# grf_wb_queue

grf_wb_queue, clock network drawn from the DEF:
(2 px per µm)
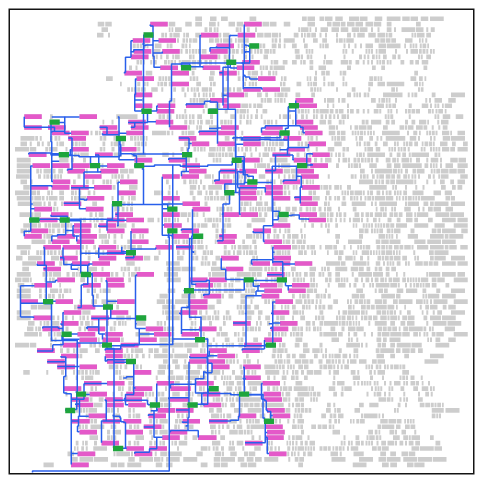
grf_wb_queue, signal wires on met3:
(2 px per µm)
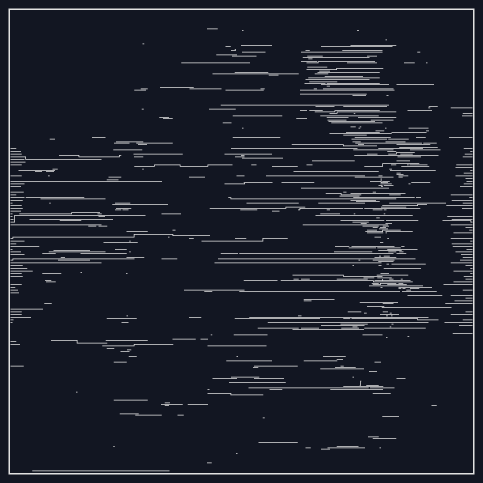
File: src/rtl/grf_wb_queue.sv
// ---------------------------------------------------------------------------
// grf_wb_queue
//
// Writeback queue between the result producers and the single GRF write port.
// Producers push register writes through a valid/ready handshake. The writes
// sit in an in-order FIFO and drain one per cycle into the GRF (WE/A3/WD/PC).
// Two lookup ports let decode find and forward values that are still pending
// in the queue.
//
// Handshake: a request is taken on a rising edge where in_valid && in_ready.
// in_ready is !full and comes only from registered state. Writes to $0 still
// complete the handshake, but they are dropped and never reach the GRF.
//
// Ports
//   clk                 system clock, rising edge
//   reset               asynchronous, active-low clear of all state
//   in_valid/in_ready   producer handshake
//   in_addr/data/pc     destination register, value, producing PC
//   drain_en            1 allows the head entry to be written this cycle
//   grf_we/a3/wd/pc     GRF write port, driven from the head entry
//   look_a1/a2          register numbers read by decode
//   look_hit1/2         a pending write to that register exists
//   look_data1/2        value of the youngest pending write, 0 if no hit
//   count               number of valid entries
// ---------------------------------------------------------------------------
module grf_wb_queue #(
    parameter int DEPTH = 4
) (
    input  logic                     clk,
    input  logic                     reset,
    input  logic                     in_valid,
    output logic                     in_ready,
    input  logic [4:0]               in_addr,
    input  logic [31:0]              in_data,
    input  logic [31:0]              in_pc,
    input  logic                     drain_en,
    output logic                     grf_we,
    output logic [4:0]               grf_a3,
    output logic [31:0]              grf_wd,
    output logic [31:0]              grf_pc,
    input  logic [4:0]               look_a1,
    input  logic [4:0]               look_a2,
    output logic                     look_hit1,
    output logic                     look_hit2,
    output logic [31:0]              look_data1,
    output logic [31:0]              look_data2,
    output logic [$clog2(DEPTH):0]   count
);

    localparam int AW = $clog2(DEPTH);
    localparam int CW = AW + 1;

    logic [4:0]    addr_q [DEPTH];
    logic [31:0]   data_q [DEPTH];
    logic [31:0]   pc_q   [DEPTH];
    logic [AW-1:0] wr_ptr;
    logic [AW-1:0] rd_ptr;
    logic [CW-1:0] cnt;

    logic push;
    logic pop;
    logic empty;

    assign empty    = (cnt == '0);
    assign in_ready = (cnt != CW'(DEPTH));
    assign grf_we   = !empty && drain_en;
    assign pop      = grf_we;
    // A $0 write is acknowledged but does not occupy an entry.
    assign push     = in_valid && in_ready && (in_addr != 5'd0);
    assign count    = cnt;

    // The head is masked when the queue is empty. Popped slots keep stale
    // contents and must not show on the write port.
    always_comb begin
        grf_a3 = '0;
        grf_wd = '0;
        grf_pc = '0;
        if (!empty) begin
            grf_a3 = addr_q[rd_ptr];
            grf_wd = data_q[rd_ptr];
            grf_pc = pc_q[rd_ptr];
        end
    end

    // The search goes from oldest (offset 0 from rd_ptr) to youngest. A later
    // match overrides an earlier one, so the youngest write wins. The head is
    // included even while it is being written to the GRF this cycle.
    function automatic logic [32:0] lookup(input logic [4:0] a);
        logic [32:0]   r;
        logic [AW-1:0] idx;
        r = '0;
        for (int i = 0; i < DEPTH; i++) begin
            idx = rd_ptr + AW'(i);
            if ((CW'(i) < cnt) && (a != 5'd0) && (addr_q[idx] == a)) begin
                r = {1'b1, data_q[idx]};
            end
        end
        return r;
    endfunction

    always_comb begin
        {look_hit1, look_data1} = lookup(look_a1);
        {look_hit2, look_data2} = lookup(look_a2);
    end

    always_ff @(posedge clk or negedge reset) begin
        if (!reset) begin
            wr_ptr <= '0;
            rd_ptr <= '0;
            cnt    <= '0;
            for (int i = 0; i < DEPTH; i++) begin
                addr_q[i] <= '0;
                data_q[i] <= '0;
                pc_q[i]   <= '0;
            end
        end else begin
            if (push) begin
                addr_q[wr_ptr] <= in_addr;
                data_q[wr_ptr] <= in_data;
                pc_q[wr_ptr]   <= in_pc;
                wr_ptr         <= wr_ptr + 1'b1;
            end
            if (pop) begin
                rd_ptr <= rd_ptr + 1'b1;
            end
            case ({push, pop})
                2'b10:   cnt <= cnt + 1'b1;
                2'b01:   cnt <= cnt - 1'b1;
                default: cnt <= cnt;
            endcase
        end
    end

endmodule

File: config.mk
export PLATFORM = sky130hd
export DESIGN_NAME = grf_wb_queue
export DESIGN_NICKNAME = d
export VERILOG_FILES = /design/src/rtl/grf_wb_queue.sv
export SDC_FILE = /design/constraint.sdc
export NUM_CORES = 1
export LEC_CHECK = 0
export ABC_AREA = 1
export CORE_MARGIN = 2
export CORE_UTILIZATION = 36
export CTS_BUF_LIST = sky130_fd_sc_hd__clkbuf_8
export DETAILED_ROUTE_END_ITERATION = 7
export SLEW_MARGIN = 0
export SYNTH_ARGS = -nofsm -noshare
export SYNTH_HDL_FRONTEND = slang
export SYNTH_SLANG_ARGS = --single-unit
File: constraint.sdc
create_clock -name clk -period 3.3 [get_ports clk]
set_clock_uncertainty 0.2 [all_clocks]
set_input_delay 0.99 -clock clk [delete_from_list [all_inputs] [get_ports clk]]
set_output_delay 0.99 -clock clk [all_outputs]
set_load 0.05 [all_outputs]
==> impl_metrics.toml <==
# physical design summary
[synth]
largest_area_cell = "dfrtp_1"
postSynthCellCount = 2766
ys_cells = 2766
yosysSeqAreaShare_pct = 38.01

[clock_tree]
htreeDepth = 2
cts_hold_buf = 0
clk_pin_slew_worst_paths_ns = 0.07
post-cts-setup-buffer-count = 11
cts_resized = 144

[hold_path]
hold_path_class = "in2async"

[layout]
nNetsFinal = 3247
fin_cells = 3872
flops = 283
final_cell_area_mm2 = 0.02733
regArea_mm2 = 0.007092
nNonClkBuffers = 546
buffer_area_share_pct = 23.53
num-nonclk-inverters = 213

[critical_path]
r2r_start = "count[1]"
crit_required_ns = 2.11
reg2reg_to = "data_q[121]"
arrival_ns = 3.05

[die]
dieArea_mm2 = 0.05359
rows = 83
taps = 680

[run_status]
violations = "setup timing"
status = "finished with violations"

[global_route]
met3_usage_pct = 5.278
grt_pass1_wl_um = 107200

[detailed_routing]
via_count = 20463
postRouteAntennaNets = 0

[place]
place.detailed.hpwl_um = 48720

[final_timing]
report.final.setup_viol = 132
fmax_mhz = 235.8
setup_ws_ns = -0.9404
## Picture notes: 'clock network drawn from the DEF' of grf_wb_queue
legend:
  magenta:
    item: flip-flops
    count: 283
  blue:
    item: clock wires
    length: 3960 µm
  green:
    item: clock drivers
    count: 46
routed clock nets: 47

## Picture notes: 'signal wires on met3' of grf_wb_queue
longest straight run: 98.4 µm
nets with wire on the layer: 353


# spi_regfile_peripheral

spi_regfile_peripheral, the clock network:
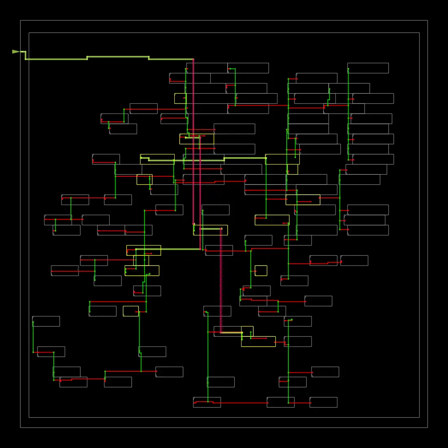
## config.mk

```make
export PLATFORM = sky130hd
export DESIGN_NAME = spi_regfile_peripheral
export DESIGN_NICKNAME = d
export VERILOG_FILES = /design/src/rtl/spi_regfile_peripheral.sv
export SDC_FILE = /design/constraint.sdc
export NUM_CORES = 1
export LEC_CHECK = 0
export CELL_PAD_IN_SITES_DETAIL_PLACEMENT = 0
export CELL_PAD_IN_SITES_GLOBAL_PLACEMENT = 1
export CORE_MARGIN = 2
export CORE_UTILIZATION = 29
export CTS_BUF_LIST = sky130_fd_sc_hd__clkbuf_16
export CTS_CLUSTER_DIAMETER = 200
export DETAILED_ROUTE_END_ITERATION = 8
export PLACE_DENSITY = 0.53
export SLEW_MARGIN = 40
export SYNTH_ARGS = -nofsm -noshare
export SYNTH_HDL_FRONTEND = slang
export SYNTH_SLANG_ARGS = --single-unit
```

## constraint.sdc

```tcl
create_clock -name clk -period 5.77 [get_ports clk]
set_input_delay 0.577 -clock clk [delete_from_list [all_inputs] [get_ports clk]]
set_output_delay 0.577 -clock clk [all_outputs]
set_load 0.02 [all_outputs]
```

## src/rtl/spi_regfile_peripheral.sv

```systemverilog
`default_nettype none
// ============================================================================
// Module   : spi_regfile_peripheral
// Brief    : SPI mode-0 slave register file. A frame is one R/W bit, ADDR_W
//            address bits and DATA_W data bits, MSB first, sampled on the
//            rising edge of sclk. All pins are synchronised into clk.
//            Write frames commit when chip select rises. Read frames can
//            return register contents on cipo.
// Options  : SPI_READBACK_EN - when defined, read frames drive cipo/cipo_oe.
//            When undefined, cipo and cipo_oe stay low. Read frames are
//            consumed silently.
// Revision : 1.0 - initial release
// ============================================================================
module spi_regfile_peripheral #(
    parameter int ADDR_W      = 7,
    parameter int DATA_W      = 8,
    parameter int NUM_REGS    = 5,
    parameter int SYNC_STAGES = 2
) (
    input  logic                       clk,
    input  logic                       rst,
    input  logic                       sclk,
    input  logic                       ncs,
    input  logic                       copi,
    output logic                       cipo,
    output logic                       cipo_oe,
    output logic [NUM_REGS*DATA_W-1:0] regs_out,
    output logic [NUM_REGS-1:0]        wr_strobe,
    output logic                       frame_err
);

    localparam int c_FRAME_LEN = 1 + ADDR_W + DATA_W;
    localparam int c_CNT_W     = $clog2(c_FRAME_LEN + 2);
    localparam int c_AW1       = ADDR_W + 1;

    // Count value just before the last address bit arrives.
    localparam logic [c_CNT_W-1:0] c_CNT_CMD_LAST = c_CNT_W'(ADDR_W);
    // Count once the whole command (rw + addr) has been received.
    localparam logic [c_CNT_W-1:0] c_CNT_CMD_DONE = c_CNT_W'(ADDR_W + 1);
    localparam logic [c_CNT_W-1:0] c_CNT_FRAME    = c_CNT_W'(c_FRAME_LEN);
    localparam logic [c_CNT_W-1:0] c_CNT_MAX      = c_CNT_W'(c_FRAME_LEN + 1);
    localparam logic [c_CNT_W-1:0] c_CNT_ONE      = c_CNT_W'(1);
    localparam logic [ADDR_W:0]    c_NUM_REGS_A   = c_AW1'(NUM_REGS);

    localparam logic [1:0] c_ST_IDLE = 2'd0;
    localparam logic [1:0] c_ST_CMD  = 2'd1;
    localparam logic [1:0] c_ST_DATA = 2'd2;

    generate
        if (NUM_REGS > (1 << ADDR_W)) begin : g_chk_num_regs
            $error("spi_regfile_peripheral: NUM_REGS exceeds 2**ADDR_W");
        end
        if (SYNC_STAGES < 2) begin : g_chk_sync_stages
            $error("spi_regfile_peripheral: SYNC_STAGES must be >= 2");
        end
    endgenerate

    // ------------------------------------------------------------------
    // Pin synchronisers and edge detection
    // ------------------------------------------------------------------
    logic [SYNC_STAGES-1:0] r_sclk_sync;
    logic [SYNC_STAGES-1:0] r_ncs_sync;
    logic [SYNC_STAGES-1:0] r_copi_sync;
    logic [SYNC_STAGES-1:0] r_vld;
    logic                   r_sclk_prev;
    logic                   r_ncs_prev;
    logic                   r_armed;

    logic w_sclk_s;
    logic w_ncs_s;
    logic w_copi_s;
    logic w_sclk_rise;
    logic w_ncs_rise;
    logic w_ncs_fall;
    logic w_ncs_fall_ok;

    // Shift the async pins through the synchroniser chains.
    // r_vld marks when the chains hold real pin samples instead of reset values.
    always_ff @(posedge clk) begin
        if (rst) begin
            r_sclk_sync <= '0;
            r_ncs_sync  <= '1;
            r_copi_sync <= '0;
            r_vld       <= '0;
            r_sclk_prev <= 1'b0;
            r_ncs_prev  <= 1'b1;
        end else begin
            r_sclk_sync <= {r_sclk_sync[SYNC_STAGES-2:0], sclk};
            r_ncs_sync  <= {r_ncs_sync[SYNC_STAGES-2:0], ncs};
            r_copi_sync <= {r_copi_sync[SYNC_STAGES-2:0], copi};
            r_vld       <= {r_vld[SYNC_STAGES-2:0], 1'b1};
            r_sclk_prev <= r_sclk_sync[SYNC_STAGES-1];
            r_ncs_prev  <= r_ncs_sync[SYNC_STAGES-1];
        end
    end

    assign w_sclk_s    = r_sclk_sync[SYNC_STAGES-1];
    assign w_ncs_s     = r_ncs_sync[SYNC_STAGES-1];
    assign w_copi_s    = r_copi_sync[SYNC_STAGES-1];
    assign w_sclk_rise = w_sclk_s & ~r_sclk_prev;
    assign w_ncs_rise  = w_ncs_s & ~r_ncs_prev;
    assign w_ncs_fall  = ~w_ncs_s & r_ncs_prev;

    // Arm frame detection only after a genuine high on ncs.
    // This ignores a frame already in progress when reset is released.
    always_ff @(posedge clk) begin
        if (rst) begin
            r_armed <= 1'b0;
        end else if (r_vld[SYNC_STAGES-1] && w_ncs_s) begin
            r_armed <= 1'b1;
        end
    end

    assign w_ncs_fall_ok = w_ncs_fall & r_armed;

    // ------------------------------------------------------------------
    // Frame state machine
    // ------------------------------------------------------------------
    logic [1:0] r_state;
    logic [1:0] w_state_next;

    logic [c_CNT_W-1:0] r_cnt;
    logic [ADDR_W-1:0]  r_cmd;
    logic               r_rw;
    logic [ADDR_W-1:0]  r_addr;
    logic [DATA_W-1:0]  r_data;
    logic               r_overrun;

    logic [ADDR_W:0]    w_cmd_next;
    logic [DATA_W-1:0]  w_data_next;
    logic               w_bit_en;
    logic               w_addr_done;

    // State register.
    always_ff @(posedge clk) begin
        if (rst) begin
            r_state <= c_ST_IDLE;
        end else begin
            r_state <= w_state_next;
        end
    end

    // Next-state logic. A rising ncs returns to IDLE from any state.
    always_comb begin
        w_state_next = r_state;
        if (w_ncs_rise) begin
            w_state_next = c_ST_IDLE;
        end else begin
            case (r_state)
                c_ST_IDLE: if (w_ncs_fall_ok) w_state_next = c_ST_CMD;
                c_ST_CMD:  if (w_addr_done)   w_state_next = c_ST_DATA;
                c_ST_DATA: w_state_next = c_ST_DATA;
                default:   w_state_next = c_ST_IDLE;
            endcase
        end
    end

    // A bit is taken only inside a frame. An ncs rise in the same cycle
    // as an sclk rise discards that bit.
    assign w_bit_en    = w_sclk_rise & ~w_ncs_rise & (r_state != c_ST_IDLE);
    assign w_addr_done = w_bit_en & (r_state == c_ST_CMD) & (r_cnt == c_CNT_CMD_LAST);
    assign w_cmd_next  = {r_cmd, w_copi_s};
    assign w_data_next = (r_data << 1) | DATA_W'(w_copi_s);

    // Bit counter and shift registers for the command and data fields.
    always_ff @(posedge clk) begin
        if (rst) begin
            r_cnt     <= '0;
            r_cmd     <= '0;
            r_rw      <= 1'b0;
            r_addr    <= '0;
            r_data    <= '0;
            r_overrun <= 1'b0;
        end else if ((r_state == c_ST_IDLE) && w_ncs_fall_ok) begin
            r_cnt     <= '0;
            r_overrun <= 1'b0;
        end else if (w_bit_en) begin
            if (r_cnt != c_CNT_MAX) begin
                r_cnt <= r_cnt + c_CNT_ONE;
            end
            if (r_state == c_ST_CMD) begin
                r_cmd <= w_cmd_next[ADDR_W-1:0];
                if (r_cnt == c_CNT_CMD_LAST) begin
                    r_rw   <= w_cmd_next[ADDR_W];
                    r_addr <= w_cmd_next[ADDR_W-1:0];
                end
            end else if (r_cnt < c_CNT_FRAME) begin
                r_data <= w_data_next;
            end else begin
                r_overrun <= 1'b1;
            end
        end
    end

    // ------------------------------------------------------------------
    // Commit, error reporting and register storage
    // ------------------------------------------------------------------
    logic                w_frame_end;
    logic                w_len_ok;
    logic                w_addr_ok;
    logic                w_commit;
    logic [NUM_REGS-1:0] w_hit;
    logic [DATA_W-1:0]   r_regs [NUM_REGS];
    logic [NUM_REGS-1:0] r_wr_strobe;
    logic                r_frame_err;

    assign w_frame_end = w_ncs_rise & (r_state != c_ST_IDLE);
    assign w_len_ok    = (r_cnt == c_CNT_FRAME) & ~r_overrun;
    assign w_addr_ok   = ({1'b0, r_addr} < c_NUM_REGS_A);
    assign w_commit    = w_frame_end & w_len_ok & r_rw & w_addr_ok;

    generate
        for (genvar gi = 0; gi < NUM_REGS; gi++) begin : g_reg
            localparam logic [ADDR_W-1:0] c_IDX = ADDR_W'(gi);
            assign w_hit[gi] = w_commit & (r_addr == c_IDX);
            assign regs_out[gi*DATA_W +: DATA_W] = r_regs[gi];
        end
    endgenerate

    // Register write and strobe on the frame-end cycle.
    always_ff @(posedge clk) begin
        if (rst) begin
            for (int i = 0; i < NUM_REGS; i++) begin
                r_regs[i] <= '0;
            end
            r_wr_strobe <= '0;
        end else begin
            r_wr_strobe <= w_hit;
            for (int i = 0; i < NUM_REGS; i++) begin
                if (w_hit[i]) begin
                    r_regs[i] <= r_data;
                end
            end
        end
    end

    // Pulse frame_err for any frame ending with the wrong bit count.
    always_ff @(posedge clk) begin
        if (rst) begin
            r_frame_err <= 1'b0;
        end else begin
            r_frame_err <= w_frame_end & ~w_len_ok;
        end
    end

    assign wr_strobe = r_wr_strobe;
    assign frame_err = r_frame_err;

    // ------------------------------------------------------------------
    // Readback path
    // ------------------------------------------------------------------
`ifdef SPI_READBACK_EN
    logic [DATA_W-1:0] r_tx;
    logic [DATA_W-1:0] w_rd_data;
    logic              w_sclk_fall;

    assign w_sclk_fall = ~w_sclk_s & r_sclk_prev;

    // Select the register named by the address field. Out of range reads as zero.
    always_comb begin
        w_rd_data = '0;
        for (int i = 0; i < NUM_REGS; i++) begin
            if (w_cmd_next[ADDR_W-1:0] == ADDR_W'(i)) begin
                w_rd_data = r_regs[i];
            end
        end
    end

    // Load on address completion of a read.
    // Advance on sclk falls once the first data bit has gone out.
    always_ff @(posedge clk) begin
        if (rst) begin
            r_tx <= '0;
        end else if (w_addr_done && !w_cmd_next[ADDR_W]) begin
            r_tx <= w_rd_data;
        end else if (w_sclk_fall && !w_ncs_rise && (r_state == c_ST_DATA) &&
                     (r_cnt > c_CNT_CMD_DONE)) begin
            r_tx <= r_tx << 1;
        end
    end

    assign cipo_oe = (r_state == c_ST_DATA) & ~r_rw;
    assign cipo    = cipo_oe & r_tx[DATA_W-1];
`else
    assign cipo    = 1'b0;
    assign cipo_oe = 1'b0;
`endif

endmodule
`default_nettype wire

```

==> impl_metrics.toml <==
# physical design summary
[power]
powerClk_uw = 565
seqPwrFrac_pct = 51.4
p_seq_uw = 674

[place]
dpl-instance-area_mm2 = 0.003829

[run]
warnings = 29

[final_timing]
fmax_mhz = 347.8

[critical_path]
critPathBufInv = 3
crit_required_ns = 5.76
cp.depth = 6
crit_type = "in2reg"

[clock_tree]
cts_buffer_depth = 2

[layout]
nMultiInputCombCells = 139

[run_status]
status = "finished clean"

[synth]
yosysUniqueCellTypes = 41
syn_avg_cell_area_um2 = 12.88

[global_route]
top_usage_layer = "met2"

[hold_path]
hold_start = "r_ncs_sync[0]"
## Picture notes: 'the clock network' of spi_regfile_peripheral
clk latency of the worst-skew pair: 0.33 ns
clk_buf instances: 9


# axis_route_scheduler

--- config.mk ---
export PLATFORM = sky130hd
export DESIGN_NAME = axis_route_scheduler
export DESIGN_NICKNAME = d
export VERILOG_FILES = /design/src/rtl/ising_pkg.sv /design/src/rtl/axis_route_scheduler.sv
export SDC_FILE = /design/constraint.sdc
export NUM_CORES = 1
export LEC_CHECK = 0
export ABC_CLOCK_PERIOD_IN_PS = 2800
export CAP_MARGIN = 20
export CELL_PAD_IN_SITES_DETAIL_PLACEMENT = 1
export CELL_PAD_IN_SITES_GLOBAL_PLACEMENT = 1
export CORE_MARGIN = 2
export CORE_UTILIZATION = 40
export DETAILED_ROUTE_END_ITERATION = 10
export DONT_BUFFER_PORTS = 1
export PLACE_DENSITY = 0.81
export SYNTH_ARGS = -nofsm -noshare
export SYNTH_HDL_FRONTEND = slang
export SYNTH_SLANG_ARGS = --single-unit
--- constraint.sdc ---
create_clock -name clk -period 2.8 [get_ports clk]
set_input_delay 0.84 -clock clk [delete_from_list [all_inputs] [get_ports clk]]
set_output_delay 0.84 -clock clk [all_outputs]
set_load 0.005 [all_outputs]
--- src/rtl/ising_pkg.sv ---
// Shared types for the stream routing scheduler.
// Holds the scheduler FSM state encoding.
package ising_pkg;

  typedef enum logic [1:0] {
    IDLE   = 2'd0,
    ROUTE0 = 2'd1,
    ROUTE1 = 2'd2,
    DONE   = 2'd3
  } route_state_t;

endpackage

--- src/rtl/axis_route_scheduler.sv ---
// Gates an AXI stream and steers the demux select line
// through len0/len1 beat phases for a number of rounds.
module axis_route_scheduler
  import ising_pkg::*;
#(
  parameter int width     = 16,
  parameter int cnt_width = 16
) (
  input  logic                 clk,
  input  logic                 rst_n,
  input  logic [width-1:0]     s_axis_tdata,
  input  logic                 s_axis_tvalid,
  output logic                 s_axis_tready,
  output logic [width-1:0]     m_axis_tdata,
  output logic                 m_axis_tvalid,
  input  logic                 m_axis_tready,
  output logic                 sel,
  input  logic                 start,
  input  logic                 abort,
  input  logic [cnt_width-1:0] len0,
  input  logic [cnt_width-1:0] len1,
  input  logic [cnt_width-1:0] rounds,
  output logic                 busy,
  output logic                 done
);

  localparam logic [cnt_width-1:0] one = cnt_width'(1);

  route_state_t         state;
  route_state_t         state_nxt;
  logic [cnt_width-1:0] beat_cnt;
  logic [cnt_width-1:0] beat_nxt;
  logic [cnt_width-1:0] round_cnt;
  logic [cnt_width-1:0] round_nxt;
  logic [cnt_width-1:0] l0_q;
  logic [cnt_width-1:0] l1_q;
  logic [cnt_width-1:0] rn_q;
  logic                 active;
  logic                 beat;
  logic                 last0;
  logic                 last1;
  logic                 last_round;
  logic                 end_round;
  logic                 load;

  assign active = (state == ROUTE0) || (state == ROUTE1);

  assign m_axis_tdata  = s_axis_tdata;
  assign m_axis_tvalid = s_axis_tvalid & active;
  assign s_axis_tready = m_axis_tready & active;

  assign beat = m_axis_tvalid & m_axis_tready;

  assign last0      = beat_cnt == (l0_q - one);
  assign last1      = beat_cnt == (l1_q - one);
  assign last_round = round_cnt == (rn_q - one);

  assign load = (state == IDLE) && start && !abort;

  assign busy = active;
  assign done = state == DONE;

  // Next state and counter values; abort overrides everything.
  always_comb begin
    state_nxt = state;
    beat_nxt  = beat_cnt;
    round_nxt = round_cnt;
    end_round = 1'b0;
    unique case (1'b1)
      state == IDLE: begin
        if (start) begin
          beat_nxt  = '0;
          round_nxt = '0;
          if (rounds == '0 || (len0 == '0 && len1 == '0))
            state_nxt = DONE;
          else if (len0 == '0)
            state_nxt = ROUTE1;
          else
            state_nxt = ROUTE0;
        end
      end
      state == ROUTE0: begin
        if (beat) begin
          if (last0) begin
            beat_nxt = '0;
            if (l1_q != '0)
              state_nxt = ROUTE1;
            else
              end_round = 1'b1;
          end else begin
            beat_nxt = beat_cnt + one;
          end
        end
      end
      state == ROUTE1: begin
        if (beat) begin
          if (last1) begin
            beat_nxt  = '0;
            end_round = 1'b1;
          end else begin
            beat_nxt = beat_cnt + one;
          end
        end
      end
      state == DONE: begin
        state_nxt = IDLE;
      end
      default: begin
        state_nxt = IDLE;
      end
    endcase
    if (end_round) begin
      if (last_round) begin
        state_nxt = DONE;
      end else begin
        round_nxt = round_cnt + one;
        state_nxt = (l0_q == '0) ? ROUTE1 : ROUTE0;
      end
    end
    if (abort) begin
      state_nxt = IDLE;
      beat_nxt  = '0;
      round_nxt = '0;
    end
  end

  // State, counters and registered select.
  always_ff @(posedge clk) begin
    if (!rst_n) begin
      state     <= IDLE;
      beat_cnt  <= '0;
      round_cnt <= '0;
      sel       <= 1'b0;
    end else begin
      state     <= state_nxt;
      beat_cnt  <= beat_nxt;
      round_cnt <= round_nxt;
      sel       <= state_nxt == ROUTE1;
    end
  end

  // Schedule parameters captured on an accepted start.
  always_ff @(posedge clk) begin
    if (!rst_n) begin
      l0_q <= '0;
      l1_q <= '0;
      rn_q <= '0;
    end else if (load) begin
      l0_q <= len0;
      l1_q <= len1;
      rn_q <= rounds;
    end
  end

endmodule

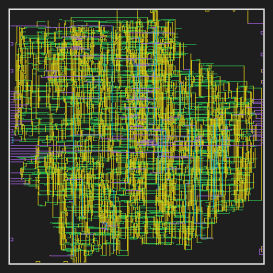
axis_route_scheduler: wiring by layer
(2 px per µm)
legend:
  green:
    layer: metal 1
    wire_length: 9370 µm
  cyan:
    layer: metal 4
    wire_length: 802 µm
  purple:
    layer: metal 3
    wire_length: 1210 µm
  yellow:
    layer: metal 2
    wire_length: 11100 µm

==> impl_metrics.toml <==
# physical design summary
[critical_path]
reg2reg_to = "state[0]"
reg2regPathDepth = 8
path_cells = "or3_4 -> or3_4 -> o211ai_1 -> o2111ai_2 -> or4_4 -> o32a_1 -> or3b_4 -> and3_1"

[final_timing]
setup_ws_ns = -0.2460
report.final.setup_viol = 31
worst_pin_slew_ns = 0.6100

[clock_tree]
clk_latency_ns = 0.37

[power]
seqPwrFrac_pct = 35.7
switching_share_pct = 29.62

[synth]
yosysSeqAreaShare_pct = 27.61
top_area_share_pct = 27.61

[layout]
buffer_area_share_pct = 10.35

[run_status]
violations = "setup timing"
status = "finished with violations"

[global_route]
met2_usage_pct = 47.50
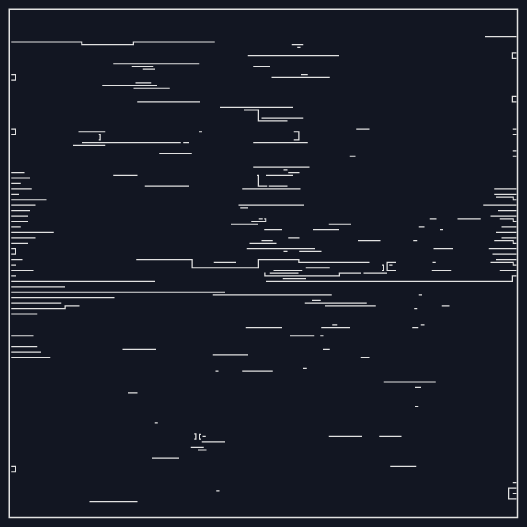
axis_route_scheduler: signal wires on met3
(4 px per µm)
share of all routed wire: 5.4%
main direction: horizontal
wire length on this layer: 1210 µm
nets with wire on the layer: 129


# dmem_arbiter

dmem_arbiter, wiring by layer:
(4 px per µm)
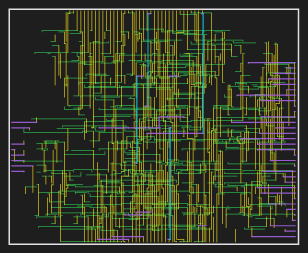
dmem_arbiter, clock network drawn from the DEF:
(6 px per µm)
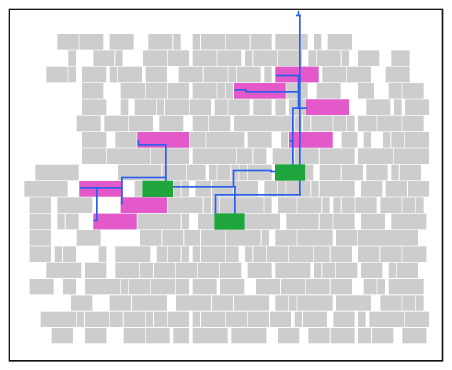
==> config.mk <==
export PLATFORM = sky130hd
export DESIGN_NAME = dmem_arbiter
export DESIGN_NICKNAME = d
export VERILOG_FILES = /design/src/rtl/dmem_arbiter_pkg.sv /design/src/rtl/dmem_arbiter_starve_counter.sv /design/src/rtl/dmem_arbiter.sv
export SDC_FILE = /design/constraint.sdc
export NUM_CORES = 1
export LEC_CHECK = 0
export ABC_AREA = 1
export CORE_ASPECT_RATIO = 0.8
export CORE_MARGIN = 2
export CORE_UTILIZATION = 21
export DETAILED_ROUTE_END_ITERATION = 12
export PLACE_DENSITY = 0.77
export SYNTH_ARGS = -nofsm -noshare
export SYNTH_HDL_FRONTEND = slang
export SYNTH_SLANG_ARGS = --single-unit
==> constraint.sdc <==
create_clock -name Clk -period 1 [get_ports Clk]
set_input_delay 0.2 -clock Clk [delete_from_list [all_inputs] [get_ports Clk]]
set_output_delay 0.2 -clock Clk [all_outputs]
set_load 0.03 [all_outputs]
==> src/rtl/dmem_arbiter_pkg.sv <==
// Shared types for the data-memory arbiter: sequencer states, owner encoding
// and a state-name helper for messages.
package ArbDefs;

  typedef enum logic [1:0] {
    ARB_IDLE   = 2'd0,
    ARB_ACCESS = 2'd1,
    ARB_DONE   = 2'd2
  } ArbState;

  typedef enum logic {
    OWN_CPU = 1'b0,
    OWN_DBG = 1'b1
  } ArbOwner;

  function automatic string arbstate_to_string(input ArbState s);
    case (s)
      ARB_IDLE:   return "ARB_IDLE";
      ARB_ACCESS: return "ARB_ACCESS";
      ARB_DONE:   return "ARB_DONE";
      default:    return "ARB_UNKNOWN";
    endcase
  endfunction

endpackage

==> src/rtl/dmem_arbiter_starve_counter.sv <==
// Saturating wait counter for a losing DBG request; sat flags that DBG has
// waited MAX_WAIT consecutive cycles.
module starve_counter #(
  parameter int MAX_WAIT = 4
) (
  input  logic Clk,
  input  logic Reset,
  input  logic inc,
  input  logic clr,
  output logic sat
);

  localparam int CNT_W = $clog2(MAX_WAIT + 1);
  localparam logic [CNT_W-1:0] MAX_CNT = CNT_W'(MAX_WAIT);

  logic [CNT_W-1:0] count_r;

  // Count losing cycles, clearing on grant or withdrawn request.
  always_ff @(posedge Clk) begin
    if (Reset) begin
      count_r <= '0;
    end else if (clr) begin
      count_r <= '0;
    end else if (inc && (count_r != MAX_CNT)) begin
      count_r <= count_r + {{(CNT_W-1){1'b0}}, 1'b1};
    end else begin
      count_r <= count_r;
    end
  end

  assign sat = (count_r == MAX_CNT);

endmodule

==> src/rtl/dmem_arbiter.sv <==
// CPU/DBG arbiter for the single-port data memory (IDLE/ACCESS/DONE sequencer).
// Optional DBG starvation guard is compiled in with DMEM_ARB_STARVE_GUARD_EN.
module dmem_arbiter
  import ArbDefs::*;
#(
  parameter int ADDR_W   = 8,
  parameter int DATA_W   = 16,
  parameter int MAX_WAIT = 4
) (
  input  logic              Clk,
  input  logic              Reset,
  input  logic              Cpu_req,
  input  logic              Cpu_wr,
  input  logic [ADDR_W-1:0] Cpu_addr,
  input  logic [DATA_W-1:0] Cpu_wdata,
  output logic              Cpu_gnt,
  output logic              Cpu_done,
  input  logic              Dbg_req,
  input  logic              Dbg_wr,
  input  logic [ADDR_W-1:0] Dbg_addr,
  input  logic [DATA_W-1:0] Dbg_wdata,
  output logic              Dbg_gnt,
  output logic              Dbg_done,
  output logic [DATA_W-1:0] Rd_data,
  output logic [ADDR_W-1:0] M_addr,
  output logic              M_wr,
  output logic [DATA_W-1:0] M_wdata,
  input  logic [DATA_W-1:0] M_rdata,
  output logic              Busy
);

  ArbState state_r, state_nx_s;
  ArbOwner owner_r, owner_nx_s, pick_s;
  logic    cpu_gnt_r, dbg_gnt_r, cpu_done_r, dbg_done_r, busy_r;
  logic    any_req_s, starve_s;

`ifdef DMEM_ARB_STARVE_GUARD_EN
  starve_counter #(.MAX_WAIT(MAX_WAIT)) u_starve (
    .Clk   (Clk),
    .Reset (Reset),
    .inc   (Dbg_req & ~dbg_gnt_r),
    .clr   (~Dbg_req | dbg_gnt_r),
    .sat   (starve_s)
  );
`else
  logic unused_max_wait_s;
  assign unused_max_wait_s = (MAX_WAIT != 0);
  assign starve_s = 1'b0;
`endif

  // Arbitration: CPU wins ties unless DBG has saturated its wait counter.
  always_comb begin
    any_req_s = Cpu_req | Dbg_req;
    if (Dbg_req && (!Cpu_req || starve_s)) begin
      pick_s = OWN_DBG;
    end else begin
      pick_s = OWN_CPU;
    end
  end

  // Sequencer next state; DONE re-arbitrates for back-to-back accesses.
  always_comb begin
    state_nx_s = state_r;
    owner_nx_s = owner_r;
    case (state_r)
      ARB_IDLE, ARB_DONE: begin
        if (any_req_s) begin
          state_nx_s = ARB_ACCESS;
          owner_nx_s = pick_s;
        end else begin
          state_nx_s = ARB_IDLE;
        end
      end
      ARB_ACCESS: state_nx_s = ARB_DONE;
      default:    state_nx_s = ARB_IDLE;
    endcase
  end

  // State, owner and handshake flops decoded from the next state.
  always_ff @(posedge Clk) begin
    if (Reset) begin
      state_r    <= ARB_IDLE;
      owner_r    <= OWN_CPU;
      cpu_gnt_r  <= 1'b0;
      dbg_gnt_r  <= 1'b0;
      cpu_done_r <= 1'b0;
      dbg_done_r <= 1'b0;
      busy_r     <= 1'b0;
    end else begin
      state_r    <= state_nx_s;
      owner_r    <= owner_nx_s;
      cpu_gnt_r  <= (state_nx_s != ARB_IDLE) && (owner_nx_s == OWN_CPU);
      dbg_gnt_r  <= (state_nx_s != ARB_IDLE) && (owner_nx_s == OWN_DBG);
      cpu_done_r <= (state_nx_s == ARB_DONE) && (owner_nx_s == OWN_CPU);
      dbg_done_r <= (state_nx_s == ARB_DONE) && (owner_nx_s == OWN_DBG);
      busy_r     <= (state_nx_s != ARB_IDLE);
    end
  end

  // Memory-side mux and read-data return; write is killed by a reset cycle.
  always_comb begin
    M_addr  = '0;
    M_wdata = '0;
    M_wr    = 1'b0;
    Rd_data = '0;
    case (state_r)
      ARB_ACCESS: begin
        if (owner_r == OWN_DBG) begin
          M_addr  = Dbg_addr;
          M_wdata = Dbg_wdata;
          M_wr    = Dbg_wr & ~Reset;
        end else begin
          M_addr  = Cpu_addr;
          M_wdata = Cpu_wdata;
          M_wr    = Cpu_wr & ~Reset;
        end
      end
      ARB_DONE: Rd_data = M_rdata;
      default:  Rd_data = '0;
    endcase
  end

  assign Cpu_gnt  = cpu_gnt_r;
  assign Dbg_gnt  = dbg_gnt_r;
  assign Cpu_done = cpu_done_r;
  assign Dbg_done = dbg_done_r;
  assign Busy     = busy_r;

endmodule

==> impl_metrics.toml <==
# physical design summary
[run_status]
status = "finished with violations"
violations = "setup timing"

[hold_path]
min_to = "state_r[1]"

[detailed_routing]
vias_per_cell = 4.668

[layout]
sh_seq_area_pct = 5.958

[critical_path]
cp.depth = 5
crit_type = "reg2out"

[place]
pre_cts_ws_ns = -0.4084
portBuffers = 115

[final_timing]
report.final.setup_viol = 44
setup_ws_ns = -0.3931

[clock_tree]
cts_tree = "done"
cts_root_buf = "clkbuf_8"
clock_sinks = 8
htreeDepth = 1

[synth]
async_flop_share_pct = 0

[global_route]
track_usage_pct = 23.37
grt_pass1_wl_um = 7624

[power]
powerDensity_mw_per_mm2 = 744.3
About 'wiring by layer' of dmem_arbiter:
legend:
  green:
    layer: metal 1
    wire_length: 1950 µm
  cyan:
    layer: metal 4
    wire_length: 103 µm
  yellow:
    layer: metal 2
    wire_length: 2760 µm
  purple:
    layer: metal 3
    wire_length: 293 µm

About 'clock network drawn from the DEF' of dmem_arbiter:
legend:
  green:
    item: clock drivers
    count: 3
  magenta:
    item: flip-flops
    count: 8
  blue:
    item: clock wires
    length: 152 µm
routed clock nets: 4


# decoded_block_uart_tx

[src/rtl/decoded_block_uart_tx_pkg.sv]
// Shared widths, packet constants and state encodings for the decoded-block UART streamer.
package decoded_block_uart_tx_pkg;

  localparam int TS_W    = 24;
  localparam int DATA_W  = 17;
  localparam int BLOCK_W = TS_W + DATA_W;
  localparam int PKT_LEN = 8;
  localparam logic [7:0] SYNC_BYTE_DEF = 8'hA5;

  typedef struct packed {
    logic [TS_W-1:0]   ts;
    logic [DATA_W-1:0] data;
  } block_t;

  typedef enum logic [1:0] {ST_IDLE, ST_FETCH, ST_LATCH, ST_SEND} state_e;

  typedef enum logic [1:0] {TX_IDLE, TX_START, TX_DATA, TX_STOP} tx_state_e;

endpackage

[src/rtl/decoded_block_uart_tx_uart_tx_byte.sv]
// 8N1 byte serializer, LSB first. A new start is also taken in the done cycle so
// consecutive bytes go out with no idle bit between them.
module uart_tx_byte
  import decoded_block_uart_tx_pkg::*;
#(
  parameter int CLKS_PER_BIT = 96
) (
  input  logic       clk_96MHz,
  input  logic       reset,
  input  logic       start,
  input  logic [7:0] byte_in,
  output logic       tx,
  output logic       done
);

  localparam logic [15:0] BIT_LAST = 16'(CLKS_PER_BIT - 1);

  tx_state_e   state_q, state_d;
  logic [15:0] cnt_q, cnt_d;
  logic [2:0]  bit_q, bit_d;
  logic [7:0]  sh_q, sh_d;
  logic        tx_q, tx_d;
  logic        accept;

  always_ff @(posedge clk_96MHz or posedge reset) begin
    if (reset) begin
      state_q <= TX_IDLE;
      cnt_q   <= '0;
      bit_q   <= '0;
      sh_q    <= '0;
      tx_q    <= 1'b1;
    end else begin
      state_q <= state_d;
      cnt_q   <= cnt_d;
      bit_q   <= bit_d;
      sh_q    <= sh_d;
      tx_q    <= tx_d;
    end
  end

  always_comb begin
    state_d = state_q;
    cnt_d   = cnt_q + 16'd1;
    bit_d   = bit_q;
    sh_d    = sh_q;
    tx_d    = tx_q;
    done    = 1'b0;
    accept  = 1'b0;
    case (state_q)
      TX_IDLE: begin
        cnt_d  = '0;
        accept = start;
      end
      TX_START: if (cnt_q == BIT_LAST) begin
        cnt_d   = '0;
        bit_d   = '0;
        tx_d    = sh_q[0];
        state_d = TX_DATA;
      end
      TX_DATA: if (cnt_q == BIT_LAST) begin
        cnt_d = '0;
        if (bit_q == 3'd7) begin
          tx_d    = 1'b1;
          state_d = TX_STOP;
        end else begin
          // sh_q[0] is always the bit on the wire; shift to expose the next one
          bit_d = bit_q + 3'd1;
          sh_d  = sh_q >> 1;
          tx_d  = sh_q[1];
        end
      end
      TX_STOP: if (cnt_q == BIT_LAST) begin
        done    = 1'b1;
        cnt_d   = '0;
        state_d = TX_IDLE;
        accept  = start;
      end
      default: state_d = TX_IDLE;
    endcase
    if (accept) begin
      state_d = TX_START;
      cnt_d   = '0;
      sh_d    = byte_in;
      tx_d    = 1'b0;
    end
  end

  assign tx = tx_q;

endmodule

[src/rtl/decoded_block_uart_tx.sv]
// Polls the block RAM count, fetches each new block by index and streams it as an
// 8-byte framed packet (sync, ts, data, xor checksum) on the UART pin.
module decoded_block_uart_tx
  import decoded_block_uart_tx_pkg::*;
#(
  parameter int         CLKS_PER_BIT  = 96,
  parameter int         READY_TIMEOUT = 255,
  parameter logic [7:0] SYNC_BYTE     = SYNC_BYTE_DEF
) (
  input  logic               clk_96MHz,
  input  logic               reset,
  input  logic [7:0]         avl_blocks_nb,
  input  logic [BLOCK_W-1:0] block_wanted,
  input  logic               data_ready,
  output logic [7:0]         block_wanted_number,
  output logic               uart_tx,
  output logic               busy,
  output logic               timeout_err
);

  localparam int TO_W = $clog2(READY_TIMEOUT + 1);
  localparam logic [TO_W-1:0] TO_LAST = TO_W'(READY_TIMEOUT - 1);
  localparam logic [2:0] BYTE_LAST = 3'(PKT_LEN - 1);

  state_e          state_q, state_d;
  logic [7:0]      next_idx_q, next_idx_d;
  logic [7:0]      bwn_q, bwn_d;
  logic [TO_W-1:0] cnt_q, cnt_d;
  logic            busy_q, busy_d;
  logic            to_q, to_d;
  block_t          shadow_q, shadow_d;
  logic [2:0]      byte_idx_q, byte_idx_d;

  logic                    tx_start, tx_done;
  logic [2:0]              send_idx;
  logic [7:0]              tx_byte, chk;
  logic [PKT_LEN-1:0][7:0] pkt;

  always_ff @(posedge clk_96MHz or posedge reset) begin
    if (reset) begin
      state_q    <= ST_IDLE;
      next_idx_q <= '0;
      bwn_q      <= '0;
      cnt_q      <= '0;
      busy_q     <= 1'b0;
      to_q       <= 1'b0;
      shadow_q   <= '0;
      byte_idx_q <= '0;
    end else begin
      state_q    <= state_d;
      next_idx_q <= next_idx_d;
      bwn_q      <= bwn_d;
      cnt_q      <= cnt_d;
      busy_q     <= busy_d;
      to_q       <= to_d;
      shadow_q   <= shadow_d;
      byte_idx_q <= byte_idx_d;
    end
  end

  always_comb begin
    state_d    = state_q;
    next_idx_d = next_idx_q;
    bwn_d      = bwn_q;
    cnt_d      = cnt_q;
    busy_d     = busy_q;
    to_d       = 1'b0;
    shadow_d   = shadow_q;
    byte_idx_d = byte_idx_q;
    tx_start   = 1'b0;
    case (state_q)
      ST_IDLE: begin
        if (avl_blocks_nb < next_idx_q) begin
          next_idx_d = '0;
        end else if (avl_blocks_nb > next_idx_q) begin
          bwn_d   = next_idx_q;
          cnt_d   = '0;
          busy_d  = 1'b1;
          state_d = ST_FETCH;
        end
      end
      ST_FETCH: begin
        cnt_d = cnt_q + 1'b1;
        // first FETCH cycle ignores data_ready: it may still belong to the previous index
        if (data_ready && cnt_q != '0) begin
          shadow_d = block_wanted;
          state_d  = ST_LATCH;
        end else if (cnt_q == TO_LAST) begin
          to_d       = 1'b1;
          next_idx_d = next_idx_q + 8'd1;
          busy_d     = 1'b0;
          state_d    = ST_IDLE;
        end
      end
      ST_LATCH: begin
        next_idx_d = next_idx_q + 8'd1;
        byte_idx_d = '0;
        tx_start   = 1'b1;
        state_d    = ST_SEND;
      end
      ST_SEND: if (tx_done) begin
        if (byte_idx_q == BYTE_LAST) begin
          busy_d  = 1'b0;
          state_d = ST_IDLE;
        end else begin
          byte_idx_d = byte_idx_q + 3'd1;
          tx_start   = 1'b1;
        end
      end
      default: state_d = ST_IDLE;
    endcase
  end

  always_comb begin
    pkt[0] = SYNC_BYTE;
    pkt[1] = shadow_q.ts[23:16];
    pkt[2] = shadow_q.ts[15:8];
    pkt[3] = shadow_q.ts[7:0];
    pkt[4] = {7'b0, shadow_q.data[16]};
    pkt[5] = shadow_q.data[15:8];
    pkt[6] = shadow_q.data[7:0];
    chk    = pkt[1] ^ pkt[2] ^ pkt[3] ^ pkt[4] ^ pkt[5] ^ pkt[6];
    pkt[7] = chk;
  end

  // byte 0 is launched from LATCH, the rest are chained on the previous byte's done
  assign send_idx = (state_q == ST_LATCH) ? 3'd0 : byte_idx_q + 3'd1;
  assign tx_byte  = pkt[send_idx];

  uart_tx_byte #(
    .CLKS_PER_BIT(CLKS_PER_BIT)
  ) u_tx (
    .clk_96MHz(clk_96MHz),
    .reset    (reset),
    .start    (tx_start),
    .byte_in  (tx_byte),
    .tx       (uart_tx),
    .done     (tx_done)
  );

  assign block_wanted_number = bwn_q;
  assign busy                = busy_q;
  assign timeout_err         = to_q;

endmodule
[config.mk]
export PLATFORM = sky130hd
export DESIGN_NAME = decoded_block_uart_tx
export DESIGN_NICKNAME = d
export VERILOG_FILES = /design/src/rtl/decoded_block_uart_tx_pkg.sv /design/src/rtl/decoded_block_uart_tx_uart_tx_byte.sv /design/src/rtl/decoded_block_uart_tx.sv
export SDC_FILE = /design/constraint.sdc
export NUM_CORES = 1
export LEC_CHECK = 0
export ABC_AREA = 0
export CAP_MARGIN = 20
export CELL_PAD_IN_SITES_DETAIL_PLACEMENT = 1
export CELL_PAD_IN_SITES_GLOBAL_PLACEMENT = 2
export CORE_AREA = 10 10 113 166
export CTS_BUF_LIST = sky130_fd_sc_hd__clkbuf_4 sky130_fd_sc_hd__clkbuf_8 sky130_fd_sc_hd__clkbuf_16
export DETAILED_ROUTE_END_ITERATION = 8
export DIE_AREA = 0 0 123 176
export PLACE_DENSITY_LB_ADDON = 0.08
export SYNTH_ARGS = -nofsm -noshare
export SYNTH_HDL_FRONTEND = slang
export SYNTH_SLANG_ARGS = --single-unit
[constraint.sdc]
create_clock -name clk_96MHz -period 4.2 [get_ports clk_96MHz]
set_input_delay 0.84 -clock clk_96MHz [delete_from_list [all_inputs] [get_ports clk_96MHz]]
set_output_delay 0.84 -clock clk_96MHz [all_outputs]
set_load 0.05 [all_outputs]
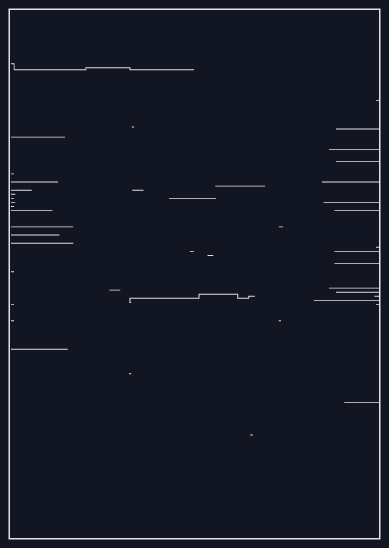
decoded_block_uart_tx: signal wires on met3
(3 px per µm)
share of all routed wire: 3.3%
wire length on this layer: 480 µm

==> impl_metrics.toml <==
# physical design summary
[critical_path]
cp.depth = 8
crit_family = "simple AND/OR/NAND/NOR gates"
crit_required_ns = 4.44
end_kind = "register"

[detailed_routing]
met2_length_um = 7934
postRouteAntennaNets = 0
dr.pass1.iters = 4
wl_met3_um = 479

[synth]
yosysSeqAreaShare_pct = 44.44
ys_cells = 545
synthTopCellsByCount = "dfrtp_1 (101), mux2_2 (54), nand2_1 (32), nor2_1 (31), xnor2_1 (28)"

[power]
powerClk_uw = 973

[final_timing]
hold_slack_ns = 0.4808
hold_violations = 0
min_period_ns = 2.852

[run_status]
status = "finished clean"

[place]
pre_cts_ws_ns = 0.9617
place.gp.congestion = 0.7535

[clock_tree]
cts_hold_buf = 0

[hold_path]
hold_start = "byte_idx_q[2]"

[layout]
nNetsFinal = 680
combGateArea_mm2 = 0.002998

[die]
die_h_um = 176

[global_route]
met2_usage_pct = 25.38
antenna_found_initial = 0
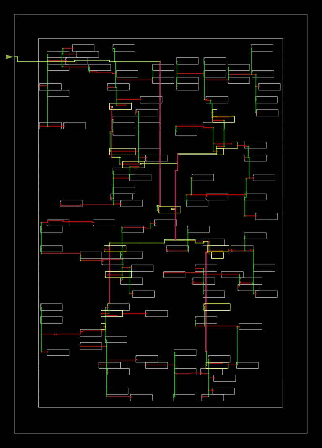
decoded_block_uart_tx: the clock network
clock skew: 0.007239 ns
clk_buf instances: 10


# mem_arbiter_rr

[config.mk]
export PLATFORM = sky130hd
export DESIGN_NAME = mem_arbiter_rr
export DESIGN_NICKNAME = d
export VERILOG_FILES = /design/src/rtl/mem_arb_pkg.sv /design/src/rtl/rr_picker.sv /design/src/rtl/mem_arbiter_rr.sv
export SDC_FILE = /design/constraint.sdc
export NUM_CORES = 1
export LEC_CHECK = 0
export ABC_AREA = 1
export CAP_MARGIN = 20
export CORE_AREA = 3 3 538 540
export CTS_BUF_LIST = sky130_fd_sc_hd__clkbuf_4 sky130_fd_sc_hd__clkbuf_8 sky130_fd_sc_hd__clkbuf_16
export CTS_CLUSTER_SIZE = 24
export DETAILED_ROUTE_END_ITERATION = 10
export DIE_AREA = 0 0 541 543
export PLACE_DENSITY_LB_ADDON = 0.3
export SETUP_SLACK_MARGIN = 0.15
export SLEW_MARGIN = 10
export SYNTH_ARGS = -nofsm -noshare
export SYNTH_HDL_FRONTEND = slang
export SYNTH_SLANG_ARGS = --single-unit
[constraint.sdc]
create_clock -name clk -period 1.77 [get_ports clk]
set_input_delay 0.4425 -clock clk [delete_from_list [all_inputs] [get_ports clk]]
set_output_delay 0.4425 -clock clk [all_outputs]
set_load 0.02 [all_outputs]
[src/rtl/mem_arb_pkg.sv]
// Shared types and default sizing for the round-robin memory arbiter.
package mem_arb_pkg;

    typedef enum logic {
        IDLE = 1'b0,
        BUSY = 1'b1
    } arb_state_t;

    localparam int MEM_ARB_NUM_CH = 2;
    localparam int MEM_ARB_LINE_W = 256;
    localparam int MEM_ARB_ADDR_W = 32;

    // Index width for a channel count; a single channel still needs one bit.
    function automatic int ptr_width(input int n);
        return (n > 1) ? $clog2(n) : 1;
    endfunction

endpackage

[src/rtl/rr_picker.sv]
// Combinational round-robin picker: first requester at or after ptr, modulo NUM_CH.
module rr_picker #(
    parameter int NUM_CH = 2,
    parameter int PTR_W  = 1
) (
    input  logic [NUM_CH-1:0] req,
    input  logic [PTR_W-1:0]  ptr,
    output logic [PTR_W-1:0]  gnt_idx,
    output logic              gnt_valid
);

    logic [PTR_W-1:0] idx;

    // Walk from the farthest candidate back to ptr so the nearest requester is written last.
    always_comb begin
        gnt_idx   = '0;
        gnt_valid = 1'b0;
        idx       = '0;
        for (int k = NUM_CH - 1; k >= 0; k--) begin
            idx = PTR_W'((int'(ptr) + k) % NUM_CH);
            if (req[idx]) begin
                gnt_idx   = idx;
                gnt_valid = 1'b1;
            end
        end
    end

endmodule

[src/rtl/mem_arbiter_rr.sv]
// Round-robin arbiter sharing one memory port among NUM_CH channels.
// Optional per-channel grant counters are built when MEM_ARB_PERF_EN is defined.
module mem_arbiter_rr
    import mem_arb_pkg::*;
#(
    parameter int NUM_CH = MEM_ARB_NUM_CH,
    parameter int LINE_W = MEM_ARB_LINE_W,
    parameter int ADDR_W = MEM_ARB_ADDR_W,
    localparam int PTR_W = ptr_width(NUM_CH)
) (
    input  logic                     clk,
    input  logic                     rst,
    input  logic [NUM_CH*ADDR_W-1:0] ch_address,
    input  logic [NUM_CH*LINE_W-1:0] ch_wdata,
    input  logic [NUM_CH-1:0]        ch_read,
    input  logic [NUM_CH-1:0]        ch_write,
    output logic [LINE_W-1:0]        ch_rdata,
    output logic [NUM_CH-1:0]        ch_resp,
    output logic [ADDR_W-1:0]        mem_address,
    output logic [LINE_W-1:0]        mem_wdata,
    output logic                     mem_read,
    output logic                     mem_write,
    input  logic [LINE_W-1:0]        mem_rdata,
    input  logic                     mem_resp,
`ifdef MEM_ARB_PERF_EN
    output logic [NUM_CH*32-1:0]     perf_grant_cnt,
`endif
    output arb_state_t               state,
    output logic [PTR_W-1:0]         rr_ptr
);

    // Handshake: a channel holds ch_read/ch_write (level) until its ch_resp pulse;
    // the memory side holds a strobe until mem_resp, which completes the access that cycle.

    logic [NUM_CH-1:0] req;
    logic [PTR_W-1:0]  pick_idx;
    logic              pick_valid;
    logic [PTR_W-1:0]  gnt_q;
    logic [ADDR_W-1:0] addr_q;
    logic [LINE_W-1:0] wdata_q;
    logic [PTR_W-1:0]  rr_next;
    logic              done;

    assign req  = ch_read | ch_write;
    assign done = (state == BUSY) && mem_resp;

    rr_picker #(
        .NUM_CH (NUM_CH),
        .PTR_W  (PTR_W)
    ) u_picker (
        .req       (req),
        .ptr       (rr_ptr),
        .gnt_idx   (pick_idx),
        .gnt_valid (pick_valid)
    );

    always_comb begin
        rr_next = '0;
        if (NUM_CH > 1 && gnt_q != PTR_W'(NUM_CH - 1)) begin
            rr_next = gnt_q + 1'b1;
        end
    end

    always_ff @(posedge clk or negedge rst) begin
        if (!rst) begin
            state     <= IDLE;
            rr_ptr    <= '0;
            gnt_q     <= '0;
            addr_q    <= '0;
            wdata_q   <= '0;
            mem_read  <= 1'b0;
            mem_write <= 1'b0;
        end else begin
            case (state)
                IDLE: begin
                    if (pick_valid) begin
                        gnt_q     <= pick_idx;
                        addr_q    <= ch_address[pick_idx*ADDR_W +: ADDR_W];
                        wdata_q   <= ch_wdata[pick_idx*LINE_W +: LINE_W];
                        // Write wins when a channel raises both strobes.
                        mem_write <= ch_write[pick_idx];
                        mem_read  <= ~ch_write[pick_idx];
                        state     <= BUSY;
                    end
                end
                BUSY: begin
                    if (mem_resp) begin
                        mem_read  <= 1'b0;
                        mem_write <= 1'b0;
                        rr_ptr    <= rr_next;
                        state     <= IDLE;
                    end
                end
                default: state <= IDLE;
            endcase
        end
    end

    always_comb begin
        ch_resp = '0;
        if (done) begin
            ch_resp[gnt_q] = 1'b1;
        end
    end

    assign ch_rdata    = mem_rdata;
    assign mem_address = addr_q;
    assign mem_wdata   = wdata_q;

`ifdef MEM_ARB_PERF_EN
    logic [31:0] grant_cnt [NUM_CH];

    for (genvar i = 0; i < NUM_CH; i++) begin : g_perf
        always_ff @(posedge clk or negedge rst) begin
            if (!rst) begin
                grant_cnt[i] <= '0;
            end else if (done && gnt_q == PTR_W'(i) && grant_cnt[i] != 32'hFFFF_FFFF) begin
                grant_cnt[i] <= grant_cnt[i] + 32'd1;
            end
        end
        assign perf_grant_cnt[i*32 +: 32] = grant_cnt[i];
    end
`endif

endmodule
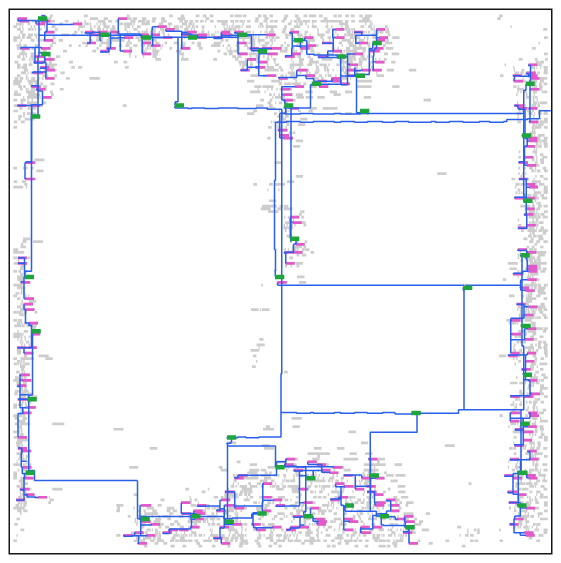
mem_arbiter_rr: clock network drawn from the DEF
(1 px per µm)
legend:
  blue:
    item: clock wires
    length: 7740 µm
  green:
    item: clock drivers
    count: 45
  magenta:
    item: flip-flops
    count: 293
flops lie: widely spread
routed clock nets: 46

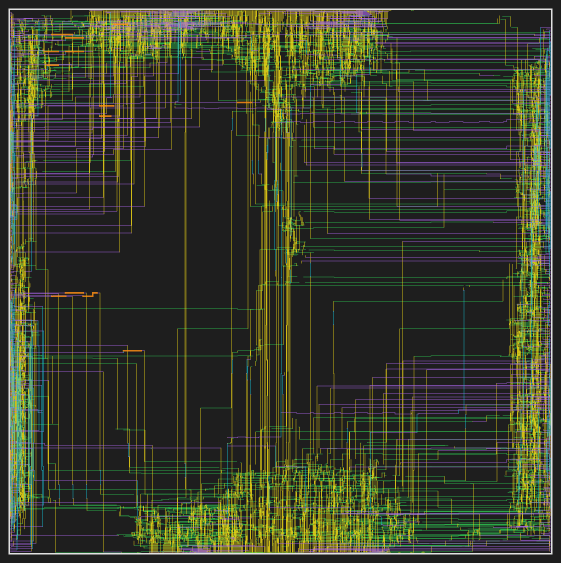
mem_arbiter_rr: wiring by layer
(1 px per µm)
legend:
  yellow:
    layer: metal 2
    wire_length: 74.2 mm
  cyan:
    layer: metal 4
    wire_length: 8880 µm
  orange:
    layer: metal 5
    wire_length: 198 µm
  purple:
    layer: metal 3
    wire_length: 29.1 mm
  green:
    layer: metal 1
    wire_length: 52.9 mm

==> impl_metrics.toml <==
# physical design summary
[synth]
ys.warnings.count = 0
yosys.area_share.xor_xnor_pct = 0
yosysSeqAreaShare_pct = 43.35
fa_ha_area_share_pct = 0
ys_area_mm2 = 0.01691
top_logic_kind = "simple AND/OR/NAND/NOR gates"
syn_avg_cell_area_um2 = 6.960
largest_area_cell = "dfrtp_1"
fp_nets = 3269

[clock_tree]
clock_sinks = 293
clk_latency_ns = 0.68
cts_root_buf = "clkbuf_16"
cts_hold_buf = 1

[critical_path]
reg2regPathDepth = 10
endpoint = "ch_resp[1]"
crit_required_ns = 1.33

[layout]
fin_cells = 7126
n_clock_buffer = 65
regArea_mm2 = 0.007363
drive_gt1_share_pct = 26.51
syn_to_final_growth_pct = 110.3
layout_top_cells = "nand2_1 (806), clkdlybuf4s50_1 (581), inv_1 (289)"

[detailed_routing]
drt-met1-wl_um = 52900

[final_timing]
hold_slack_ns = 0.3754
max_slew_margin_pct = 52.32
report.final.setup_viol = 4
fmax_mhz = 545.1
setup_ws_ns = -0.06464

[run_status]
status = "finished with violations"
violations = "setup timing"

[global_route]
met2_usage_pct = 16.74
globalRoute.totalOverflow = 0
top_usage_layer = "met2"
met3_usage_pct = 8.517

[die]
taps = 3762
fp_util_pct = 5.935

[power]
p_leak_nw = 15.75
power_mw = 63.70
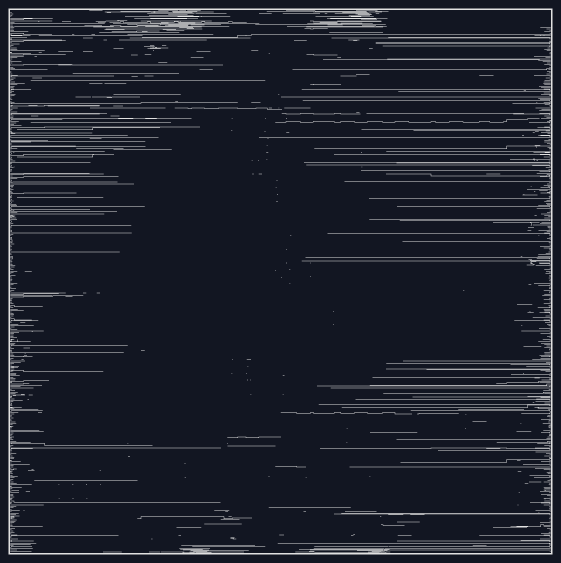
mem_arbiter_rr: signal wires on met3
(1 px per µm)
longest straight run: 299 µm
share of all routed wire: 18%
main direction: horizontal
nets with wire on the layer: 818
wire length on this layer: 29.1 mm


# instr_fetch_unit

instr_fetch_unit, signal wires on met3:
(4 px per µm)
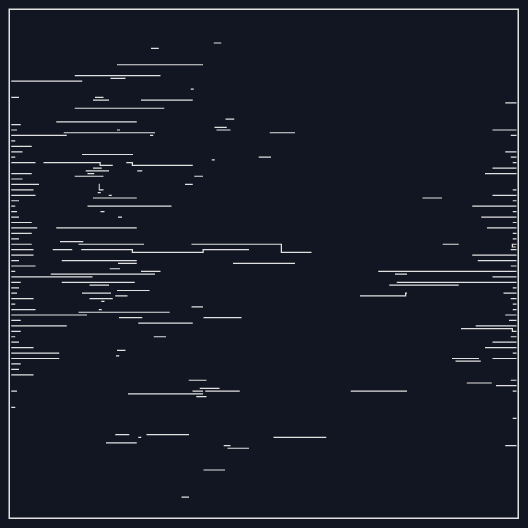
`config.mk`:
```
export PLATFORM = sky130hd
export DESIGN_NAME = instr_fetch_unit
export DESIGN_NICKNAME = d
export VERILOG_FILES = /design/src/rtl/instr_fetch_unit.sv
export SDC_FILE = /design/constraint.sdc
export NUM_CORES = 1
export LEC_CHECK = 0
export ABC_AREA = 1
export CAP_MARGIN = 20
export CORE_MARGIN = 1.5
export CORE_UTILIZATION = 50
export DETAILED_ROUTE_END_ITERATION = 12
export PLACE_DENSITY = 0.86
export RECOVER_POWER = 25
export SLEW_MARGIN = 20
export SYNTH_ARGS = -nofsm -noshare
export SYNTH_HDL_FRONTEND = slang
export SYNTH_SLANG_ARGS = --single-unit
export TNS_END_PERCENT = 50
```
`constraint.sdc`:
```
create_clock -name clk -period 8.1 [get_ports clk]
set_clock_uncertainty 0.15 [all_clocks]
set_input_delay 1.215 -clock clk [delete_from_list [all_inputs] [get_ports clk]]
set_output_delay 1.215 -clock clk [all_outputs]
set_load 0.05 [all_outputs]
```
`src/rtl/instr_fetch_unit.sv`:
```
// Instruction fetch unit: sequential PC generator feeding a small circular queue.
// Branch/jump redirects flush the queue and restart fetching at the target.
module instr_fetch_unit #(
   parameter int                    DATA_WIDTH = 32,
   parameter int                    ADDR_WIDTH = 32,
   parameter logic [ADDR_WIDTH-1:0] RESET_PC   = 32'h0000_0000,
   parameter int                    DEPTH      = 2
) (
   input  logic                  clk,
   input  logic                  reset,
   output logic [ADDR_WIDTH-1:0] instr_addr,
   input  logic [DATA_WIDTH-1:0] instr,
   input  logic                  redirect_valid,
   input  logic [ADDR_WIDTH-1:0] redirect_pc,
   output logic                  out_valid,
   input  logic                  out_ready,
   output logic [DATA_WIDTH-1:0] out_instr,
   output logic [ADDR_WIDTH-1:0] out_pc
);

   localparam int PW = (DEPTH > 1) ? $clog2(DEPTH) : 1;
   localparam int CW = $clog2(DEPTH + 1);
   localparam logic [CW-1:0]         DEPTH_C    = CW'(DEPTH);
   localparam logic [ADDR_WIDTH-1:0] RESET_PC_A = {RESET_PC[ADDR_WIDTH-1:2], 2'b00};

   logic [ADDR_WIDTH-1:0] fetch_pc_q, fetch_pc_d;
   logic [PW-1:0]         wr_ptr_q, wr_ptr_d;
   logic [PW-1:0]         rd_ptr_q, rd_ptr_d;
   logic [CW-1:0]         count_q, count_d;
   logic [ADDR_WIDTH-1:0] pc_mem_q    [DEPTH];
   logic [DATA_WIDTH-1:0] instr_mem_q [DEPTH];
   logic                  push, pop;

   assign instr_addr = fetch_pc_q;
   assign out_valid  = (count_q != '0);
   assign out_instr  = instr_mem_q[rd_ptr_q];
   assign out_pc     = pc_mem_q[rd_ptr_q];
   assign pop        = out_valid & out_ready;
   // A full queue still accepts a fetch when the head leaves in the same cycle.
   assign push       = ~redirect_valid & ((count_q < DEPTH_C) | pop);

   always_comb begin
      fetch_pc_d = fetch_pc_q;
      wr_ptr_d   = wr_ptr_q;
      rd_ptr_d   = rd_ptr_q;
      count_d    = count_q;
      if (redirect_valid) begin
         // Any coincident pop is consumed, then flushed along with the rest.
         fetch_pc_d = {redirect_pc[ADDR_WIDTH-1:2], 2'b00};
         wr_ptr_d   = '0;
         rd_ptr_d   = '0;
         count_d    = '0;
      end else begin
         if (push) begin
            fetch_pc_d = fetch_pc_q + ADDR_WIDTH'(4);
            wr_ptr_d   = wr_ptr_q + PW'(1);
         end
         if (pop) begin
            rd_ptr_d = rd_ptr_q + PW'(1);
         end
         count_d = count_q + CW'(push) - CW'(pop);
      end
   end

   always_ff @(posedge clk or posedge reset) begin
      if (reset) begin
         fetch_pc_q <= RESET_PC_A;
         wr_ptr_q   <= '0;
         rd_ptr_q   <= '0;
         count_q    <= '0;
         for (int i = 0; i < DEPTH; i++) begin
            pc_mem_q[i]    <= '0;
            instr_mem_q[i] <= '0;
         end
      end else begin
         fetch_pc_q <= fetch_pc_d;
         wr_ptr_q   <= wr_ptr_d;
         rd_ptr_q   <= rd_ptr_d;
         count_q    <= count_d;
         if (push) begin
            pc_mem_q[wr_ptr_q]    <= fetch_pc_q;
            instr_mem_q[wr_ptr_q] <= instr;
         end
      end
   end

endmodule

```
==> impl_metrics.toml <==
# physical design summary
[run_status]
status = "finished with violations"
violations = "capacitance limit, slew limit"

[detailed_routing]
dr.pass1.iters = 5
postRouteAntennaNets = 0
avgRoutedWirePerCell_um = 14.00

[layout]
fill_cells = 1296
nNetsFinal = 1211
final_cell_area_mm2 = 0.009773
largest_register_ffs = 64
top_area_cell_class = "registers"
combGateArea_mm2 = 0.003065
lay_top_count = "nand2_1"

[clock_tree]
clk_latency_ns = 0.41
htreeDepth = 4
cts_buffers = 17
cts_tree = "done"
clk_pin_slew_worst_paths_ns = 0.06

[critical_path]
critPathBufInv = 3
cp_max_fo = 104
reg2reg_to = "instr_mem_q[46]"
cpPeakStageDelay_ns = 2.47

[final_timing]
slew_viol_final = 105
fmax_mhz = 204.9

[hold_path]
worstHoldPathCells = 2
min_to = "pc_mem_q[31]"

[global_route]
grt_pass1_vias = 6308

[power]
p_seq_mw = 1.34
power.share.combinational_pct = 50.8
p_leak_nw = 4.847
powerDensity_mw_per_mm2 = 432.7

[synth]
synth_area_mm2 = 0.007676

[run]
maxCapViolations = 1

[die]
die_h_um = 126.9
## Picture notes: 'signal wires on met3' of instr_fetch_unit
wire length on this layer: 1170 µm
share of all routed wire: 6.2%
longest straight run: 34.3 µm
nets with wire on the layer: 156


# elevator_scheduler_flat

File: src/rtl/elevator_scheduler_if.sv
// Signal bundle between the request scheduler and the car controller / call panel.
// The master side is the scheduler; the slave side is the car and call sources.
interface elevator_scheduler_if;
  logic [15:0] call_req;
  logic [3:0]  cur_floor;
  logic        car_at_rest;
  logic [3:0]  target_floor;
  logic [15:0] pending;
  logic        dir_up;
  logic        busy;
  logic        serve_pulse;
  logic [3:0]  served_floor;

  modport master (
    input  call_req, cur_floor, car_at_rest,
    output target_floor, pending, dir_up, busy, serve_pulse, served_floor
  );

  modport slave (
    output call_req, cur_floor, car_at_rest,
    input  target_floor, pending, dir_up, busy, serve_pulse, served_floor
  );
endinterface

File: src/rtl/elevator_scheduler.sv
// SCAN request scheduler for a single elevator car: collects floor calls, picks the
// next target, performs en-route pickups and holds the car for a door dwell after each serve.
module elevator_scheduler #(
  parameter int unsigned NUM_FLOORS   = 15,
  parameter int unsigned DWELL_CYCLES = 4
) (
  input  logic                        clk,
  input  logic                        reset,
  elevator_scheduler_if.master        bus
);

  localparam logic [15:0] FLOOR_MASK = 16'((32'd1 << NUM_FLOORS) - 32'd1);
  localparam logic [7:0]  DWELL_LOAD = 8'(DWELL_CYCLES - 1);

  typedef enum logic [1:0] {
    S_IDLE  = 2'd0,
    S_MOVE  = 2'd1,
    S_DWELL = 2'd2
  } state_e;

  state_e      state_q, state_d;
  logic [15:0] pending_q, pending_d;
  logic [3:0]  target_q, target_d;
  logic        dir_up_q, dir_up_d;
  logic [7:0]  dwell_q, dwell_d;
  logic        serve_q, serve_d;
  logic [3:0]  served_q, served_d;

  logic [15:0] call_masked_s;
  logic [15:0] clear_s;
  logic [4:0]  up_s;
  logic [4:0]  dn_s;

  // Bit 4 flags that a pending floor was found; bits 3:0 hold the nearest one above floor.
  function automatic logic [4:0] nearest_above(input logic [15:0] pend, input logic [3:0] floor);
    logic [4:0] res;
    res = 5'd0;
    for (int i = 15; i >= 0; i--) begin
      if ((4'(i) > floor) && pend[4'(i)]) begin
        res = {1'b1, 4'(i)};
      end else begin
        res = res;
      end
    end
    return res;
  endfunction

  function automatic logic [4:0] nearest_below(input logic [15:0] pend, input logic [3:0] floor);
    logic [4:0] res;
    res = 5'd0;
    for (int i = 0; i <= 15; i++) begin
      if ((4'(i) < floor) && pend[4'(i)]) begin
        res = {1'b1, 4'(i)};
      end else begin
        res = res;
      end
    end
    return res;
  endfunction

  // Next-state, next-target and pending-bitmap update.
  always_comb begin
    call_masked_s = bus.call_req & FLOOR_MASK;
    up_s          = nearest_above(pending_q, bus.cur_floor);
    dn_s          = nearest_below(pending_q, bus.cur_floor);
    clear_s       = 16'd0;
    state_d       = state_q;
    target_d      = target_q;
    dir_up_d      = dir_up_q;
    dwell_d       = dwell_q;
    serve_d       = 1'b0;
    served_d      = served_q;

    case (state_q)
      S_IDLE: begin
        target_d = bus.cur_floor;
        if (pending_q[bus.cur_floor]) begin
          clear_s  = 16'd1 << bus.cur_floor;
          serve_d  = 1'b1;
          served_d = bus.cur_floor;
          dwell_d  = DWELL_LOAD;
          state_d  = S_DWELL;
        end else if (pending_q != 16'd0) begin
          // With no call ahead, reverse: the opposite side must hold the remaining calls.
          if (dir_up_q ? up_s[4] : dn_s[4]) begin
            target_d = dir_up_q ? up_s[3:0] : dn_s[3:0];
          end else begin
            target_d = dir_up_q ? dn_s[3:0] : up_s[3:0];
            dir_up_d = ~dir_up_q;
          end
          state_d = S_MOVE;
        end else begin
          state_d = S_IDLE;
        end
      end

      S_MOVE: begin
        if (bus.car_at_rest && (bus.cur_floor == target_q)) begin
          clear_s  = 16'd1 << target_q;
          serve_d  = 1'b1;
          served_d = target_q;
          dwell_d  = DWELL_LOAD;
          state_d  = S_DWELL;
        end else if (target_q > bus.cur_floor) begin
          if (up_s[4] && (up_s[3:0] < target_q)) begin
            target_d = up_s[3:0];
          end else begin
            target_d = target_q;
          end
        end else if (target_q < bus.cur_floor) begin
          if (dn_s[4] && (dn_s[3:0] > target_q)) begin
            target_d = dn_s[3:0];
          end else begin
            target_d = target_q;
          end
        end else begin
          target_d = target_q;
        end
      end

      S_DWELL: begin
        target_d = bus.cur_floor;
        // A repeat call for the floor being served only stretches the door time.
        if (bus.call_req[bus.cur_floor]) begin
          clear_s = 16'd1 << bus.cur_floor;
          dwell_d = DWELL_LOAD;
        end else if (dwell_q == 8'd0) begin
          state_d = S_IDLE;
        end else begin
          dwell_d = dwell_q - 8'd1;
        end
      end

      default: begin
        state_d  = S_IDLE;
        target_d = bus.cur_floor;
      end
    endcase

    pending_d = (pending_q | call_masked_s) & ~clear_s;
  end

  // State and output registers with synchronous reset.
  always_ff @(posedge clk) begin
    if (reset) begin
      state_q   <= S_IDLE;
      pending_q <= 16'd0;
      target_q  <= 4'd0;
      dir_up_q  <= 1'b1;
      dwell_q   <= 8'd0;
      serve_q   <= 1'b0;
      served_q  <= 4'd0;
    end else begin
      state_q   <= state_d;
      pending_q <= pending_d;
      target_q  <= target_d;
      dir_up_q  <= dir_up_d;
      dwell_q   <= dwell_d;
      serve_q   <= serve_d;
      served_q  <= served_d;
    end
  end

  assign bus.target_floor = target_q;
  assign bus.pending      = pending_q;
  assign bus.dir_up       = dir_up_q;
  assign bus.busy         = (state_q != S_IDLE);
  assign bus.serve_pulse  = serve_q;
  assign bus.served_floor = served_q;

endmodule
File: src/flat_wrapper.sv
// flat-port wrapper written by rule: the top's interface ports become plain ports
module elevator_scheduler_flat 
#(
  parameter int unsigned NUM_FLOORS   = 15,
  parameter int unsigned DWELL_CYCLES = 4
)
  (clk, reset, bus_call_req, bus_cur_floor, bus_car_at_rest, bus_target_floor, bus_pending, bus_dir_up, bus_busy, bus_serve_pulse, bus_served_floor);
  elevator_scheduler_if bus_i ();
  input  logic clk;
  input  logic reset;
  input wire logic [$bits(bus_i.call_req)-1:0] bus_call_req;
  input wire logic [$bits(bus_i.cur_floor)-1:0] bus_cur_floor;
  input wire logic [$bits(bus_i.car_at_rest)-1:0] bus_car_at_rest;
  output wire logic [$bits(bus_i.target_floor)-1:0] bus_target_floor;
  output wire logic [$bits(bus_i.pending)-1:0] bus_pending;
  output wire logic [$bits(bus_i.dir_up)-1:0] bus_dir_up;
  output wire logic [$bits(bus_i.busy)-1:0] bus_busy;
  output wire logic [$bits(bus_i.serve_pulse)-1:0] bus_serve_pulse;
  output wire logic [$bits(bus_i.served_floor)-1:0] bus_served_floor;
  assign bus_i.call_req = bus_call_req;
  assign bus_i.cur_floor = bus_cur_floor;
  assign bus_i.car_at_rest = bus_car_at_rest;
  assign bus_target_floor = bus_i.target_floor;
  assign bus_pending = bus_i.pending;
  assign bus_dir_up = bus_i.dir_up;
  assign bus_busy = bus_i.busy;
  assign bus_serve_pulse = bus_i.serve_pulse;
  assign bus_served_floor = bus_i.served_floor;
  elevator_scheduler #(.NUM_FLOORS(NUM_FLOORS), .DWELL_CYCLES(DWELL_CYCLES)) u_core (.clk(clk), .reset(reset), .bus(bus_i));
endmodule
File: config.mk
export PLATFORM = sky130hd
export DESIGN_NAME = elevator_scheduler_flat
export DESIGN_NICKNAME = d
export VERILOG_FILES = /design/src/rtl/elevator_scheduler_if.sv /design/src/rtl/elevator_scheduler.sv /design/src/flat_wrapper.sv
export SDC_FILE = /design/constraint.sdc
export NUM_CORES = 1
export LEC_CHECK = 0
export CORE_MARGIN = 5
export CORE_UTILIZATION = 50
export CTS_CLUSTER_DIAMETER = 50
export DETAILED_ROUTE_END_ITERATION = 6
export GPL_ROUTABILITY_DRIVEN = 0
export PLACE_DENSITY = 0.77
export SYNTH_ARGS = -nofsm -noshare
export SYNTH_HDL_FRONTEND = slang
export SYNTH_SLANG_ARGS = --single-unit
File: constraint.sdc
create_clock -name clk -period 4 [get_ports clk]
set_input_delay 0.8 -clock clk [delete_from_list [all_inputs] [get_ports clk]]
set_output_delay 0.8 -clock clk [all_outputs]
set_load 0.02 [all_outputs]
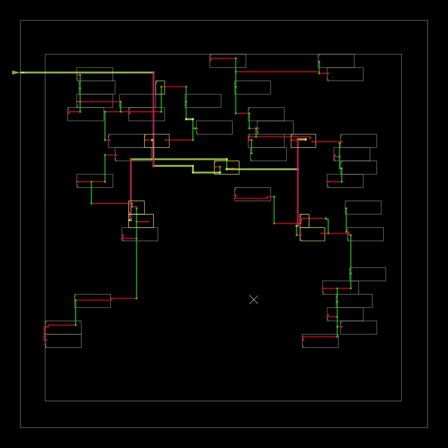
elevator_scheduler_flat: the clock network
CTS buffer count: 5
clk_buf instances: 5
clk latency of the worst-skew pair: 0.29 ns

==> impl_metrics.toml <==
# physical design summary
[detailed_routing]
drc = 2
dr.max_layer_used = "met4"
postRouteAntennaNets = 0

[hold_path]
worstHoldPathCells = 2
min_to = "u_core.bus.served_floor[1]"

[global_route]
grt_pass1_wl_um = 13630

[power]
power.share.combinational_pct = 46.7

[clock_tree]
clock_sinks = 36

[run_status]
status = "finished with violations"
violations = "DRC"

[critical_path]
arrival_ns = 3.90
cp_max_fo = 4

[synth]
yosysSeqAreaShare_pct = 27.00

[die]
die_x_um = 83.06

[final_timing]
setup_ws_ns = 0.2991

[layout]
sh_comb_area_pct = 52.86

# alu_md_ctrl

alu_md_ctrl, signal wires on met3:
(2 px per µm)
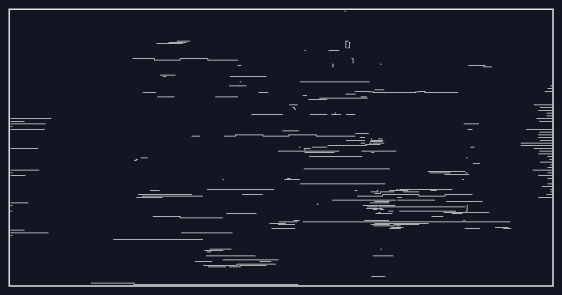
alu_md_ctrl, clock network drawn from the DEF:
(2 px per µm)
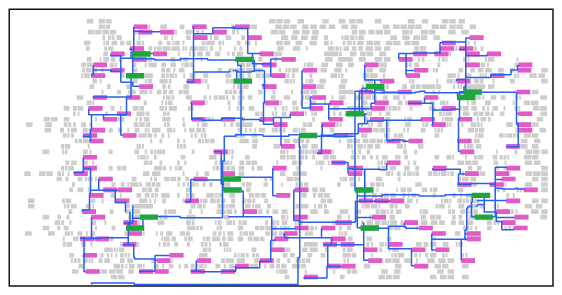
alu_md_ctrl, wiring by layer:
(1.5 px per µm)
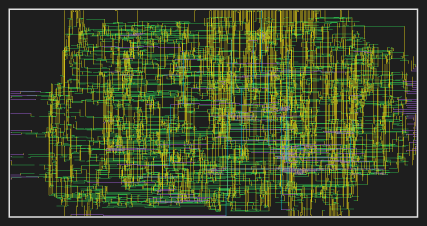
File: config.mk
export PLATFORM = sky130hd
export DESIGN_NAME = alu_md_ctrl
export DESIGN_NICKNAME = d
export VERILOG_FILES = /design/src/rtl/alu_md_ctrl.sv
export SDC_FILE = /design/constraint.sdc
export NUM_CORES = 1
export LEC_CHECK = 0
export CELL_PAD_IN_SITES_DETAIL_PLACEMENT = 0
export CELL_PAD_IN_SITES_GLOBAL_PLACEMENT = 2
export CORE_ASPECT_RATIO = 0.5
export CORE_MARGIN = 2
export CORE_UTILIZATION = 32
export DETAILED_ROUTE_END_ITERATION = 10
export PLACE_DENSITY = 0.8
export SLEW_MARGIN = 15
export SYNTH_ARGS = -nofsm -noshare
export SYNTH_HDL_FRONTEND = slang
export SYNTH_SLANG_ARGS = --single-unit
File: constraint.sdc
create_clock -name clk -period 5.86 [get_ports clk]
set_input_delay 1.758 -clock clk [delete_from_list [all_inputs] [get_ports clk]]
set_output_delay 1.758 -clock clk [all_outputs]
set_load 0.01 [all_outputs]
File: src/rtl/alu_md_ctrl.sv
// MIPS EX-stage ALU control decoder with an iterative multiply/divide sequencer and HI/LO registers.
// Optional macro ALU_MD_DIV_EN enables the div/divu path; without it the divider is omitted.
module alu_md_ctrl #(
  parameter int DATA_W = 32,
  parameter int CTRL_W = 4
) (
  input  logic              clk,
  input  logic              reset,
  input  logic              op_valid,
  input  logic [1:0]        ALUOp,
  input  logic [5:0]        funct,
  input  logic [DATA_W-1:0] rs_data,
  input  logic [DATA_W-1:0] rt_data,
  output logic [CTRL_W-1:0] ALUCtrl,
  output logic              md_busy,
  output logic              md_stall,
  output logic              md_rd_valid,
  output logic [DATA_W-1:0] md_rd_data,
  output logic [DATA_W-1:0] hi,
  output logic [DATA_W-1:0] lo
);

  localparam int CNT_W = $clog2(DATA_W);

  typedef enum logic [1:0] {
    S_IDLE,
    S_MUL
`ifdef ALU_MD_DIV_EN
    , S_DIV
`endif
  } state_t;

  state_t              state;
  logic [CNT_W-1:0]    cnt;
  logic [2*DATA_W-1:0] acc;
  logic [DATA_W-1:0]   opb;
  logic                neg_lo;

  logic [3:0]          code;
  logic                is_r, is_mul, is_div, is_mf, is_mt;
  logic                is_signed, sa, sb, last;
  logic [DATA_W-1:0]   a_mag, b_mag;
  logic [DATA_W:0]     mul_sum;
  logic [2*DATA_W-1:0] mul_next, mul_res;

  always_comb begin
    code = 4'b1111;
    case (ALUOp)
      2'b00: code = 4'b0010;
      2'b01: code = 4'b0110;
      2'b10: begin
        case (funct)
          6'b100000: code = 4'b0010;
          6'b100010: code = 4'b0110;
          6'b100100: code = 4'b0000;
          6'b100101: code = 4'b0001;
          6'b100111: code = 4'b1100;
          6'b101010: code = 4'b0111;
          default:   code = 4'b1111;
        endcase
      end
      default: code = 4'b1111;
    endcase
    ALUCtrl = '0;
    ALUCtrl[3:0] = code;
  end

  assign is_r   = (ALUOp == 2'b10);
  assign is_mul = is_r && (funct == 6'b011000 || funct == 6'b011001);
  assign is_mf  = is_r && (funct == 6'b010000 || funct == 6'b010010);
  assign is_mt  = is_r && (funct == 6'b010001 || funct == 6'b010011);
`ifdef ALU_MD_DIV_EN
  assign is_div = is_r && (funct == 6'b011010 || funct == 6'b011011);
`else
  assign is_div = 1'b0;
`endif

  assign md_busy     = (state != S_IDLE);
  assign md_stall    = op_valid && (is_mul || is_div || is_mf || is_mt) && md_busy;
  assign md_rd_valid = op_valid && is_mf && !md_busy;
  assign md_rd_data  = funct[1] ? lo : hi;

  // Signed variants (mult/div) have funct[0]=0; operands are held as magnitudes.
  assign is_signed = ~funct[0];
  assign sa        = is_signed & rs_data[DATA_W-1];
  assign sb        = is_signed & rt_data[DATA_W-1];
  assign a_mag     = sa ? -rs_data : rs_data;
  assign b_mag     = sb ? -rt_data : rt_data;
  assign last      = (cnt == CNT_W'(DATA_W-1));

  // Shift-add: upper half accumulates, lower half holds the not-yet-consumed multiplier bits.
  always_comb begin
    mul_sum  = {1'b0, acc[2*DATA_W-1:DATA_W]} + (acc[0] ? {1'b0, opb} : '0);
    mul_next = {mul_sum, acc[DATA_W-1:1]};
    mul_res  = neg_lo ? -mul_next : mul_next;
  end

`ifdef ALU_MD_DIV_EN
  logic                neg_hi, div_zero;
  logic [DATA_W:0]     div_shift, div_diff;
  logic [DATA_W-1:0]   div_rem, div_quo, q_res, r_res;

  // Restoring division: upper half is the partial remainder, lower half shifts dividend out / quotient in.
  always_comb begin
    div_shift = {acc[2*DATA_W-1:DATA_W], acc[DATA_W-1]};
    div_diff  = div_shift - {1'b0, opb};
    if (!div_diff[DATA_W]) begin
      div_rem = div_diff[DATA_W-1:0];
      div_quo = {acc[DATA_W-2:0], 1'b1};
    end else begin
      div_rem = div_shift[DATA_W-1:0];
      div_quo = {acc[DATA_W-2:0], 1'b0};
    end
    q_res = div_zero ? '1 : (neg_lo ? -div_quo : div_quo);
    r_res = neg_hi ? -div_rem : div_rem;
  end
`endif

  always_ff @(posedge clk) begin
    if (reset) begin
      state  <= S_IDLE;
      cnt    <= '0;
      acc    <= '0;
      opb    <= '0;
      neg_lo <= 1'b0;
      hi     <= '0;
      lo     <= '0;
`ifdef ALU_MD_DIV_EN
      neg_hi   <= 1'b0;
      div_zero <= 1'b0;
`endif
    end else begin
      case (state)
        S_IDLE: begin
          if (op_valid && is_mul) begin
            state  <= S_MUL;
            cnt    <= '0;
            acc    <= {{DATA_W{1'b0}}, a_mag};
            opb    <= b_mag;
            neg_lo <= sa ^ sb;
`ifdef ALU_MD_DIV_EN
          end else if (op_valid && is_div) begin
            state    <= S_DIV;
            cnt      <= '0;
            acc      <= {{DATA_W{1'b0}}, a_mag};
            opb      <= b_mag;
            neg_lo   <= sa ^ sb;
            neg_hi   <= sa;
            div_zero <= (rt_data == '0);
`endif
          end else if (op_valid && is_mt) begin
            if (funct[1]) lo <= rs_data;
            else          hi <= rs_data;
          end
        end
        S_MUL: begin
          acc <= mul_next;
          cnt <= cnt + 1'b1;
          if (last) begin
            hi    <= mul_res[2*DATA_W-1:DATA_W];
            lo    <= mul_res[DATA_W-1:0];
            cnt   <= '0;
            state <= S_IDLE;
          end
        end
`ifdef ALU_MD_DIV_EN
        S_DIV: begin
          acc <= {div_rem, div_quo};
          cnt <= cnt + 1'b1;
          if (last) begin
            hi    <= r_res;
            lo    <= q_res;
            cnt   <= '0;
            state <= S_IDLE;
          end
        end
`endif
        default: state <= S_IDLE;
      endcase
    end
  end

endmodule

==> impl_metrics.toml <==
# physical design summary
[run_status]
status = "finished clean"

[power]
powerDensity_mw_per_mm2 = 181.1
power.share.combinational_pct = 8.7
p_leak_nw = 5.317

[final_timing]
max_slew_margin_pct = 27.17
finalClockPeriodUsage_pct = 93.40
fin_setup_tns_ns = 0
worst_pin_slew_ns = 1.093

[layout]
fin_cells = 2084
top_area_cell_class = "combinational gates"
nNonClkBuffers = 208
buffer_area_share_pct = 14.20
num-nonclk-inverters = 22
clock_area_share_pct = 4.288

[critical_path]
cp.depth = 5
crit_start = "funct[2]"
arrival_ns = 3.72
r2r_start = "acc[0]"

[detailed_routing]
drt_iter0_drc = 1210
dr.max_layer_used = "met4"

[global_route]
grt_max_degree = 98

[die]
dieArea_mm2 = 0.03730
die_x_um = 271.1

[synth]
ys.warnings.count = 0

[clock_tree]
clock_sinks = 167
Notes on 'signal wires on met3' of alu_md_ctrl above:
main direction: horizontal
longest straight run: 104 µm
wire length on this layer: 2200 µm
share of all routed wire: 5.3%
nets with wire on the layer: 152

Notes on 'clock network drawn from the DEF' of alu_md_ctrl above:
legend:
  blue:
    item: clock wires
    length: 2650 µm
  green:
    item: clock drivers
    count: 17
  magenta:
    item: flip-flops
    count: 167
flops lie: widely spread

Notes on 'wiring by layer' of alu_md_ctrl above:
legend:
  yellow:
    layer: metal 2
    wire_length: 18700 µm
  purple:
    layer: metal 3
    wire_length: 2200 µm
  cyan:
    layer: metal 4
    wire_length: 591 µm
  green:
    layer: metal 1
    wire_length: 20000 µm


# xnor_bist_ctrl

### src/rtl/xnor_bist_ctrl.sv
// xnor_bist_ctrl: on-chip sweep of a shared XNOR gate
// drives every {a,b}, checks ~(a^b), logs errors
module xnor_bist_ctrl #(
  parameter int WIDTH  = 1,
  parameter int SETTLE = 2,
  parameter int ERR_W  = 8
) (
  input  logic             clk,
  input  logic             rst_n,
  input  logic             start,
  input  logic             abort,
  output logic [WIDTH-1:0] dut_a,
  output logic [WIDTH-1:0] dut_b,
  input  logic [WIDTH-1:0] dut_y,
  output logic             busy,
  output logic             done,
  output logic             pass,
  output logic [ERR_W-1:0] err_count,
  output logic             first_err_valid,
  output logic [WIDTH-1:0] first_err_a,
  output logic [WIDTH-1:0] first_err_b
);

  localparam int VW = 2 * WIDTH;
  localparam int CW = (SETTLE > 1) ? $clog2(SETTLE) : 1;
  localparam logic [CW-1:0] W_LAST = CW'(SETTLE - 1);

  typedef enum logic [1:0] {
    S_IDLE,
    S_WAIT,
    S_CHECK,
    S_DONE
  } state_t;

  state_t state_q, state_d;

  logic [VW-1:0]    vec_q, vec_d;
  logic [CW-1:0]    wcnt_q, wcnt_d;
  logic [ERR_W-1:0] err_q, err_d;
  logic             fev_q, fev_d;
  logic [WIDTH-1:0] fea_q, fea_d;
  logic [WIDTH-1:0] feb_q, feb_d;
  logic             busy_q, busy_d;
  logic             done_q, done_d;
  logic             pass_q, pass_d;

  logic [WIDTH-1:0] cur_a;
  logic [WIDTH-1:0] cur_b;
  logic [WIDTH-1:0] exp_y;
  logic             miss;
  logic             last;
  logic             err_sat;
  logic             is_idle;
  logic             is_wait;
  logic             is_chk;
  logic             is_done;
  logic             kill;
  logic             go;
  logic             step;
  logic             chk;

  assign cur_a   = vec_q[VW-1:WIDTH];
  assign cur_b   = vec_q[WIDTH-1:0];
  assign exp_y   = ~(cur_a ^ cur_b);
  assign miss    = (dut_y != exp_y);
  assign last    = &vec_q;
  assign err_sat = &err_q;

  assign is_idle = (state_q == S_IDLE);
  assign is_wait = (state_q == S_WAIT);
  assign is_chk  = (state_q == S_CHECK);
  assign is_done = (state_q == S_DONE);

  // abort wins over everything, so the four actions never overlap
  assign kill = abort & ~is_idle;
  assign go   = ~abort & start & (is_idle | is_done);
  assign step = ~abort & is_wait;
  assign chk  = ~abort & is_chk;

  // state register and sweep bookkeeping
  always_ff @(posedge clk or negedge rst_n) begin
    if (!rst_n) begin
      state_q <= S_IDLE;
      vec_q   <= '0;
      wcnt_q  <= '0;
      err_q   <= '0;
      fev_q   <= 1'b0;
      fea_q   <= '0;
      feb_q   <= '0;
      busy_q  <= 1'b0;
      done_q  <= 1'b0;
      pass_q  <= 1'b0;
    end else begin
      state_q <= state_d;
      vec_q   <= vec_d;
      wcnt_q  <= wcnt_d;
      err_q   <= err_d;
      fev_q   <= fev_d;
      fea_q   <= fea_d;
      feb_q   <= feb_d;
      busy_q  <= busy_d;
      done_q  <= done_d;
      pass_q  <= pass_d;
    end
  end

  // next state, vector stepping and result capture
  always_comb begin
    state_d = state_q;
    vec_d   = vec_q;
    wcnt_d  = wcnt_q;
    err_d   = err_q;
    fev_d   = fev_q;
    fea_d   = fea_q;
    feb_d   = feb_q;
    busy_d  = busy_q;
    done_d  = done_q;
    pass_d  = pass_q;
    unique case (1'b1)
      kill: begin
        state_d = S_IDLE;
        vec_d   = '0;
        wcnt_d  = '0;
        busy_d  = 1'b0;
        done_d  = 1'b0;
        pass_d  = 1'b0;
      end
      go: begin
        state_d = S_WAIT;
        vec_d   = '0;
        wcnt_d  = '0;
        err_d   = '0;
        fev_d   = 1'b0;
        fea_d   = '0;
        feb_d   = '0;
        busy_d  = 1'b1;
        done_d  = 1'b0;
        pass_d  = 1'b0;
      end
      step: begin
        if (wcnt_q == W_LAST) begin
          state_d = S_CHECK;
          wcnt_d  = '0;
        end else begin
          wcnt_d = wcnt_q + CW'(1);
        end
      end
      chk: begin
        if (miss) begin
          err_d = err_sat ? err_q : err_q + ERR_W'(1);
          if (!fev_q) begin
            fev_d = 1'b1;
            fea_d = cur_a;
            feb_d = cur_b;
          end
        end
        if (last) begin
          state_d = S_DONE;
          busy_d  = 1'b0;
          done_d  = 1'b1;
          pass_d  = (err_d == '0);
        end else begin
          state_d = S_WAIT;
          vec_d   = vec_q + VW'(1);
          wcnt_d  = '0;
        end
      end
      default: begin
      end
    endcase
  end

  assign dut_a           = cur_a;
  assign dut_b           = cur_b;
  assign busy            = busy_q;
  assign done            = done_q;
  assign pass            = pass_q;
  assign err_count       = err_q;
  assign first_err_valid = fev_q;
  assign first_err_a     = fea_q;
  assign first_err_b     = feb_q;

endmodule

### config.mk
export PLATFORM = sky130hd
export DESIGN_NAME = xnor_bist_ctrl
export DESIGN_NICKNAME = d
export VERILOG_FILES = /design/src/rtl/xnor_bist_ctrl.sv
export SDC_FILE = /design/constraint.sdc
export NUM_CORES = 1
export LEC_CHECK = 0
export ABC_AREA = 1
export CORE_MARGIN = 2
export CORE_UTILIZATION = 38
export CTS_CLUSTER_SIZE = 20
export DETAILED_ROUTE_END_ITERATION = 7
export PLACE_DENSITY = 0.64
export SYNTH_ARGS = -nofsm -noshare
export SYNTH_HDL_FRONTEND = slang
export SYNTH_SLANG_ARGS = --single-unit
### constraint.sdc
create_clock -name clk -period 1.8 [get_ports clk]
set_input_delay 0.36 -clock clk [delete_from_list [all_inputs] [get_ports clk]]
set_output_delay 0.36 -clock clk [all_outputs]
set_load 0.01 [all_outputs]
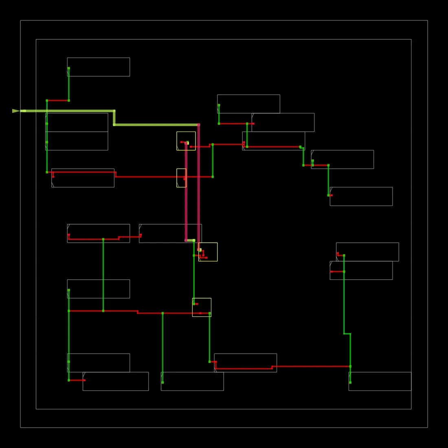
xnor_bist_ctrl: the clock network
clk_buf instances: 4
clock skew: 0.006652 ns

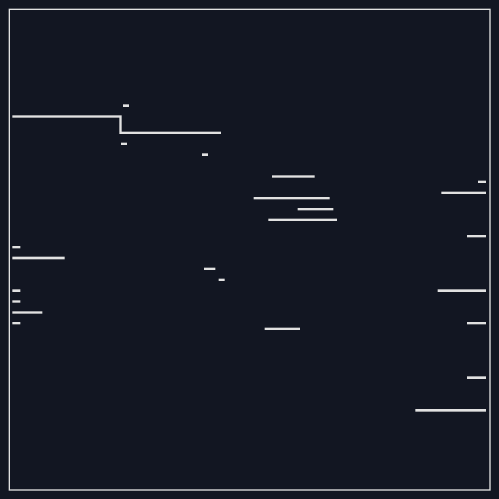
xnor_bist_ctrl: signal wires on met3
(8 px per µm)
nets with wire on the layer: 21
main direction: horizontal
share of all routed wire: 3.7%
wire length on this layer: 99.6 µm
longest straight run: 13.3 µm

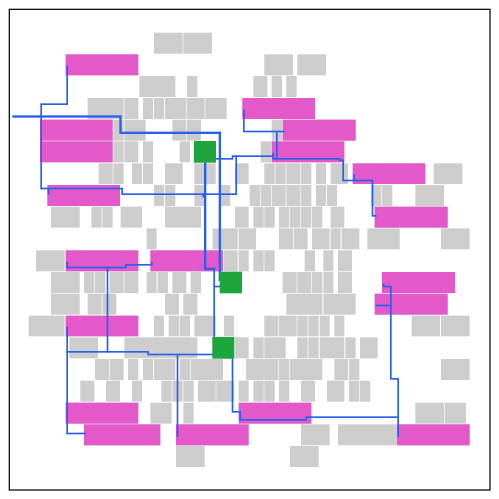
xnor_bist_ctrl: clock network drawn from the DEF
(8 px per µm)
legend:
  magenta:
    item: flip-flops
    count: 19
  green:
    item: clock drivers
    count: 3
  blue:
    item: clock wires
    length: 288 µm
routed clock nets: 4

==> impl_metrics.toml <==
# physical design summary
[run_status]
status = "finished clean"

[synth]
postSynthCellCount = 159
ys_cells = 159
fp_nets = 169
yosysUniqueCellTypes = 24
fa_ha_area_share_pct = 5.269
ys_area_mm2 = 0.001187
synthAoiAreaFrac_pct = 10.12

[layout]
sh_seq_area_pct = 31.31
syn_to_final_growth_pct = 28.24
fin_cells = 222
buffer_area_share_pct = 16.76
num-nonclk-inverters = 23
layout_top_cells = "nand2_1 (46), inv_1 (19), clkdlybuf4s50_1 (19)"
flops = 19

[critical_path]
crit_start = "err_count[4]"
slowest_stage = "clkdlybuf4s50_1"
critPathBufInv = 1
arrival_ns = 1.34
end_kind = "output port"

[power]
p_int_mw = 1.109
powerDensity_mw_per_mm2 = 1296
switching_share_pct = 43.80
ir_drop_uv = 684.7

[global_route]
met3_usage_pct = 2.165
globalRoute.totalOverflow = 0
grt_use_met1_pct = 21.94

[clock_tree]
clock_sinks = 19
cts_root_buf = "clkbuf_4"

[die]
core-area_mm2 = 0.003003
rows = 20

[detailed_routing]
via_count = 1117
drt_iter0_drc = 23

[final_timing]
min_period_ns = 1.700
max_slew_margin_pct = 80.23
worst_pin_slew_ns = 0.2958
grt_setup_unrepaired = "true"

[place]
portBuffers = 20

[hold_path]
hold_path_class = "in2async"

# parity_unit

parity_unit, wiring by layer:
(4 px per µm)
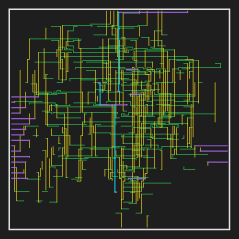
parity_unit, gate-type map:
(4 px per µm)
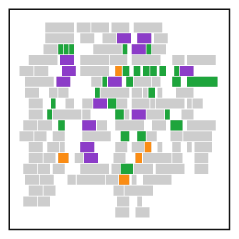
parity_unit, the clock network:
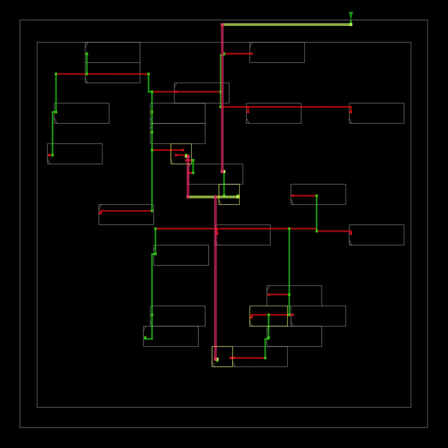
--- src/rtl/parity_pkg.sv ---
// Shared parity-type encodings and RX frame state type for the parity unit.
package parity_pkg;

  localparam logic [1:0] PAR_EVEN  = 2'b00;
  localparam logic [1:0] PAR_ODD   = 2'b01;
  localparam logic [1:0] PAR_MARK  = 2'b10;
  localparam logic [1:0] PAR_SPACE = 2'b11;

  typedef enum logic [1:0] {
    IDLE   = 2'b00,
    DATA   = 2'b01,
    PARITY = 2'b10,
    DONE   = 2'b11
  } rx_state_t;

endpackage

--- src/rtl/parity_sel.sv ---
// Combinational parity selector: XOR-reduces a word and maps it to the bit
// dictated by the parity type (even, odd, mark, space).
module parity_sel
  import parity_pkg::*;
#(
  parameter int WIDTH = 8
) (
  input  logic [WIDTH-1:0] data,
  input  logic [1:0]       par_typ,
  output logic             par
);

  logic red_p0;

  assign red_p0 = ^data;

  always_comb begin
    par = 1'b0;
    case (par_typ)
      PAR_EVEN:  par = red_p0;
      PAR_ODD:   par = ~red_p0;
      PAR_MARK:  par = 1'b1;
      PAR_SPACE: par = 1'b0;
      default:   par = 1'b0;
    endcase
  end

endmodule

--- src/rtl/parity_unit.sv ---
// Parity unit: registered TX parity generator plus an independent RX serial
// frame assembler/checker. Both paths share the parity_sel function.
module parity_unit
  import parity_pkg::*;
#(
  parameter int DATA_WIDTH = 8,
  parameter int CNT_W      = $clog2(DATA_WIDTH + 1)
) (
  input  logic                  CLK,
  input  logic                  RST,
  input  logic [DATA_WIDTH-1:0] P_DATA,
  input  logic                  Data_valid,
  input  logic                  PAR_EN,
  input  logic [1:0]            PAR_TYP,
  output logic                  par_bit,
  output logic                  par_bit_valid,
  input  logic                  frame_start,
  input  logic                  ser_in,
  input  logic                  sample_valid,
  output logic [DATA_WIDTH-1:0] rx_data,
  output logic                  chk_done,
  output logic                  par_err,
  output logic                  busy
);

  localparam logic [CNT_W-1:0] LAST_IDX = CNT_W'(DATA_WIDTH - 1);

  // ---------------- TX stage p0 -> p1 ----------------
  logic tx_par_p0;

  parity_sel #(.WIDTH(DATA_WIDTH)) u_tx_sel (
    .data    (P_DATA),
    .par_typ (PAR_TYP),
    .par     (tx_par_p0)
  );

  always_ff @(posedge CLK) begin
    if (!RST) begin
      par_bit       <= 1'b0;
      par_bit_valid <= 1'b0;
    end else begin
      par_bit_valid <= Data_valid;
      if (Data_valid && PAR_EN)
        par_bit <= tx_par_p0;
    end
  end

  // ---------------- RX frame state ----------------
  rx_state_t        state, state_nxt;
  logic [CNT_W-1:0] cnt;
  logic             acc;
  logic             en_snap;
  logic [1:0]       typ_snap;
  logic             rx_exp;
  logic             last_sample;

  // The accumulator already holds the XOR of all data bits, so a 1-bit
  // selector instance yields the expected parity for the snapshotted type.
  parity_sel #(.WIDTH(1)) u_rx_sel (
    .data    (acc),
    .par_typ (typ_snap),
    .par     (rx_exp)
  );

  assign last_sample = sample_valid && (cnt == LAST_IDX);
  assign busy        = (state != IDLE);

  always_ff @(posedge CLK) begin
    if (!RST)
      state <= IDLE;
    else
      state <= state_nxt;
  end

  always_comb begin
    state_nxt = state;
    if (frame_start) begin
      state_nxt = DATA;
    end else begin
      case (state)
        IDLE:    state_nxt = IDLE;
        DATA:    if (last_sample) state_nxt = en_snap ? PARITY : DONE;
        PARITY:  if (sample_valid) state_nxt = DONE;
        DONE:    state_nxt = IDLE;
        default: state_nxt = IDLE;
      endcase
    end
  end

  // ---------------- RX datapath ----------------
  always_ff @(posedge CLK) begin
    if (!RST) begin
      cnt      <= '0;
      acc      <= 1'b0;
      rx_data  <= '0;
      par_err  <= 1'b0;
      chk_done <= 1'b0;
      en_snap  <= 1'b0;
      typ_snap <= PAR_EVEN;
    end else begin
      // Registered alongside the state so the pulse lines up with DONE.
      chk_done <= (state_nxt == DONE);
      if (frame_start) begin
        cnt      <= '0;
        acc      <= 1'b0;
        rx_data  <= '0;
        par_err  <= 1'b0;
        en_snap  <= PAR_EN;
        typ_snap <= PAR_TYP;
      end else begin
        case (state)
          DATA: begin
            if (sample_valid) begin
              for (int i = 0; i < DATA_WIDTH; i++) begin
                if (cnt == CNT_W'(i))
                  rx_data[i] <= ser_in;
              end
              acc <= acc ^ ser_in;
              cnt <= cnt + 1'b1;
            end
          end
          PARITY: begin
            if (sample_valid)
              par_err <= (ser_in != rx_exp);
          end
          default: ;
        endcase
      end
    end
  end

endmodule
--- config.mk ---
export PLATFORM = sky130hd
export DESIGN_NAME = parity_unit
export DESIGN_NICKNAME = d
export VERILOG_FILES = /design/src/rtl/parity_pkg.sv /design/src/rtl/parity_sel.sv /design/src/rtl/parity_unit.sv
export SDC_FILE = /design/constraint.sdc
export NUM_CORES = 1
export LEC_CHECK = 0
export ABC_CLOCK_PERIOD_IN_PS = 1650
export CAP_MARGIN = 20
export CORE_MARGIN = 2
export CORE_UTILIZATION = 42
export DETAILED_ROUTE_END_ITERATION = 10
export PLACE_DENSITY = 0.79
export SKIP_CTS_REPAIR_TIMING = 1
export SLEW_MARGIN = 0
export SYNTH_ARGS = -nofsm -noshare
export SYNTH_HDL_FRONTEND = slang
export SYNTH_HIERARCHICAL = 1
export SYNTH_SLANG_ARGS = --single-unit
--- constraint.sdc ---
create_clock -name CLK -period 1.65 [get_ports CLK]
set_input_delay 0.33 -clock CLK [delete_from_list [all_inputs] [get_ports CLK]]
set_output_delay 0.33 -clock CLK [all_outputs]
set_load 0.02 [all_outputs]
==> impl_metrics.toml <==
# physical design summary
[run_status]
status = "finished clean"

[global_route]
grt_pass1_vias = 856
globalRoute.totalOverflow = 0

[final_timing]
hold_slack_ns = 0.4668
hold_violations = 0
slew_viol_final = 0

[power]
comb-power_uw = 180
switching_share_pct = 23.76

[synth]
top_logic_kind = "simple AND/OR/NAND/NOR gates"
synth_area_mm2 = 0.001079
fp_nets = 132
simple_gate_share_pct = 25.41
synthAoiAreaFrac_pct = 3.596

[critical_path]
reg2regPathDepth = 4
startpoint_type = "register"
slowest_stage = "clkdlybuf4s50_1"
critPathBufInv = 1

[run]
maxCapViolations = 0

[die]
taps = 30

[clock_tree]
clk_pin_slew_worst_paths_ns = 0.12
cts_buffers = 3
cts_buffer_depth = 2

[detailed_routing]
avgRoutedWirePerCell_um = 12.71
totalWireLength_um = 2249
drc = 0
About 'wiring by layer' of parity_unit:
legend:
  purple:
    layer: metal 3
    wire_length: 106 µm
  yellow:
    layer: metal 2
    wire_length: 1090 µm
  green:
    layer: metal 1
    wire_length: 1000 µm
  cyan:
    layer: metal 4
    wire_length: 46.9 µm

About 'gate-type map' of parity_unit:
legend:
  green:
    family: nand cells
    cells: 27
    most_used: nand2_1
  purple:
    family: mux cells
    cells: 13
    most_used: mux2i_1
  orange:
    family: aoi and oai cells
    cells: 5
    most_used: a21oi_1

About 'the clock network' of parity_unit:
clk latency of the worst-skew pair: 0.31 ns
TritonCTS Sinks: 22
clock skew: 0.002369 ns


# load_response_queue

load_response_queue, clock network drawn from the DEF:
(4 px per µm)
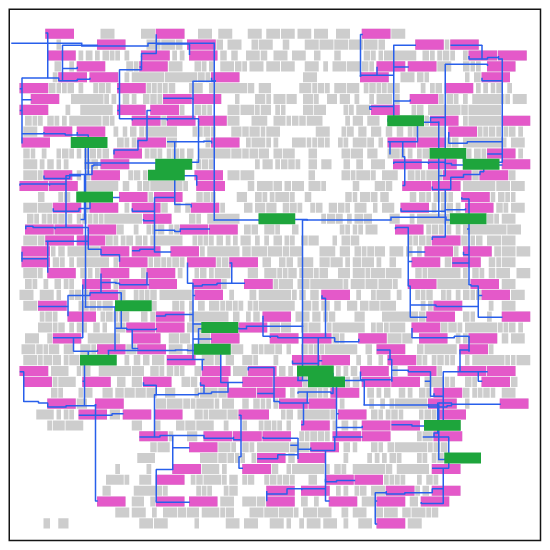
load_response_queue, wiring by layer:
(2 px per µm)
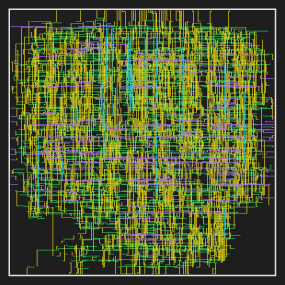
$ cat config.mk
export PLATFORM = sky130hd
export DESIGN_NAME = load_response_queue
export DESIGN_NICKNAME = d
export VERILOG_FILES = /design/src/rtl/load_response_queue_pkg.sv /design/src/rtl/load_response_queue_align.sv /design/src/rtl/load_response_queue.sv
export SDC_FILE = /design/constraint.sdc
export NUM_CORES = 1
export LEC_CHECK = 0
export CAP_MARGIN = 30
export CORE_MARGIN = 2
export CORE_UTILIZATION = 60
export CTS_CLUSTER_DIAMETER = 150
export DETAILED_ROUTE_END_ITERATION = 10
export PLACE_DENSITY = 0.83
export REMOVE_ABC_BUFFERS = 1
export SETUP_SLACK_MARGIN = 0.05
export SLEW_MARGIN = 40
export SYNTH_ARGS = -nofsm -noshare
export SYNTH_HDL_FRONTEND = slang
export SYNTH_SLANG_ARGS = --single-unit
export TNS_END_PERCENT = 10
$ cat constraint.sdc
create_clock -name clock -period 6.21 [get_ports clock]
set_input_delay 0.621 -clock clock [delete_from_list [all_inputs] [get_ports clock]]
set_output_delay 0.621 -clock clock [all_outputs]
set_load 0.02 [all_outputs]
$ cat src/rtl/load_response_queue_pkg.sv
// Shared io-stage types: load kinds, queue entry layout, datapath width.
// Latency: n/a (types and constants only).
// Backpressure: n/a.
package io_stage_params;

  localparam int CPU_DATA_WIDTH = 32;

  // Widest destination tag an entry can hold; narrower tags are zero-extended.
  localparam int TAG_WIDTH_MAX = 8;

  typedef enum logic [2:0] {
    KIND_LB    = 3'd0,
    KIND_LH    = 3'd1,
    KIND_LW    = 3'd2,
    KIND_LWL   = 3'd3,
    KIND_LWR   = 3'd4,
    KIND_STORE = 3'd5
  } load_kind_t;

  // FREE must encode as zero so a cleared entry is free.
  typedef enum logic [1:0] {
    ENT_FREE    = 2'd0,
    ENT_PENDING = 2'd1,
    ENT_DONE    = 2'd2
  } entry_state_t;

  typedef struct packed {
    entry_state_t                state;
    logic                        discard;
    load_kind_t                  kind;
    logic                        is_unsigned;
    logic [1:0]                  offset;
    logic [TAG_WIDTH_MAX-1:0]    tag;
    logic [CPU_DATA_WIDTH-1:0]   data;
  } load_queue_entry_t;

endpackage

$ cat src/rtl/load_response_queue_align.sv
// Load data aligner: byte/half select with extension, LWL/LWR shifts and strobes.
// Latency: purely combinational, 0 cycles.
// Backpressure: none (no handshake).
// Ports: kind_i, is_unsigned_i, offset_i, data_i -> data_o (aligned), strobe_o (RF byte strobe).
module load_data_align
  import io_stage_params::*;
(
  input  load_kind_t                kind_i,
  input  logic                      is_unsigned_i,
  input  logic [1:0]                offset_i,
  input  logic [CPU_DATA_WIDTH-1:0] data_i,
  output logic [CPU_DATA_WIDTH-1:0] data_o,
  output logic [3:0]                strobe_o
);

  logic [7:0]  byte_sel;
  logic [15:0] half_sel;
  logic [1:0]  lwl_sh;

  always_comb begin
    byte_sel = data_i[{offset_i, 3'b000} +: 8];
    half_sel = offset_i[1] ? data_i[31:16] : data_i[15:0];
    lwl_sh   = 2'd3 - offset_i;
    data_o   = data_i;
    strobe_o = 4'b1111;
    case (kind_i)
      KIND_LB:  data_o = {{24{byte_sel[7] & ~is_unsigned_i}}, byte_sel};
      KIND_LH:  data_o = {{16{half_sel[15] & ~is_unsigned_i}}, half_sel};
      // LWL fills the upper bytes of the register from the low bytes of memory.
      KIND_LWL: begin
        data_o   = data_i << {lwl_sh, 3'b000};
        strobe_o = 4'b1111 << lwl_sh;
      end
      // LWR fills the lower bytes of the register from the high bytes of memory.
      KIND_LWR: begin
        data_o   = data_i >> {offset_i, 3'b000};
        strobe_o = 4'b1111 >> offset_i;
      end
      default: ;
    endcase
  end

endmodule

$ cat src/rtl/load_response_queue.sv
// In-order queue of outstanding data-SRAM transactions; aligns load results for the io stage.
// Latency: response -> out_valid 1 cycle (0 cycles with LOAD_QUEUE_BYPASS_EN defined).
// Backpressure: req_ready low when full; responses cannot stall and are held until out_ready.
// Ports: req_* allocate, resp_* fill oldest pending entry, out_* valid/ready result,
//        flush cancels queued entries, occupancy live count, orphan_resp sticky error.
// Optional: LOAD_QUEUE_BYPASS_EN enables a same-cycle response-to-output bypass at the head.
module load_response_queue
  import io_stage_params::*;
#(
  parameter int DEPTH     = 4,
  parameter int TAG_WIDTH = 5
) (
  input  logic                      clock,
  input  logic                      reset,
  input  logic                      req_valid,
  output logic                      req_ready,
  input  load_kind_t                req_kind,
  input  logic                      req_unsigned,
  input  logic [1:0]                req_offset,
  input  logic [TAG_WIDTH-1:0]      req_tag,
  input  logic                      flush,
  input  logic                      resp_valid,
  input  logic [CPU_DATA_WIDTH-1:0] resp_data,
  output logic                      out_valid,
  input  logic                      out_ready,
  output logic [CPU_DATA_WIDTH-1:0] out_data,
  output logic [3:0]                out_strobe,
  output logic [TAG_WIDTH-1:0]      out_tag,
  output logic [$clog2(DEPTH):0]    occupancy,
  output logic                      orphan_resp
);

  localparam int PTR_W = $clog2(DEPTH);
  localparam int CNT_W = PTR_W + 1;

  load_queue_entry_t ent_q [DEPTH];
  load_queue_entry_t ent_d [DEPTH];
  logic [PTR_W-1:0]  head_q, head_d, fill_q, fill_d, tail_q, tail_d;
  logic [CNT_W-1:0]  count_q, count_d;
  logic              orphan_q, orphan_d;

  load_queue_entry_t         head_ent;
  logic                      head_is_load;
  logic                      alloc, fill_hit, done_out, retire, bypass_hit, free_head;
  logic [CPU_DATA_WIDTH-1:0] align_in, align_out;
  logic [3:0]                align_strobe;

  assign head_ent     = ent_q[head_q];
  assign head_is_load = (head_ent.kind != KIND_STORE);
  assign req_ready    = (count_q < CNT_W'(DEPTH));
  assign alloc        = req_valid && req_ready;
  // fill always points at the oldest PENDING entry, or at a non-pending slot when none exist.
  assign fill_hit     = resp_valid && (ent_q[fill_q].state == ENT_PENDING);
  assign done_out     = (head_ent.state == ENT_DONE) && !head_ent.discard && head_is_load;
  assign retire       = (head_ent.state == ENT_DONE) && (head_ent.discard || !head_is_load);

`ifdef LOAD_QUEUE_BYPASS_EN
  // A pending head is necessarily the oldest pending entry, so fill_q == head_q here.
  assign bypass_hit = resp_valid && (head_ent.state == ENT_PENDING) && !head_ent.discard
                      && head_is_load && (fill_q == head_q);
`else
  assign bypass_hit = 1'b0;
`endif

  assign out_valid = done_out || bypass_hit;
  assign free_head = retire || (out_valid && out_ready);
  assign align_in  = bypass_hit ? resp_data : head_ent.data;

  load_data_align u_align (
    .kind_i        (head_ent.kind),
    .is_unsigned_i (head_ent.is_unsigned),
    .offset_i      (head_ent.offset),
    .data_i        (align_in),
    .data_o        (align_out),
    .strobe_o      (align_strobe)
  );

  // Outputs are forced to zero when idle so nothing stale leaks to the io stage.
  assign out_data    = out_valid ? align_out : '0;
  assign out_strobe  = out_valid ? align_strobe : 4'b0000;
  assign out_tag     = out_valid ? TAG_WIDTH'(head_ent.tag) : '0;
  assign occupancy   = count_q;
  assign orphan_resp = orphan_q;

  always_comb begin
    for (int i = 0; i < DEPTH; i++) begin
      ent_d[i] = ent_q[i];
      // Flush only marks entries that exist before this edge; the allocation below is untouched.
      if (flush && (ent_q[i].state != ENT_FREE)) begin
        ent_d[i].discard = 1'b1;
      end
    end
    head_d   = head_q;
    fill_d   = fill_q;
    tail_d   = tail_q;
    orphan_d = orphan_q | (resp_valid && !fill_hit);

    if (fill_hit) begin
      ent_d[fill_q].state = ENT_DONE;
      ent_d[fill_q].data  = resp_data;
      fill_d              = fill_q + 1'b1;
    end

    // Applied after the fill so a bypassed head goes straight to FREE.
    if (free_head) begin
      ent_d[head_q].state   = ENT_FREE;
      ent_d[head_q].discard = 1'b0;
      head_d                = head_q + 1'b1;
    end

    if (alloc) begin
      ent_d[tail_q] = '{state:       ENT_PENDING,
                        discard:     1'b0,
                        kind:        req_kind,
                        is_unsigned: req_unsigned,
                        offset:      req_offset,
                        tag:         TAG_WIDTH_MAX'(req_tag),
                        data:        '0};
      tail_d = tail_q + 1'b1;
    end

    count_d = count_q + CNT_W'(alloc) - CNT_W'(free_head);
  end

  always_ff @(posedge clock) begin
    if (reset) begin
      for (int i = 0; i < DEPTH; i++) begin
        ent_q[i] <= '0;
      end
      head_q   <= '0;
      fill_q   <= '0;
      tail_q   <= '0;
      count_q  <= '0;
      orphan_q <= 1'b0;
    end else begin
      for (int i = 0; i < DEPTH; i++) begin
        ent_q[i] <= ent_d[i];
      end
      head_q   <= head_d;
      fill_q   <= fill_d;
      tail_q   <= tail_d;
      count_q  <= count_d;
      orphan_q <= orphan_d;
    end
  end

endmodule

==> impl_metrics.toml <==
# physical design summary
[layout]
n_clock_buffer = 23
top_area_cell_class = "combinational gates"
nNetsFinal = 1315
regArea_mm2 = 0.003966
sh_comb_area_pct = 47.41

[critical_path]
cpPeakStageDelay_ns = 1.00
critPathBufInv = 2
slowest_stage = "mux4_4"
cp.depth = 8

[synth]
ys.warnings.count = 0
synthTopCellsByArea = "dfxtp_1 (40%), nand2_1 (14%), a21oi_1 (11%)"
fa_ha_area_share_pct = 1.973
ys.flop_type = "dfxtp_1"
async_flop_share_pct = 0

[power]
p_int_mw = 2.223
ir_drop_uv = 201.5
power-top-group = "registers"

[run_status]
status = "finished clean"

[final_timing]
clock_skew_ns = 0.009411
hold_slack_ns = 0.4517
fin_setup_tns_ns = 0

[global_route]
met2_usage_pct = 54.78
About 'clock network drawn from the DEF' of load_response_queue:
legend:
  blue:
    item: clock wires
    length: 2150 µm
  magenta:
    item: flip-flops
    count: 198
  green:
    item: clock drivers
    count: 17
routed clock nets: 18
flops lie: widely spread

About 'wiring by layer' of load_response_queue:
legend:
  yellow:
    layer: metal 2
    wire_length: 13800 µm
  purple:
    layer: metal 3
    wire_length: 2640 µm
  cyan:
    layer: metal 4
    wire_length: 906 µm
  green:
    layer: metal 1
    wire_length: 11100 µm


# seq_detector_param

File: src/rtl/seq_detector_param.sv
// Programmable symbol-sequence detector: sliding window of the last SEQ_LEN valid symbols,
// overlapping/non-overlapping detection, saturating match counter. Optional idle timeout: SEQDET_TIMEOUT_EN.
module seq_detector_param #(
    parameter int SYM_W   = 3,
    parameter int SEQ_LEN = 8,
    parameter int CNT_W   = 8,
    parameter logic [SEQ_LEN*SYM_W-1:0] RST_PATTERN =
        {3'b101, 3'b011, 3'b110, 3'b110, 3'b000, 3'b110, 3'b101, 3'b001},
    parameter int TIMEOUT = 16
) (
    input  logic                            clk,
    input  logic                            rst_n,
    input  logic                            cfg_load,
    input  logic [SEQ_LEN*SYM_W-1:0]        cfg_pattern,
    input  logic                            overlap_en,
    input  logic                            data_valid,
    input  logic [SYM_W-1:0]                data,
    input  logic                            cnt_clr,
    output logic                            match,
    output logic [CNT_W-1:0]                match_count,
    output logic [$clog2(SEQ_LEN+1)-1:0]    fill_level
);

    localparam int WIN_W  = SEQ_LEN * SYM_W;
    localparam int FILL_W = $clog2(SEQ_LEN + 1);
    localparam logic [FILL_W-1:0] FILL_FULL = FILL_W'(SEQ_LEN);
    localparam logic [FILL_W-1:0] FILL_LAST = FILL_W'(SEQ_LEN - 1);
    localparam logic [CNT_W-1:0]  CNT_MAX   = '1;

    if (SYM_W < 1 || SEQ_LEN < 2 || SEQ_LEN > 32 || CNT_W < 1 || TIMEOUT < 1) begin : g_bad_params
        $error("seq_detector_param: parameter out of range");
    end

    typedef enum logic [1:0] {
        EMPTY   = 2'd0,
        FILLING = 2'd1,
        ARMED   = 2'd2
    } state_t;

    state_t             state, state_next;
    logic [WIN_W-1:0]   pattern, pattern_next;
    logic [WIN_W-1:0]   window, window_next;
    logic [WIN_W-1:0]   window_shift;
    logic [FILL_W-1:0]  fill, fill_next;
    logic               match_next;
    logic [CNT_W-1:0]   count_next;
    logic               hit;

`ifdef SEQDET_TIMEOUT_EN
    localparam int IDLE_W = $clog2(TIMEOUT + 1);
    localparam logic [IDLE_W-1:0] IDLE_LAST = IDLE_W'(TIMEOUT - 1);
    logic [IDLE_W-1:0]  idle, idle_next;
`endif

    // Newest symbol enters at the top (symbol SEQ_LEN-1), oldest drops out of the LSBs.
    assign window_shift = {data, window[WIN_W-1:SYM_W]};

    // Prospective window is complete only if this symbol brings the fill to SEQ_LEN.
    assign hit = (fill >= FILL_LAST) && (window_shift == pattern);

    always_comb begin
        state_next   = state;
        pattern_next = pattern;
        window_next  = window;
        fill_next    = fill;
        match_next   = 1'b0;
        count_next   = match_count;
`ifdef SEQDET_TIMEOUT_EN
        idle_next    = '0;
`endif

        if (cfg_load) begin
            pattern_next = cfg_pattern;
            window_next  = '0;
            fill_next    = '0;
            state_next   = EMPTY;
        end else if (data_valid) begin
            window_next = window_shift;
            case (state)
                EMPTY: begin
                    fill_next  = FILL_W'(1);
                    state_next = FILLING;
                end
                FILLING: begin
                    fill_next = fill + FILL_W'(1);
                    if (fill == FILL_LAST) begin
                        state_next = ARMED;
                    end
                end
                ARMED: begin
                    fill_next = FILL_FULL;
                end
                default: begin
                    fill_next  = '0;
                    state_next = EMPTY;
                end
            endcase
            if (hit) begin
                match_next = 1'b1;
                if (!overlap_en) begin
                    window_next = '0;
                    fill_next   = '0;
                    state_next  = EMPTY;
                end
            end
        end
`ifdef SEQDET_TIMEOUT_EN
        else if (state != EMPTY) begin
            if (idle == IDLE_LAST) begin
                window_next = '0;
                fill_next   = '0;
                state_next  = EMPTY;
            end else begin
                idle_next = idle + IDLE_W'(1);
            end
        end
`endif

        if (cnt_clr) begin
            count_next = '0;
        end else if (match_next && (match_count != CNT_MAX)) begin
            count_next = match_count + CNT_W'(1);
        end
    end

    always_ff @(posedge clk or negedge rst_n) begin
        if (!rst_n) begin
            state       <= EMPTY;
            pattern     <= RST_PATTERN;
            window      <= '0;
            fill        <= '0;
            match       <= 1'b0;
            match_count <= '0;
`ifdef SEQDET_TIMEOUT_EN
            idle        <= '0;
`endif
        end else begin
            state       <= state_next;
            pattern     <= pattern_next;
            window      <= window_next;
            fill        <= fill_next;
            match       <= match_next;
            match_count <= count_next;
`ifdef SEQDET_TIMEOUT_EN
            idle        <= idle_next;
`endif
        end
    end

    assign fill_level = fill;

endmodule

File: config.mk
export PLATFORM = sky130hd
export DESIGN_NAME = seq_detector_param
export DESIGN_NICKNAME = d
export VERILOG_FILES = /design/src/rtl/seq_detector_param.sv
export SDC_FILE = /design/constraint.sdc
export NUM_CORES = 1
export LEC_CHECK = 0
export CAP_MARGIN = 20
export CORE_MARGIN = 5
export CORE_UTILIZATION = 48
export DETAILED_ROUTE_END_ITERATION = 6
export GPL_ROUTABILITY_DRIVEN = 1
export HOLD_SLACK_MARGIN = 0.12
export PLACE_DENSITY = 0.85
export SLEW_MARGIN = 5
export SYNTH_ARGS = -nofsm -noshare
export SYNTH_HDL_FRONTEND = slang
export SYNTH_SLANG_ARGS = --single-unit
File: constraint.sdc
create_clock -name clk -period 1.8 [get_ports clk]
set_input_delay 0.27 -clock clk [delete_from_list [all_inputs] [get_ports clk]]
set_output_delay 0.27 -clock clk [all_outputs]
set_load 0.02 [all_outputs]
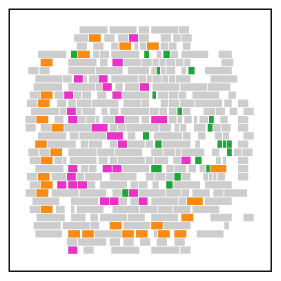
seq_detector_param: gate-type map
(3 px per µm)
legend:
  magenta:
    family: non-inverting ao/oa cells
    cells: 28
    most_used: a22o_1
  orange:
    family: mux cells
    cells: 27
    most_used: mux2_2
  green:
    family: nand cells
    cells: 21
    most_used: nand3_1

==> impl_metrics.toml <==
# physical design summary
[synth]
mux_area_share_pct = 10.72
fp_nets = 266
synthTopCellsByCount = "dfrtp_1 (47), mux2_2 (27), a22o_1 (23), dfstp_2 (13), xor2_1 (13)"

[global_route]
met2_usage_pct = 36.02
grt_pass1_wl_um = 12400
antenna_found_initial = 0

[layout]
regMostFlops = "pattern"
buffer_area_share_pct = 21.66
sh_comb_area_pct = 35.25
insertedDiodeCount = 0

[final_timing]
slew_viol_final = 0
setup_ws_ns = -0.3162
max_slew_margin_pct = 67.50
hold_violations = 0
report.final.setup_viol = 35
finalClockPeriodUsage_pct = 117.6

[clock_tree]
cts_buffers = 9

[run_status]
status = "finished with violations"
violations = "setup timing"

[place]
placed_cells = 386
portBuffers = 45

[critical_path]
critPathBufInv = 2
crit_family = "simple AND/OR/NAND/NOR gates"
endpoint = "match_count[4]"
slowest_stage = "dfrtp_2"
startpoint_type = "register"

[die]
core-area_mm2 = 0.005816
die_x_um = 86.86

[power]
clockPowerShare_pct = 38.8
seqPwrFrac_pct = 47.6
power_mw = 3.152

[detailed_routing]
postRouteAntennaNets = 0
avgRoutedWirePerCell_um = 18.60

# uart_rx_ctrl

$ cat src/rtl/uart_rx_ctrl.sv
// uart_rx_ctrl: receive-side controller for a UART receiver.
// Each completed frame is stored with an error tag in a first-word-fall-through
// FIFO and offered on a valid/ready stream. Parity and stop-bit errors are
// counted in saturating counters, and a sticky flag records frames lost to a
// full FIFO.
//
// Build option: RX_CTRL_DROP_PARITY_EN
//   undefined (default) - parity-error frames are queued with err_tag=1
//   defined             - parity-error frames are discarded; m_err is tied to 0
module uart_rx_ctrl #(
    parameter int WIDTH = 8,
    parameter int DEPTH = 8,
    parameter int CNT_W = 8
) (
    input  logic                     clk,
    input  logic                     rst,
    input  logic                     rx_valid,
    input  logic [WIDTH-1:0]         rx_data,
    input  logic                     rx_parity_err,
    input  logic                     rx_stop_err,
    output logic                     m_valid,
    output logic [WIDTH-1:0]         m_data,
    output logic                     m_err,
    input  logic                     m_ready,
    output logic [$clog2(DEPTH):0]   fifo_count,
    output logic                     overrun,
    output logic [CNT_W-1:0]         parity_err_cnt,
    output logic [CNT_W-1:0]         stop_err_cnt,
    input  logic                     clr_stats
);

    localparam int PTR_W = $clog2(DEPTH);
    localparam int OCC_W = PTR_W + 1;
    localparam int ENT_W = WIDTH + 1;

    localparam logic [OCC_W-1:0] FULL_OCC = OCC_W'(DEPTH);
    localparam logic [OCC_W-1:0] ONE_OCC  = OCC_W'(1);
    localparam logic [PTR_W-1:0] ONE_PTR  = PTR_W'(1);
    localparam logic [CNT_W-1:0] CNT_MAX  = '1;
    localparam logic [CNT_W-1:0] ONE_CNT  = CNT_W'(1);

    // Storage and state
    logic [ENT_W-1:0] mem_q [DEPTH];
    logic [ENT_W-1:0] mem_d [DEPTH];
    logic [PTR_W-1:0] wr_ptr_q, wr_ptr_d;
    logic [PTR_W-1:0] rd_ptr_q, rd_ptr_d;
    logic [OCC_W-1:0] count_q, count_d;
    logic             overrun_q, overrun_d;
    logic [CNT_W-1:0] par_cnt_q, par_cnt_d;
    logic [CNT_W-1:0] stop_cnt_q, stop_cnt_d;

    // Handshake terms
    logic             push_req;
    logic             pop;
    logic             full;
    logic             push_ok;
    logic             push_drop;
    logic             wr_tag;
    logic [ENT_W-1:0] head;

    // Push qualification: a stop-error frame never enters the FIFO, and in
    // drop mode neither does a frame with a parity mismatch.
    always_comb begin
        full = (count_q == FULL_OCC);
        pop  = m_valid && m_ready;
`ifdef RX_CTRL_DROP_PARITY_EN
        push_req = rx_valid && !rx_stop_err && !rx_parity_err;
        wr_tag   = 1'b0;
`else
        push_req = rx_valid && !rx_stop_err;
        wr_tag   = rx_parity_err;
`endif
        // A full FIFO still accepts a push when the head leaves in the same
        // cycle, since the freed slot is the one being written.
        push_ok   = push_req && (!full || pop);
        push_drop = push_req && full && !pop;
    end

    // FIFO write, pointer and occupancy update
    always_comb begin
        for (int i = 0; i < DEPTH; i++) begin
            mem_d[i] = mem_q[i];
        end
        wr_ptr_d = wr_ptr_q;
        rd_ptr_d = rd_ptr_q;
        count_d  = count_q;

        if (push_ok) begin
            mem_d[wr_ptr_q] = {wr_tag, rx_data};
            wr_ptr_d        = wr_ptr_q + ONE_PTR;
        end
        if (pop) begin
            rd_ptr_d = rd_ptr_q + ONE_PTR;
        end
        if (push_ok && !pop) begin
            count_d = count_q + ONE_OCC;
        end else if (pop && !push_ok) begin
            count_d = count_q - ONE_OCC;
        end
    end

    // Statistics: sticky overrun and saturating error counters, clr_stats wins
    always_comb begin
        overrun_d  = overrun_q;
        par_cnt_d  = par_cnt_q;
        stop_cnt_d = stop_cnt_q;

        if (push_drop) begin
            overrun_d = 1'b1;
        end
        if (rx_parity_err && (par_cnt_q != CNT_MAX)) begin
            par_cnt_d = par_cnt_q + ONE_CNT;
        end
        if (rx_stop_err && (stop_cnt_q != CNT_MAX)) begin
            stop_cnt_d = stop_cnt_q + ONE_CNT;
        end
        if (clr_stats) begin
            overrun_d  = 1'b0;
            par_cnt_d  = '0;
            stop_cnt_d = '0;
        end
    end

    // Control and statistics registers
    always_ff @(posedge clk) begin
        if (rst) begin
            wr_ptr_q   <= '0;
            rd_ptr_q   <= '0;
            count_q    <= '0;
            overrun_q  <= 1'b0;
            par_cnt_q  <= '0;
            stop_cnt_q <= '0;
        end else begin
            wr_ptr_q   <= wr_ptr_d;
            rd_ptr_q   <= rd_ptr_d;
            count_q    <= count_d;
            overrun_q  <= overrun_d;
            par_cnt_q  <= par_cnt_d;
            stop_cnt_q <= stop_cnt_d;
        end
    end

    // Entry storage; contents need no reset because outputs are gated by m_valid
    always_ff @(posedge clk) begin
        for (int i = 0; i < DEPTH; i++) begin
            mem_q[i] <= mem_d[i];
        end
    end

    // Head entry presented directly from storage (fall-through)
    always_comb begin
        head    = mem_q[rd_ptr_q];
        m_valid = (count_q != '0);
        m_data  = m_valid ? head[WIDTH-1:0] : '0;
`ifdef RX_CTRL_DROP_PARITY_EN
        m_err   = 1'b0;
`else
        m_err   = m_valid ? head[WIDTH] : 1'b0;
`endif
        fifo_count     = count_q;
        overrun        = overrun_q;
        parity_err_cnt = par_cnt_q;
        stop_err_cnt   = stop_cnt_q;
    end

endmodule

$ cat config.mk
export PLATFORM = sky130hd
export DESIGN_NAME = uart_rx_ctrl
export DESIGN_NICKNAME = d
export VERILOG_FILES = /design/src/rtl/uart_rx_ctrl.sv
export SDC_FILE = /design/constraint.sdc
export NUM_CORES = 1
export LEC_CHECK = 0
export ABC_CLOCK_PERIOD_IN_PS = 6000
export CAP_MARGIN = 20
export CORE_UTILIZATION = 55
export DETAILED_ROUTE_END_ITERATION = 6
export GPL_ROUTABILITY_DRIVEN = 0
export HOLD_SLACK_MARGIN = 0.15
export PLACE_DENSITY = 0.87
export RECOVER_POWER = 25
export SLEW_MARGIN = 20
export SYNTH_ARGS = -nofsm -noshare
export SYNTH_HDL_FRONTEND = slang
export SYNTH_SLANG_ARGS = --single-unit
export TNS_END_PERCENT = 1
$ cat constraint.sdc
create_clock -name clk -period 6 [get_ports clk]
set_input_delay 1.2 -clock clk [delete_from_list [all_inputs] [get_ports clk]]
set_output_delay 1.2 -clock clk [all_outputs]
set_load 0.01 [all_outputs]
==> impl_metrics.toml <==
# physical design summary
[critical_path]
slowest_stage = "dfxtp_1"
reg2reg_to = "fifo_count[3]"
critPathBufInv = 2
reg2regPathDepth = 10

[detailed_routing]
drt-met1-wl_um = 3301
avgRoutedWirePerCell_um = 17.01

[hold_path]
worstHoldPathCells = 2
hold_path_class = "reg2reg"

[die]
core-area_mm2 = 0.007331

[layout]
syn_to_final_growth_pct = 17.53
regArea_mm2 = 0.002763
num-nonclk-inverters = 5
fin_cells = 437
clock_area_share_pct = 3.349

[global_route]
grt_max_degree = 19

[power]
power-top-group = "registers"
power_mw = 1.656
seqPwrFrac_pct = 50.5

[place]
pre_cts_ws_ns = 2.107

[final_timing]
fmax_mhz = 259.6
slew_viol_final = 0

[run]
warnings = 26

[run_status]
status = "finished clean"

[clock_tree]
cts_resized = 0

[synth]
yosysSeqAreaShare_pct = 65.83
synthAoiAreaFrac_pct = 4.323
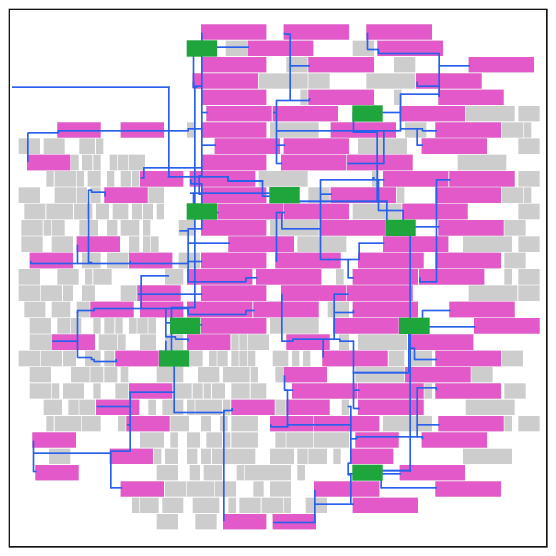
uart_rx_ctrl: clock network drawn from the DEF
(6 px per µm)
legend:
  magenta:
    item: flip-flops
    count: 102
  green:
    item: clock drivers
    count: 9
  blue:
    item: clock wires
    length: 1040 µm
flops lie: widely spread
routed clock nets: 10

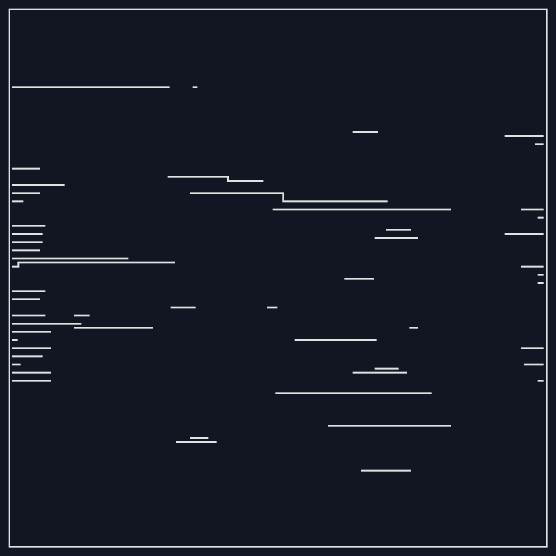
uart_rx_ctrl: signal wires on met3
(6 px per µm)
wire length on this layer: 408 µm
main direction: horizontal
nets with wire on the layer: 45
share of all routed wire: 5.5%


# shared_ram_arbiter

shared_ram_arbiter, gate-type map:
(4 px per µm)
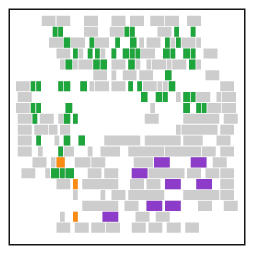
`config.mk`:
```
export PLATFORM = sky130hd
export DESIGN_NAME = shared_ram_arbiter
export DESIGN_NICKNAME = d
export VERILOG_FILES = /design/src/rtl/easy6502_pkg.sv /design/src/rtl/arb_prio_enc.sv /design/src/rtl/shared_ram_arbiter.sv
export SDC_FILE = /design/constraint.sdc
export NUM_CORES = 1
export LEC_CHECK = 0
export ABC_AREA = 1
export CORE_UTILIZATION = 28
export CTS_BUF_LIST = sky130_fd_sc_hd__clkbuf_8
export DETAILED_ROUTE_END_ITERATION = 10
export PLACE_DENSITY = 0.8
export RECOVER_POWER = 25
export SETUP_SLACK_MARGIN = 0.2
export SLEW_MARGIN = 40
export SYNTH_ARGS = -nofsm -noshare
export SYNTH_HDL_FRONTEND = slang
export SYNTH_SLANG_ARGS = --single-unit
export TNS_END_PERCENT = 30
```
`constraint.sdc`:
```
create_clock -name clk -period 2.6 [get_ports clk]
set_input_delay 0.39 -clock clk [delete_from_list [all_inputs] [get_ports clk]]
set_output_delay 0.39 -clock clk [all_outputs]
set_load 0.005 [all_outputs]
```
`src/rtl/easy6502_pkg.sv`:
```
// Shared definitions for the easy6502 memory subsystem: default bus widths,
// video client limits and the client-index encoding used by the arbiter.
package easy6502_pkg;

   localparam int DEF_ADDR_WIDTH = 11;
   localparam int DEF_DATA_WIDTH = 8;
   localparam int MAX_NUM_VID    = 4;

   // Wide enough to encode every video port plus the CPU slot
   localparam int CLIENT_IDX_W   = $clog2(MAX_NUM_VID + 1);

   // The CPU always takes the index just after the last video port
   function automatic int client_cpu(input int num_vid);
      return num_vid;
   endfunction

endpackage

```
`src/rtl/arb_prio_enc.sv`:
```
// Lowest-index-first one-hot priority encoder with an "any request" flag.
module arb_prio_enc #(
   parameter int N = 2
) (
   input  logic [N-1:0] i_req,
   output logic [N-1:0] o_gnt,
   output logic         o_any
);

   logic w_found;

   // Walk upward from bit 0 and keep only the first asserted request
   always_comb begin
      o_gnt   = '0;
      w_found = 1'b0;
      for (int k = 0; k < N; k++) begin
         if (i_req[k] && !w_found) begin
            o_gnt[k] = 1'b1;
            w_found  = 1'b1;
         end
      end
   end

   assign o_any = |i_req;

endmodule

```
`src/rtl/shared_ram_arbiter.sv`:
```
// Time-shares one single-port synchronous RAM between the CPU bus and
// NUM_VID video read ports. Video ports have fixed priority over the CPU.
// Optional starvation guard: define ARB_STARVE_GUARD_EN to force a CPU slot
// after MAX_STALL consecutive denied cycles.
module shared_ram_arbiter
   import easy6502_pkg::*;
#(
   parameter int ADDR_WIDTH = DEF_ADDR_WIDTH,
   parameter int DATA_WIDTH = DEF_DATA_WIDTH,
   parameter int NUM_VID    = 2,
   parameter int MAX_STALL  = 8
) (
   input  logic                          clk,
   input  logic                          reset,
   input  logic [NUM_VID-1:0]            vid_req,
   input  logic [NUM_VID*ADDR_WIDTH-1:0] vid_addr,
   output logic [NUM_VID-1:0]            vid_gnt,
   output logic [NUM_VID-1:0]            vid_rvalid,
   output logic [DATA_WIDTH-1:0]         vid_rdata,
   input  logic [ADDR_WIDTH-1:0]         cpu_addr,
   input  logic                          cpu_we,
   input  logic [DATA_WIDTH-1:0]         cpu_wdata,
   output logic                          cpu_rdy,
   output logic [DATA_WIDTH-1:0]         cpu_rdata,
   output logic [ADDR_WIDTH-1:0]         ram_addr,
   output logic                          ram_we,
   output logic [DATA_WIDTH-1:0]         ram_wdata,
   input  logic [DATA_WIDTH-1:0]         ram_rdata
);

   logic [NUM_VID-1:0]      w_enc_gnt;
   logic                    w_vid_any;
   logic                    w_force;
   logic [CLIENT_IDX_W-1:0] w_gnt_idx;

   logic [NUM_VID-1:0]      r_vid_rvalid;
   logic                    r_last_cpu_rd;
   logic [DATA_WIDTH-1:0]   r_hold_q;

   arb_prio_enc #(
      .N (NUM_VID)
   ) u_prio (
      .i_req (vid_req),
      .o_gnt (w_enc_gnt),
      .o_any (w_vid_any)
   );

`ifdef ARB_STARVE_GUARD_EN
   logic [7:0] r_stall_cnt;

   assign w_force = (r_stall_cnt == MAX_STALL[7:0]);

   // Count consecutive CPU-denied cycles, saturating; any CPU slot clears it
   always_ff @(posedge clk or posedge reset) begin
      if (reset) begin
         r_stall_cnt <= 8'd0;
      end else if (cpu_rdy) begin
         r_stall_cnt <= 8'd0;
      end else if (r_stall_cnt != MAX_STALL[7:0]) begin
         r_stall_cnt <= r_stall_cnt + 8'd1;
      end
   end
`else
   // Strict video priority; MAX_STALL has no effect in this build
   assign w_force = 1'b0 & (MAX_STALL == 0);
`endif

   // Grants are suppressed during reset and while the CPU slot is forced
   assign vid_gnt = (reset | w_force) ? '0 : w_enc_gnt;
   assign cpu_rdy = ~reset & (w_force | ~w_vid_any);

   // Encode the winning client; the CPU is the fallback index
   always_comb begin
      w_gnt_idx = CLIENT_IDX_W'(client_cpu(NUM_VID));
      for (int k = NUM_VID - 1; k >= 0; k--) begin
         if (vid_gnt[k]) w_gnt_idx = CLIENT_IDX_W'(k);
      end
   end

   // RAM address mux: the granted video port, otherwise the CPU
   always_comb begin
      ram_addr = cpu_addr;
      for (int k = 0; k < NUM_VID; k++) begin
         if (w_gnt_idx == CLIENT_IDX_W'(k)) ram_addr = vid_addr[k*ADDR_WIDTH +: ADDR_WIDTH];
      end
   end

   // Only a granted CPU cycle may write; ungranted writes simply wait
   assign ram_we    = cpu_rdy & cpu_we;
   assign ram_wdata = cpu_wdata;
   assign vid_rdata = ram_rdata;

   // Read-valid pipeline plus record of whether the CPU just issued a read
   always_ff @(posedge clk or posedge reset) begin
      if (reset) begin
         r_vid_rvalid  <= '0;
         r_last_cpu_rd <= 1'b0;
      end else begin
         r_vid_rvalid  <= vid_gnt;
         r_last_cpu_rd <= cpu_rdy & ~cpu_we;
      end
   end

   // Hold the CPU's own read data so video cycles cannot overwrite it
   always_ff @(posedge clk or posedge reset) begin
      if (reset) begin
         r_hold_q <= '0;
      end else if (r_last_cpu_rd) begin
         r_hold_q <= ram_rdata;
      end
   end

   assign vid_rvalid = r_vid_rvalid;
   assign cpu_rdata  = r_last_cpu_rd ? ram_rdata : r_hold_q;

endmodule

```
==> impl_metrics.toml <==
# physical design summary
[run_status]
status = "finished clean"

[synth]
synthAoiAreaFrac_pct = 0
synth_flops = 11
synthTopCellsByCount = "nand2_1 (35), inv_1 (27), nand3_1 (22), buf_4 (18), dfrtp_1 (11)"
largest_area_cell = "dfrtp_1"
edf_count = 0
postSynthCellCount = 130
fa_ha_area_share_pct = 0
ys_cells = 130

[place]
placed_cells = 233

[final_timing]
slew_viol_final = 0
max_slew_margin_pct = 79.04
min_period_ns = 2.378
report.final.setup_viol = 0

[detailed_routing]
vias_per_cell = 4.051
met2_length_um = 1183

[clock_tree]
cts_buffers = 3
clk_latency_ns = 0.23
htreeDepth = 1

[layout]
num-nonclk-inverters = 28
lay_top_count = "clkdlybuf4s50_1"
clock_area_share_pct = 2.740
fill_cells = 296
combGateArea_um2 = 354.1
regMostFlops = "r_hold_q"
nNonClkBuffers = 81

[run]
maxCapViolations = 0

[critical_path]
cp.depth = 7
startpoint_type = "input pin"
r2r_start = "r_last_cpu_rd"
crit_type = "in2out"
cpPeakStageDelay_ns = 0.57
end_kind = "output port"

[die]
core-area_mm2 = 0.003028

[power]
ir_drop_uv = 210.7
seqPwrFrac_pct = 32.3

[global_route]
top_usage_layer = "met2"
Notes on 'gate-type map' of shared_ram_arbiter above:
legend:
  orange:
    family: nor cells
    cells: 3
    most_used: nor2_1
  purple:
    family: mux cells
    cells: 8
    most_used: mux2_2
  green:
    family: nand cells
    cells: 58
    most_used: nand2_1


# fft_bit_reverse_buffer

fft_bit_reverse_buffer, wiring by layer:
(1 px per µm)
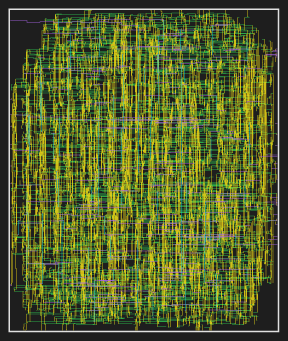
fft_bit_reverse_buffer, clock network drawn from the DEF:
(1.5 px per µm)
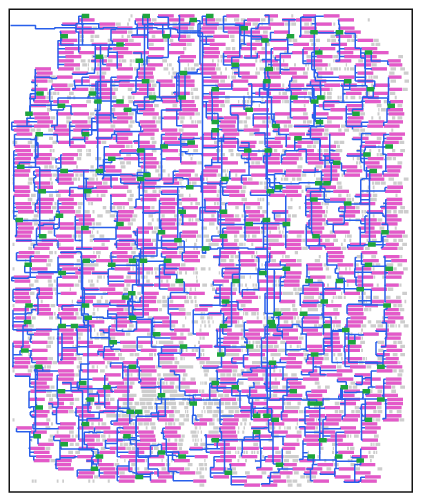
### config.mk
export PLATFORM = sky130hd
export DESIGN_NAME = fft_bit_reverse_buffer
export DESIGN_NICKNAME = d
export VERILOG_FILES = /design/src/rtl/fft_bit_reverse_buffer.sv
export SDC_FILE = /design/constraint.sdc
export NUM_CORES = 1
export LEC_CHECK = 0
export CAP_MARGIN = 5
export CELL_PAD_IN_SITES_DETAIL_PLACEMENT = 0
export CELL_PAD_IN_SITES_GLOBAL_PLACEMENT = 2
export CORE_ASPECT_RATIO = 1.2
export CORE_UTILIZATION = 52
export CTS_BUF_LIST = sky130_fd_sc_hd__clkbuf_8
export DETAILED_ROUTE_END_ITERATION = 12
export GPL_TIMING_DRIVEN = 0
export PLACE_DENSITY_LB_ADDON = 0.1
export SLEW_MARGIN = 20
export SYNTH_ARGS = -nofsm -noshare
export SYNTH_HDL_FRONTEND = slang
export SYNTH_SLANG_ARGS = --single-unit
### constraint.sdc
create_clock -name clkIn -period 7.4 [get_ports clkIn]
set_clock_uncertainty 0.1 [all_clocks]
set_input_delay 1.48 -clock clkIn [delete_from_list [all_inputs] [get_ports clkIn]]
set_output_delay 1.48 -clock clkIn [all_outputs]
set_load 0.005 [all_outputs]
### src/rtl/fft_bit_reverse_buffer.sv
// -----------------------------------------------------------------------------
// fft_bit_reverse_buffer
//
// Purpose:
//   This is a ping-pong frame buffer that sits after a radix-2 FFT butterfly
//   stage. It collects N = 2^LOG2_N samples in natural order into one bank.
//   While the next frame fills the other bank, it streams the finished bank
//   back out. The output is in bit-reversed order when the reorder feature is
//   enabled, and in natural order otherwise.
//
//   The output latency is 2 enabled cycles: one for the registered RAM read
//   and one for the output register. Back-to-back frames stream out with no
//   bubble between them.
//
// Configuration:
//   FFT_BITREV_REORDER_EN
//     - Defined:   the read address is bitrev(readCount).
//     - Undefined: the read address is readCount, giving a plain frame buffer
//       with identical timing.
//
// Parameters:
//   DATA_WIDTH  Sample width (default 33).
//   LOG2_N      log2 of the frame length (legal range 1..12).
//
// Ports:
//   clkIn     Clock. All state changes on the rising edge.
//   rstIn     Asynchronous, active-low reset. RAM contents are not cleared.
//   enIn      Global enable. When low, all state is frozen.
//   dataIn    Input sample, natural order.
//   validIn   Qualifier for dataIn.
//   dataOut   Reordered sample. Holds its value while validOut is low.
//   validOut  Qualifier for dataOut.
//   lastOut   High with the final sample of each output frame.
// -----------------------------------------------------------------------------
module fft_bit_reverse_buffer #(
  parameter int DATA_WIDTH = 33,
  parameter int LOG2_N     = 4
) (
  input  logic                  clkIn,
  input  logic                  rstIn,
  input  logic                  enIn,
  input  logic [DATA_WIDTH-1:0] dataIn,
  input  logic                  validIn,
  output logic [DATA_WIDTH-1:0] dataOut,
  output logic                  validOut,
  output logic                  lastOut
);

  localparam int N = 1 << LOG2_N;
  localparam logic [LOG2_N-1:0] CNT_LAST = '1;

  typedef enum logic {
    IDLE = 1'b0,
    READ = 1'b1
  } rdState_t;

  // Both banks live in one array. The bank select is the address MSB.
  logic [DATA_WIDTH-1:0] mem [0:2*N-1];

  logic [LOG2_N-1:0]     wrCntReg;
  logic                  wrBankReg;
  rdState_t              rdStateReg, rdStateNext;
  logic [LOG2_N-1:0]     rdCntReg, rdCntNext;
  logic                  rdBankReg, rdBankNext;
  logic [LOG2_N-1:0]     rdAddr;
  logic                  reading;
  logic [DATA_WIDTH-1:0] ramQReg;
  logic                  rdValidReg;
  logic                  rdLastReg;
  logic [DATA_WIDTH-1:0] dataOutReg;
  logic                  validOutReg;
  logic                  lastOutReg;

  logic accept;
  logic frameDone;

  assign accept    = enIn & validIn;
  // frameDone marks the edge that accepts the final sample of a frame.
  assign frameDone = accept & (wrCntReg == CNT_LAST);

`ifdef FFT_BITREV_REORDER_EN
  genvar gi;
  generate
    for (gi = 0; gi < LOG2_N; gi++) begin : gen_bitrev
      assign rdAddr[gi] = rdCntReg[LOG2_N-1-gi];
    end
  endgenerate
`else
  assign rdAddr = rdCntReg;
`endif

  // ---------------------------------------------------------------------------
  // Write side: the sample counter and the bank select.
  // ---------------------------------------------------------------------------
  always_ff @(posedge clkIn or negedge rstIn) begin
    if (!rstIn) begin
      wrCntReg  <= '0;
      wrBankReg <= 1'b0;
    end else if (accept) begin
      wrCntReg <= wrCntReg + 1'b1;
      if (frameDone) begin
        wrBankReg <= ~wrBankReg;
      end
    end
  end

  // ---------------------------------------------------------------------------
  // RAM with a registered read, and no reset so it maps to block RAM.
  // The reader always works on the opposite bank from the writer, so a
  // read and a write never target the same word in the same cycle.
  // ---------------------------------------------------------------------------
  always_ff @(posedge clkIn) begin
    if (accept) begin
      mem[{wrBankReg, wrCntReg}] <= dataIn;
    end
    if (enIn && reading) begin
      ramQReg <= mem[{rdBankReg, rdAddr}];
    end
  end

  // ---------------------------------------------------------------------------
  // Reader FSM: state register.
  // ---------------------------------------------------------------------------
  always_ff @(posedge clkIn or negedge rstIn) begin
    if (!rstIn) begin
      rdStateReg <= IDLE;
      rdCntReg   <= '0;
      rdBankReg  <= 1'b0;
    end else if (enIn) begin
      rdStateReg <= rdStateNext;
      rdCntReg   <= rdCntNext;
      rdBankReg  <= rdBankNext;
    end
  end

  // ---------------------------------------------------------------------------
  // Reader FSM: next-state logic.
  // A new frame can complete on the same edge that issues the last read of the
  // current frame. In that case the reader restarts at 0 on the new bank
  // without passing through IDLE, so the output stream has no bubble.
  // ---------------------------------------------------------------------------
  always_comb begin
    rdStateNext = rdStateReg;
    rdCntNext   = rdCntReg;
    rdBankNext  = rdBankReg;
    reading     = 1'b0;
    case (rdStateReg)
      IDLE: begin
        if (frameDone) begin
          rdStateNext = READ;
          rdCntNext   = '0;
          rdBankNext  = wrBankReg;
        end
      end
      READ: begin
        reading = 1'b1;
        if (rdCntReg == CNT_LAST) begin
          rdCntNext = '0;
          if (frameDone) begin
            rdBankNext = wrBankReg;
          end else begin
            rdStateNext = IDLE;
          end
        end else begin
          rdCntNext = rdCntReg + 1'b1;
        end
      end
      default: begin
        rdStateNext = IDLE;
      end
    endcase
  end

  // ---------------------------------------------------------------------------
  // Valid/last pipeline aligned with the RAM read, then the output register.
  // dataOut only loads when a real sample arrives, so it holds otherwise.
  // ---------------------------------------------------------------------------
  always_ff @(posedge clkIn or negedge rstIn) begin
    if (!rstIn) begin
      rdValidReg  <= 1'b0;
      rdLastReg   <= 1'b0;
      dataOutReg  <= '0;
      validOutReg <= 1'b0;
      lastOutReg  <= 1'b0;
    end else if (enIn) begin
      rdValidReg  <= reading;
      rdLastReg   <= reading && (rdCntReg == CNT_LAST);
      validOutReg <= rdValidReg;
      lastOutReg  <= rdLastReg;
      if (rdValidReg) begin
        dataOutReg <= ramQReg;
      end
    end
  end

  assign dataOut  = dataOutReg;
  assign validOut = validOutReg;
  assign lastOut  = lastOutReg;

endmodule
==> impl_metrics.toml <==
# physical design summary
[run_status]
status = "finished clean"

[detailed_routing]
vias_per_cell = 5.787
dr.max_layer_used = "met4"

[clock_tree]
cts_buffers = 173
post-cts-setup-buffer-count = 0
clk_pin_slew_worst_paths_ns = 0.06

[synth]
postSynthCellCount = 2471
ys_cells = 2471
yosys.area_share.xor_xnor_pct = 0.05965
syn_avg_cell_area_um2 = 17.83
yosysUniqueCellTypes = 39
fa_ha_area_share_pct = 0.1420
mux_area_share_pct = 12.92
synthTopCellsByCount = "edfxtp_1 (1089), mux2i_1 (529), nand2_1 (115), nand3_1 (104), a21oi_1 (100)"

[layout]
largest_register_ffs = 1056
top_area_cell_class = "registers"
nMultiInputCombCells = 1187
regMostFlops = "mem"
fin_cells = 4023
final_util_pct = 60.49
clock_area_share_pct = 6.485
flops = 1137
n_clock_buffer = 196

[power]
power.switching_mw = 5.561
power_mw = 17.39
p_int_mw = 11.83
comb-power_mw = 4.89
p_leak_nw = 17.56

[final_timing]
slew_viol_final = 0
hold_violations = 0
fin_setup_tns_ns = 0
min_period_ns = 3.618
worst_pin_slew_ns = 1.051

[critical_path]
cp_max_fo = 18
endpoint = "mem[31][23]"
crit_required_ns = 7.82
critPathBufInv = 3
path_cells = "clkdlybuf4s50_1 -> buf_2 -> nand3_2 -> nor2_1 -> and2_2 -> buf_16"
crit_type = "in2reg"
crit_start = "enIn"
startpoint_type = "input pin"

[global_route]
track_usage_pct = 25.84

[run]
maxCapViolations = 0
Notes on 'wiring by layer' of fft_bit_reverse_buffer above:
legend:
  purple:
    layer: metal 3
    wire_length: 5230 µm
  green:
    layer: metal 1
    wire_length: 45.6 mm
  yellow:
    layer: metal 2
    wire_length: 56.0 mm
  cyan:
    layer: metal 4
    wire_length: 2360 µm

Notes on 'clock network drawn from the DEF' of fft_bit_reverse_buffer above:
legend:
  magenta:
    item: flip-flops
    count: 1137
  blue:
    item: clock wires
    length: 13100 µm
  green:
    item: clock drivers
    count: 173
routed clock nets: 174
flops lie: widely spread


# spart_tx_flat

$ cat config.mk
export PLATFORM = sky130hd
export DESIGN_NAME = spart_tx_flat
export DESIGN_NICKNAME = d
export VERILOG_FILES = /design/src/rtl/spart_tx_if.sv /design/src/rtl/spart_tx.sv /design/src/flat_wrapper.sv
export SDC_FILE = /design/constraint.sdc
export NUM_CORES = 1
export LEC_CHECK = 0
export CAP_MARGIN = 20
export CORE_ASPECT_RATIO = 1.2
export CORE_MARGIN = 2
export CORE_UTILIZATION = 30
export DETAILED_ROUTE_END_ITERATION = 6
export PLACE_DENSITY = 0.46
export SLEW_MARGIN = 20
export SYNTH_ARGS = -nofsm -noshare
export SYNTH_HDL_FRONTEND = slang
export SYNTH_SLANG_ARGS = --single-unit
$ cat constraint.sdc
create_clock -name clk -period 6.9 [get_ports clk]
set_input_delay 1.38 -clock clk [delete_from_list [all_inputs] [get_ports clk]]
set_output_delay 1.38 -clock clk [all_outputs]
set_load 0.02 [all_outputs]
$ cat src/rtl/spart_tx_if.sv
// Processor-side bus of the SPART transmitter: byte/write strobe in, status and serial line out.
`timescale 1ns/1ps
interface spart_tx_if #(
    parameter int DATA_W = 8,
    parameter int DIV_W  = 16
);
    logic [DIV_W-1:0]  baud_div;
    logic [DATA_W-1:0] tx_data;
    logic              tx_wr;
    logic              tbr;
    logic              tx_busy;
    logic              txd;

    modport master (
        output baud_div, tx_data, tx_wr,
        input  tbr, tx_busy, txd
    );

    modport slave (
        input  baud_div, tx_data, tx_wr,
        output tbr, tx_busy, txd
    );
endinterface

$ cat src/rtl/spart_tx.sv
// SPART transmitter: holding register + shifter producing 8N1 frames on a registered txd,
// allowing back-to-back frames with no idle gap between a stop bit and the next start bit.
`timescale 1ns/1ps
module spart_tx #(
    parameter int DATA_W = 8,
    parameter int DIV_W  = 16
) (
    input  logic       clk,
    input  logic       rst_n,
    spart_tx_if.slave  bus
);
    localparam int IDX_W = (DATA_W > 1) ? $clog2(DATA_W) : 1;
    localparam logic [IDX_W-1:0] IDX_LAST = IDX_W'(DATA_W - 1);

    typedef enum logic [1:0] {IDLE, START, DATA, STOP} state_t;

    state_t            state_reg, state_next;
    logic [DATA_W-1:0] hold_reg, hold_next;
    logic              hold_full_reg, hold_full_next;
    logic [DATA_W-1:0] shift_reg, shift_next;
    logic [DIV_W-1:0]  div_reg, div_next;
    logic [DIV_W-1:0]  cnt_reg, cnt_next;
    logic [IDX_W-1:0]  idx_reg, idx_next;
    logic              txd_reg, txd_next;
    logic              busy_reg, busy_next;

    logic              write_accept;
    logic              load_shifter;
    logic              bit_done;
    logic [DIV_W-1:0]  div_clamped;
    logic [IDX_W-1:0]  idx_up;
    logic [IDX_W-1:0]  idx_pick;
    logic [DATA_W-1:0] pick_vec;
    logic              pick_bit;

    assign write_accept = bus.tx_wr & ~hold_full_reg;
    assign bit_done     = (cnt_reg == div_reg - DIV_W'(1));
    // A divisor below 2 would leave no room for the counter wrap; clamp it.
    assign div_clamped  = (bus.baud_div < DIV_W'(2)) ? DIV_W'(2) : bus.baud_div;

    // The next data bit to drive: bit 0 when leaving START, idx+1 while in DATA.
    assign idx_up   = idx_reg + IDX_W'(1);
    assign idx_pick = (state_reg == DATA) ? idx_up : '0;

    generate
        for (genvar gi = 0; gi < DATA_W; gi++) begin : g_pick
            assign pick_vec[gi] = shift_reg[gi] & (idx_pick == IDX_W'(gi));
        end
    endgenerate
    assign pick_bit = |pick_vec;

    always_ff @(posedge clk or negedge rst_n) begin
        if (!rst_n) begin
            state_reg     <= IDLE;
            hold_reg      <= '0;
            hold_full_reg <= 1'b0;
            shift_reg     <= '0;
            div_reg       <= DIV_W'(2);
            cnt_reg       <= '0;
            idx_reg       <= '0;
            txd_reg       <= 1'b1;
            busy_reg      <= 1'b0;
        end else begin
            state_reg     <= state_next;
            hold_reg      <= hold_next;
            hold_full_reg <= hold_full_next;
            shift_reg     <= shift_next;
            div_reg       <= div_next;
            cnt_reg       <= cnt_next;
            idx_reg       <= idx_next;
            txd_reg       <= txd_next;
            busy_reg      <= busy_next;
        end
    end

    always_comb begin
        state_next   = state_reg;
        shift_next   = shift_reg;
        div_next     = div_reg;
        cnt_next     = cnt_reg;
        idx_next     = idx_reg;
        txd_next     = txd_reg;
        busy_next    = busy_reg;
        load_shifter = 1'b0;

        case (state_reg)
            IDLE: begin
                txd_next  = 1'b1;
                busy_next = 1'b0;
                cnt_next  = '0;
                if (hold_full_reg) begin
                    load_shifter = 1'b1;
                end
            end
            START: begin
                if (bit_done) begin
                    cnt_next   = '0;
                    idx_next   = '0;
                    txd_next   = pick_bit;
                    state_next = DATA;
                end else begin
                    cnt_next = cnt_reg + DIV_W'(1);
                end
            end
            DATA: begin
                if (bit_done) begin
                    cnt_next = '0;
                    if (idx_reg == IDX_LAST) begin
                        txd_next   = 1'b1;
                        state_next = STOP;
                    end else begin
                        idx_next = idx_up;
                        txd_next = pick_bit;
                    end
                end else begin
                    cnt_next = cnt_reg + DIV_W'(1);
                end
            end
            STOP: begin
                if (bit_done) begin
                    cnt_next = '0;
                    if (hold_full_reg) begin
                        load_shifter = 1'b1;
                    end else begin
                        txd_next   = 1'b1;
                        busy_next  = 1'b0;
                        state_next = IDLE;
                    end
                end else begin
                    cnt_next = cnt_reg + DIV_W'(1);
                end
            end
            default: begin
                state_next = IDLE;
                txd_next   = 1'b1;
                busy_next  = 1'b0;
            end
        endcase

        // Holding register empties into the shifter; the divisor is frozen for the whole frame.
        if (load_shifter) begin
            shift_next = hold_reg;
            div_next   = div_clamped;
            cnt_next   = '0;
            idx_next   = '0;
            txd_next   = 1'b0;
            busy_next  = 1'b1;
            state_next = START;
        end
    end

    always_comb begin
        hold_next      = hold_reg;
        hold_full_next = hold_full_reg;
        if (load_shifter) begin
            hold_full_next = 1'b0;
        end else if (write_accept) begin
            hold_next      = bus.tx_data;
            hold_full_next = 1'b1;
        end
    end

    assign bus.tbr     = ~hold_full_reg;
    assign bus.tx_busy = busy_reg;
    assign bus.txd     = txd_reg;

endmodule
$ cat src/flat_wrapper.sv
// flat-port wrapper written by rule: the top's interface ports become plain ports
module spart_tx_flat 
#(
    parameter int DATA_W = 8,
    parameter int DIV_W  = 16
)
  (clk, rst_n, bus_baud_div, bus_tx_data, bus_tx_wr, bus_tbr, bus_tx_busy, bus_txd);
  spart_tx_if #(.DATA_W(DATA_W), .DIV_W(DIV_W)) bus_i ();
  input  logic clk;
  input  logic rst_n;
  input wire logic [$bits(bus_i.baud_div)-1:0] bus_baud_div;
  input wire logic [$bits(bus_i.tx_data)-1:0] bus_tx_data;
  input wire logic [$bits(bus_i.tx_wr)-1:0] bus_tx_wr;
  output wire logic [$bits(bus_i.tbr)-1:0] bus_tbr;
  output wire logic [$bits(bus_i.tx_busy)-1:0] bus_tx_busy;
  output wire logic [$bits(bus_i.txd)-1:0] bus_txd;
  assign bus_i.baud_div = bus_baud_div;
  assign bus_i.tx_data = bus_tx_data;
  assign bus_i.tx_wr = bus_tx_wr;
  assign bus_tbr = bus_i.tbr;
  assign bus_tx_busy = bus_i.tx_busy;
  assign bus_txd = bus_i.txd;
  spart_tx #(.DATA_W(DATA_W), .DIV_W(DIV_W)) u_core (.clk(clk), .rst_n(rst_n), .bus(bus_i));
endmodule
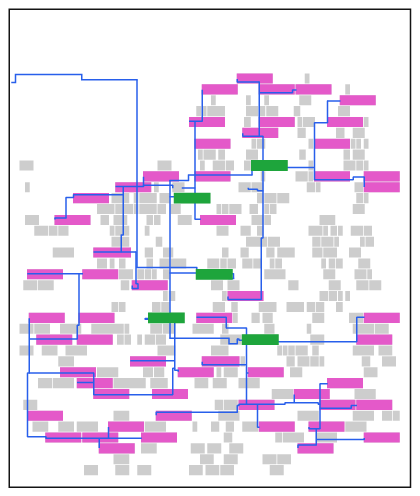
spart_tx_flat: clock network drawn from the DEF
(4 px per µm)
legend:
  magenta:
    item: flip-flops
    count: 56
  green:
    item: clock drivers
    count: 5
  blue:
    item: clock wires
    length: 837 µm
flops lie: widely spread
routed clock nets: 6

==> impl_metrics.toml <==
# physical design summary
[critical_path]
crit_family = "multiplexers"
endpoint = "u_core.div_reg[15]"
cpPeakStageDelay_ns = 0.82
crit_required_ns = 7.09
critPathBufInv = 1

[power]
power_mw = 1.352
seqPwrFrac_pct = 43.7
ir_drop_uv = 118.3

[detailed_routing]
drt_iter0_drc = 62
drc = 0
avgRoutedWirePerCell_um = 15.90

[layout]
flops = 56
final_util_pct = 35.39
clock_area_share_pct = 3.835
fin_cells = 465
layout_top_cells = "dfrtp_1 (54), clkdlybuf4s50_1 (28), nor2_1 (25)"
fill_cells = 1075

[run_status]
status = "finished clean"

[synth]
synthAoiAreaFrac_pct = 8.082
yosys.area_share.xor_xnor_pct = 8.724
ys_cells = 306
edf_count = 0

[die]
rows = 42

[global_route]
met3_usage_pct = 2.523

[clock_tree]
cts_tree = "done"
post-cts-setup-buffer-count = 0

[final_timing]
fin_setup_tns_ns = 0

[place]
placed_cells = 457

# seconds_counter

seconds_counter, gate-type map:
(6 px per µm)
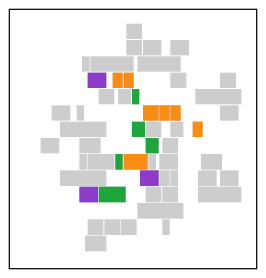
seconds_counter, wiring by layer:
(6 px per µm)
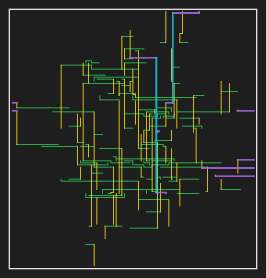
### src/rtl/seconds_counter.sv
// -----------------------------------------------------------------------------
// seconds_counter
//
// Modulo-(MAX_COUNT+1) seconds counter for the clock/timer datapath.
// The counter advances once per count event and holds while enable is low.
// After MAX_COUNT it wraps to 0 and raises tick_minute for exactly one clock.
// That pulse feeds the minutes counter's enable.
//
// Optional feature (compile-time macro SECONDS_PRESCALE_EN):
//   When the macro is defined, a prescaler counts enabled clocks. Only every
//   CLKS_PER_SEC-th enabled clock becomes a count event. When the macro is
//   undefined, every enabled clock is a count event and CLKS_PER_SEC is
//   ignored.
//
// Parameters:
//   MAX_COUNT    terminal count; the counter wraps to 0 after this value
//   WIDTH        width of seconds; 2**WIDTH must exceed MAX_COUNT
//   CLKS_PER_SEC enabled clocks per count event (prescaler build only)
//
// Ports:
//   clk          rising-edge clock
//   rst_n        synchronous reset, ACTIVE-HIGH (1 = reset). The name is
//                historical and matches the rest of the codebase.
//   enable       level-sensitive count enable
//   seconds      registered count, 0..MAX_COUNT
//   tick_minute  registered one-cycle pulse, high in the cycle where seconds
//                first reads 0 after a wrap
// -----------------------------------------------------------------------------
module seconds_counter #(
  parameter int MAX_COUNT    = 59,
  parameter int WIDTH        = 6,
  parameter int CLKS_PER_SEC = 1
) (
  input  logic             clk,
  input  logic             rst_n,
  input  logic             enable,
  output logic [WIDTH-1:0] seconds,
  output logic             tick_minute
);

  localparam logic [WIDTH-1:0] TERMINAL = WIDTH'(MAX_COUNT);

  // Elaboration-time sanity checks on the parameter set.
  if ((64'd1 << WIDTH) <= 64'(MAX_COUNT)) begin : g_bad_width
    $error("seconds_counter: WIDTH too small to hold MAX_COUNT");
  end
  if (CLKS_PER_SEC < 1) begin : g_bad_prescale
    $error("seconds_counter: CLKS_PER_SEC must be at least 1");
  end

  logic count_event;

`ifdef SECONDS_PRESCALE_EN
  localparam int PS_W = (CLKS_PER_SEC > 1) ? $clog2(CLKS_PER_SEC) : 1;
  localparam logic [PS_W-1:0] PS_LAST = PS_W'(CLKS_PER_SEC - 1);

  logic [PS_W-1:0] prescale;

  // The terminal test uses >= so that an unreachable out-of-range value still
  // recovers on the next enabled clock.
  assign count_event = enable && (prescale >= PS_LAST);

  // NOTE: sequential state is written with non-blocking assignments only.
  // Every flop then samples the pre-edge values, with no dependence on
  // process ordering.
  always_ff @(posedge clk) begin
    if (rst_n) begin
      prescale <= '0;
    end else if (enable) begin
      if (prescale >= PS_LAST) prescale <= '0;
      else                     prescale <= prescale + PS_W'(1);
    end
  end
`else
  assign count_event = enable;
`endif

  // Reset has priority over counting. Any edge that is not a count event
  // clears tick_minute, so the pulse can never stretch past one cycle.
  always_ff @(posedge clk) begin
    if (rst_n) begin
      seconds     <= '0;
      tick_minute <= 1'b0;
    end else if (count_event) begin
      if (seconds == TERMINAL) begin
        seconds     <= '0;
        tick_minute <= 1'b1;
      end else if (seconds > TERMINAL) begin
        // Out-of-range recovery: reload 0 and do not raise a tick.
        seconds     <= '0;
        tick_minute <= 1'b0;
      end else begin
        seconds     <= seconds + WIDTH'(1);
        tick_minute <= 1'b0;
      end
    end else begin
      tick_minute <= 1'b0;
    end
  end

endmodule

### config.mk
export PLATFORM = sky130hd
export DESIGN_NAME = seconds_counter
export DESIGN_NICKNAME = d
export VERILOG_FILES = /design/src/rtl/seconds_counter.sv
export SDC_FILE = /design/constraint.sdc
export NUM_CORES = 1
export LEC_CHECK = 0
export ABC_CLOCK_PERIOD_IN_PS = 1460
export CAP_MARGIN = 20
export CORE_AREA = 2 2 39 41
export DETAILED_ROUTE_END_ITERATION = 8
export DIE_AREA = 0 0 41 43
export GPL_ROUTABILITY_DRIVEN = 0
export HOLD_SLACK_MARGIN = 0.1
export PLACE_DENSITY = 0.49
export SLEW_MARGIN = 20
export SYNTH_ARGS = -nofsm -noshare
export SYNTH_HDL_FRONTEND = slang
export SYNTH_SLANG_ARGS = --single-unit
export TNS_END_PERCENT = 30
### constraint.sdc
create_clock -name clk -period 1.46 [get_ports clk]
set_clock_uncertainty 0.15 [all_clocks]
set_input_delay 0.292 -clock clk [delete_from_list [all_inputs] [get_ports clk]]
set_output_delay 0.292 -clock clk [all_outputs]
set_load 0.005 [all_outputs]
==> impl_metrics.toml <==
# physical design summary
[detailed_routing]
vias_per_cell = 4.563
dr.max_layer_used = "met4"
drc = 0
wl_met3_um = 33
via_count = 324
met2_length_um = 315

[global_route]
track_usage_pct = 10.43

[die]
dieArea_mm2 = 0.001763
taps = 16
fp_util_pct = 23.24

[power]
seqPwrFrac_pct = 46.9
power.switching_uw = 104.8

[synth]
synth_flops = 7
ys_area_um2 = 321.6
top_logic_kind = "simple AND/OR/NAND/NOR gates"

[layout]
layout_top_cells = "buf_4 (9), dlygate4sd2_1 (7), nor2_1 (4), dfxtp_2 (4)"
fill_cells = 159
flops = 7
clock_area_share_pct = 5.147

[clock_tree]
cts_hold_buf = 0

[place]
place.detailed.hpwl_um = 531.1

[final_timing]
fin_setup_tns_ns = 0

[critical_path]
path_cells = "clkdlybuf4s50_1 -> buf_4 -> nand4_1 -> o21bai_2 -> nor2_1"
ff2ff_setup_slack_ns = 0.19

[hold_path]
hold_path_class = "reg2reg"

[run_status]
status = "finished clean"
Notes on 'gate-type map' of seconds_counter above:
legend:
  purple:
    family: xor and xnor cells
    cells: 3
    most_used: xor2_1
  green:
    family: nand cells
    cells: 5
    where: middle
  orange:
    family: aoi and oai cells
    cells: 7
    most_used: a21oi_1
    where: middle

Notes on 'wiring by layer' of seconds_counter above:
legend:
  cyan:
    layer: metal 4
    wire_length: 37.4 µm
  yellow:
    layer: metal 2
    wire_length: 316 µm
  green:
    layer: metal 1
    wire_length: 327 µm
  purple:
    layer: metal 3
    wire_length: 33.4 µm


# arith_result_stage

File: config.mk
export PLATFORM = sky130hd
export DESIGN_NAME = arith_result_stage
export DESIGN_NICKNAME = d
export VERILOG_FILES = /design/src/rtl/arith_pkg.sv /design/src/rtl/arith_result_fifo.sv /design/src/rtl/arith_result_stage.sv
export SDC_FILE = /design/constraint.sdc
export NUM_CORES = 1
export LEC_CHECK = 0
export CAP_MARGIN = 20
export CORE_ASPECT_RATIO = 0.7
export CORE_MARGIN = 5
export CORE_UTILIZATION = 40
export DETAILED_ROUTE_END_ITERATION = 7
export PLACE_DENSITY = 0.66
export SYNTH_ARGS = -nofsm -noshare
export SYNTH_HDL_FRONTEND = slang
export SYNTH_SLANG_ARGS = --single-unit
File: constraint.sdc
create_clock -name clk -period 3.4 [get_ports clk]
set_input_delay 0.68 -clock clk [delete_from_list [all_inputs] [get_ports clk]]
set_output_delay 0.68 -clock clk [all_outputs]
set_load 0.01 [all_outputs]
File: src/rtl/arith_pkg.sv
// Shared opcodes, FSM states and FIFO entry layout
// for the add/sub result stage.
package arith_pkg;

  localparam int DATA_W = 4;

  localparam logic [1:0] OP_NOP = 2'b00;
  localparam logic [1:0] OP_ADD = 2'b01;
  localparam logic [1:0] OP_SUB = 2'b10;
  localparam logic [1:0] OP_BAD = 2'b11;

  typedef enum logic {
    ST_IDLE,
    ST_CHAIN
  } state_e;

  typedef struct packed {
    logic              last;
    logic              z;
    logic              n;
    logic              v;
    logic              c;
    logic [DATA_W-1:0] result;
  } entry_t;

endpackage

File: src/rtl/arith_result_fifo.sv
// Small FIFO of result entries; head is read straight
// from the storage flops, so no input->output path.
module arith_result_fifo
  import arith_pkg::*;
#(
  parameter int DEPTH = 2
) (
  input  logic   clk,
  input  logic   rst_n,
  input  logic   push,
  input  entry_t wdata,
  input  logic   pop,
  output entry_t rdata,
  output logic   full,
  output logic   empty
);

  localparam int AW = $clog2(DEPTH);
  localparam int CW = AW + 1;

  entry_t         mem_q [DEPTH];
  entry_t         mem_d [DEPTH];
  logic [AW-1:0]  wp_q, wp_d;
  logic [AW-1:0]  rp_q, rp_d;
  logic [CW-1:0]  cnt_q, cnt_d;
  logic           do_push;
  logic           do_pop;

  assign full  = (cnt_q == CW'(DEPTH));
  assign empty = (cnt_q == '0);
  assign rdata = mem_q[rp_q];

  always_comb begin
    mem_d   = mem_q;
    wp_d    = wp_q;
    rp_d    = rp_q;
    cnt_d   = cnt_q;
    do_push = push && !full;
    do_pop  = pop && !empty;
    if (do_push) begin
      mem_d[wp_q] = wdata;
      wp_d        = wp_q + AW'(1);
    end
    if (do_pop) begin
      rp_d = rp_q + AW'(1);
    end
    unique case ({do_push, do_pop})
      2'b10:   cnt_d = cnt_q + CW'(1);
      2'b01:   cnt_d = cnt_q - CW'(1);
      default: cnt_d = cnt_q;
    endcase
  end

  always_ff @(posedge clk or negedge rst_n) begin
    if (!rst_n) begin
      for (int i = 0; i < DEPTH; i++) begin
        mem_q[i] <= '0;
      end
      wp_q  <= '0;
      rp_q  <= '0;
      cnt_q <= '0;
    end else begin
      mem_q <= mem_d;
      wp_q  <= wp_d;
      rp_q  <= rp_d;
      cnt_q <= cnt_d;
    end
  end

endmodule

File: src/rtl/arith_result_stage.sv
// Result select, flag derivation and nibble-chain
// tracking in front of the result FIFO.
module arith_result_stage
  import arith_pkg::*;
#(
  parameter int WIDTH       = DATA_W,
  parameter int DEPTH       = 2,
  parameter int MAX_NIBBLES = 4
) (
  input  logic             clk,
  input  logic             rst_n,
  input  logic             in_valid,
  output logic             in_ready,
  input  logic [1:0]       op_code,
  input  logic [WIDTH-1:0] add_y,
  input  logic [WIDTH-1:0] sub_y,
  input  logic             carry_in,
  input  logic             ovf_in,
  input  logic             in_last,
  output logic             carry_fb,
  output logic             out_valid,
  input  logic             out_ready,
  output logic [WIDTH-1:0] result,
  output logic             flag_c,
  output logic             flag_v,
  output logic             flag_n,
  output logic             flag_z,
  output logic             out_last,
  input  logic             clr_err,
  output logic             err
);

  localparam int CW = $clog2(MAX_NIBBLES + 1);

  state_e           state_q, state_d;
  logic [CW-1:0]    nib_q, nib_d;
  logic             zacc_q, zacc_d;
  logic             cfb_q, cfb_d;
  logic             err_q, err_d;

  logic             accept;
  logic             is_arith;
  logic             is_bad;
  logic [WIDTH-1:0] res;
  logic             res_zero;
  logic             zacc_nx;
  logic             close;
  logic             trunc;
  logic             push;
  entry_t           ent;
  entry_t           head;
  logic             full;
  logic             empty;

  assign in_ready = !full;
  assign accept   = in_valid && in_ready;

  always_comb begin
    is_arith = 1'b0;
    is_bad   = 1'b0;
    res      = '0;
    unique case (1'b1)
      (op_code == OP_ADD): begin
        is_arith = 1'b1;
        res      = add_y;
      end
      (op_code == OP_SUB): begin
        is_arith = 1'b1;
        res      = sub_y;
      end
      (op_code == OP_BAD): is_bad = 1'b1;
      default: ;
    endcase
  end

  assign res_zero = (res == '0);
  assign zacc_nx  = zacc_q && res_zero;

  always_comb begin
    state_d    = state_q;
    nib_d      = nib_q;
    zacc_d     = zacc_q;
    cfb_d      = cfb_q;
    push       = 1'b0;
    close      = 1'b0;
    trunc      = 1'b0;
    ent.result = res;
    ent.c      = carry_in;
    ent.v      = ovf_in;
    ent.n      = res[WIDTH-1];
    ent.z      = res_zero;
    ent.last   = in_last;
    if (accept && is_arith) begin
      push = 1'b1;
      unique case (state_q)
        ST_IDLE: begin
          if (in_last) begin
            cfb_d = 1'b0;
          end else begin
            cfb_d   = carry_in;
            nib_d   = CW'(1);
            zacc_d  = res_zero;
            state_d = ST_CHAIN;
          end
        end
        ST_CHAIN: begin
          cfb_d  = carry_in;
          zacc_d = zacc_nx;
          nib_d  = nib_q + CW'(1);
          close  = in_last ||
                   (nib_q == CW'(MAX_NIBBLES - 1));
          if (close) begin
            // z of a closing entry covers the whole op
            ent.last = 1'b1;
            ent.z    = zacc_nx;
            cfb_d    = 1'b0;
            nib_d    = '0;
            state_d  = ST_IDLE;
            trunc    = !in_last;
          end
        end
        default: state_d = ST_IDLE;
      endcase
    end
  end

  always_comb begin
    err_d = err_q;
    if (accept && (is_bad || trunc)) begin
      err_d = 1'b1;
    end else if (clr_err) begin
      err_d = 1'b0;
    end
  end

  always_ff @(posedge clk or negedge rst_n) begin
    if (!rst_n) begin
      state_q <= ST_IDLE;
      nib_q   <= '0;
      zacc_q  <= 1'b0;
      cfb_q   <= 1'b0;
      err_q   <= 1'b0;
    end else begin
      state_q <= state_d;
      nib_q   <= nib_d;
      zacc_q  <= zacc_d;
      cfb_q   <= cfb_d;
      err_q   <= err_d;
    end
  end

  arith_result_fifo #(
    .DEPTH (DEPTH)
  ) u_fifo (
    .clk   (clk),
    .rst_n (rst_n),
    .push  (push),
    .wdata (ent),
    .pop   (out_ready),
    .rdata (head),
    .full  (full),
    .empty (empty)
  );

  assign out_valid = !empty;
  assign result    = head.result;
  assign flag_c    = head.c;
  assign flag_v    = head.v;
  assign flag_n    = head.n;
  assign flag_z    = head.z;
  assign out_last  = head.last;
  assign carry_fb  = cfb_q;
  assign err       = err_q;

endmodule

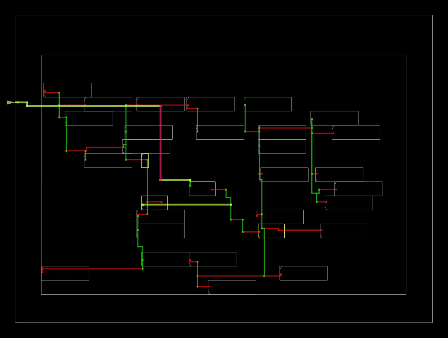
arith_result_stage: the clock network
Flop Count: 27
Clock Power: 178 µW
CTS buffer count: 3
clock skew: 0.002646 ns
clk_buf instances: 4

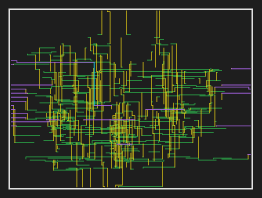
arith_result_stage: wiring by layer
(3 px per µm)
legend:
  green:
    layer: metal 1
    wire_length: 1340 µm
  yellow:
    layer: metal 2
    wire_length: 1340 µm
  purple:
    layer: metal 3
    wire_length: 183 µm
  cyan:
    layer: metal 4
    wire_length: 14.3 µm

==> impl_metrics.toml <==
# physical design summary
[run_status]
status = "finished clean"

[detailed_routing]
drt_iter0_drc = 26

[global_route]
track_usage_pct = 13.57
antenna_found_initial = 0
met3_usage_pct = 4.103

[synth]
postSynthCellCount = 111
synth_area_mm2 = 0.001393
fa_ha_area_share_pct = 5.391

[layout]
sh_comb_area_pct = 37.43
buffer_area_share_pct = 17.28
clock_area_share_pct = 2.528

[power]
ir_drop_uv = 311.0

[critical_path]
endpoint = "u_fifo.cnt_q[1]"

[final_timing]
hold_violations = 0
setup_ws_ns = 0.8539

# mcs4_bus_hub

mcs4_bus_hub, signal wires on met3:
(6 px per µm)
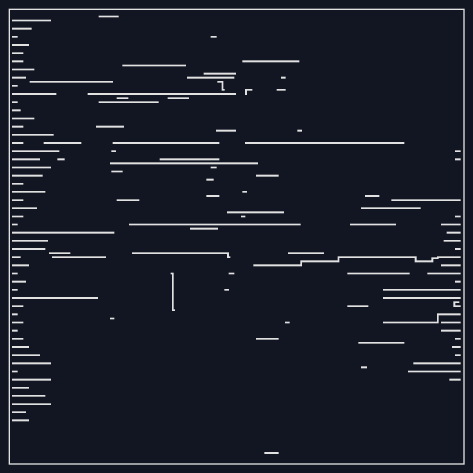
$ cat config.mk
export PLATFORM = sky130hd
export DESIGN_NAME = mcs4_bus_hub
export DESIGN_NICKNAME = d
export VERILOG_FILES = /design/src/rtl/mcs4_bus_hub.sv
export SDC_FILE = /design/constraint.sdc
export NUM_CORES = 1
export LEC_CHECK = 0
export ABC_CLOCK_PERIOD_IN_PS = 2200
export CAP_MARGIN = 20
export CORE_MARGIN = 1.5
export CORE_UTILIZATION = 36
export CTS_CLUSTER_DIAMETER = 150
export CTS_CLUSTER_SIZE = 20
export DETAILED_ROUTE_END_ITERATION = 10
export PLACE_DENSITY = 0.84
export SLEW_MARGIN = 20
export SYNTH_ARGS = -nofsm -noshare
export SYNTH_HDL_FRONTEND = slang
export SYNTH_SLANG_ARGS = --single-unit
$ cat constraint.sdc
create_clock -name clk -period 2.2 [get_ports clk]
set_input_delay 0.66 -clock clk [delete_from_list [all_inputs] [get_ports clk]]
set_output_delay 0.66 -clock clk [all_outputs]
set_load 0.03 [all_outputs]
$ cat src/rtl/mcs4_bus_hub.sv
// rtl/mcs4_bus_hub.sv - MCS-4 shared data-bus hub: merge, phase tracking, contention, bank latch (option: MCS4_BUS_HUB_PRIORITY_EN)
module mcs4_bus_hub #(
    parameter  int N_ROM      = 2,
    parameter  int RAM_BANKS  = 4,
    parameter  int BANK_CHIPS = 4,
    parameter  int ERR_CNT_W  = 8,
    localparam int N_AGENT    = 1 + N_ROM + RAM_BANKS * BANK_CHIPS,
    localparam int AG_W       = $clog2(N_AGENT)
) (
    input  logic                   clk,
    input  logic                   rst,
    input  logic                   sync,
    input  logic [N_AGENT*4-1:0]   agent_dout,
    input  logic [N_AGENT-1:0]     agent_den,
    input  logic [RAM_BANKS-1:0]   cm_ram,
    input  logic                   err_clr,
    output logic [3:0]             dbus,
    output logic [2:0]             phase,
    output logic                   phase_valid,
    output logic                   sync_lost,
    output logic                   contention,
    output logic [AG_W-1:0]        owner,
    output logic                   owner_valid,
    output logic [ERR_CNT_W-1:0]   err_cnt,
    output logic [RAM_BANKS-1:0]   bank_sel
);

    typedef enum logic {ST_UNLOCKED = 1'b0, ST_LOCKED = 1'b1} state_t;

    state_t                 state_q, state_d;
    logic [2:0]             phase_q, phase_d;
    logic                   sync_lost_q, sync_lost_d;
    logic                   contention_q, contention_d;
    logic [AG_W-1:0]        owner_q, owner_d;
    logic                   owner_valid_q, owner_valid_d;
    logic [ERR_CNT_W-1:0]   err_cnt_q, err_cnt_d;
    logic [RAM_BANKS-1:0]   bank_sel_q, bank_sel_d;

    // Bus merge: OR of enabled drivers, or lowest-index driver only when priority is enabled
    always_comb begin
        dbus = 4'h0;
`ifdef MCS4_BUS_HUB_PRIORITY_EN
        for (int i = N_AGENT - 1; i >= 0; i--) begin
            if (agent_den[i]) begin
                dbus = agent_dout[4*i +: 4];
            end
        end
`else
        for (int i = 0; i < N_AGENT; i++) begin
            dbus = dbus | (agent_dout[4*i +: 4] & {4{agent_den[i]}});
        end
`endif
    end

    // Contention, owner, error counter and bank latch next values
    always_comb begin
        logic seen;
        logic multi;
        seen          = 1'b0;
        multi         = 1'b0;
        owner_d       = '0;
        owner_valid_d = 1'b0;
        for (int i = 0; i < N_AGENT; i++) begin
            multi = multi | (seen & agent_den[i]);
            seen  = seen | agent_den[i];
        end
        for (int i = N_AGENT - 1; i >= 0; i--) begin
            if (agent_den[i]) begin
                owner_d       = AG_W'(i);
                owner_valid_d = 1'b1;
            end
        end
        contention_d = multi;

        err_cnt_d = err_cnt_q;
        if (err_clr) begin
            err_cnt_d = '0;
        end else if (multi && (err_cnt_q != {ERR_CNT_W{1'b1}})) begin
            err_cnt_d = err_cnt_q + 1'b1;
        end

        bank_sel_d = bank_sel_q;
        if ((state_q == ST_LOCKED) && (phase_q == 3'd2) && (cm_ram != '0)) begin
            bank_sel_d = cm_ram;
        end
    end

    // State register: tracker state plus every registered output
    always_ff @(posedge clk or negedge rst) begin
        if (!rst) begin
            state_q       <= ST_UNLOCKED;
            phase_q       <= 3'd0;
            sync_lost_q   <= 1'b0;
            contention_q  <= 1'b0;
            owner_q       <= '0;
            owner_valid_q <= 1'b0;
            err_cnt_q     <= '0;
            bank_sel_q    <= RAM_BANKS'(1);
        end else begin
            state_q       <= state_d;
            phase_q       <= phase_d;
            sync_lost_q   <= sync_lost_d;
            contention_q  <= contention_d;
            owner_q       <= owner_d;
            owner_valid_q <= owner_valid_d;
            err_cnt_q     <= err_cnt_d;
            bank_sel_q    <= bank_sel_d;
        end
    end

    // Tracker next state: lock on sync, expect sync exactly at X3, relock on early sync
    always_comb begin
        state_d     = state_q;
        phase_d     = phase_q;
        sync_lost_d = 1'b0;
        case (state_q)
            ST_UNLOCKED: begin
                phase_d = 3'd0;
                if (sync) begin
                    state_d = ST_LOCKED;
                end
            end
            ST_LOCKED: begin
                if (sync) begin
                    sync_lost_d = (phase_q != 3'd7);
                    phase_d     = 3'd0;
                end else if (phase_q == 3'd7) begin
                    sync_lost_d = 1'b1;
                    state_d     = ST_UNLOCKED;
                    phase_d     = 3'd0;
                end else begin
                    phase_d = phase_q + 3'd1;
                end
            end
            default: begin
                state_d = ST_UNLOCKED;
                phase_d = 3'd0;
            end
        endcase
    end

    // Outputs driven straight from the registers
    always_comb begin
        phase       = phase_q;
        phase_valid = (state_q == ST_LOCKED);
        sync_lost   = sync_lost_q;
        contention  = contention_q;
        owner       = owner_q;
        owner_valid = owner_valid_q;
        err_cnt     = err_cnt_q;
        bank_sel    = bank_sel_q;
    end

endmodule

==> impl_metrics.toml <==
# physical design summary
[synth]
ys.warnings.count = 0
top_area_share_pct = 30.38
yosysMostFrequentCell = "nor2_1"

[critical_path]
crit_family = "AND-OR/OR-AND gates"
startpoint_type = "input pin"
cp_max_fo = 5
slowest_stage = "or4_4"
path_cells = "buf_8 -> or4_4 -> o31ai_2 -> o2111ai_2 -> a221oi_4 -> o2bb2a_4 -> nand4_1 -> mux2_4"
critPathBufInv = 1
cpPeakStageDelay_ns = 0.58

[hold_path]
min_to = "phase[0]"
hold_start = "phase[0]"

[final_timing]
finalClockPeriodUsage_pct = 122.8
hold_violations = 0
hold_slack_ns = 0.4969
setup_ws_ns = -0.5008
slew_viol_final = 0
report.final.setup_viol = 13

[run]
maxCapViolations = 0

[layout]
top_area_cell_class = "buffers"
final_util_pct = 78.23

[power]
p_int_mw = 1.100
seqPwrFrac_pct = 32.7
power.switching_uw = 478.4
comb-power_uw = 684

[run_status]
violations = "setup timing"
status = "finished with violations"

[place]
placed_cells = 442

[detailed_routing]
drc = 0
via_count = 2681
dr.pass1.iters = 4

[clock_tree]
cts_resized = 209
htreeDepth = 1

[die]
die_h_um = 75.54
fp_util_pct = 37.33

[global_route]
grt_pass1_vias = 2513
met3_usage_pct = 4.762
Notes on 'signal wires on met3' of mcs4_bus_hub above:
wire length on this layer: 640 µm
longest straight run: 28.3 µm
nets with wire on the layer: 110


# instr_mem_responder

instr_mem_responder, wiring by layer:
(1 px per µm)
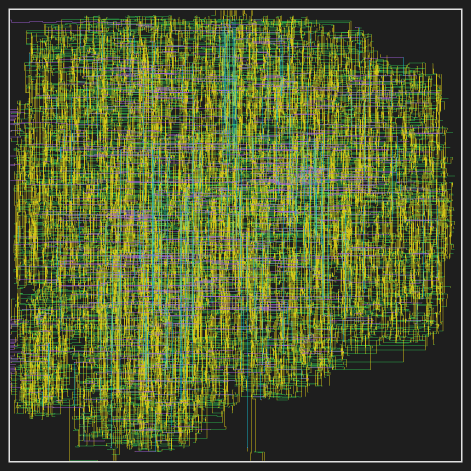
$ cat src/rtl/instr_mem_responder.sv
// Instruction memory responder.
//
// Serves 19-bit instruction words for a CPU word address (pc). A fetch for a
// new pc takes READ_LATENCY cycles; busywait stays high until instruction
// corresponds to the current pc. A loader port writes words into the array
// whenever the responder is idle and serving a valid pc.
//
// Optional build macro IMEM_PREFETCH_EN: every completed fetch also captures
// the word at pc+1 into a one-entry buffer, so a sequential fetch completes
// in a single cycle.
//
// state | meaning
// IDLE  | serving served_pc (if served_valid); accepts misses and loads
// READ  | fetching req_pc; counter runs down to completion
// WRITE | committing the latched loader word on the next edge
module instr_mem_responder #(
    parameter int DEPTH        = 128,
    parameter int READ_LATENCY = 2
) (
    input  logic        clk,
    input  logic        reset,
    input  logic [31:0] pc,
    output logic [18:0] instruction,
    output logic        busywait,
    output logic        addr_err,
    input  logic        load_en,
    input  logic [6:0]  load_addr,
    input  logic [18:0] load_data,
    output logic        load_ack
);

    localparam logic [2:0] LAT_LOAD = 3'(READ_LATENCY - 1);

    typedef enum logic [1:0] {
        S_IDLE,
        S_READ,
        S_WRITE
    } state_t;

    state_t      state;
    state_t      state_nxt;
    logic [2:0]  count;
    logic [2:0]  count_nxt;
    logic [31:0] req_pc;
    logic [31:0] req_pc_nxt;
    logic [31:0] served_pc;
    logic        served_valid;
    logic [6:0]  wr_addr;
    logic [18:0] wr_data;

    logic [18:0] mem [DEPTH];

    logic        hit;
    logic        fill;
    logic [31:0] fill_pc;
    logic [18:0] fill_word;
    logic        fill_err;
    logic        commit;
    logic        latch_wr;
    logic        wr_hits_served;

    assign hit            = served_valid && (pc == served_pc);
    assign busywait       = !hit || (state != S_IDLE);
    assign fill_err       = |fill_pc[31:7];
    assign wr_hits_served = (wr_addr == served_pc[6:0]) && (served_pc[31:7] == '0);

`ifdef IMEM_PREFETCH_EN
    logic        pf_valid;
    logic [31:0] pf_tag;
    logic [18:0] pf_data;
    logic        pf_hit;
    logic        fill_pf;
    logic [31:0] pf_next_pc;
    logic [18:0] pf_word;

    assign pf_hit     = pf_valid && (pc == pf_tag);
    assign pf_next_pc = fill_pc + 32'd1;
    assign pf_word    = (|pf_next_pc[31:7]) ? 19'h0 : mem[pf_next_pc[6:0]];
`endif

    // Next-state, counter and fetch/commit control.
    always_comb begin
        state_nxt  = state;
        count_nxt  = count;
        req_pc_nxt = req_pc;
        fill       = 1'b0;
        fill_pc    = req_pc;
        commit     = 1'b0;
        latch_wr   = 1'b0;
`ifdef IMEM_PREFETCH_EN
        fill_pf    = 1'b0;
`endif
        case (state)
            S_IDLE: begin
                if (!hit) begin
`ifdef IMEM_PREFETCH_EN
                    if (pf_hit) begin
                        fill    = 1'b1;
                        fill_pc = pc;
                        fill_pf = 1'b1;
                    end else
`endif
                    // A one-cycle latency leaves no room for a READ cycle,
                    // so the fetch completes straight from IDLE.
                    if (READ_LATENCY == 1) begin
                        fill    = 1'b1;
                        fill_pc = pc;
                    end else begin
                        state_nxt  = S_READ;
                        req_pc_nxt = pc;
                        count_nxt  = LAT_LOAD;
                    end
                end else if (load_en && !load_ack) begin
                    // load_ack high means the loader has not yet dropped
                    // load_en for the write just committed.
                    state_nxt = S_WRITE;
                    latch_wr  = 1'b1;
                end
            end
            S_READ: begin
                if (pc != req_pc) begin
                    req_pc_nxt = pc;
                    count_nxt  = LAT_LOAD;
                end else if (count <= 3'd1) begin
                    fill      = 1'b1;
                    fill_pc   = req_pc;
                    count_nxt = 3'd0;
                    state_nxt = S_IDLE;
                end else begin
                    count_nxt = count - 3'd1;
                end
            end
            S_WRITE: begin
                commit    = 1'b1;
                state_nxt = S_IDLE;
            end
            default: begin
                state_nxt = S_IDLE;
            end
        endcase
    end

`ifdef IMEM_PREFETCH_EN
    // Word delivered on completion: from the prefetch buffer or the array.
    always_comb begin
        fill_word = mem[fill_pc[6:0]];
        if (fill_err)
            fill_word = 19'h0;
        else if (fill_pf)
            fill_word = pf_data;
    end
`else
    // Word delivered on completion, zero for out-of-range addresses.
    always_comb begin
        fill_word = mem[fill_pc[6:0]];
        if (fill_err)
            fill_word = 19'h0;
    end
`endif

    // State, counter, served-pc tracking and registered outputs.
    always_ff @(posedge clk) begin
        if (!reset) begin
            state        <= S_IDLE;
            count        <= 3'd0;
            instruction  <= 19'h0;
            addr_err     <= 1'b0;
            load_ack     <= 1'b0;
            served_valid <= 1'b0;
        end else begin
            state    <= state_nxt;
            count    <= count_nxt;
            req_pc   <= req_pc_nxt;
            load_ack <= commit;
            if (latch_wr) begin
                wr_addr <= load_addr;
                wr_data <= load_data;
            end
            if (fill) begin
                instruction  <= fill_word;
                addr_err     <= fill_err;
                served_pc    <= fill_pc;
                served_valid <= 1'b1;
            end else if (commit && wr_hits_served) begin
                served_valid <= 1'b0;
            end
        end
    end

    // Instruction array; contents survive reset, and a write pending when
    // reset arrives is dropped.
    always_ff @(posedge clk) begin
        if (reset && commit)
            mem[wr_addr] <= wr_data;
    end

`ifdef IMEM_PREFETCH_EN
    // One-entry prefetch buffer, refilled on every completion and dropped
    // when the loader overwrites the word it holds.
    always_ff @(posedge clk) begin
        if (!reset) begin
            pf_valid <= 1'b0;
        end else if (fill) begin
            pf_valid <= 1'b1;
            pf_tag   <= pf_next_pc;
            pf_data  <= pf_word;
        end else if (commit && (pf_tag[31:7] == '0) && (pf_tag[6:0] == wr_addr)) begin
            pf_valid <= 1'b0;
        end
    end
`endif

endmodule

$ cat config.mk
export PLATFORM = sky130hd
export DESIGN_NAME = instr_mem_responder
export DESIGN_NICKNAME = d
export VERILOG_FILES = /design/src/rtl/instr_mem_responder.sv
export SDC_FILE = /design/constraint.sdc
export NUM_CORES = 2
export LEC_CHECK = 0
export CORE_MARGIN = 4
export CORE_UTILIZATION = 50
export DETAILED_ROUTE_END_ITERATION = 10
export PLACE_DENSITY = 0.63
export SLEW_MARGIN = 40
export SYNTH_ARGS = -nofsm -noshare
export SYNTH_HDL_FRONTEND = slang
export SYNTH_SLANG_ARGS = --single-unit
$ cat constraint.sdc
create_clock -name clk -period 9.5 [get_ports clk]
set_clock_uncertainty 0.15 [all_clocks]
set_input_delay 1.9 -clock clk [delete_from_list [all_inputs] [get_ports clk]]
set_output_delay 1.9 -clock clk [all_outputs]
set_load 0.05 [all_outputs]
==> impl_metrics.toml <==
# physical design summary
[run_status]
status = "finished clean"

[power]
power_mw = 23.96
seqPwrFrac_pct = 51.1
p_int_mw = 18.79
power-top-group = "registers"
p_seq_mw = 12.3

[die]
core-area_mm2 = 0.1950
taps = 2624

[layout]
biggestRegsByFlops = "mem x2432, req_pc x32, served_pc x32"
fin_cells = 7624
sh_comb_area_pct = 19.04
top_area_cell_class = "registers"

[critical_path]
end_kind = "output port"
critPathBufInv = 2
path_cells = "clkdlybuf4s50_1 -> xor2_1 -> nor4_1 -> nand4_1 -> nor3_1 -> nand2_1 -> clkdlybuf4s50_1"
endpoint = "busywait"
cpPeakStageDelay_ns = 0.74

[detailed_routing]
drt_iter0_drc = 6308
dr.pass1.iters = 5

[synth]
fp_nets = 4586
syn_avg_cell_area_um2 = 21.70
yosysUniqueCellTypes = 68
postSynthCellCount = 4523

[final_timing]
fin_setup_tns_ns = 0

[global_route]
top_usage_layer = "met2"
grt_pass1_vias = 48277
grt_use_met1_pct = 35.36

[place]
dpl-instance-area_mm2 = 0.1033

[clock_tree]
cts_buffer_depth = 4
Notes on 'wiring by layer' of instr_mem_responder above:
legend:
  green:
    layer: metal 1
    wire_length: 101 mm
  yellow:
    layer: metal 2
    wire_length: 124 mm
  cyan:
    layer: metal 4
    wire_length: 10700 µm
  purple:
    layer: metal 3
    wire_length: 21.2 mm


# ltssm_substate_sequencer

ltssm_substate_sequencer, signal wires on met3:
(6 px per µm)
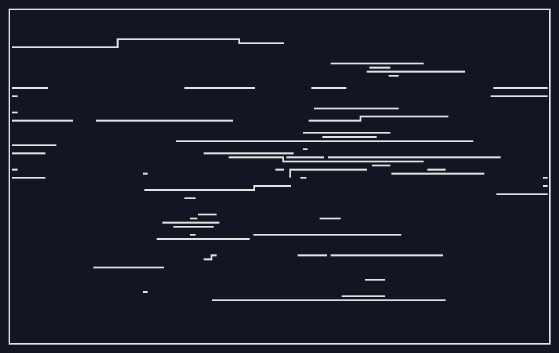
$ cat config.mk
export PLATFORM = sky130hd
export DESIGN_NAME = ltssm_substate_sequencer
export DESIGN_NICKNAME = d
export VERILOG_FILES = /design/src/rtl/ltssm_substate_sequencer.sv
export SDC_FILE = /design/constraint.sdc
export NUM_CORES = 1
export LEC_CHECK = 0
export CORE_ASPECT_RATIO = 0.6
export CORE_MARGIN = 2
export CORE_UTILIZATION = 57
export CTS_CLUSTER_DIAMETER = 150
export DETAILED_ROUTE_END_ITERATION = 12
export GPL_ROUTABILITY_DRIVEN = 0
export PLACE_DENSITY = 0.79
export SLEW_MARGIN = 15
export SYNTH_ARGS = -nofsm -noshare
export SYNTH_HDL_FRONTEND = slang
export SYNTH_SLANG_ARGS = --single-unit
$ cat constraint.sdc
create_clock -name clk -period 3.1 [get_ports clk]
set_input_delay 0.31 -clock clk [delete_from_list [all_inputs] [get_ports clk]]
set_output_delay 0.31 -clock clk [all_outputs]
set_load 0.1 [all_outputs]
$ cat src/rtl/ltssm_substate_sequencer.sv
// Link-training substate sequencer: owns the current LTSSM substate, advances on agreed RX/TX exits,
// and falls back to Detect on watchdog expiry or disagreement, with bounded retries.
module ltssm_substate_sequencer #(
    parameter int unsigned           DEVICETYPE  = 0,
    parameter int unsigned           WD_WIDTH    = 24,
    parameter logic [WD_WIDTH-1:0]   WD_CYCLES   = 24'd1_000_000,
    parameter int unsigned           MAX_RETRIES = 3
) (
    input  logic       clk,
    input  logic       reset,
    input  logic       start,
    input  logic       rxFinish,
    input  logic [3:0] rxExitTo,
    input  logic       txFinish,
    input  logic [3:0] txExitTo,
    output logic [3:0] substate,
    output logic       substateValid,
    output logic       forceDetect,
    output logic       linkUp,
    output logic       trainingError,
    output logic [2:0] retryCount
);

    typedef enum logic [2:0] {
        ST_IDLE    = 3'd0,
        ST_LOAD    = 3'd1,
        ST_RUN     = 3'd2,
        ST_WAIT_RX = 3'd3,
        ST_WAIT_TX = 3'd4,
        ST_ERROR   = 3'd5
    } state_t;

    localparam logic [3:0] SUB_L0        = 4'd10;
    localparam logic [3:0] INIT_SUBSTATE = (DEVICETYPE == 0) ? 4'd0 : 4'd0;
    localparam logic [3:0] MAX_R         = 4'(MAX_RETRIES);

    function automatic logic is_legal(input logic [3:0] s);
        return (s <= 4'd11);
    endfunction

    function automatic logic [2:0] sat_inc3(input logic [2:0] v);
        return (v == 3'd7) ? 3'd7 : (v + 3'd1);
    endfunction

    state_t              state_q;
    logic [3:0]          substate_q;
    logic [3:0]          next_q;
    logic [3:0]          latch_q;
    logic [WD_WIDTH-1:0] wd_q;
    logic [2:0]          retry_q;
    logic                valid_q;
    logic                force_q;
    logic                link_q;
    logic                err_q;

    logic                pair_done_s;
    logic                pair_ok_s;
    logic [3:0]          cmp_a_s;
    logic [3:0]          cmp_b_s;
    logic                wd_expired_s;
    logic [2:0]          retry_inc_s;
    logic                retry_over_s;

    // Resolve which exitTo values are being compared this cycle and whether the pair agrees.
    always_comb begin
        pair_done_s = 1'b0;
        cmp_a_s     = rxExitTo;
        cmp_b_s     = txExitTo;
        case (state_q)
            ST_RUN: begin
                pair_done_s = rxFinish & txFinish;
            end
            ST_WAIT_TX: begin
                pair_done_s = txFinish;
                cmp_a_s     = rxFinish ? rxExitTo : latch_q;
            end
            ST_WAIT_RX: begin
                pair_done_s = rxFinish;
                cmp_b_s     = txFinish ? txExitTo : latch_q;
            end
            default: begin
                pair_done_s = 1'b0;
            end
        endcase
        pair_ok_s    = (cmp_a_s == cmp_b_s) && is_legal(cmp_a_s);
        wd_expired_s = (substate_q != SUB_L0) && (wd_q >= (WD_CYCLES - WD_WIDTH'(1)));
        retry_inc_s  = sat_inc3(retry_q);
        retry_over_s = ({1'b0, retry_inc_s} > MAX_R);
    end

    // Sequencer FSM with registered outputs.
    always_ff @(posedge clk) begin
        if (!reset) begin
            state_q    <= ST_IDLE;
            substate_q <= 4'd0;
            next_q     <= 4'd0;
            latch_q    <= 4'd0;
            wd_q       <= '0;
            retry_q    <= 3'd0;
            valid_q    <= 1'b0;
            force_q    <= 1'b0;
            link_q     <= 1'b0;
            err_q      <= 1'b0;
        end else begin
            valid_q <= 1'b0;
            force_q <= 1'b0;
            link_q  <= 1'b0;
            if (!start) begin
                state_q    <= ST_IDLE;
                substate_q <= 4'd0;
                latch_q    <= 4'd0;
                wd_q       <= '0;
                retry_q    <= 3'd0;
                err_q      <= 1'b0;
            end else begin
                case (state_q)
                    ST_IDLE: begin
                        next_q  <= INIT_SUBSTATE;
                        state_q <= ST_LOAD;
                    end
                    ST_LOAD: begin
                        substate_q <= next_q;
                        valid_q    <= 1'b1;
                        wd_q       <= '0;
                        link_q     <= (next_q == SUB_L0);
                        if (next_q == SUB_L0) begin
                            retry_q <= 3'd0;
                        end
                        state_q <= ST_RUN;
                    end
                    ST_RUN, ST_WAIT_RX, ST_WAIT_TX: begin
                        if ((substate_q != SUB_L0) && (wd_q != '1)) begin
                            wd_q <= wd_q + WD_WIDTH'(1);
                        end
                        // A finish in this cycle always takes precedence over watchdog expiry.
                        if (pair_done_s && pair_ok_s) begin
                            next_q  <= cmp_a_s;
                            state_q <= ST_LOAD;
                        end else if (pair_done_s || (!rxFinish && !txFinish && wd_expired_s)) begin
                            force_q <= 1'b1;
                            retry_q <= retry_inc_s;
                            if (retry_over_s) begin
                                err_q      <= 1'b1;
                                substate_q <= 4'd0;
                                state_q    <= ST_ERROR;
                            end else begin
                                next_q  <= 4'd0;
                                state_q <= ST_LOAD;
                            end
                        end else if (rxFinish) begin
                            latch_q <= rxExitTo;
                            state_q <= ST_WAIT_TX;
                        end else if (txFinish) begin
                            latch_q <= txExitTo;
                            state_q <= ST_WAIT_RX;
                        end else begin
                            link_q <= (state_q == ST_RUN) && (substate_q == SUB_L0);
                        end
                    end
                    ST_ERROR: begin
                        err_q      <= 1'b1;
                        substate_q <= 4'd0;
                    end
                    default: begin
                        state_q <= ST_IDLE;
                    end
                endcase
            end
        end
    end

    assign substate      = substate_q;
    assign substateValid = valid_q;
    assign forceDetect   = force_q;
    assign linkUp        = link_q;
    assign trainingError = err_q;
    assign retryCount    = retry_q;

endmodule
==> impl_metrics.toml <==
# physical design summary
[synth]
largest_area_cell = "dfxtp_1"
syn_avg_cell_area_um2 = 8.235
postSynthCellCount = 306
ys.flop_type = "dfxtp_1"
async_flop_share_pct = 0
top_area_share_pct = 36.54
synthAoiAreaFrac_pct = 23.39

[clock_tree]
clk_pin_slew_worst_paths_ns = 0.09
cts_buffer_depth = 2
cts_hold_buf = 0
post-cts-setup-buffer-count = 0
htreeDepth = 2

[layout]
sh_seq_area_pct = 31.74
clock_area_share_pct = 2.975
lay_top_count = "dfxtp_1"
insertedDiodeCount = 0

[detailed_routing]
postRouteAntennaNets = 0
drc = 0

[critical_path]
crit_start = "state_q[1]"
reg2regPathDepth = 7
reg2reg_to = "retryCount[1]"
crit_required_ns = 3.31
r2r_start = "state_q[1]"
endpoint = "retryCount[1]"

[power]
seqPwrFrac_pct = 55.3
ir_drop_uv = 222.0
power.switching_uw = 284.9
powerClk_uw = 370

[final_timing]
clock_skew_ns = 0.007911
fin_setup_tns_ns = 0
report.final.setup_viol = 0

[place]
placed_cells = 384

[run]
maxCapViolations = 0

[run_status]
status = "finished clean"

[global_route]
top_usage_layer = "met1"
track_usage_pct = 25.99
About 'signal wires on met3' of ltssm_substate_sequencer:
longest straight run: 49.2 µm
wire length on this layer: 589 µm
share of all routed wire: 9.2%
main direction: horizontal
nets with wire on the layer: 45


# mtimer_mmap_flat

mtimer_mmap_flat, clock network drawn from the DEF:
(2 px per µm)
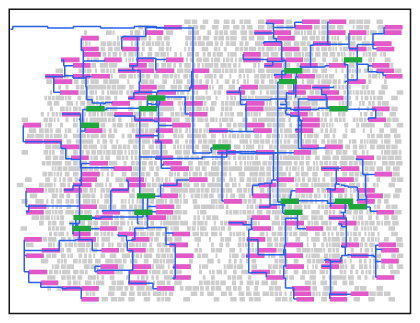
mtimer_mmap_flat, signal wires on met3:
(2 px per µm)
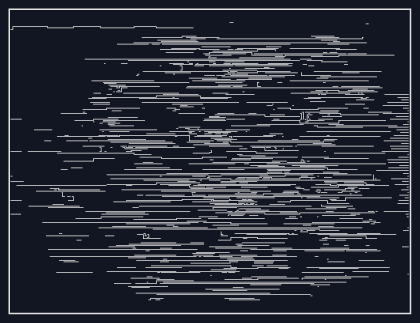
File: config.mk
export PLATFORM = sky130hd
export DESIGN_NAME = mtimer_mmap_flat
export DESIGN_NICKNAME = d
export VERILOG_FILES = /design/src/rtl/mtimer_mmap_if.sv /design/src/rtl/mtimer_mmap.sv /design/src/flat_wrapper.sv
export SDC_FILE = /design/constraint.sdc
export NUM_CORES = 1
export LEC_CHECK = 0
export CORE_ASPECT_RATIO = 0.75
export CORE_MARGIN = 3
export CORE_UTILIZATION = 52
export DETAILED_ROUTE_END_ITERATION = 8
export PLACE_DENSITY = 0.78
export SYNTH_ARGS = -nofsm -noshare
export SYNTH_HDL_FRONTEND = slang
export SYNTH_SLANG_ARGS = --single-unit
export TNS_END_PERCENT = 20
File: constraint.sdc
create_clock -name clk -period 3.4 [get_ports clk]
set_clock_uncertainty 0.15 [all_clocks]
set_input_delay 0.51 -clock clk [delete_from_list [all_inputs] [get_ports clk]]
set_output_delay 0.51 -clock clk [all_outputs]
set_load 0.02 [all_outputs]
File: src/rtl/mtimer_mmap_if.sv
// Word device port between the mmu (master) and a memory-mapped slave.
// Read data is combinational; writes are whole 32-bit words.
interface mtimer_mmap_if;
  logic        re;
  logic [31:0] rd;
  logic        we;
  logic [31:0] wd;
  logic [29:0] addr;

  modport master (output re, output we, output wd, output addr, input rd);
  modport slave  (input re, input we, input wd, input addr, output rd);
endinterface

File: src/rtl/mtimer_mmap.sv
// Machine timer: prescaled free-running 64-bit mtime plus CHANNELS compare
// channels with optional periodic auto-reload, sticky pending bits and maskable irqs.
module mtimer_mmap #(
  parameter int CHANNELS       = 1,
  parameter int PRESCALE_WIDTH = 16
) (
  input  logic                clk,
  input  logic                reset,
  mtimer_mmap_if.slave        bus,
  output logic [63:0]         mtime,
  output logic [CHANNELS-1:0] irq
);
  localparam int PW = PRESCALE_WIDTH;

  localparam logic [5:0] W_MTIME_LO = 6'h00;
  localparam logic [5:0] W_MTIME_HI = 6'h01;
  localparam logic [5:0] W_CTRL     = 6'h02;
  localparam logic [5:0] W_IRQ_EN   = 6'h03;
  localparam logic [5:0] W_PENDING  = 6'h04;

  // Address decode: word index within the 256-byte window
  logic [5:0] word;
  logic       ch_space;
  logic [3:0] ch_sel;
  logic [1:0] ch_reg;
  logic       unused_addr;

  assign word        = bus.addr[5:0];
  assign ch_space    = (word[5:3] != 3'd0);
  assign ch_sel      = word[5:2] - 4'd2;
  assign ch_reg      = word[1:0];
  assign unused_addr = ^bus.addr[29:6];

  logic wr_mtime_lo;
  logic wr_mtime_hi;
  logic wr_ctrl;
  logic wr_irq_en;
  logic wr_pending;

  assign wr_mtime_lo = bus.we && (word == W_MTIME_LO);
  assign wr_mtime_hi = bus.we && (word == W_MTIME_HI);
  assign wr_ctrl     = bus.we && (word == W_CTRL);
  assign wr_irq_en   = bus.we && (word == W_IRQ_EN);
  assign wr_pending  = bus.we && (word == W_PENDING);

  logic [63:0]         mtime_reg;
  logic [63:0]         mtime_next;
  logic [PW-1:0]       pc_reg;
  logic [PW-1:0]       pc_next;
  logic [PW-1:0]       prescale_reg;
  logic                en_reg;
  logic                tick;
  logic [CHANNELS-1:0] irq_en_reg;
  logic [CHANNELS-1:0] pending_reg;
  logic [CHANNELS-1:0] pending_next;
  logic [CHANNELS-1:0] irq_reg;
  logic [CHANNELS-1:0] match;

  logic [CHANNELS-1:0][63:0] cmp_all;
  logic [CHANNELS-1:0][31:0] period_all;

  assign tick = en_reg && (pc_reg == prescale_reg);

  always_comb begin
    pc_next = pc_reg;
    if (wr_ctrl) begin
      pc_next = '0;
    end else if (tick) begin
      pc_next = '0;
    end else if (en_reg) begin
      pc_next = pc_reg + PW'(1);
    end
  end

  // A half-word load replaces the tick for that cycle; the other half holds.
  always_comb begin
    mtime_next = mtime_reg;
    if (wr_mtime_lo) begin
      mtime_next[31:0] = bus.wd;
    end else if (wr_mtime_hi) begin
      mtime_next[63:32] = bus.wd;
    end else if (tick) begin
      mtime_next = mtime_reg + 64'd1;
    end
  end

  always_ff @(posedge clk or negedge reset) begin
    if (!reset) begin
      mtime_reg    <= '0;
      pc_reg       <= '0;
      en_reg       <= 1'b1;
      prescale_reg <= '0;
      irq_en_reg   <= '0;
      pending_reg  <= '0;
      irq_reg      <= '0;
    end else begin
      mtime_reg   <= mtime_next;
      pc_reg      <= pc_next;
      pending_reg <= pending_next;
      irq_reg     <= pending_next & irq_en_reg;
      if (wr_ctrl) begin
        en_reg       <= bus.wd[0];
        prescale_reg <= bus.wd[PW+15:16];
      end
      if (wr_irq_en) begin
        irq_en_reg <= bus.wd[CHANNELS-1:0];
      end
    end
  end

  generate
    for (genvar gi = 0; gi < CHANNELS; gi++) begin : g_ch
      logic        sel;
      logic        wr_cmp_lo;
      logic        wr_cmp_hi;
      logic        wr_period;
      logic        cmp_write;
      logic        w1c;
      logic [63:0] cmp_reg;
      logic [31:0] period_reg;

      assign sel       = bus.we && ch_space && (ch_sel == 4'(gi));
      assign wr_cmp_lo = sel && (ch_reg == 2'd0);
      assign wr_cmp_hi = sel && (ch_reg == 2'd1);
      assign wr_period = sel && (ch_reg == 2'd2);
      assign cmp_write = wr_cmp_lo || wr_cmp_hi;
      assign w1c       = wr_pending && bus.wd[gi];

      assign match[gi] = (mtime_reg >= cmp_reg);

      // Match sets over a W1C, but a compare rewrite re-arms the channel:
      // the match against the compare value being replaced is discarded.
      assign pending_next[gi] = (match[gi] && !cmp_write) ||
                                (pending_reg[gi] && !(cmp_write || w1c));

      always_ff @(posedge clk or negedge reset) begin
        if (!reset) begin
          cmp_reg    <= '1;
          period_reg <= '0;
        end else begin
          if (wr_cmp_lo) begin
            cmp_reg[31:0] <= bus.wd;
          end else if (wr_cmp_hi) begin
            cmp_reg[63:32] <= bus.wd;
          end else if (match[gi] && (period_reg != 32'd0)) begin
            cmp_reg <= cmp_reg + {32'd0, period_reg};
          end
          if (wr_period) begin
            period_reg <= bus.wd;
          end
        end
      end

      assign cmp_all[gi]    = cmp_reg;
      assign period_all[gi] = period_reg;
    end
  endgenerate

  logic [31:0] ctrl_word;
  logic [31:0] rd_word;

  always_comb begin
    ctrl_word              = 32'd0;
    ctrl_word[0]           = en_reg;
    ctrl_word[PW+15:16]    = prescale_reg;
  end

  always_comb begin
    rd_word = 32'd0;
    if (ch_space) begin
      for (int i = 0; i < CHANNELS; i++) begin
        if (ch_sel == 4'(i)) begin
          case (ch_reg)
            2'd0:    rd_word = cmp_all[i][31:0];
            2'd1:    rd_word = cmp_all[i][63:32];
            2'd2:    rd_word = period_all[i];
            default: rd_word = 32'd0;
          endcase
        end
      end
    end else begin
      case (word[2:0])
        3'd0:    rd_word = mtime_reg[31:0];
        3'd1:    rd_word = mtime_reg[63:32];
        3'd2:    rd_word = ctrl_word;
        3'd3:    rd_word = 32'(irq_en_reg);
        3'd4:    rd_word = 32'(pending_reg);
        default: rd_word = 32'd0;
      endcase
    end
  end

  assign bus.rd = bus.re ? rd_word : 32'd0;
  assign mtime  = mtime_reg;
  assign irq    = irq_reg;
endmodule

File: src/flat_wrapper.sv
// flat-port wrapper written by rule: the top's interface ports become plain ports
module mtimer_mmap_flat 
#(
  parameter int CHANNELS       = 1,
  parameter int PRESCALE_WIDTH = 16
)
  (clk, reset, mtime, irq, bus_re, bus_we, bus_wd, bus_addr, bus_rd);
  mtimer_mmap_if bus_i ();
  input  logic clk;
  input  logic reset;
  output logic [63:0] mtime;
  output logic [CHANNELS-1:0] irq;
  input wire logic [$bits(bus_i.re)-1:0] bus_re;
  input wire logic [$bits(bus_i.we)-1:0] bus_we;
  input wire logic [$bits(bus_i.wd)-1:0] bus_wd;
  input wire logic [$bits(bus_i.addr)-1:0] bus_addr;
  output wire logic [$bits(bus_i.rd)-1:0] bus_rd;
  assign bus_i.re = bus_re;
  assign bus_i.we = bus_we;
  assign bus_i.wd = bus_wd;
  assign bus_i.addr = bus_addr;
  assign bus_rd = bus_i.rd;
  mtimer_mmap #(.CHANNELS(CHANNELS), .PRESCALE_WIDTH(PRESCALE_WIDTH)) u_core (.clk(clk), .reset(reset), .bus(bus_i), .mtime(mtime), .irq(irq));
endmodule
==> impl_metrics.toml <==
# physical design summary
[clock_tree]
htreeDepth = 4
post-cts-setup-buffer-count = 5

[run_status]
status = "finished with violations"
violations = "setup timing"

[final_timing]
report.final.setup_viol = 7
setup_ws_ns = -0.1157
slew_viol_final = 0
hold_slack_ns = 0.3863

[layout]
n_clock_buffer = 21
num-nonclk-inverters = 97
final_cell_area_mm2 = 0.01943

[synth]
simple_gate_share_pct = 18.63
edf_count = 0
fa_ha_area_share_pct = 8.670

[global_route]
grt_pass1_wl_um = 89730

[power]
clockPowerShare_pct = 16.9

[detailed_routing]
drc = 0
Notes on 'clock network drawn from the DEF' of mtimer_mmap_flat above:
legend:
  magenta:
    item: flip-flops
    count: 196
  green:
    item: clock drivers
    count: 17
  blue:
    item: clock wires
    length: 2600 µm
flops lie: widely spread

Notes on 'signal wires on met3' of mtimer_mmap_flat above:
nets with wire on the layer: 455
longest straight run: 116 µm


# mul_arbiter

mul_arbiter, the clock network:
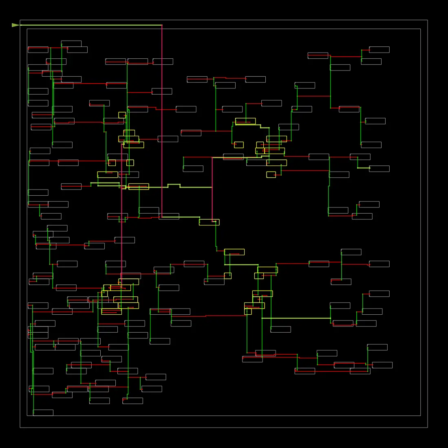
mul_arbiter, wiring by layer:
(1.5 px per µm)
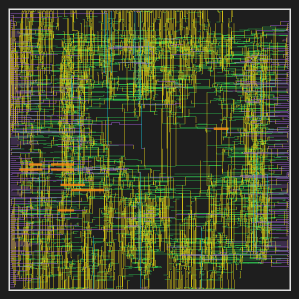
`src/rtl/mul_arb_pkg.sv`:
```
// mul_arbiter shared definitions: FSM state codes and default widths.
// Imported by mul_arbiter and rr_arbiter.
package mul_arb_pkg;

  localparam int NUM_REQ_DEF = 4;
  localparam int DW_DEF      = 32;

  typedef logic [1:0] state_t;

  localparam state_t S_IDLE  = 2'd0;
  localparam state_t S_ISSUE = 2'd1;
  localparam state_t S_WAIT  = 2'd2;
  localparam state_t S_RESP  = 2'd3;

  function automatic int res_w(input int dw);
    return 2 * dw;
  endfunction

endpackage

```
`src/rtl/mul_arbiter_rr_arbiter.sv`:
```
// rr_arbiter: combinational round-robin pick, first request at/after ptr.
// Ports: req_i (request vector), ptr_i (start index), gnt_o (one-hot),
//        id_o (granted index), any_o (some request present).
module rr_arbiter
  import mul_arb_pkg::*;
#(
  parameter int NUM_REQ = NUM_REQ_DEF,
  localparam int IDW = $clog2(NUM_REQ)
) (
  input  logic [NUM_REQ-1:0] req_i,
  input  logic [IDW-1:0]     ptr_i,
  output logic [NUM_REQ-1:0] gnt_o,
  output logic [IDW-1:0]     id_o,
  output logic               any_o
);

  // One extra bit so ptr + offset never overflows before the wrap.
  logic [IDW:0]   sum;
  logic [IDW-1:0] idx;

  always_comb begin
    gnt_o = '0;
    id_o  = '0;
    any_o = 1'b0;
    sum   = '0;
    idx   = '0;
    for (int i = 0; i < NUM_REQ; i++) begin
      sum = {1'b0, ptr_i} + (IDW+1)'(i);
      if (sum >= (IDW+1)'(NUM_REQ)) begin
        sum = sum - (IDW+1)'(NUM_REQ);
      end
      idx = sum[IDW-1:0];
      if (!any_o && req_i[idx]) begin
        any_o      = 1'b1;
        gnt_o[idx] = 1'b1;
        id_o       = idx;
      end
    end
  end

endmodule

```
`src/rtl/mul_arbiter.sv`:
```
// mul_arbiter: shares one multiplier between NUM_REQ requesters,
// round-robin, one op in flight. Optional macro: MUL_ARB_PERF_EN.
// Ports: req_* (requester operand handshake), rsp_* (result handshake),
//        mul_* (multiplier operand/result handshakes),
//        perf_ops_o/perf_busy_o (only with MUL_ARB_PERF_EN).
module mul_arbiter
  import mul_arb_pkg::*;
#(
  parameter int NUM_REQ = NUM_REQ_DEF,
  parameter int DW      = DW_DEF,
  localparam int IDW    = $clog2(NUM_REQ),
  localparam int RW     = 2 * DW
) (
  input  logic                  clk,
  input  logic                  rst_n,
`ifdef MUL_ARB_PERF_EN
  output logic [31:0]           perf_ops_o,
  output logic [31:0]           perf_busy_o,
`endif
  input  logic [NUM_REQ-1:0]    req_valid_i,
  output logic [NUM_REQ-1:0]    req_ready_o,
  input  logic [NUM_REQ*DW-1:0] req_data1_i,
  input  logic [NUM_REQ*DW-1:0] req_data2_i,
  input  logic [NUM_REQ-1:0]    req_signed_i,
  output logic [NUM_REQ-1:0]    rsp_valid_o,
  input  logic [NUM_REQ-1:0]    rsp_ready_i,
  output logic [RW-1:0]         rsp_res_o,
  output logic                  mul_valid_o,
  input  logic                  mul_ready_i,
  output logic [DW-1:0]         mul_data1_o,
  output logic [DW-1:0]         mul_data2_o,
  output logic                  mul_signal_o,
  input  logic                  mul_valid_i,
  output logic                  mul_ready_o,
  input  logic [RW-1:0]         mul_res_i
);

  state_t         state_q, state_d;
  logic [IDW-1:0] ptr_q, ptr_d;
  logic [IDW-1:0] owner_q, owner_d;
  logic [DW-1:0]  d1_q, d1_d;
  logic [DW-1:0]  d2_q, d2_d;
  logic           sg_q, sg_d;
  logic [RW-1:0]  res_q, res_d;

  logic [NUM_REQ-1:0] gnt;
  logic [IDW-1:0]     gid;
  logic               any;
  logic               rsp_hs;

  rr_arbiter #(
    .NUM_REQ(NUM_REQ)
  ) u_rr (
    .req_i (req_valid_i),
    .ptr_i (ptr_q),
    .gnt_o (gnt),
    .id_o  (gid),
    .any_o (any)
  );

  assign rsp_hs = (state_q == S_RESP) && rsp_ready_i[owner_q];

  always_comb begin
    state_d = state_q;
    ptr_d   = ptr_q;
    owner_d = owner_q;
    d1_d    = d1_q;
    d2_d    = d2_q;
    sg_d    = sg_q;
    res_d   = res_q;
    case (state_q)
      S_IDLE: begin
        if (any) begin
          state_d = S_ISSUE;
          owner_d = gid;
          if (gid == IDW'(NUM_REQ - 1)) begin
            ptr_d = '0;
          end else begin
            ptr_d = gid + IDW'(1);
          end
          for (int k = 0; k < NUM_REQ; k++) begin
            if (gnt[k]) begin
              d1_d = req_data1_i[k*DW +: DW];
              d2_d = req_data2_i[k*DW +: DW];
              sg_d = req_signed_i[k];
            end
          end
        end
      end
      S_ISSUE: begin
        if (mul_ready_i) state_d = S_WAIT;
      end
      S_WAIT: begin
        if (mul_valid_i) begin
          res_d   = mul_res_i;
          state_d = S_RESP;
        end
      end
      S_RESP: begin
        if (rsp_hs) state_d = S_IDLE;
      end
      default: state_d = S_IDLE;
    endcase
  end

  always_ff @(posedge clk or negedge rst_n) begin
    if (!rst_n) begin
      state_q <= S_IDLE;
      ptr_q   <= '0;
      owner_q <= '0;
      d1_q    <= '0;
      d2_q    <= '0;
      sg_q    <= 1'b0;
      res_q   <= '0;
    end else begin
      state_q <= state_d;
      ptr_q   <= ptr_d;
      owner_q <= owner_d;
      d1_q    <= d1_d;
      d2_q    <= d2_d;
      sg_q    <= sg_d;
      res_q   <= res_d;
    end
  end

  // Grant is combinational from IDLE; masked so reset drives it low.
  assign req_ready_o  = (rst_n && state_q == S_IDLE) ? gnt : '0;
  assign mul_valid_o  = (state_q == S_ISSUE);
  assign mul_data1_o  = d1_q;
  assign mul_data2_o  = d2_q;
  assign mul_signal_o = sg_q;
  assign mul_ready_o  = (state_q == S_WAIT);
  assign rsp_valid_o  = (state_q == S_RESP) ?
                        (NUM_REQ'(1) << owner_q) : '0;
  assign rsp_res_o    = res_q;

`ifdef MUL_ARB_PERF_EN
  logic [31:0] ops_q, ops_d;
  logic [31:0] busy_q, busy_d;

  always_comb begin
    ops_d  = ops_q;
    busy_d = busy_q;
    if (rsp_hs && ops_q != '1) ops_d = ops_q + 32'd1;
    if (state_q != S_IDLE && busy_q != '1) busy_d = busy_q + 32'd1;
  end

  always_ff @(posedge clk or negedge rst_n) begin
    if (!rst_n) begin
      ops_q  <= '0;
      busy_q <= '0;
    end else begin
      ops_q  <= ops_d;
      busy_q <= busy_d;
    end
  end

  assign perf_ops_o  = ops_q;
  assign perf_busy_o = busy_q;
`endif

endmodule
```
`config.mk`:
```
export PLATFORM = sky130hd
export DESIGN_NAME = mul_arbiter
export DESIGN_NICKNAME = d
export VERILOG_FILES = /design/src/rtl/mul_arb_pkg.sv /design/src/rtl/mul_arbiter_rr_arbiter.sv /design/src/rtl/mul_arbiter.sv
export SDC_FILE = /design/constraint.sdc
export NUM_CORES = 1
export LEC_CHECK = 0
export CELL_PAD_IN_SITES_DETAIL_PLACEMENT = 0
export CELL_PAD_IN_SITES_GLOBAL_PLACEMENT = 1
export CORE_MARGIN = 3
export CORE_UTILIZATION = 29
export DETAILED_ROUTE_END_ITERATION = 10
export GPL_ROUTABILITY_DRIVEN = 0
export PLACE_DENSITY_LB_ADDON = 0.2
export SYNTH_ARGS = -nofsm -noshare
export SYNTH_HDL_FRONTEND = slang
export SYNTH_SLANG_ARGS = --single-unit
```
`constraint.sdc`:
```
create_clock -name clk -period 4 [get_ports clk]
set_input_delay 0.8 -clock clk [delete_from_list [all_inputs] [get_ports clk]]
set_output_delay 0.8 -clock clk [all_outputs]
set_load 0.005 [all_outputs]
```
==> impl_metrics.toml <==
# physical design summary
[detailed_routing]
drt-met1-wl_um = 17840
avgRoutedWirePerCell_um = 23.01

[critical_path]
cp_max_fo = 7
arrival_ns = 3.13
r2r_start = "ptr_q[1]"
slowest_stage = "mux4_2"
ff2ff_setup_slack_ns = 0.27
path_cells = "clkdlybuf4s50_1 -> buf_4 -> mux4_2 -> buf_4 -> a21oi_1 -> a21oi_1 -> a221o_1 -> nor2b_1 -> clkdlybuf4s50_1"

[synth]
postSynthCellCount = 1071
synth_flops = 135
synthTopCellsByCount = "inv_1 (205), dfrtp_1 (135), clkbuf_1 (84), nand2_1 (77), a21oi_1 (72)"

[power]
power.share.combinational_pct = 66.9
p_leak_nw = 6.873
power-top-group = "combinational logic"

[run_status]
status = "finished clean"

[layout]
clock_area_share_pct = 3.794
buffer_area_share_pct = 34.67

[die]
die_h_um = 186.3

[place]
portBuffers = 474

[final_timing]
report.final.setup_viol = 0
Notes on 'the clock network' of mul_arbiter above:
CTS buffer count: 17
Clock Power: 1.68 mW
clk_buf instances: 18

Notes on 'wiring by layer' of mul_arbiter above:
legend:
  orange:
    layer: metal 5
    wire_length: 101 µm
  purple:
    layer: metal 3
    wire_length: 4570 µm
  yellow:
    layer: metal 2
    wire_length: 22.0 mm
  green:
    layer: metal 1
    wire_length: 17800 µm
  cyan:
    layer: metal 4
    wire_length: 943 µm


# deser_queue_top

File: src/rtl/deser_queue_top.sv
// Serial-to-parallel deserializer feeding a byte FIFO, single clock domain.
// Define DESER_MSB_FIRST_EN to assemble bytes MSB first (default LSB first).
module deser_queue_top #(
  parameter int DATA_WIDTH = 8,
  parameter int DEPTH      = 8
) (
  input  logic                    clock,
  input  logic                    reset,
  input  logic                    data_in,
  input  logic                    write_in,
  output logic                    data_ready,
  output logic                    status_out,
  input  logic                    enqueue_in,
  input  logic                    dequeue_in,
  output logic [DATA_WIDTH-1:0]   data_out,
  output logic [$clog2(DEPTH):0]  len_out
);

  localparam int CW = (DATA_WIDTH > 1) ? $clog2(DATA_WIDTH) : 1;
  localparam int PW = (DEPTH > 1) ? $clog2(DEPTH) : 1;
  localparam int LW = $clog2(DEPTH) + 1;

  typedef enum logic {
    ACCEPT = 1'b0,
    HOLD   = 1'b1
  } state_t;

  state_t                state;
  logic [CW-1:0]         bit_cnt;
  logic [DATA_WIDTH-1:0] shift_q;
  logic [DATA_WIDTH-1:0] shift_next;
  logic                  last_bit;

  logic [DATA_WIDTH-1:0] mem [DEPTH];
  logic [PW-1:0]         head;
  logic [PW-1:0]         tail;
  logic                  pop;
  logic                  push;
  logic                  has_room;

  // Next shift-register value with the incoming serial bit inserted.
  always_comb begin
    shift_next = shift_q;
`ifdef DESER_MSB_FIRST_EN
    shift_next = {shift_q[DATA_WIDTH-2:0], data_in};
`else
    shift_next = {data_in, shift_q[DATA_WIDTH-1:1]};
`endif
  end

  // Handshake qualifiers; a full FIFO still accepts when it pops this edge.
  always_comb begin
    last_bit = (bit_cnt == CW'(DATA_WIDTH - 1));
    pop      = dequeue_in && (len_out != '0);
    has_room = (len_out < LW'(DEPTH)) || pop;
    push     = (state == HOLD) && enqueue_in && has_room;
  end

  // Deserializer FSM with registered ready/status flags.
  always_ff @(posedge clock) begin
    if (reset) begin
      state      <= ACCEPT;
      bit_cnt    <= '0;
      shift_q    <= '0;
      data_ready <= 1'b0;
      status_out <= 1'b1;
    end else begin
      unique case (state)
        ACCEPT: begin
          if (write_in) begin
            shift_q <= shift_next;
            if (last_bit) begin
              bit_cnt    <= '0;
              state      <= HOLD;
              data_ready <= 1'b1;
              status_out <= 1'b0;
            end else begin
              bit_cnt <= bit_cnt + CW'(1);
            end
          end
        end
        HOLD: begin
          if (push) begin
            state      <= ACCEPT;
            data_ready <= 1'b0;
            status_out <= 1'b1;
          end
        end
        default: begin
          state      <= ACCEPT;
          bit_cnt    <= '0;
          data_ready <= 1'b0;
          status_out <= 1'b1;
        end
      endcase
    end
  end

  // Storage array; contents are don't-care until written, so no reset.
  always_ff @(posedge clock) begin
    if (push) begin
      mem[tail] <= shift_q;
    end
  end

  // Pointers, occupancy and the registered pop data.
  always_ff @(posedge clock) begin
    if (reset) begin
      head     <= '0;
      tail     <= '0;
      len_out  <= '0;
      data_out <= '0;
    end else begin
      if (pop) begin
        data_out <= mem[head];
        head     <= head + PW'(1);
      end
      if (push) begin
        tail <= tail + PW'(1);
      end
      unique case ({push, pop})
        2'b10:   len_out <= len_out + LW'(1);
        2'b01:   len_out <= len_out - LW'(1);
        default: len_out <= len_out;
      endcase
    end
  end

endmodule

File: config.mk
export PLATFORM = sky130hd
export DESIGN_NAME = deser_queue_top
export DESIGN_NICKNAME = d
export VERILOG_FILES = /design/src/rtl/deser_queue_top.sv
export SDC_FILE = /design/constraint.sdc
export NUM_CORES = 1
export LEC_CHECK = 0
export ABC_AREA = 1
export CAP_MARGIN = 30
export CORE_MARGIN = 5
export CORE_UTILIZATION = 45
export DETAILED_ROUTE_END_ITERATION = 6
export DONT_BUFFER_PORTS = 1
export GPL_ROUTABILITY_DRIVEN = 0
export PLACE_DENSITY_LB_ADDON = 0.2
export SYNTH_ARGS = -nofsm -noshare
export SYNTH_HDL_FRONTEND = slang
export SYNTH_SLANG_ARGS = --single-unit
File: constraint.sdc
create_clock -name clock -period 2.34 [get_ports clock]
set_input_delay 0.468 -clock clock [delete_from_list [all_inputs] [get_ports clock]]
set_output_delay 0.468 -clock clock [all_outputs]
set_load 0.005 [all_outputs]
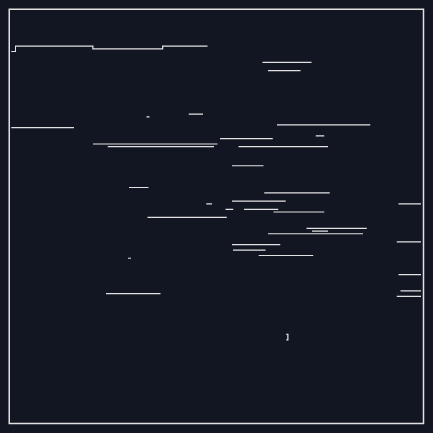
deser_queue_top: signal wires on met3
(4 px per µm)
nets with wire on the layer: 23
main direction: horizontal

==> impl_metrics.toml <==
# physical design summary
[run_status]
status = "finished clean"

[synth]
mux_area_share_pct = 0
synthAoiAreaFrac_pct = 10.02
fp_nets = 388
largest_area_cell = "edfxtp_1"

[layout]
top_area_cell_class = "registers"
layout_top_cells = "nor2_1 (98), edfxtp_1 (64), dfxtp_1 (32)"
insertedDiodeCount = 0
sh_comb_area_pct = 26.51

[die]
num_io_pins = 20
dieArea_mm2 = 0.01065
rows = 34

[detailed_routing]
dr.max_layer_used = "met4"
wl_met3_um = 408
drc = 0
totalWireLength_um = 8325

[critical_path]
cpPeakStageDelay_ns = 0.40
reg2regPathDepth = 11
endpoint = "len_out[2]"
path_cells = "inv_1 -> o21bai_4 -> ha_1 -> nand2_1 -> inv_1 -> nor2_1 -> ha_1 -> a21oi_1 -> xnor2_1 -> o21ai_0 -> inv_1"
crit_required_ns = 2.60
crit_family = "AND-OR/OR-AND gates"

[global_route]
grt_pass1_vias = 2438
top_usage_layer = "met2"

[hold_path]
min_to = "data_out[6]"

[final_timing]
setup_ws_ns = 0.3855
fin_setup_tns_ns = 0
report.final.setup_viol = 0

[power]
seqPwrFrac_pct = 49.9

[place]
place.detailed.hpwl_um = 5073

[clock_tree]
post-cts-setup-buffer-count = 0
clk_latency_ns = 0.36

[run]
maxCapViolations = 0
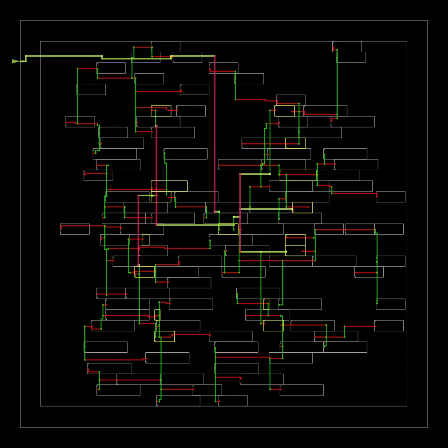
deser_queue_top: the clock network
clk_buf instances: 15
clock skew: 0.008985 ns
Clock Power: 1.13 mW
TritonCTS Sinks: 96
CTS buffer count: 9



==> screenshots <==
The clock network.
Plate I
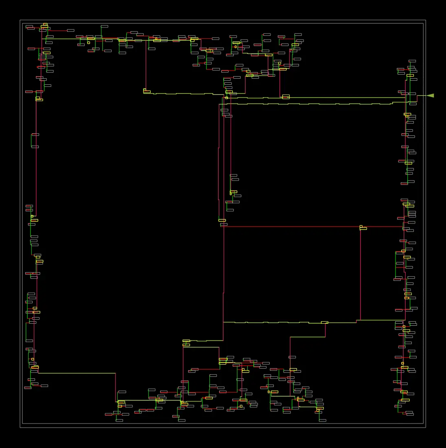
Plate II
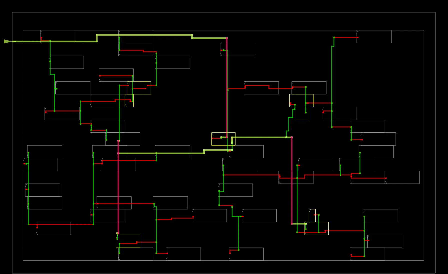
Plate III
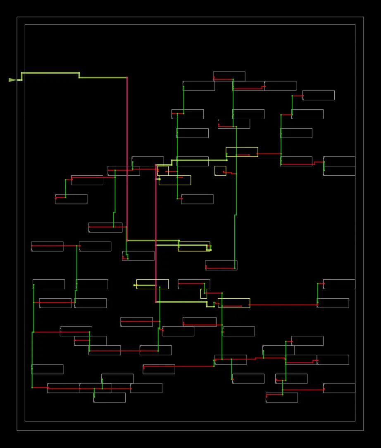
Plate IV
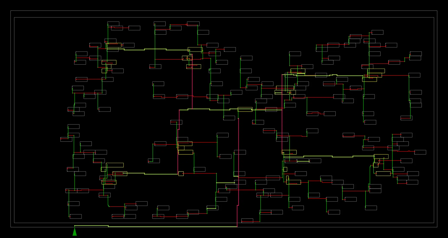
Plate V
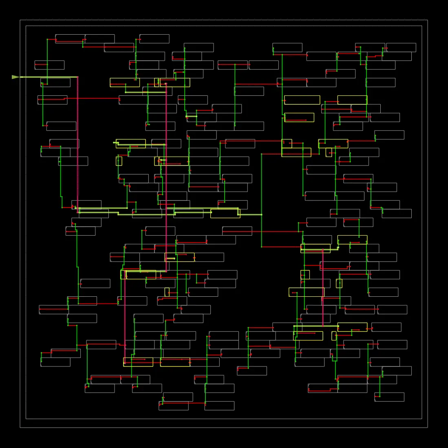
Plate VI
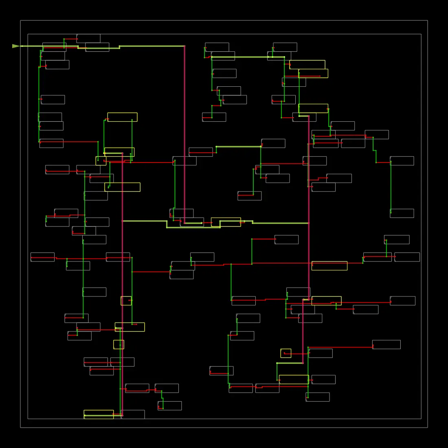
alu_md_ctrl -> Plate IV
mem_arbiter_rr -> Plate I
ltssm_substate_sequencer -> Plate II
instr_fetch_unit -> Plate V
axis_route_scheduler -> Plate VI
spart_tx_flat -> Plate III
The one with the most sequential cells is Plate I.
The one with the fewest sequential cells is Plate II.


==> layout pictures side by side <==
Wiring by layer.
panel A
(1.5 px per µm)
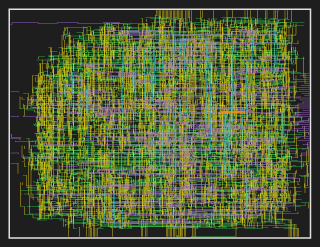
panel B
(3 px per µm)
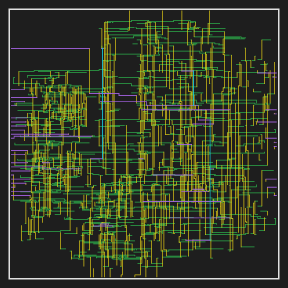
panel C
(3 px per µm)
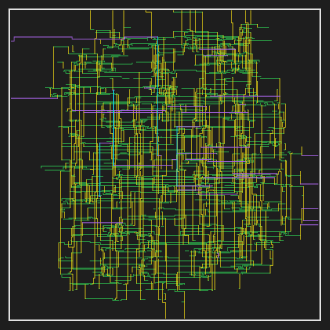
panel D
(4 px per µm)
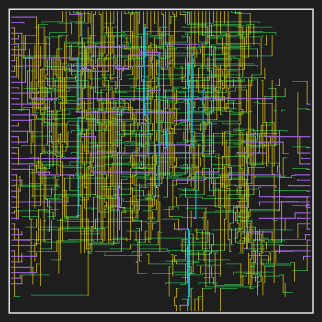
panel E
(4 px per µm)
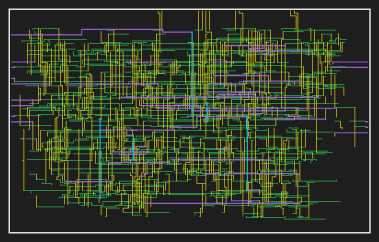
panel F
(2 px per µm)
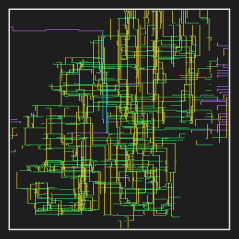
For ltssm_substate_sequencer, see panel E.
For spi_regfile_peripheral, see panel F.
For deser_queue_top, see panel C.
For mcs4_bus_hub, see panel D.
For mtimer_mmap_flat, see panel A.
For uart_rx_ctrl, see panel B.

No activity file was given, so power comes from the tool's default toggle rates.
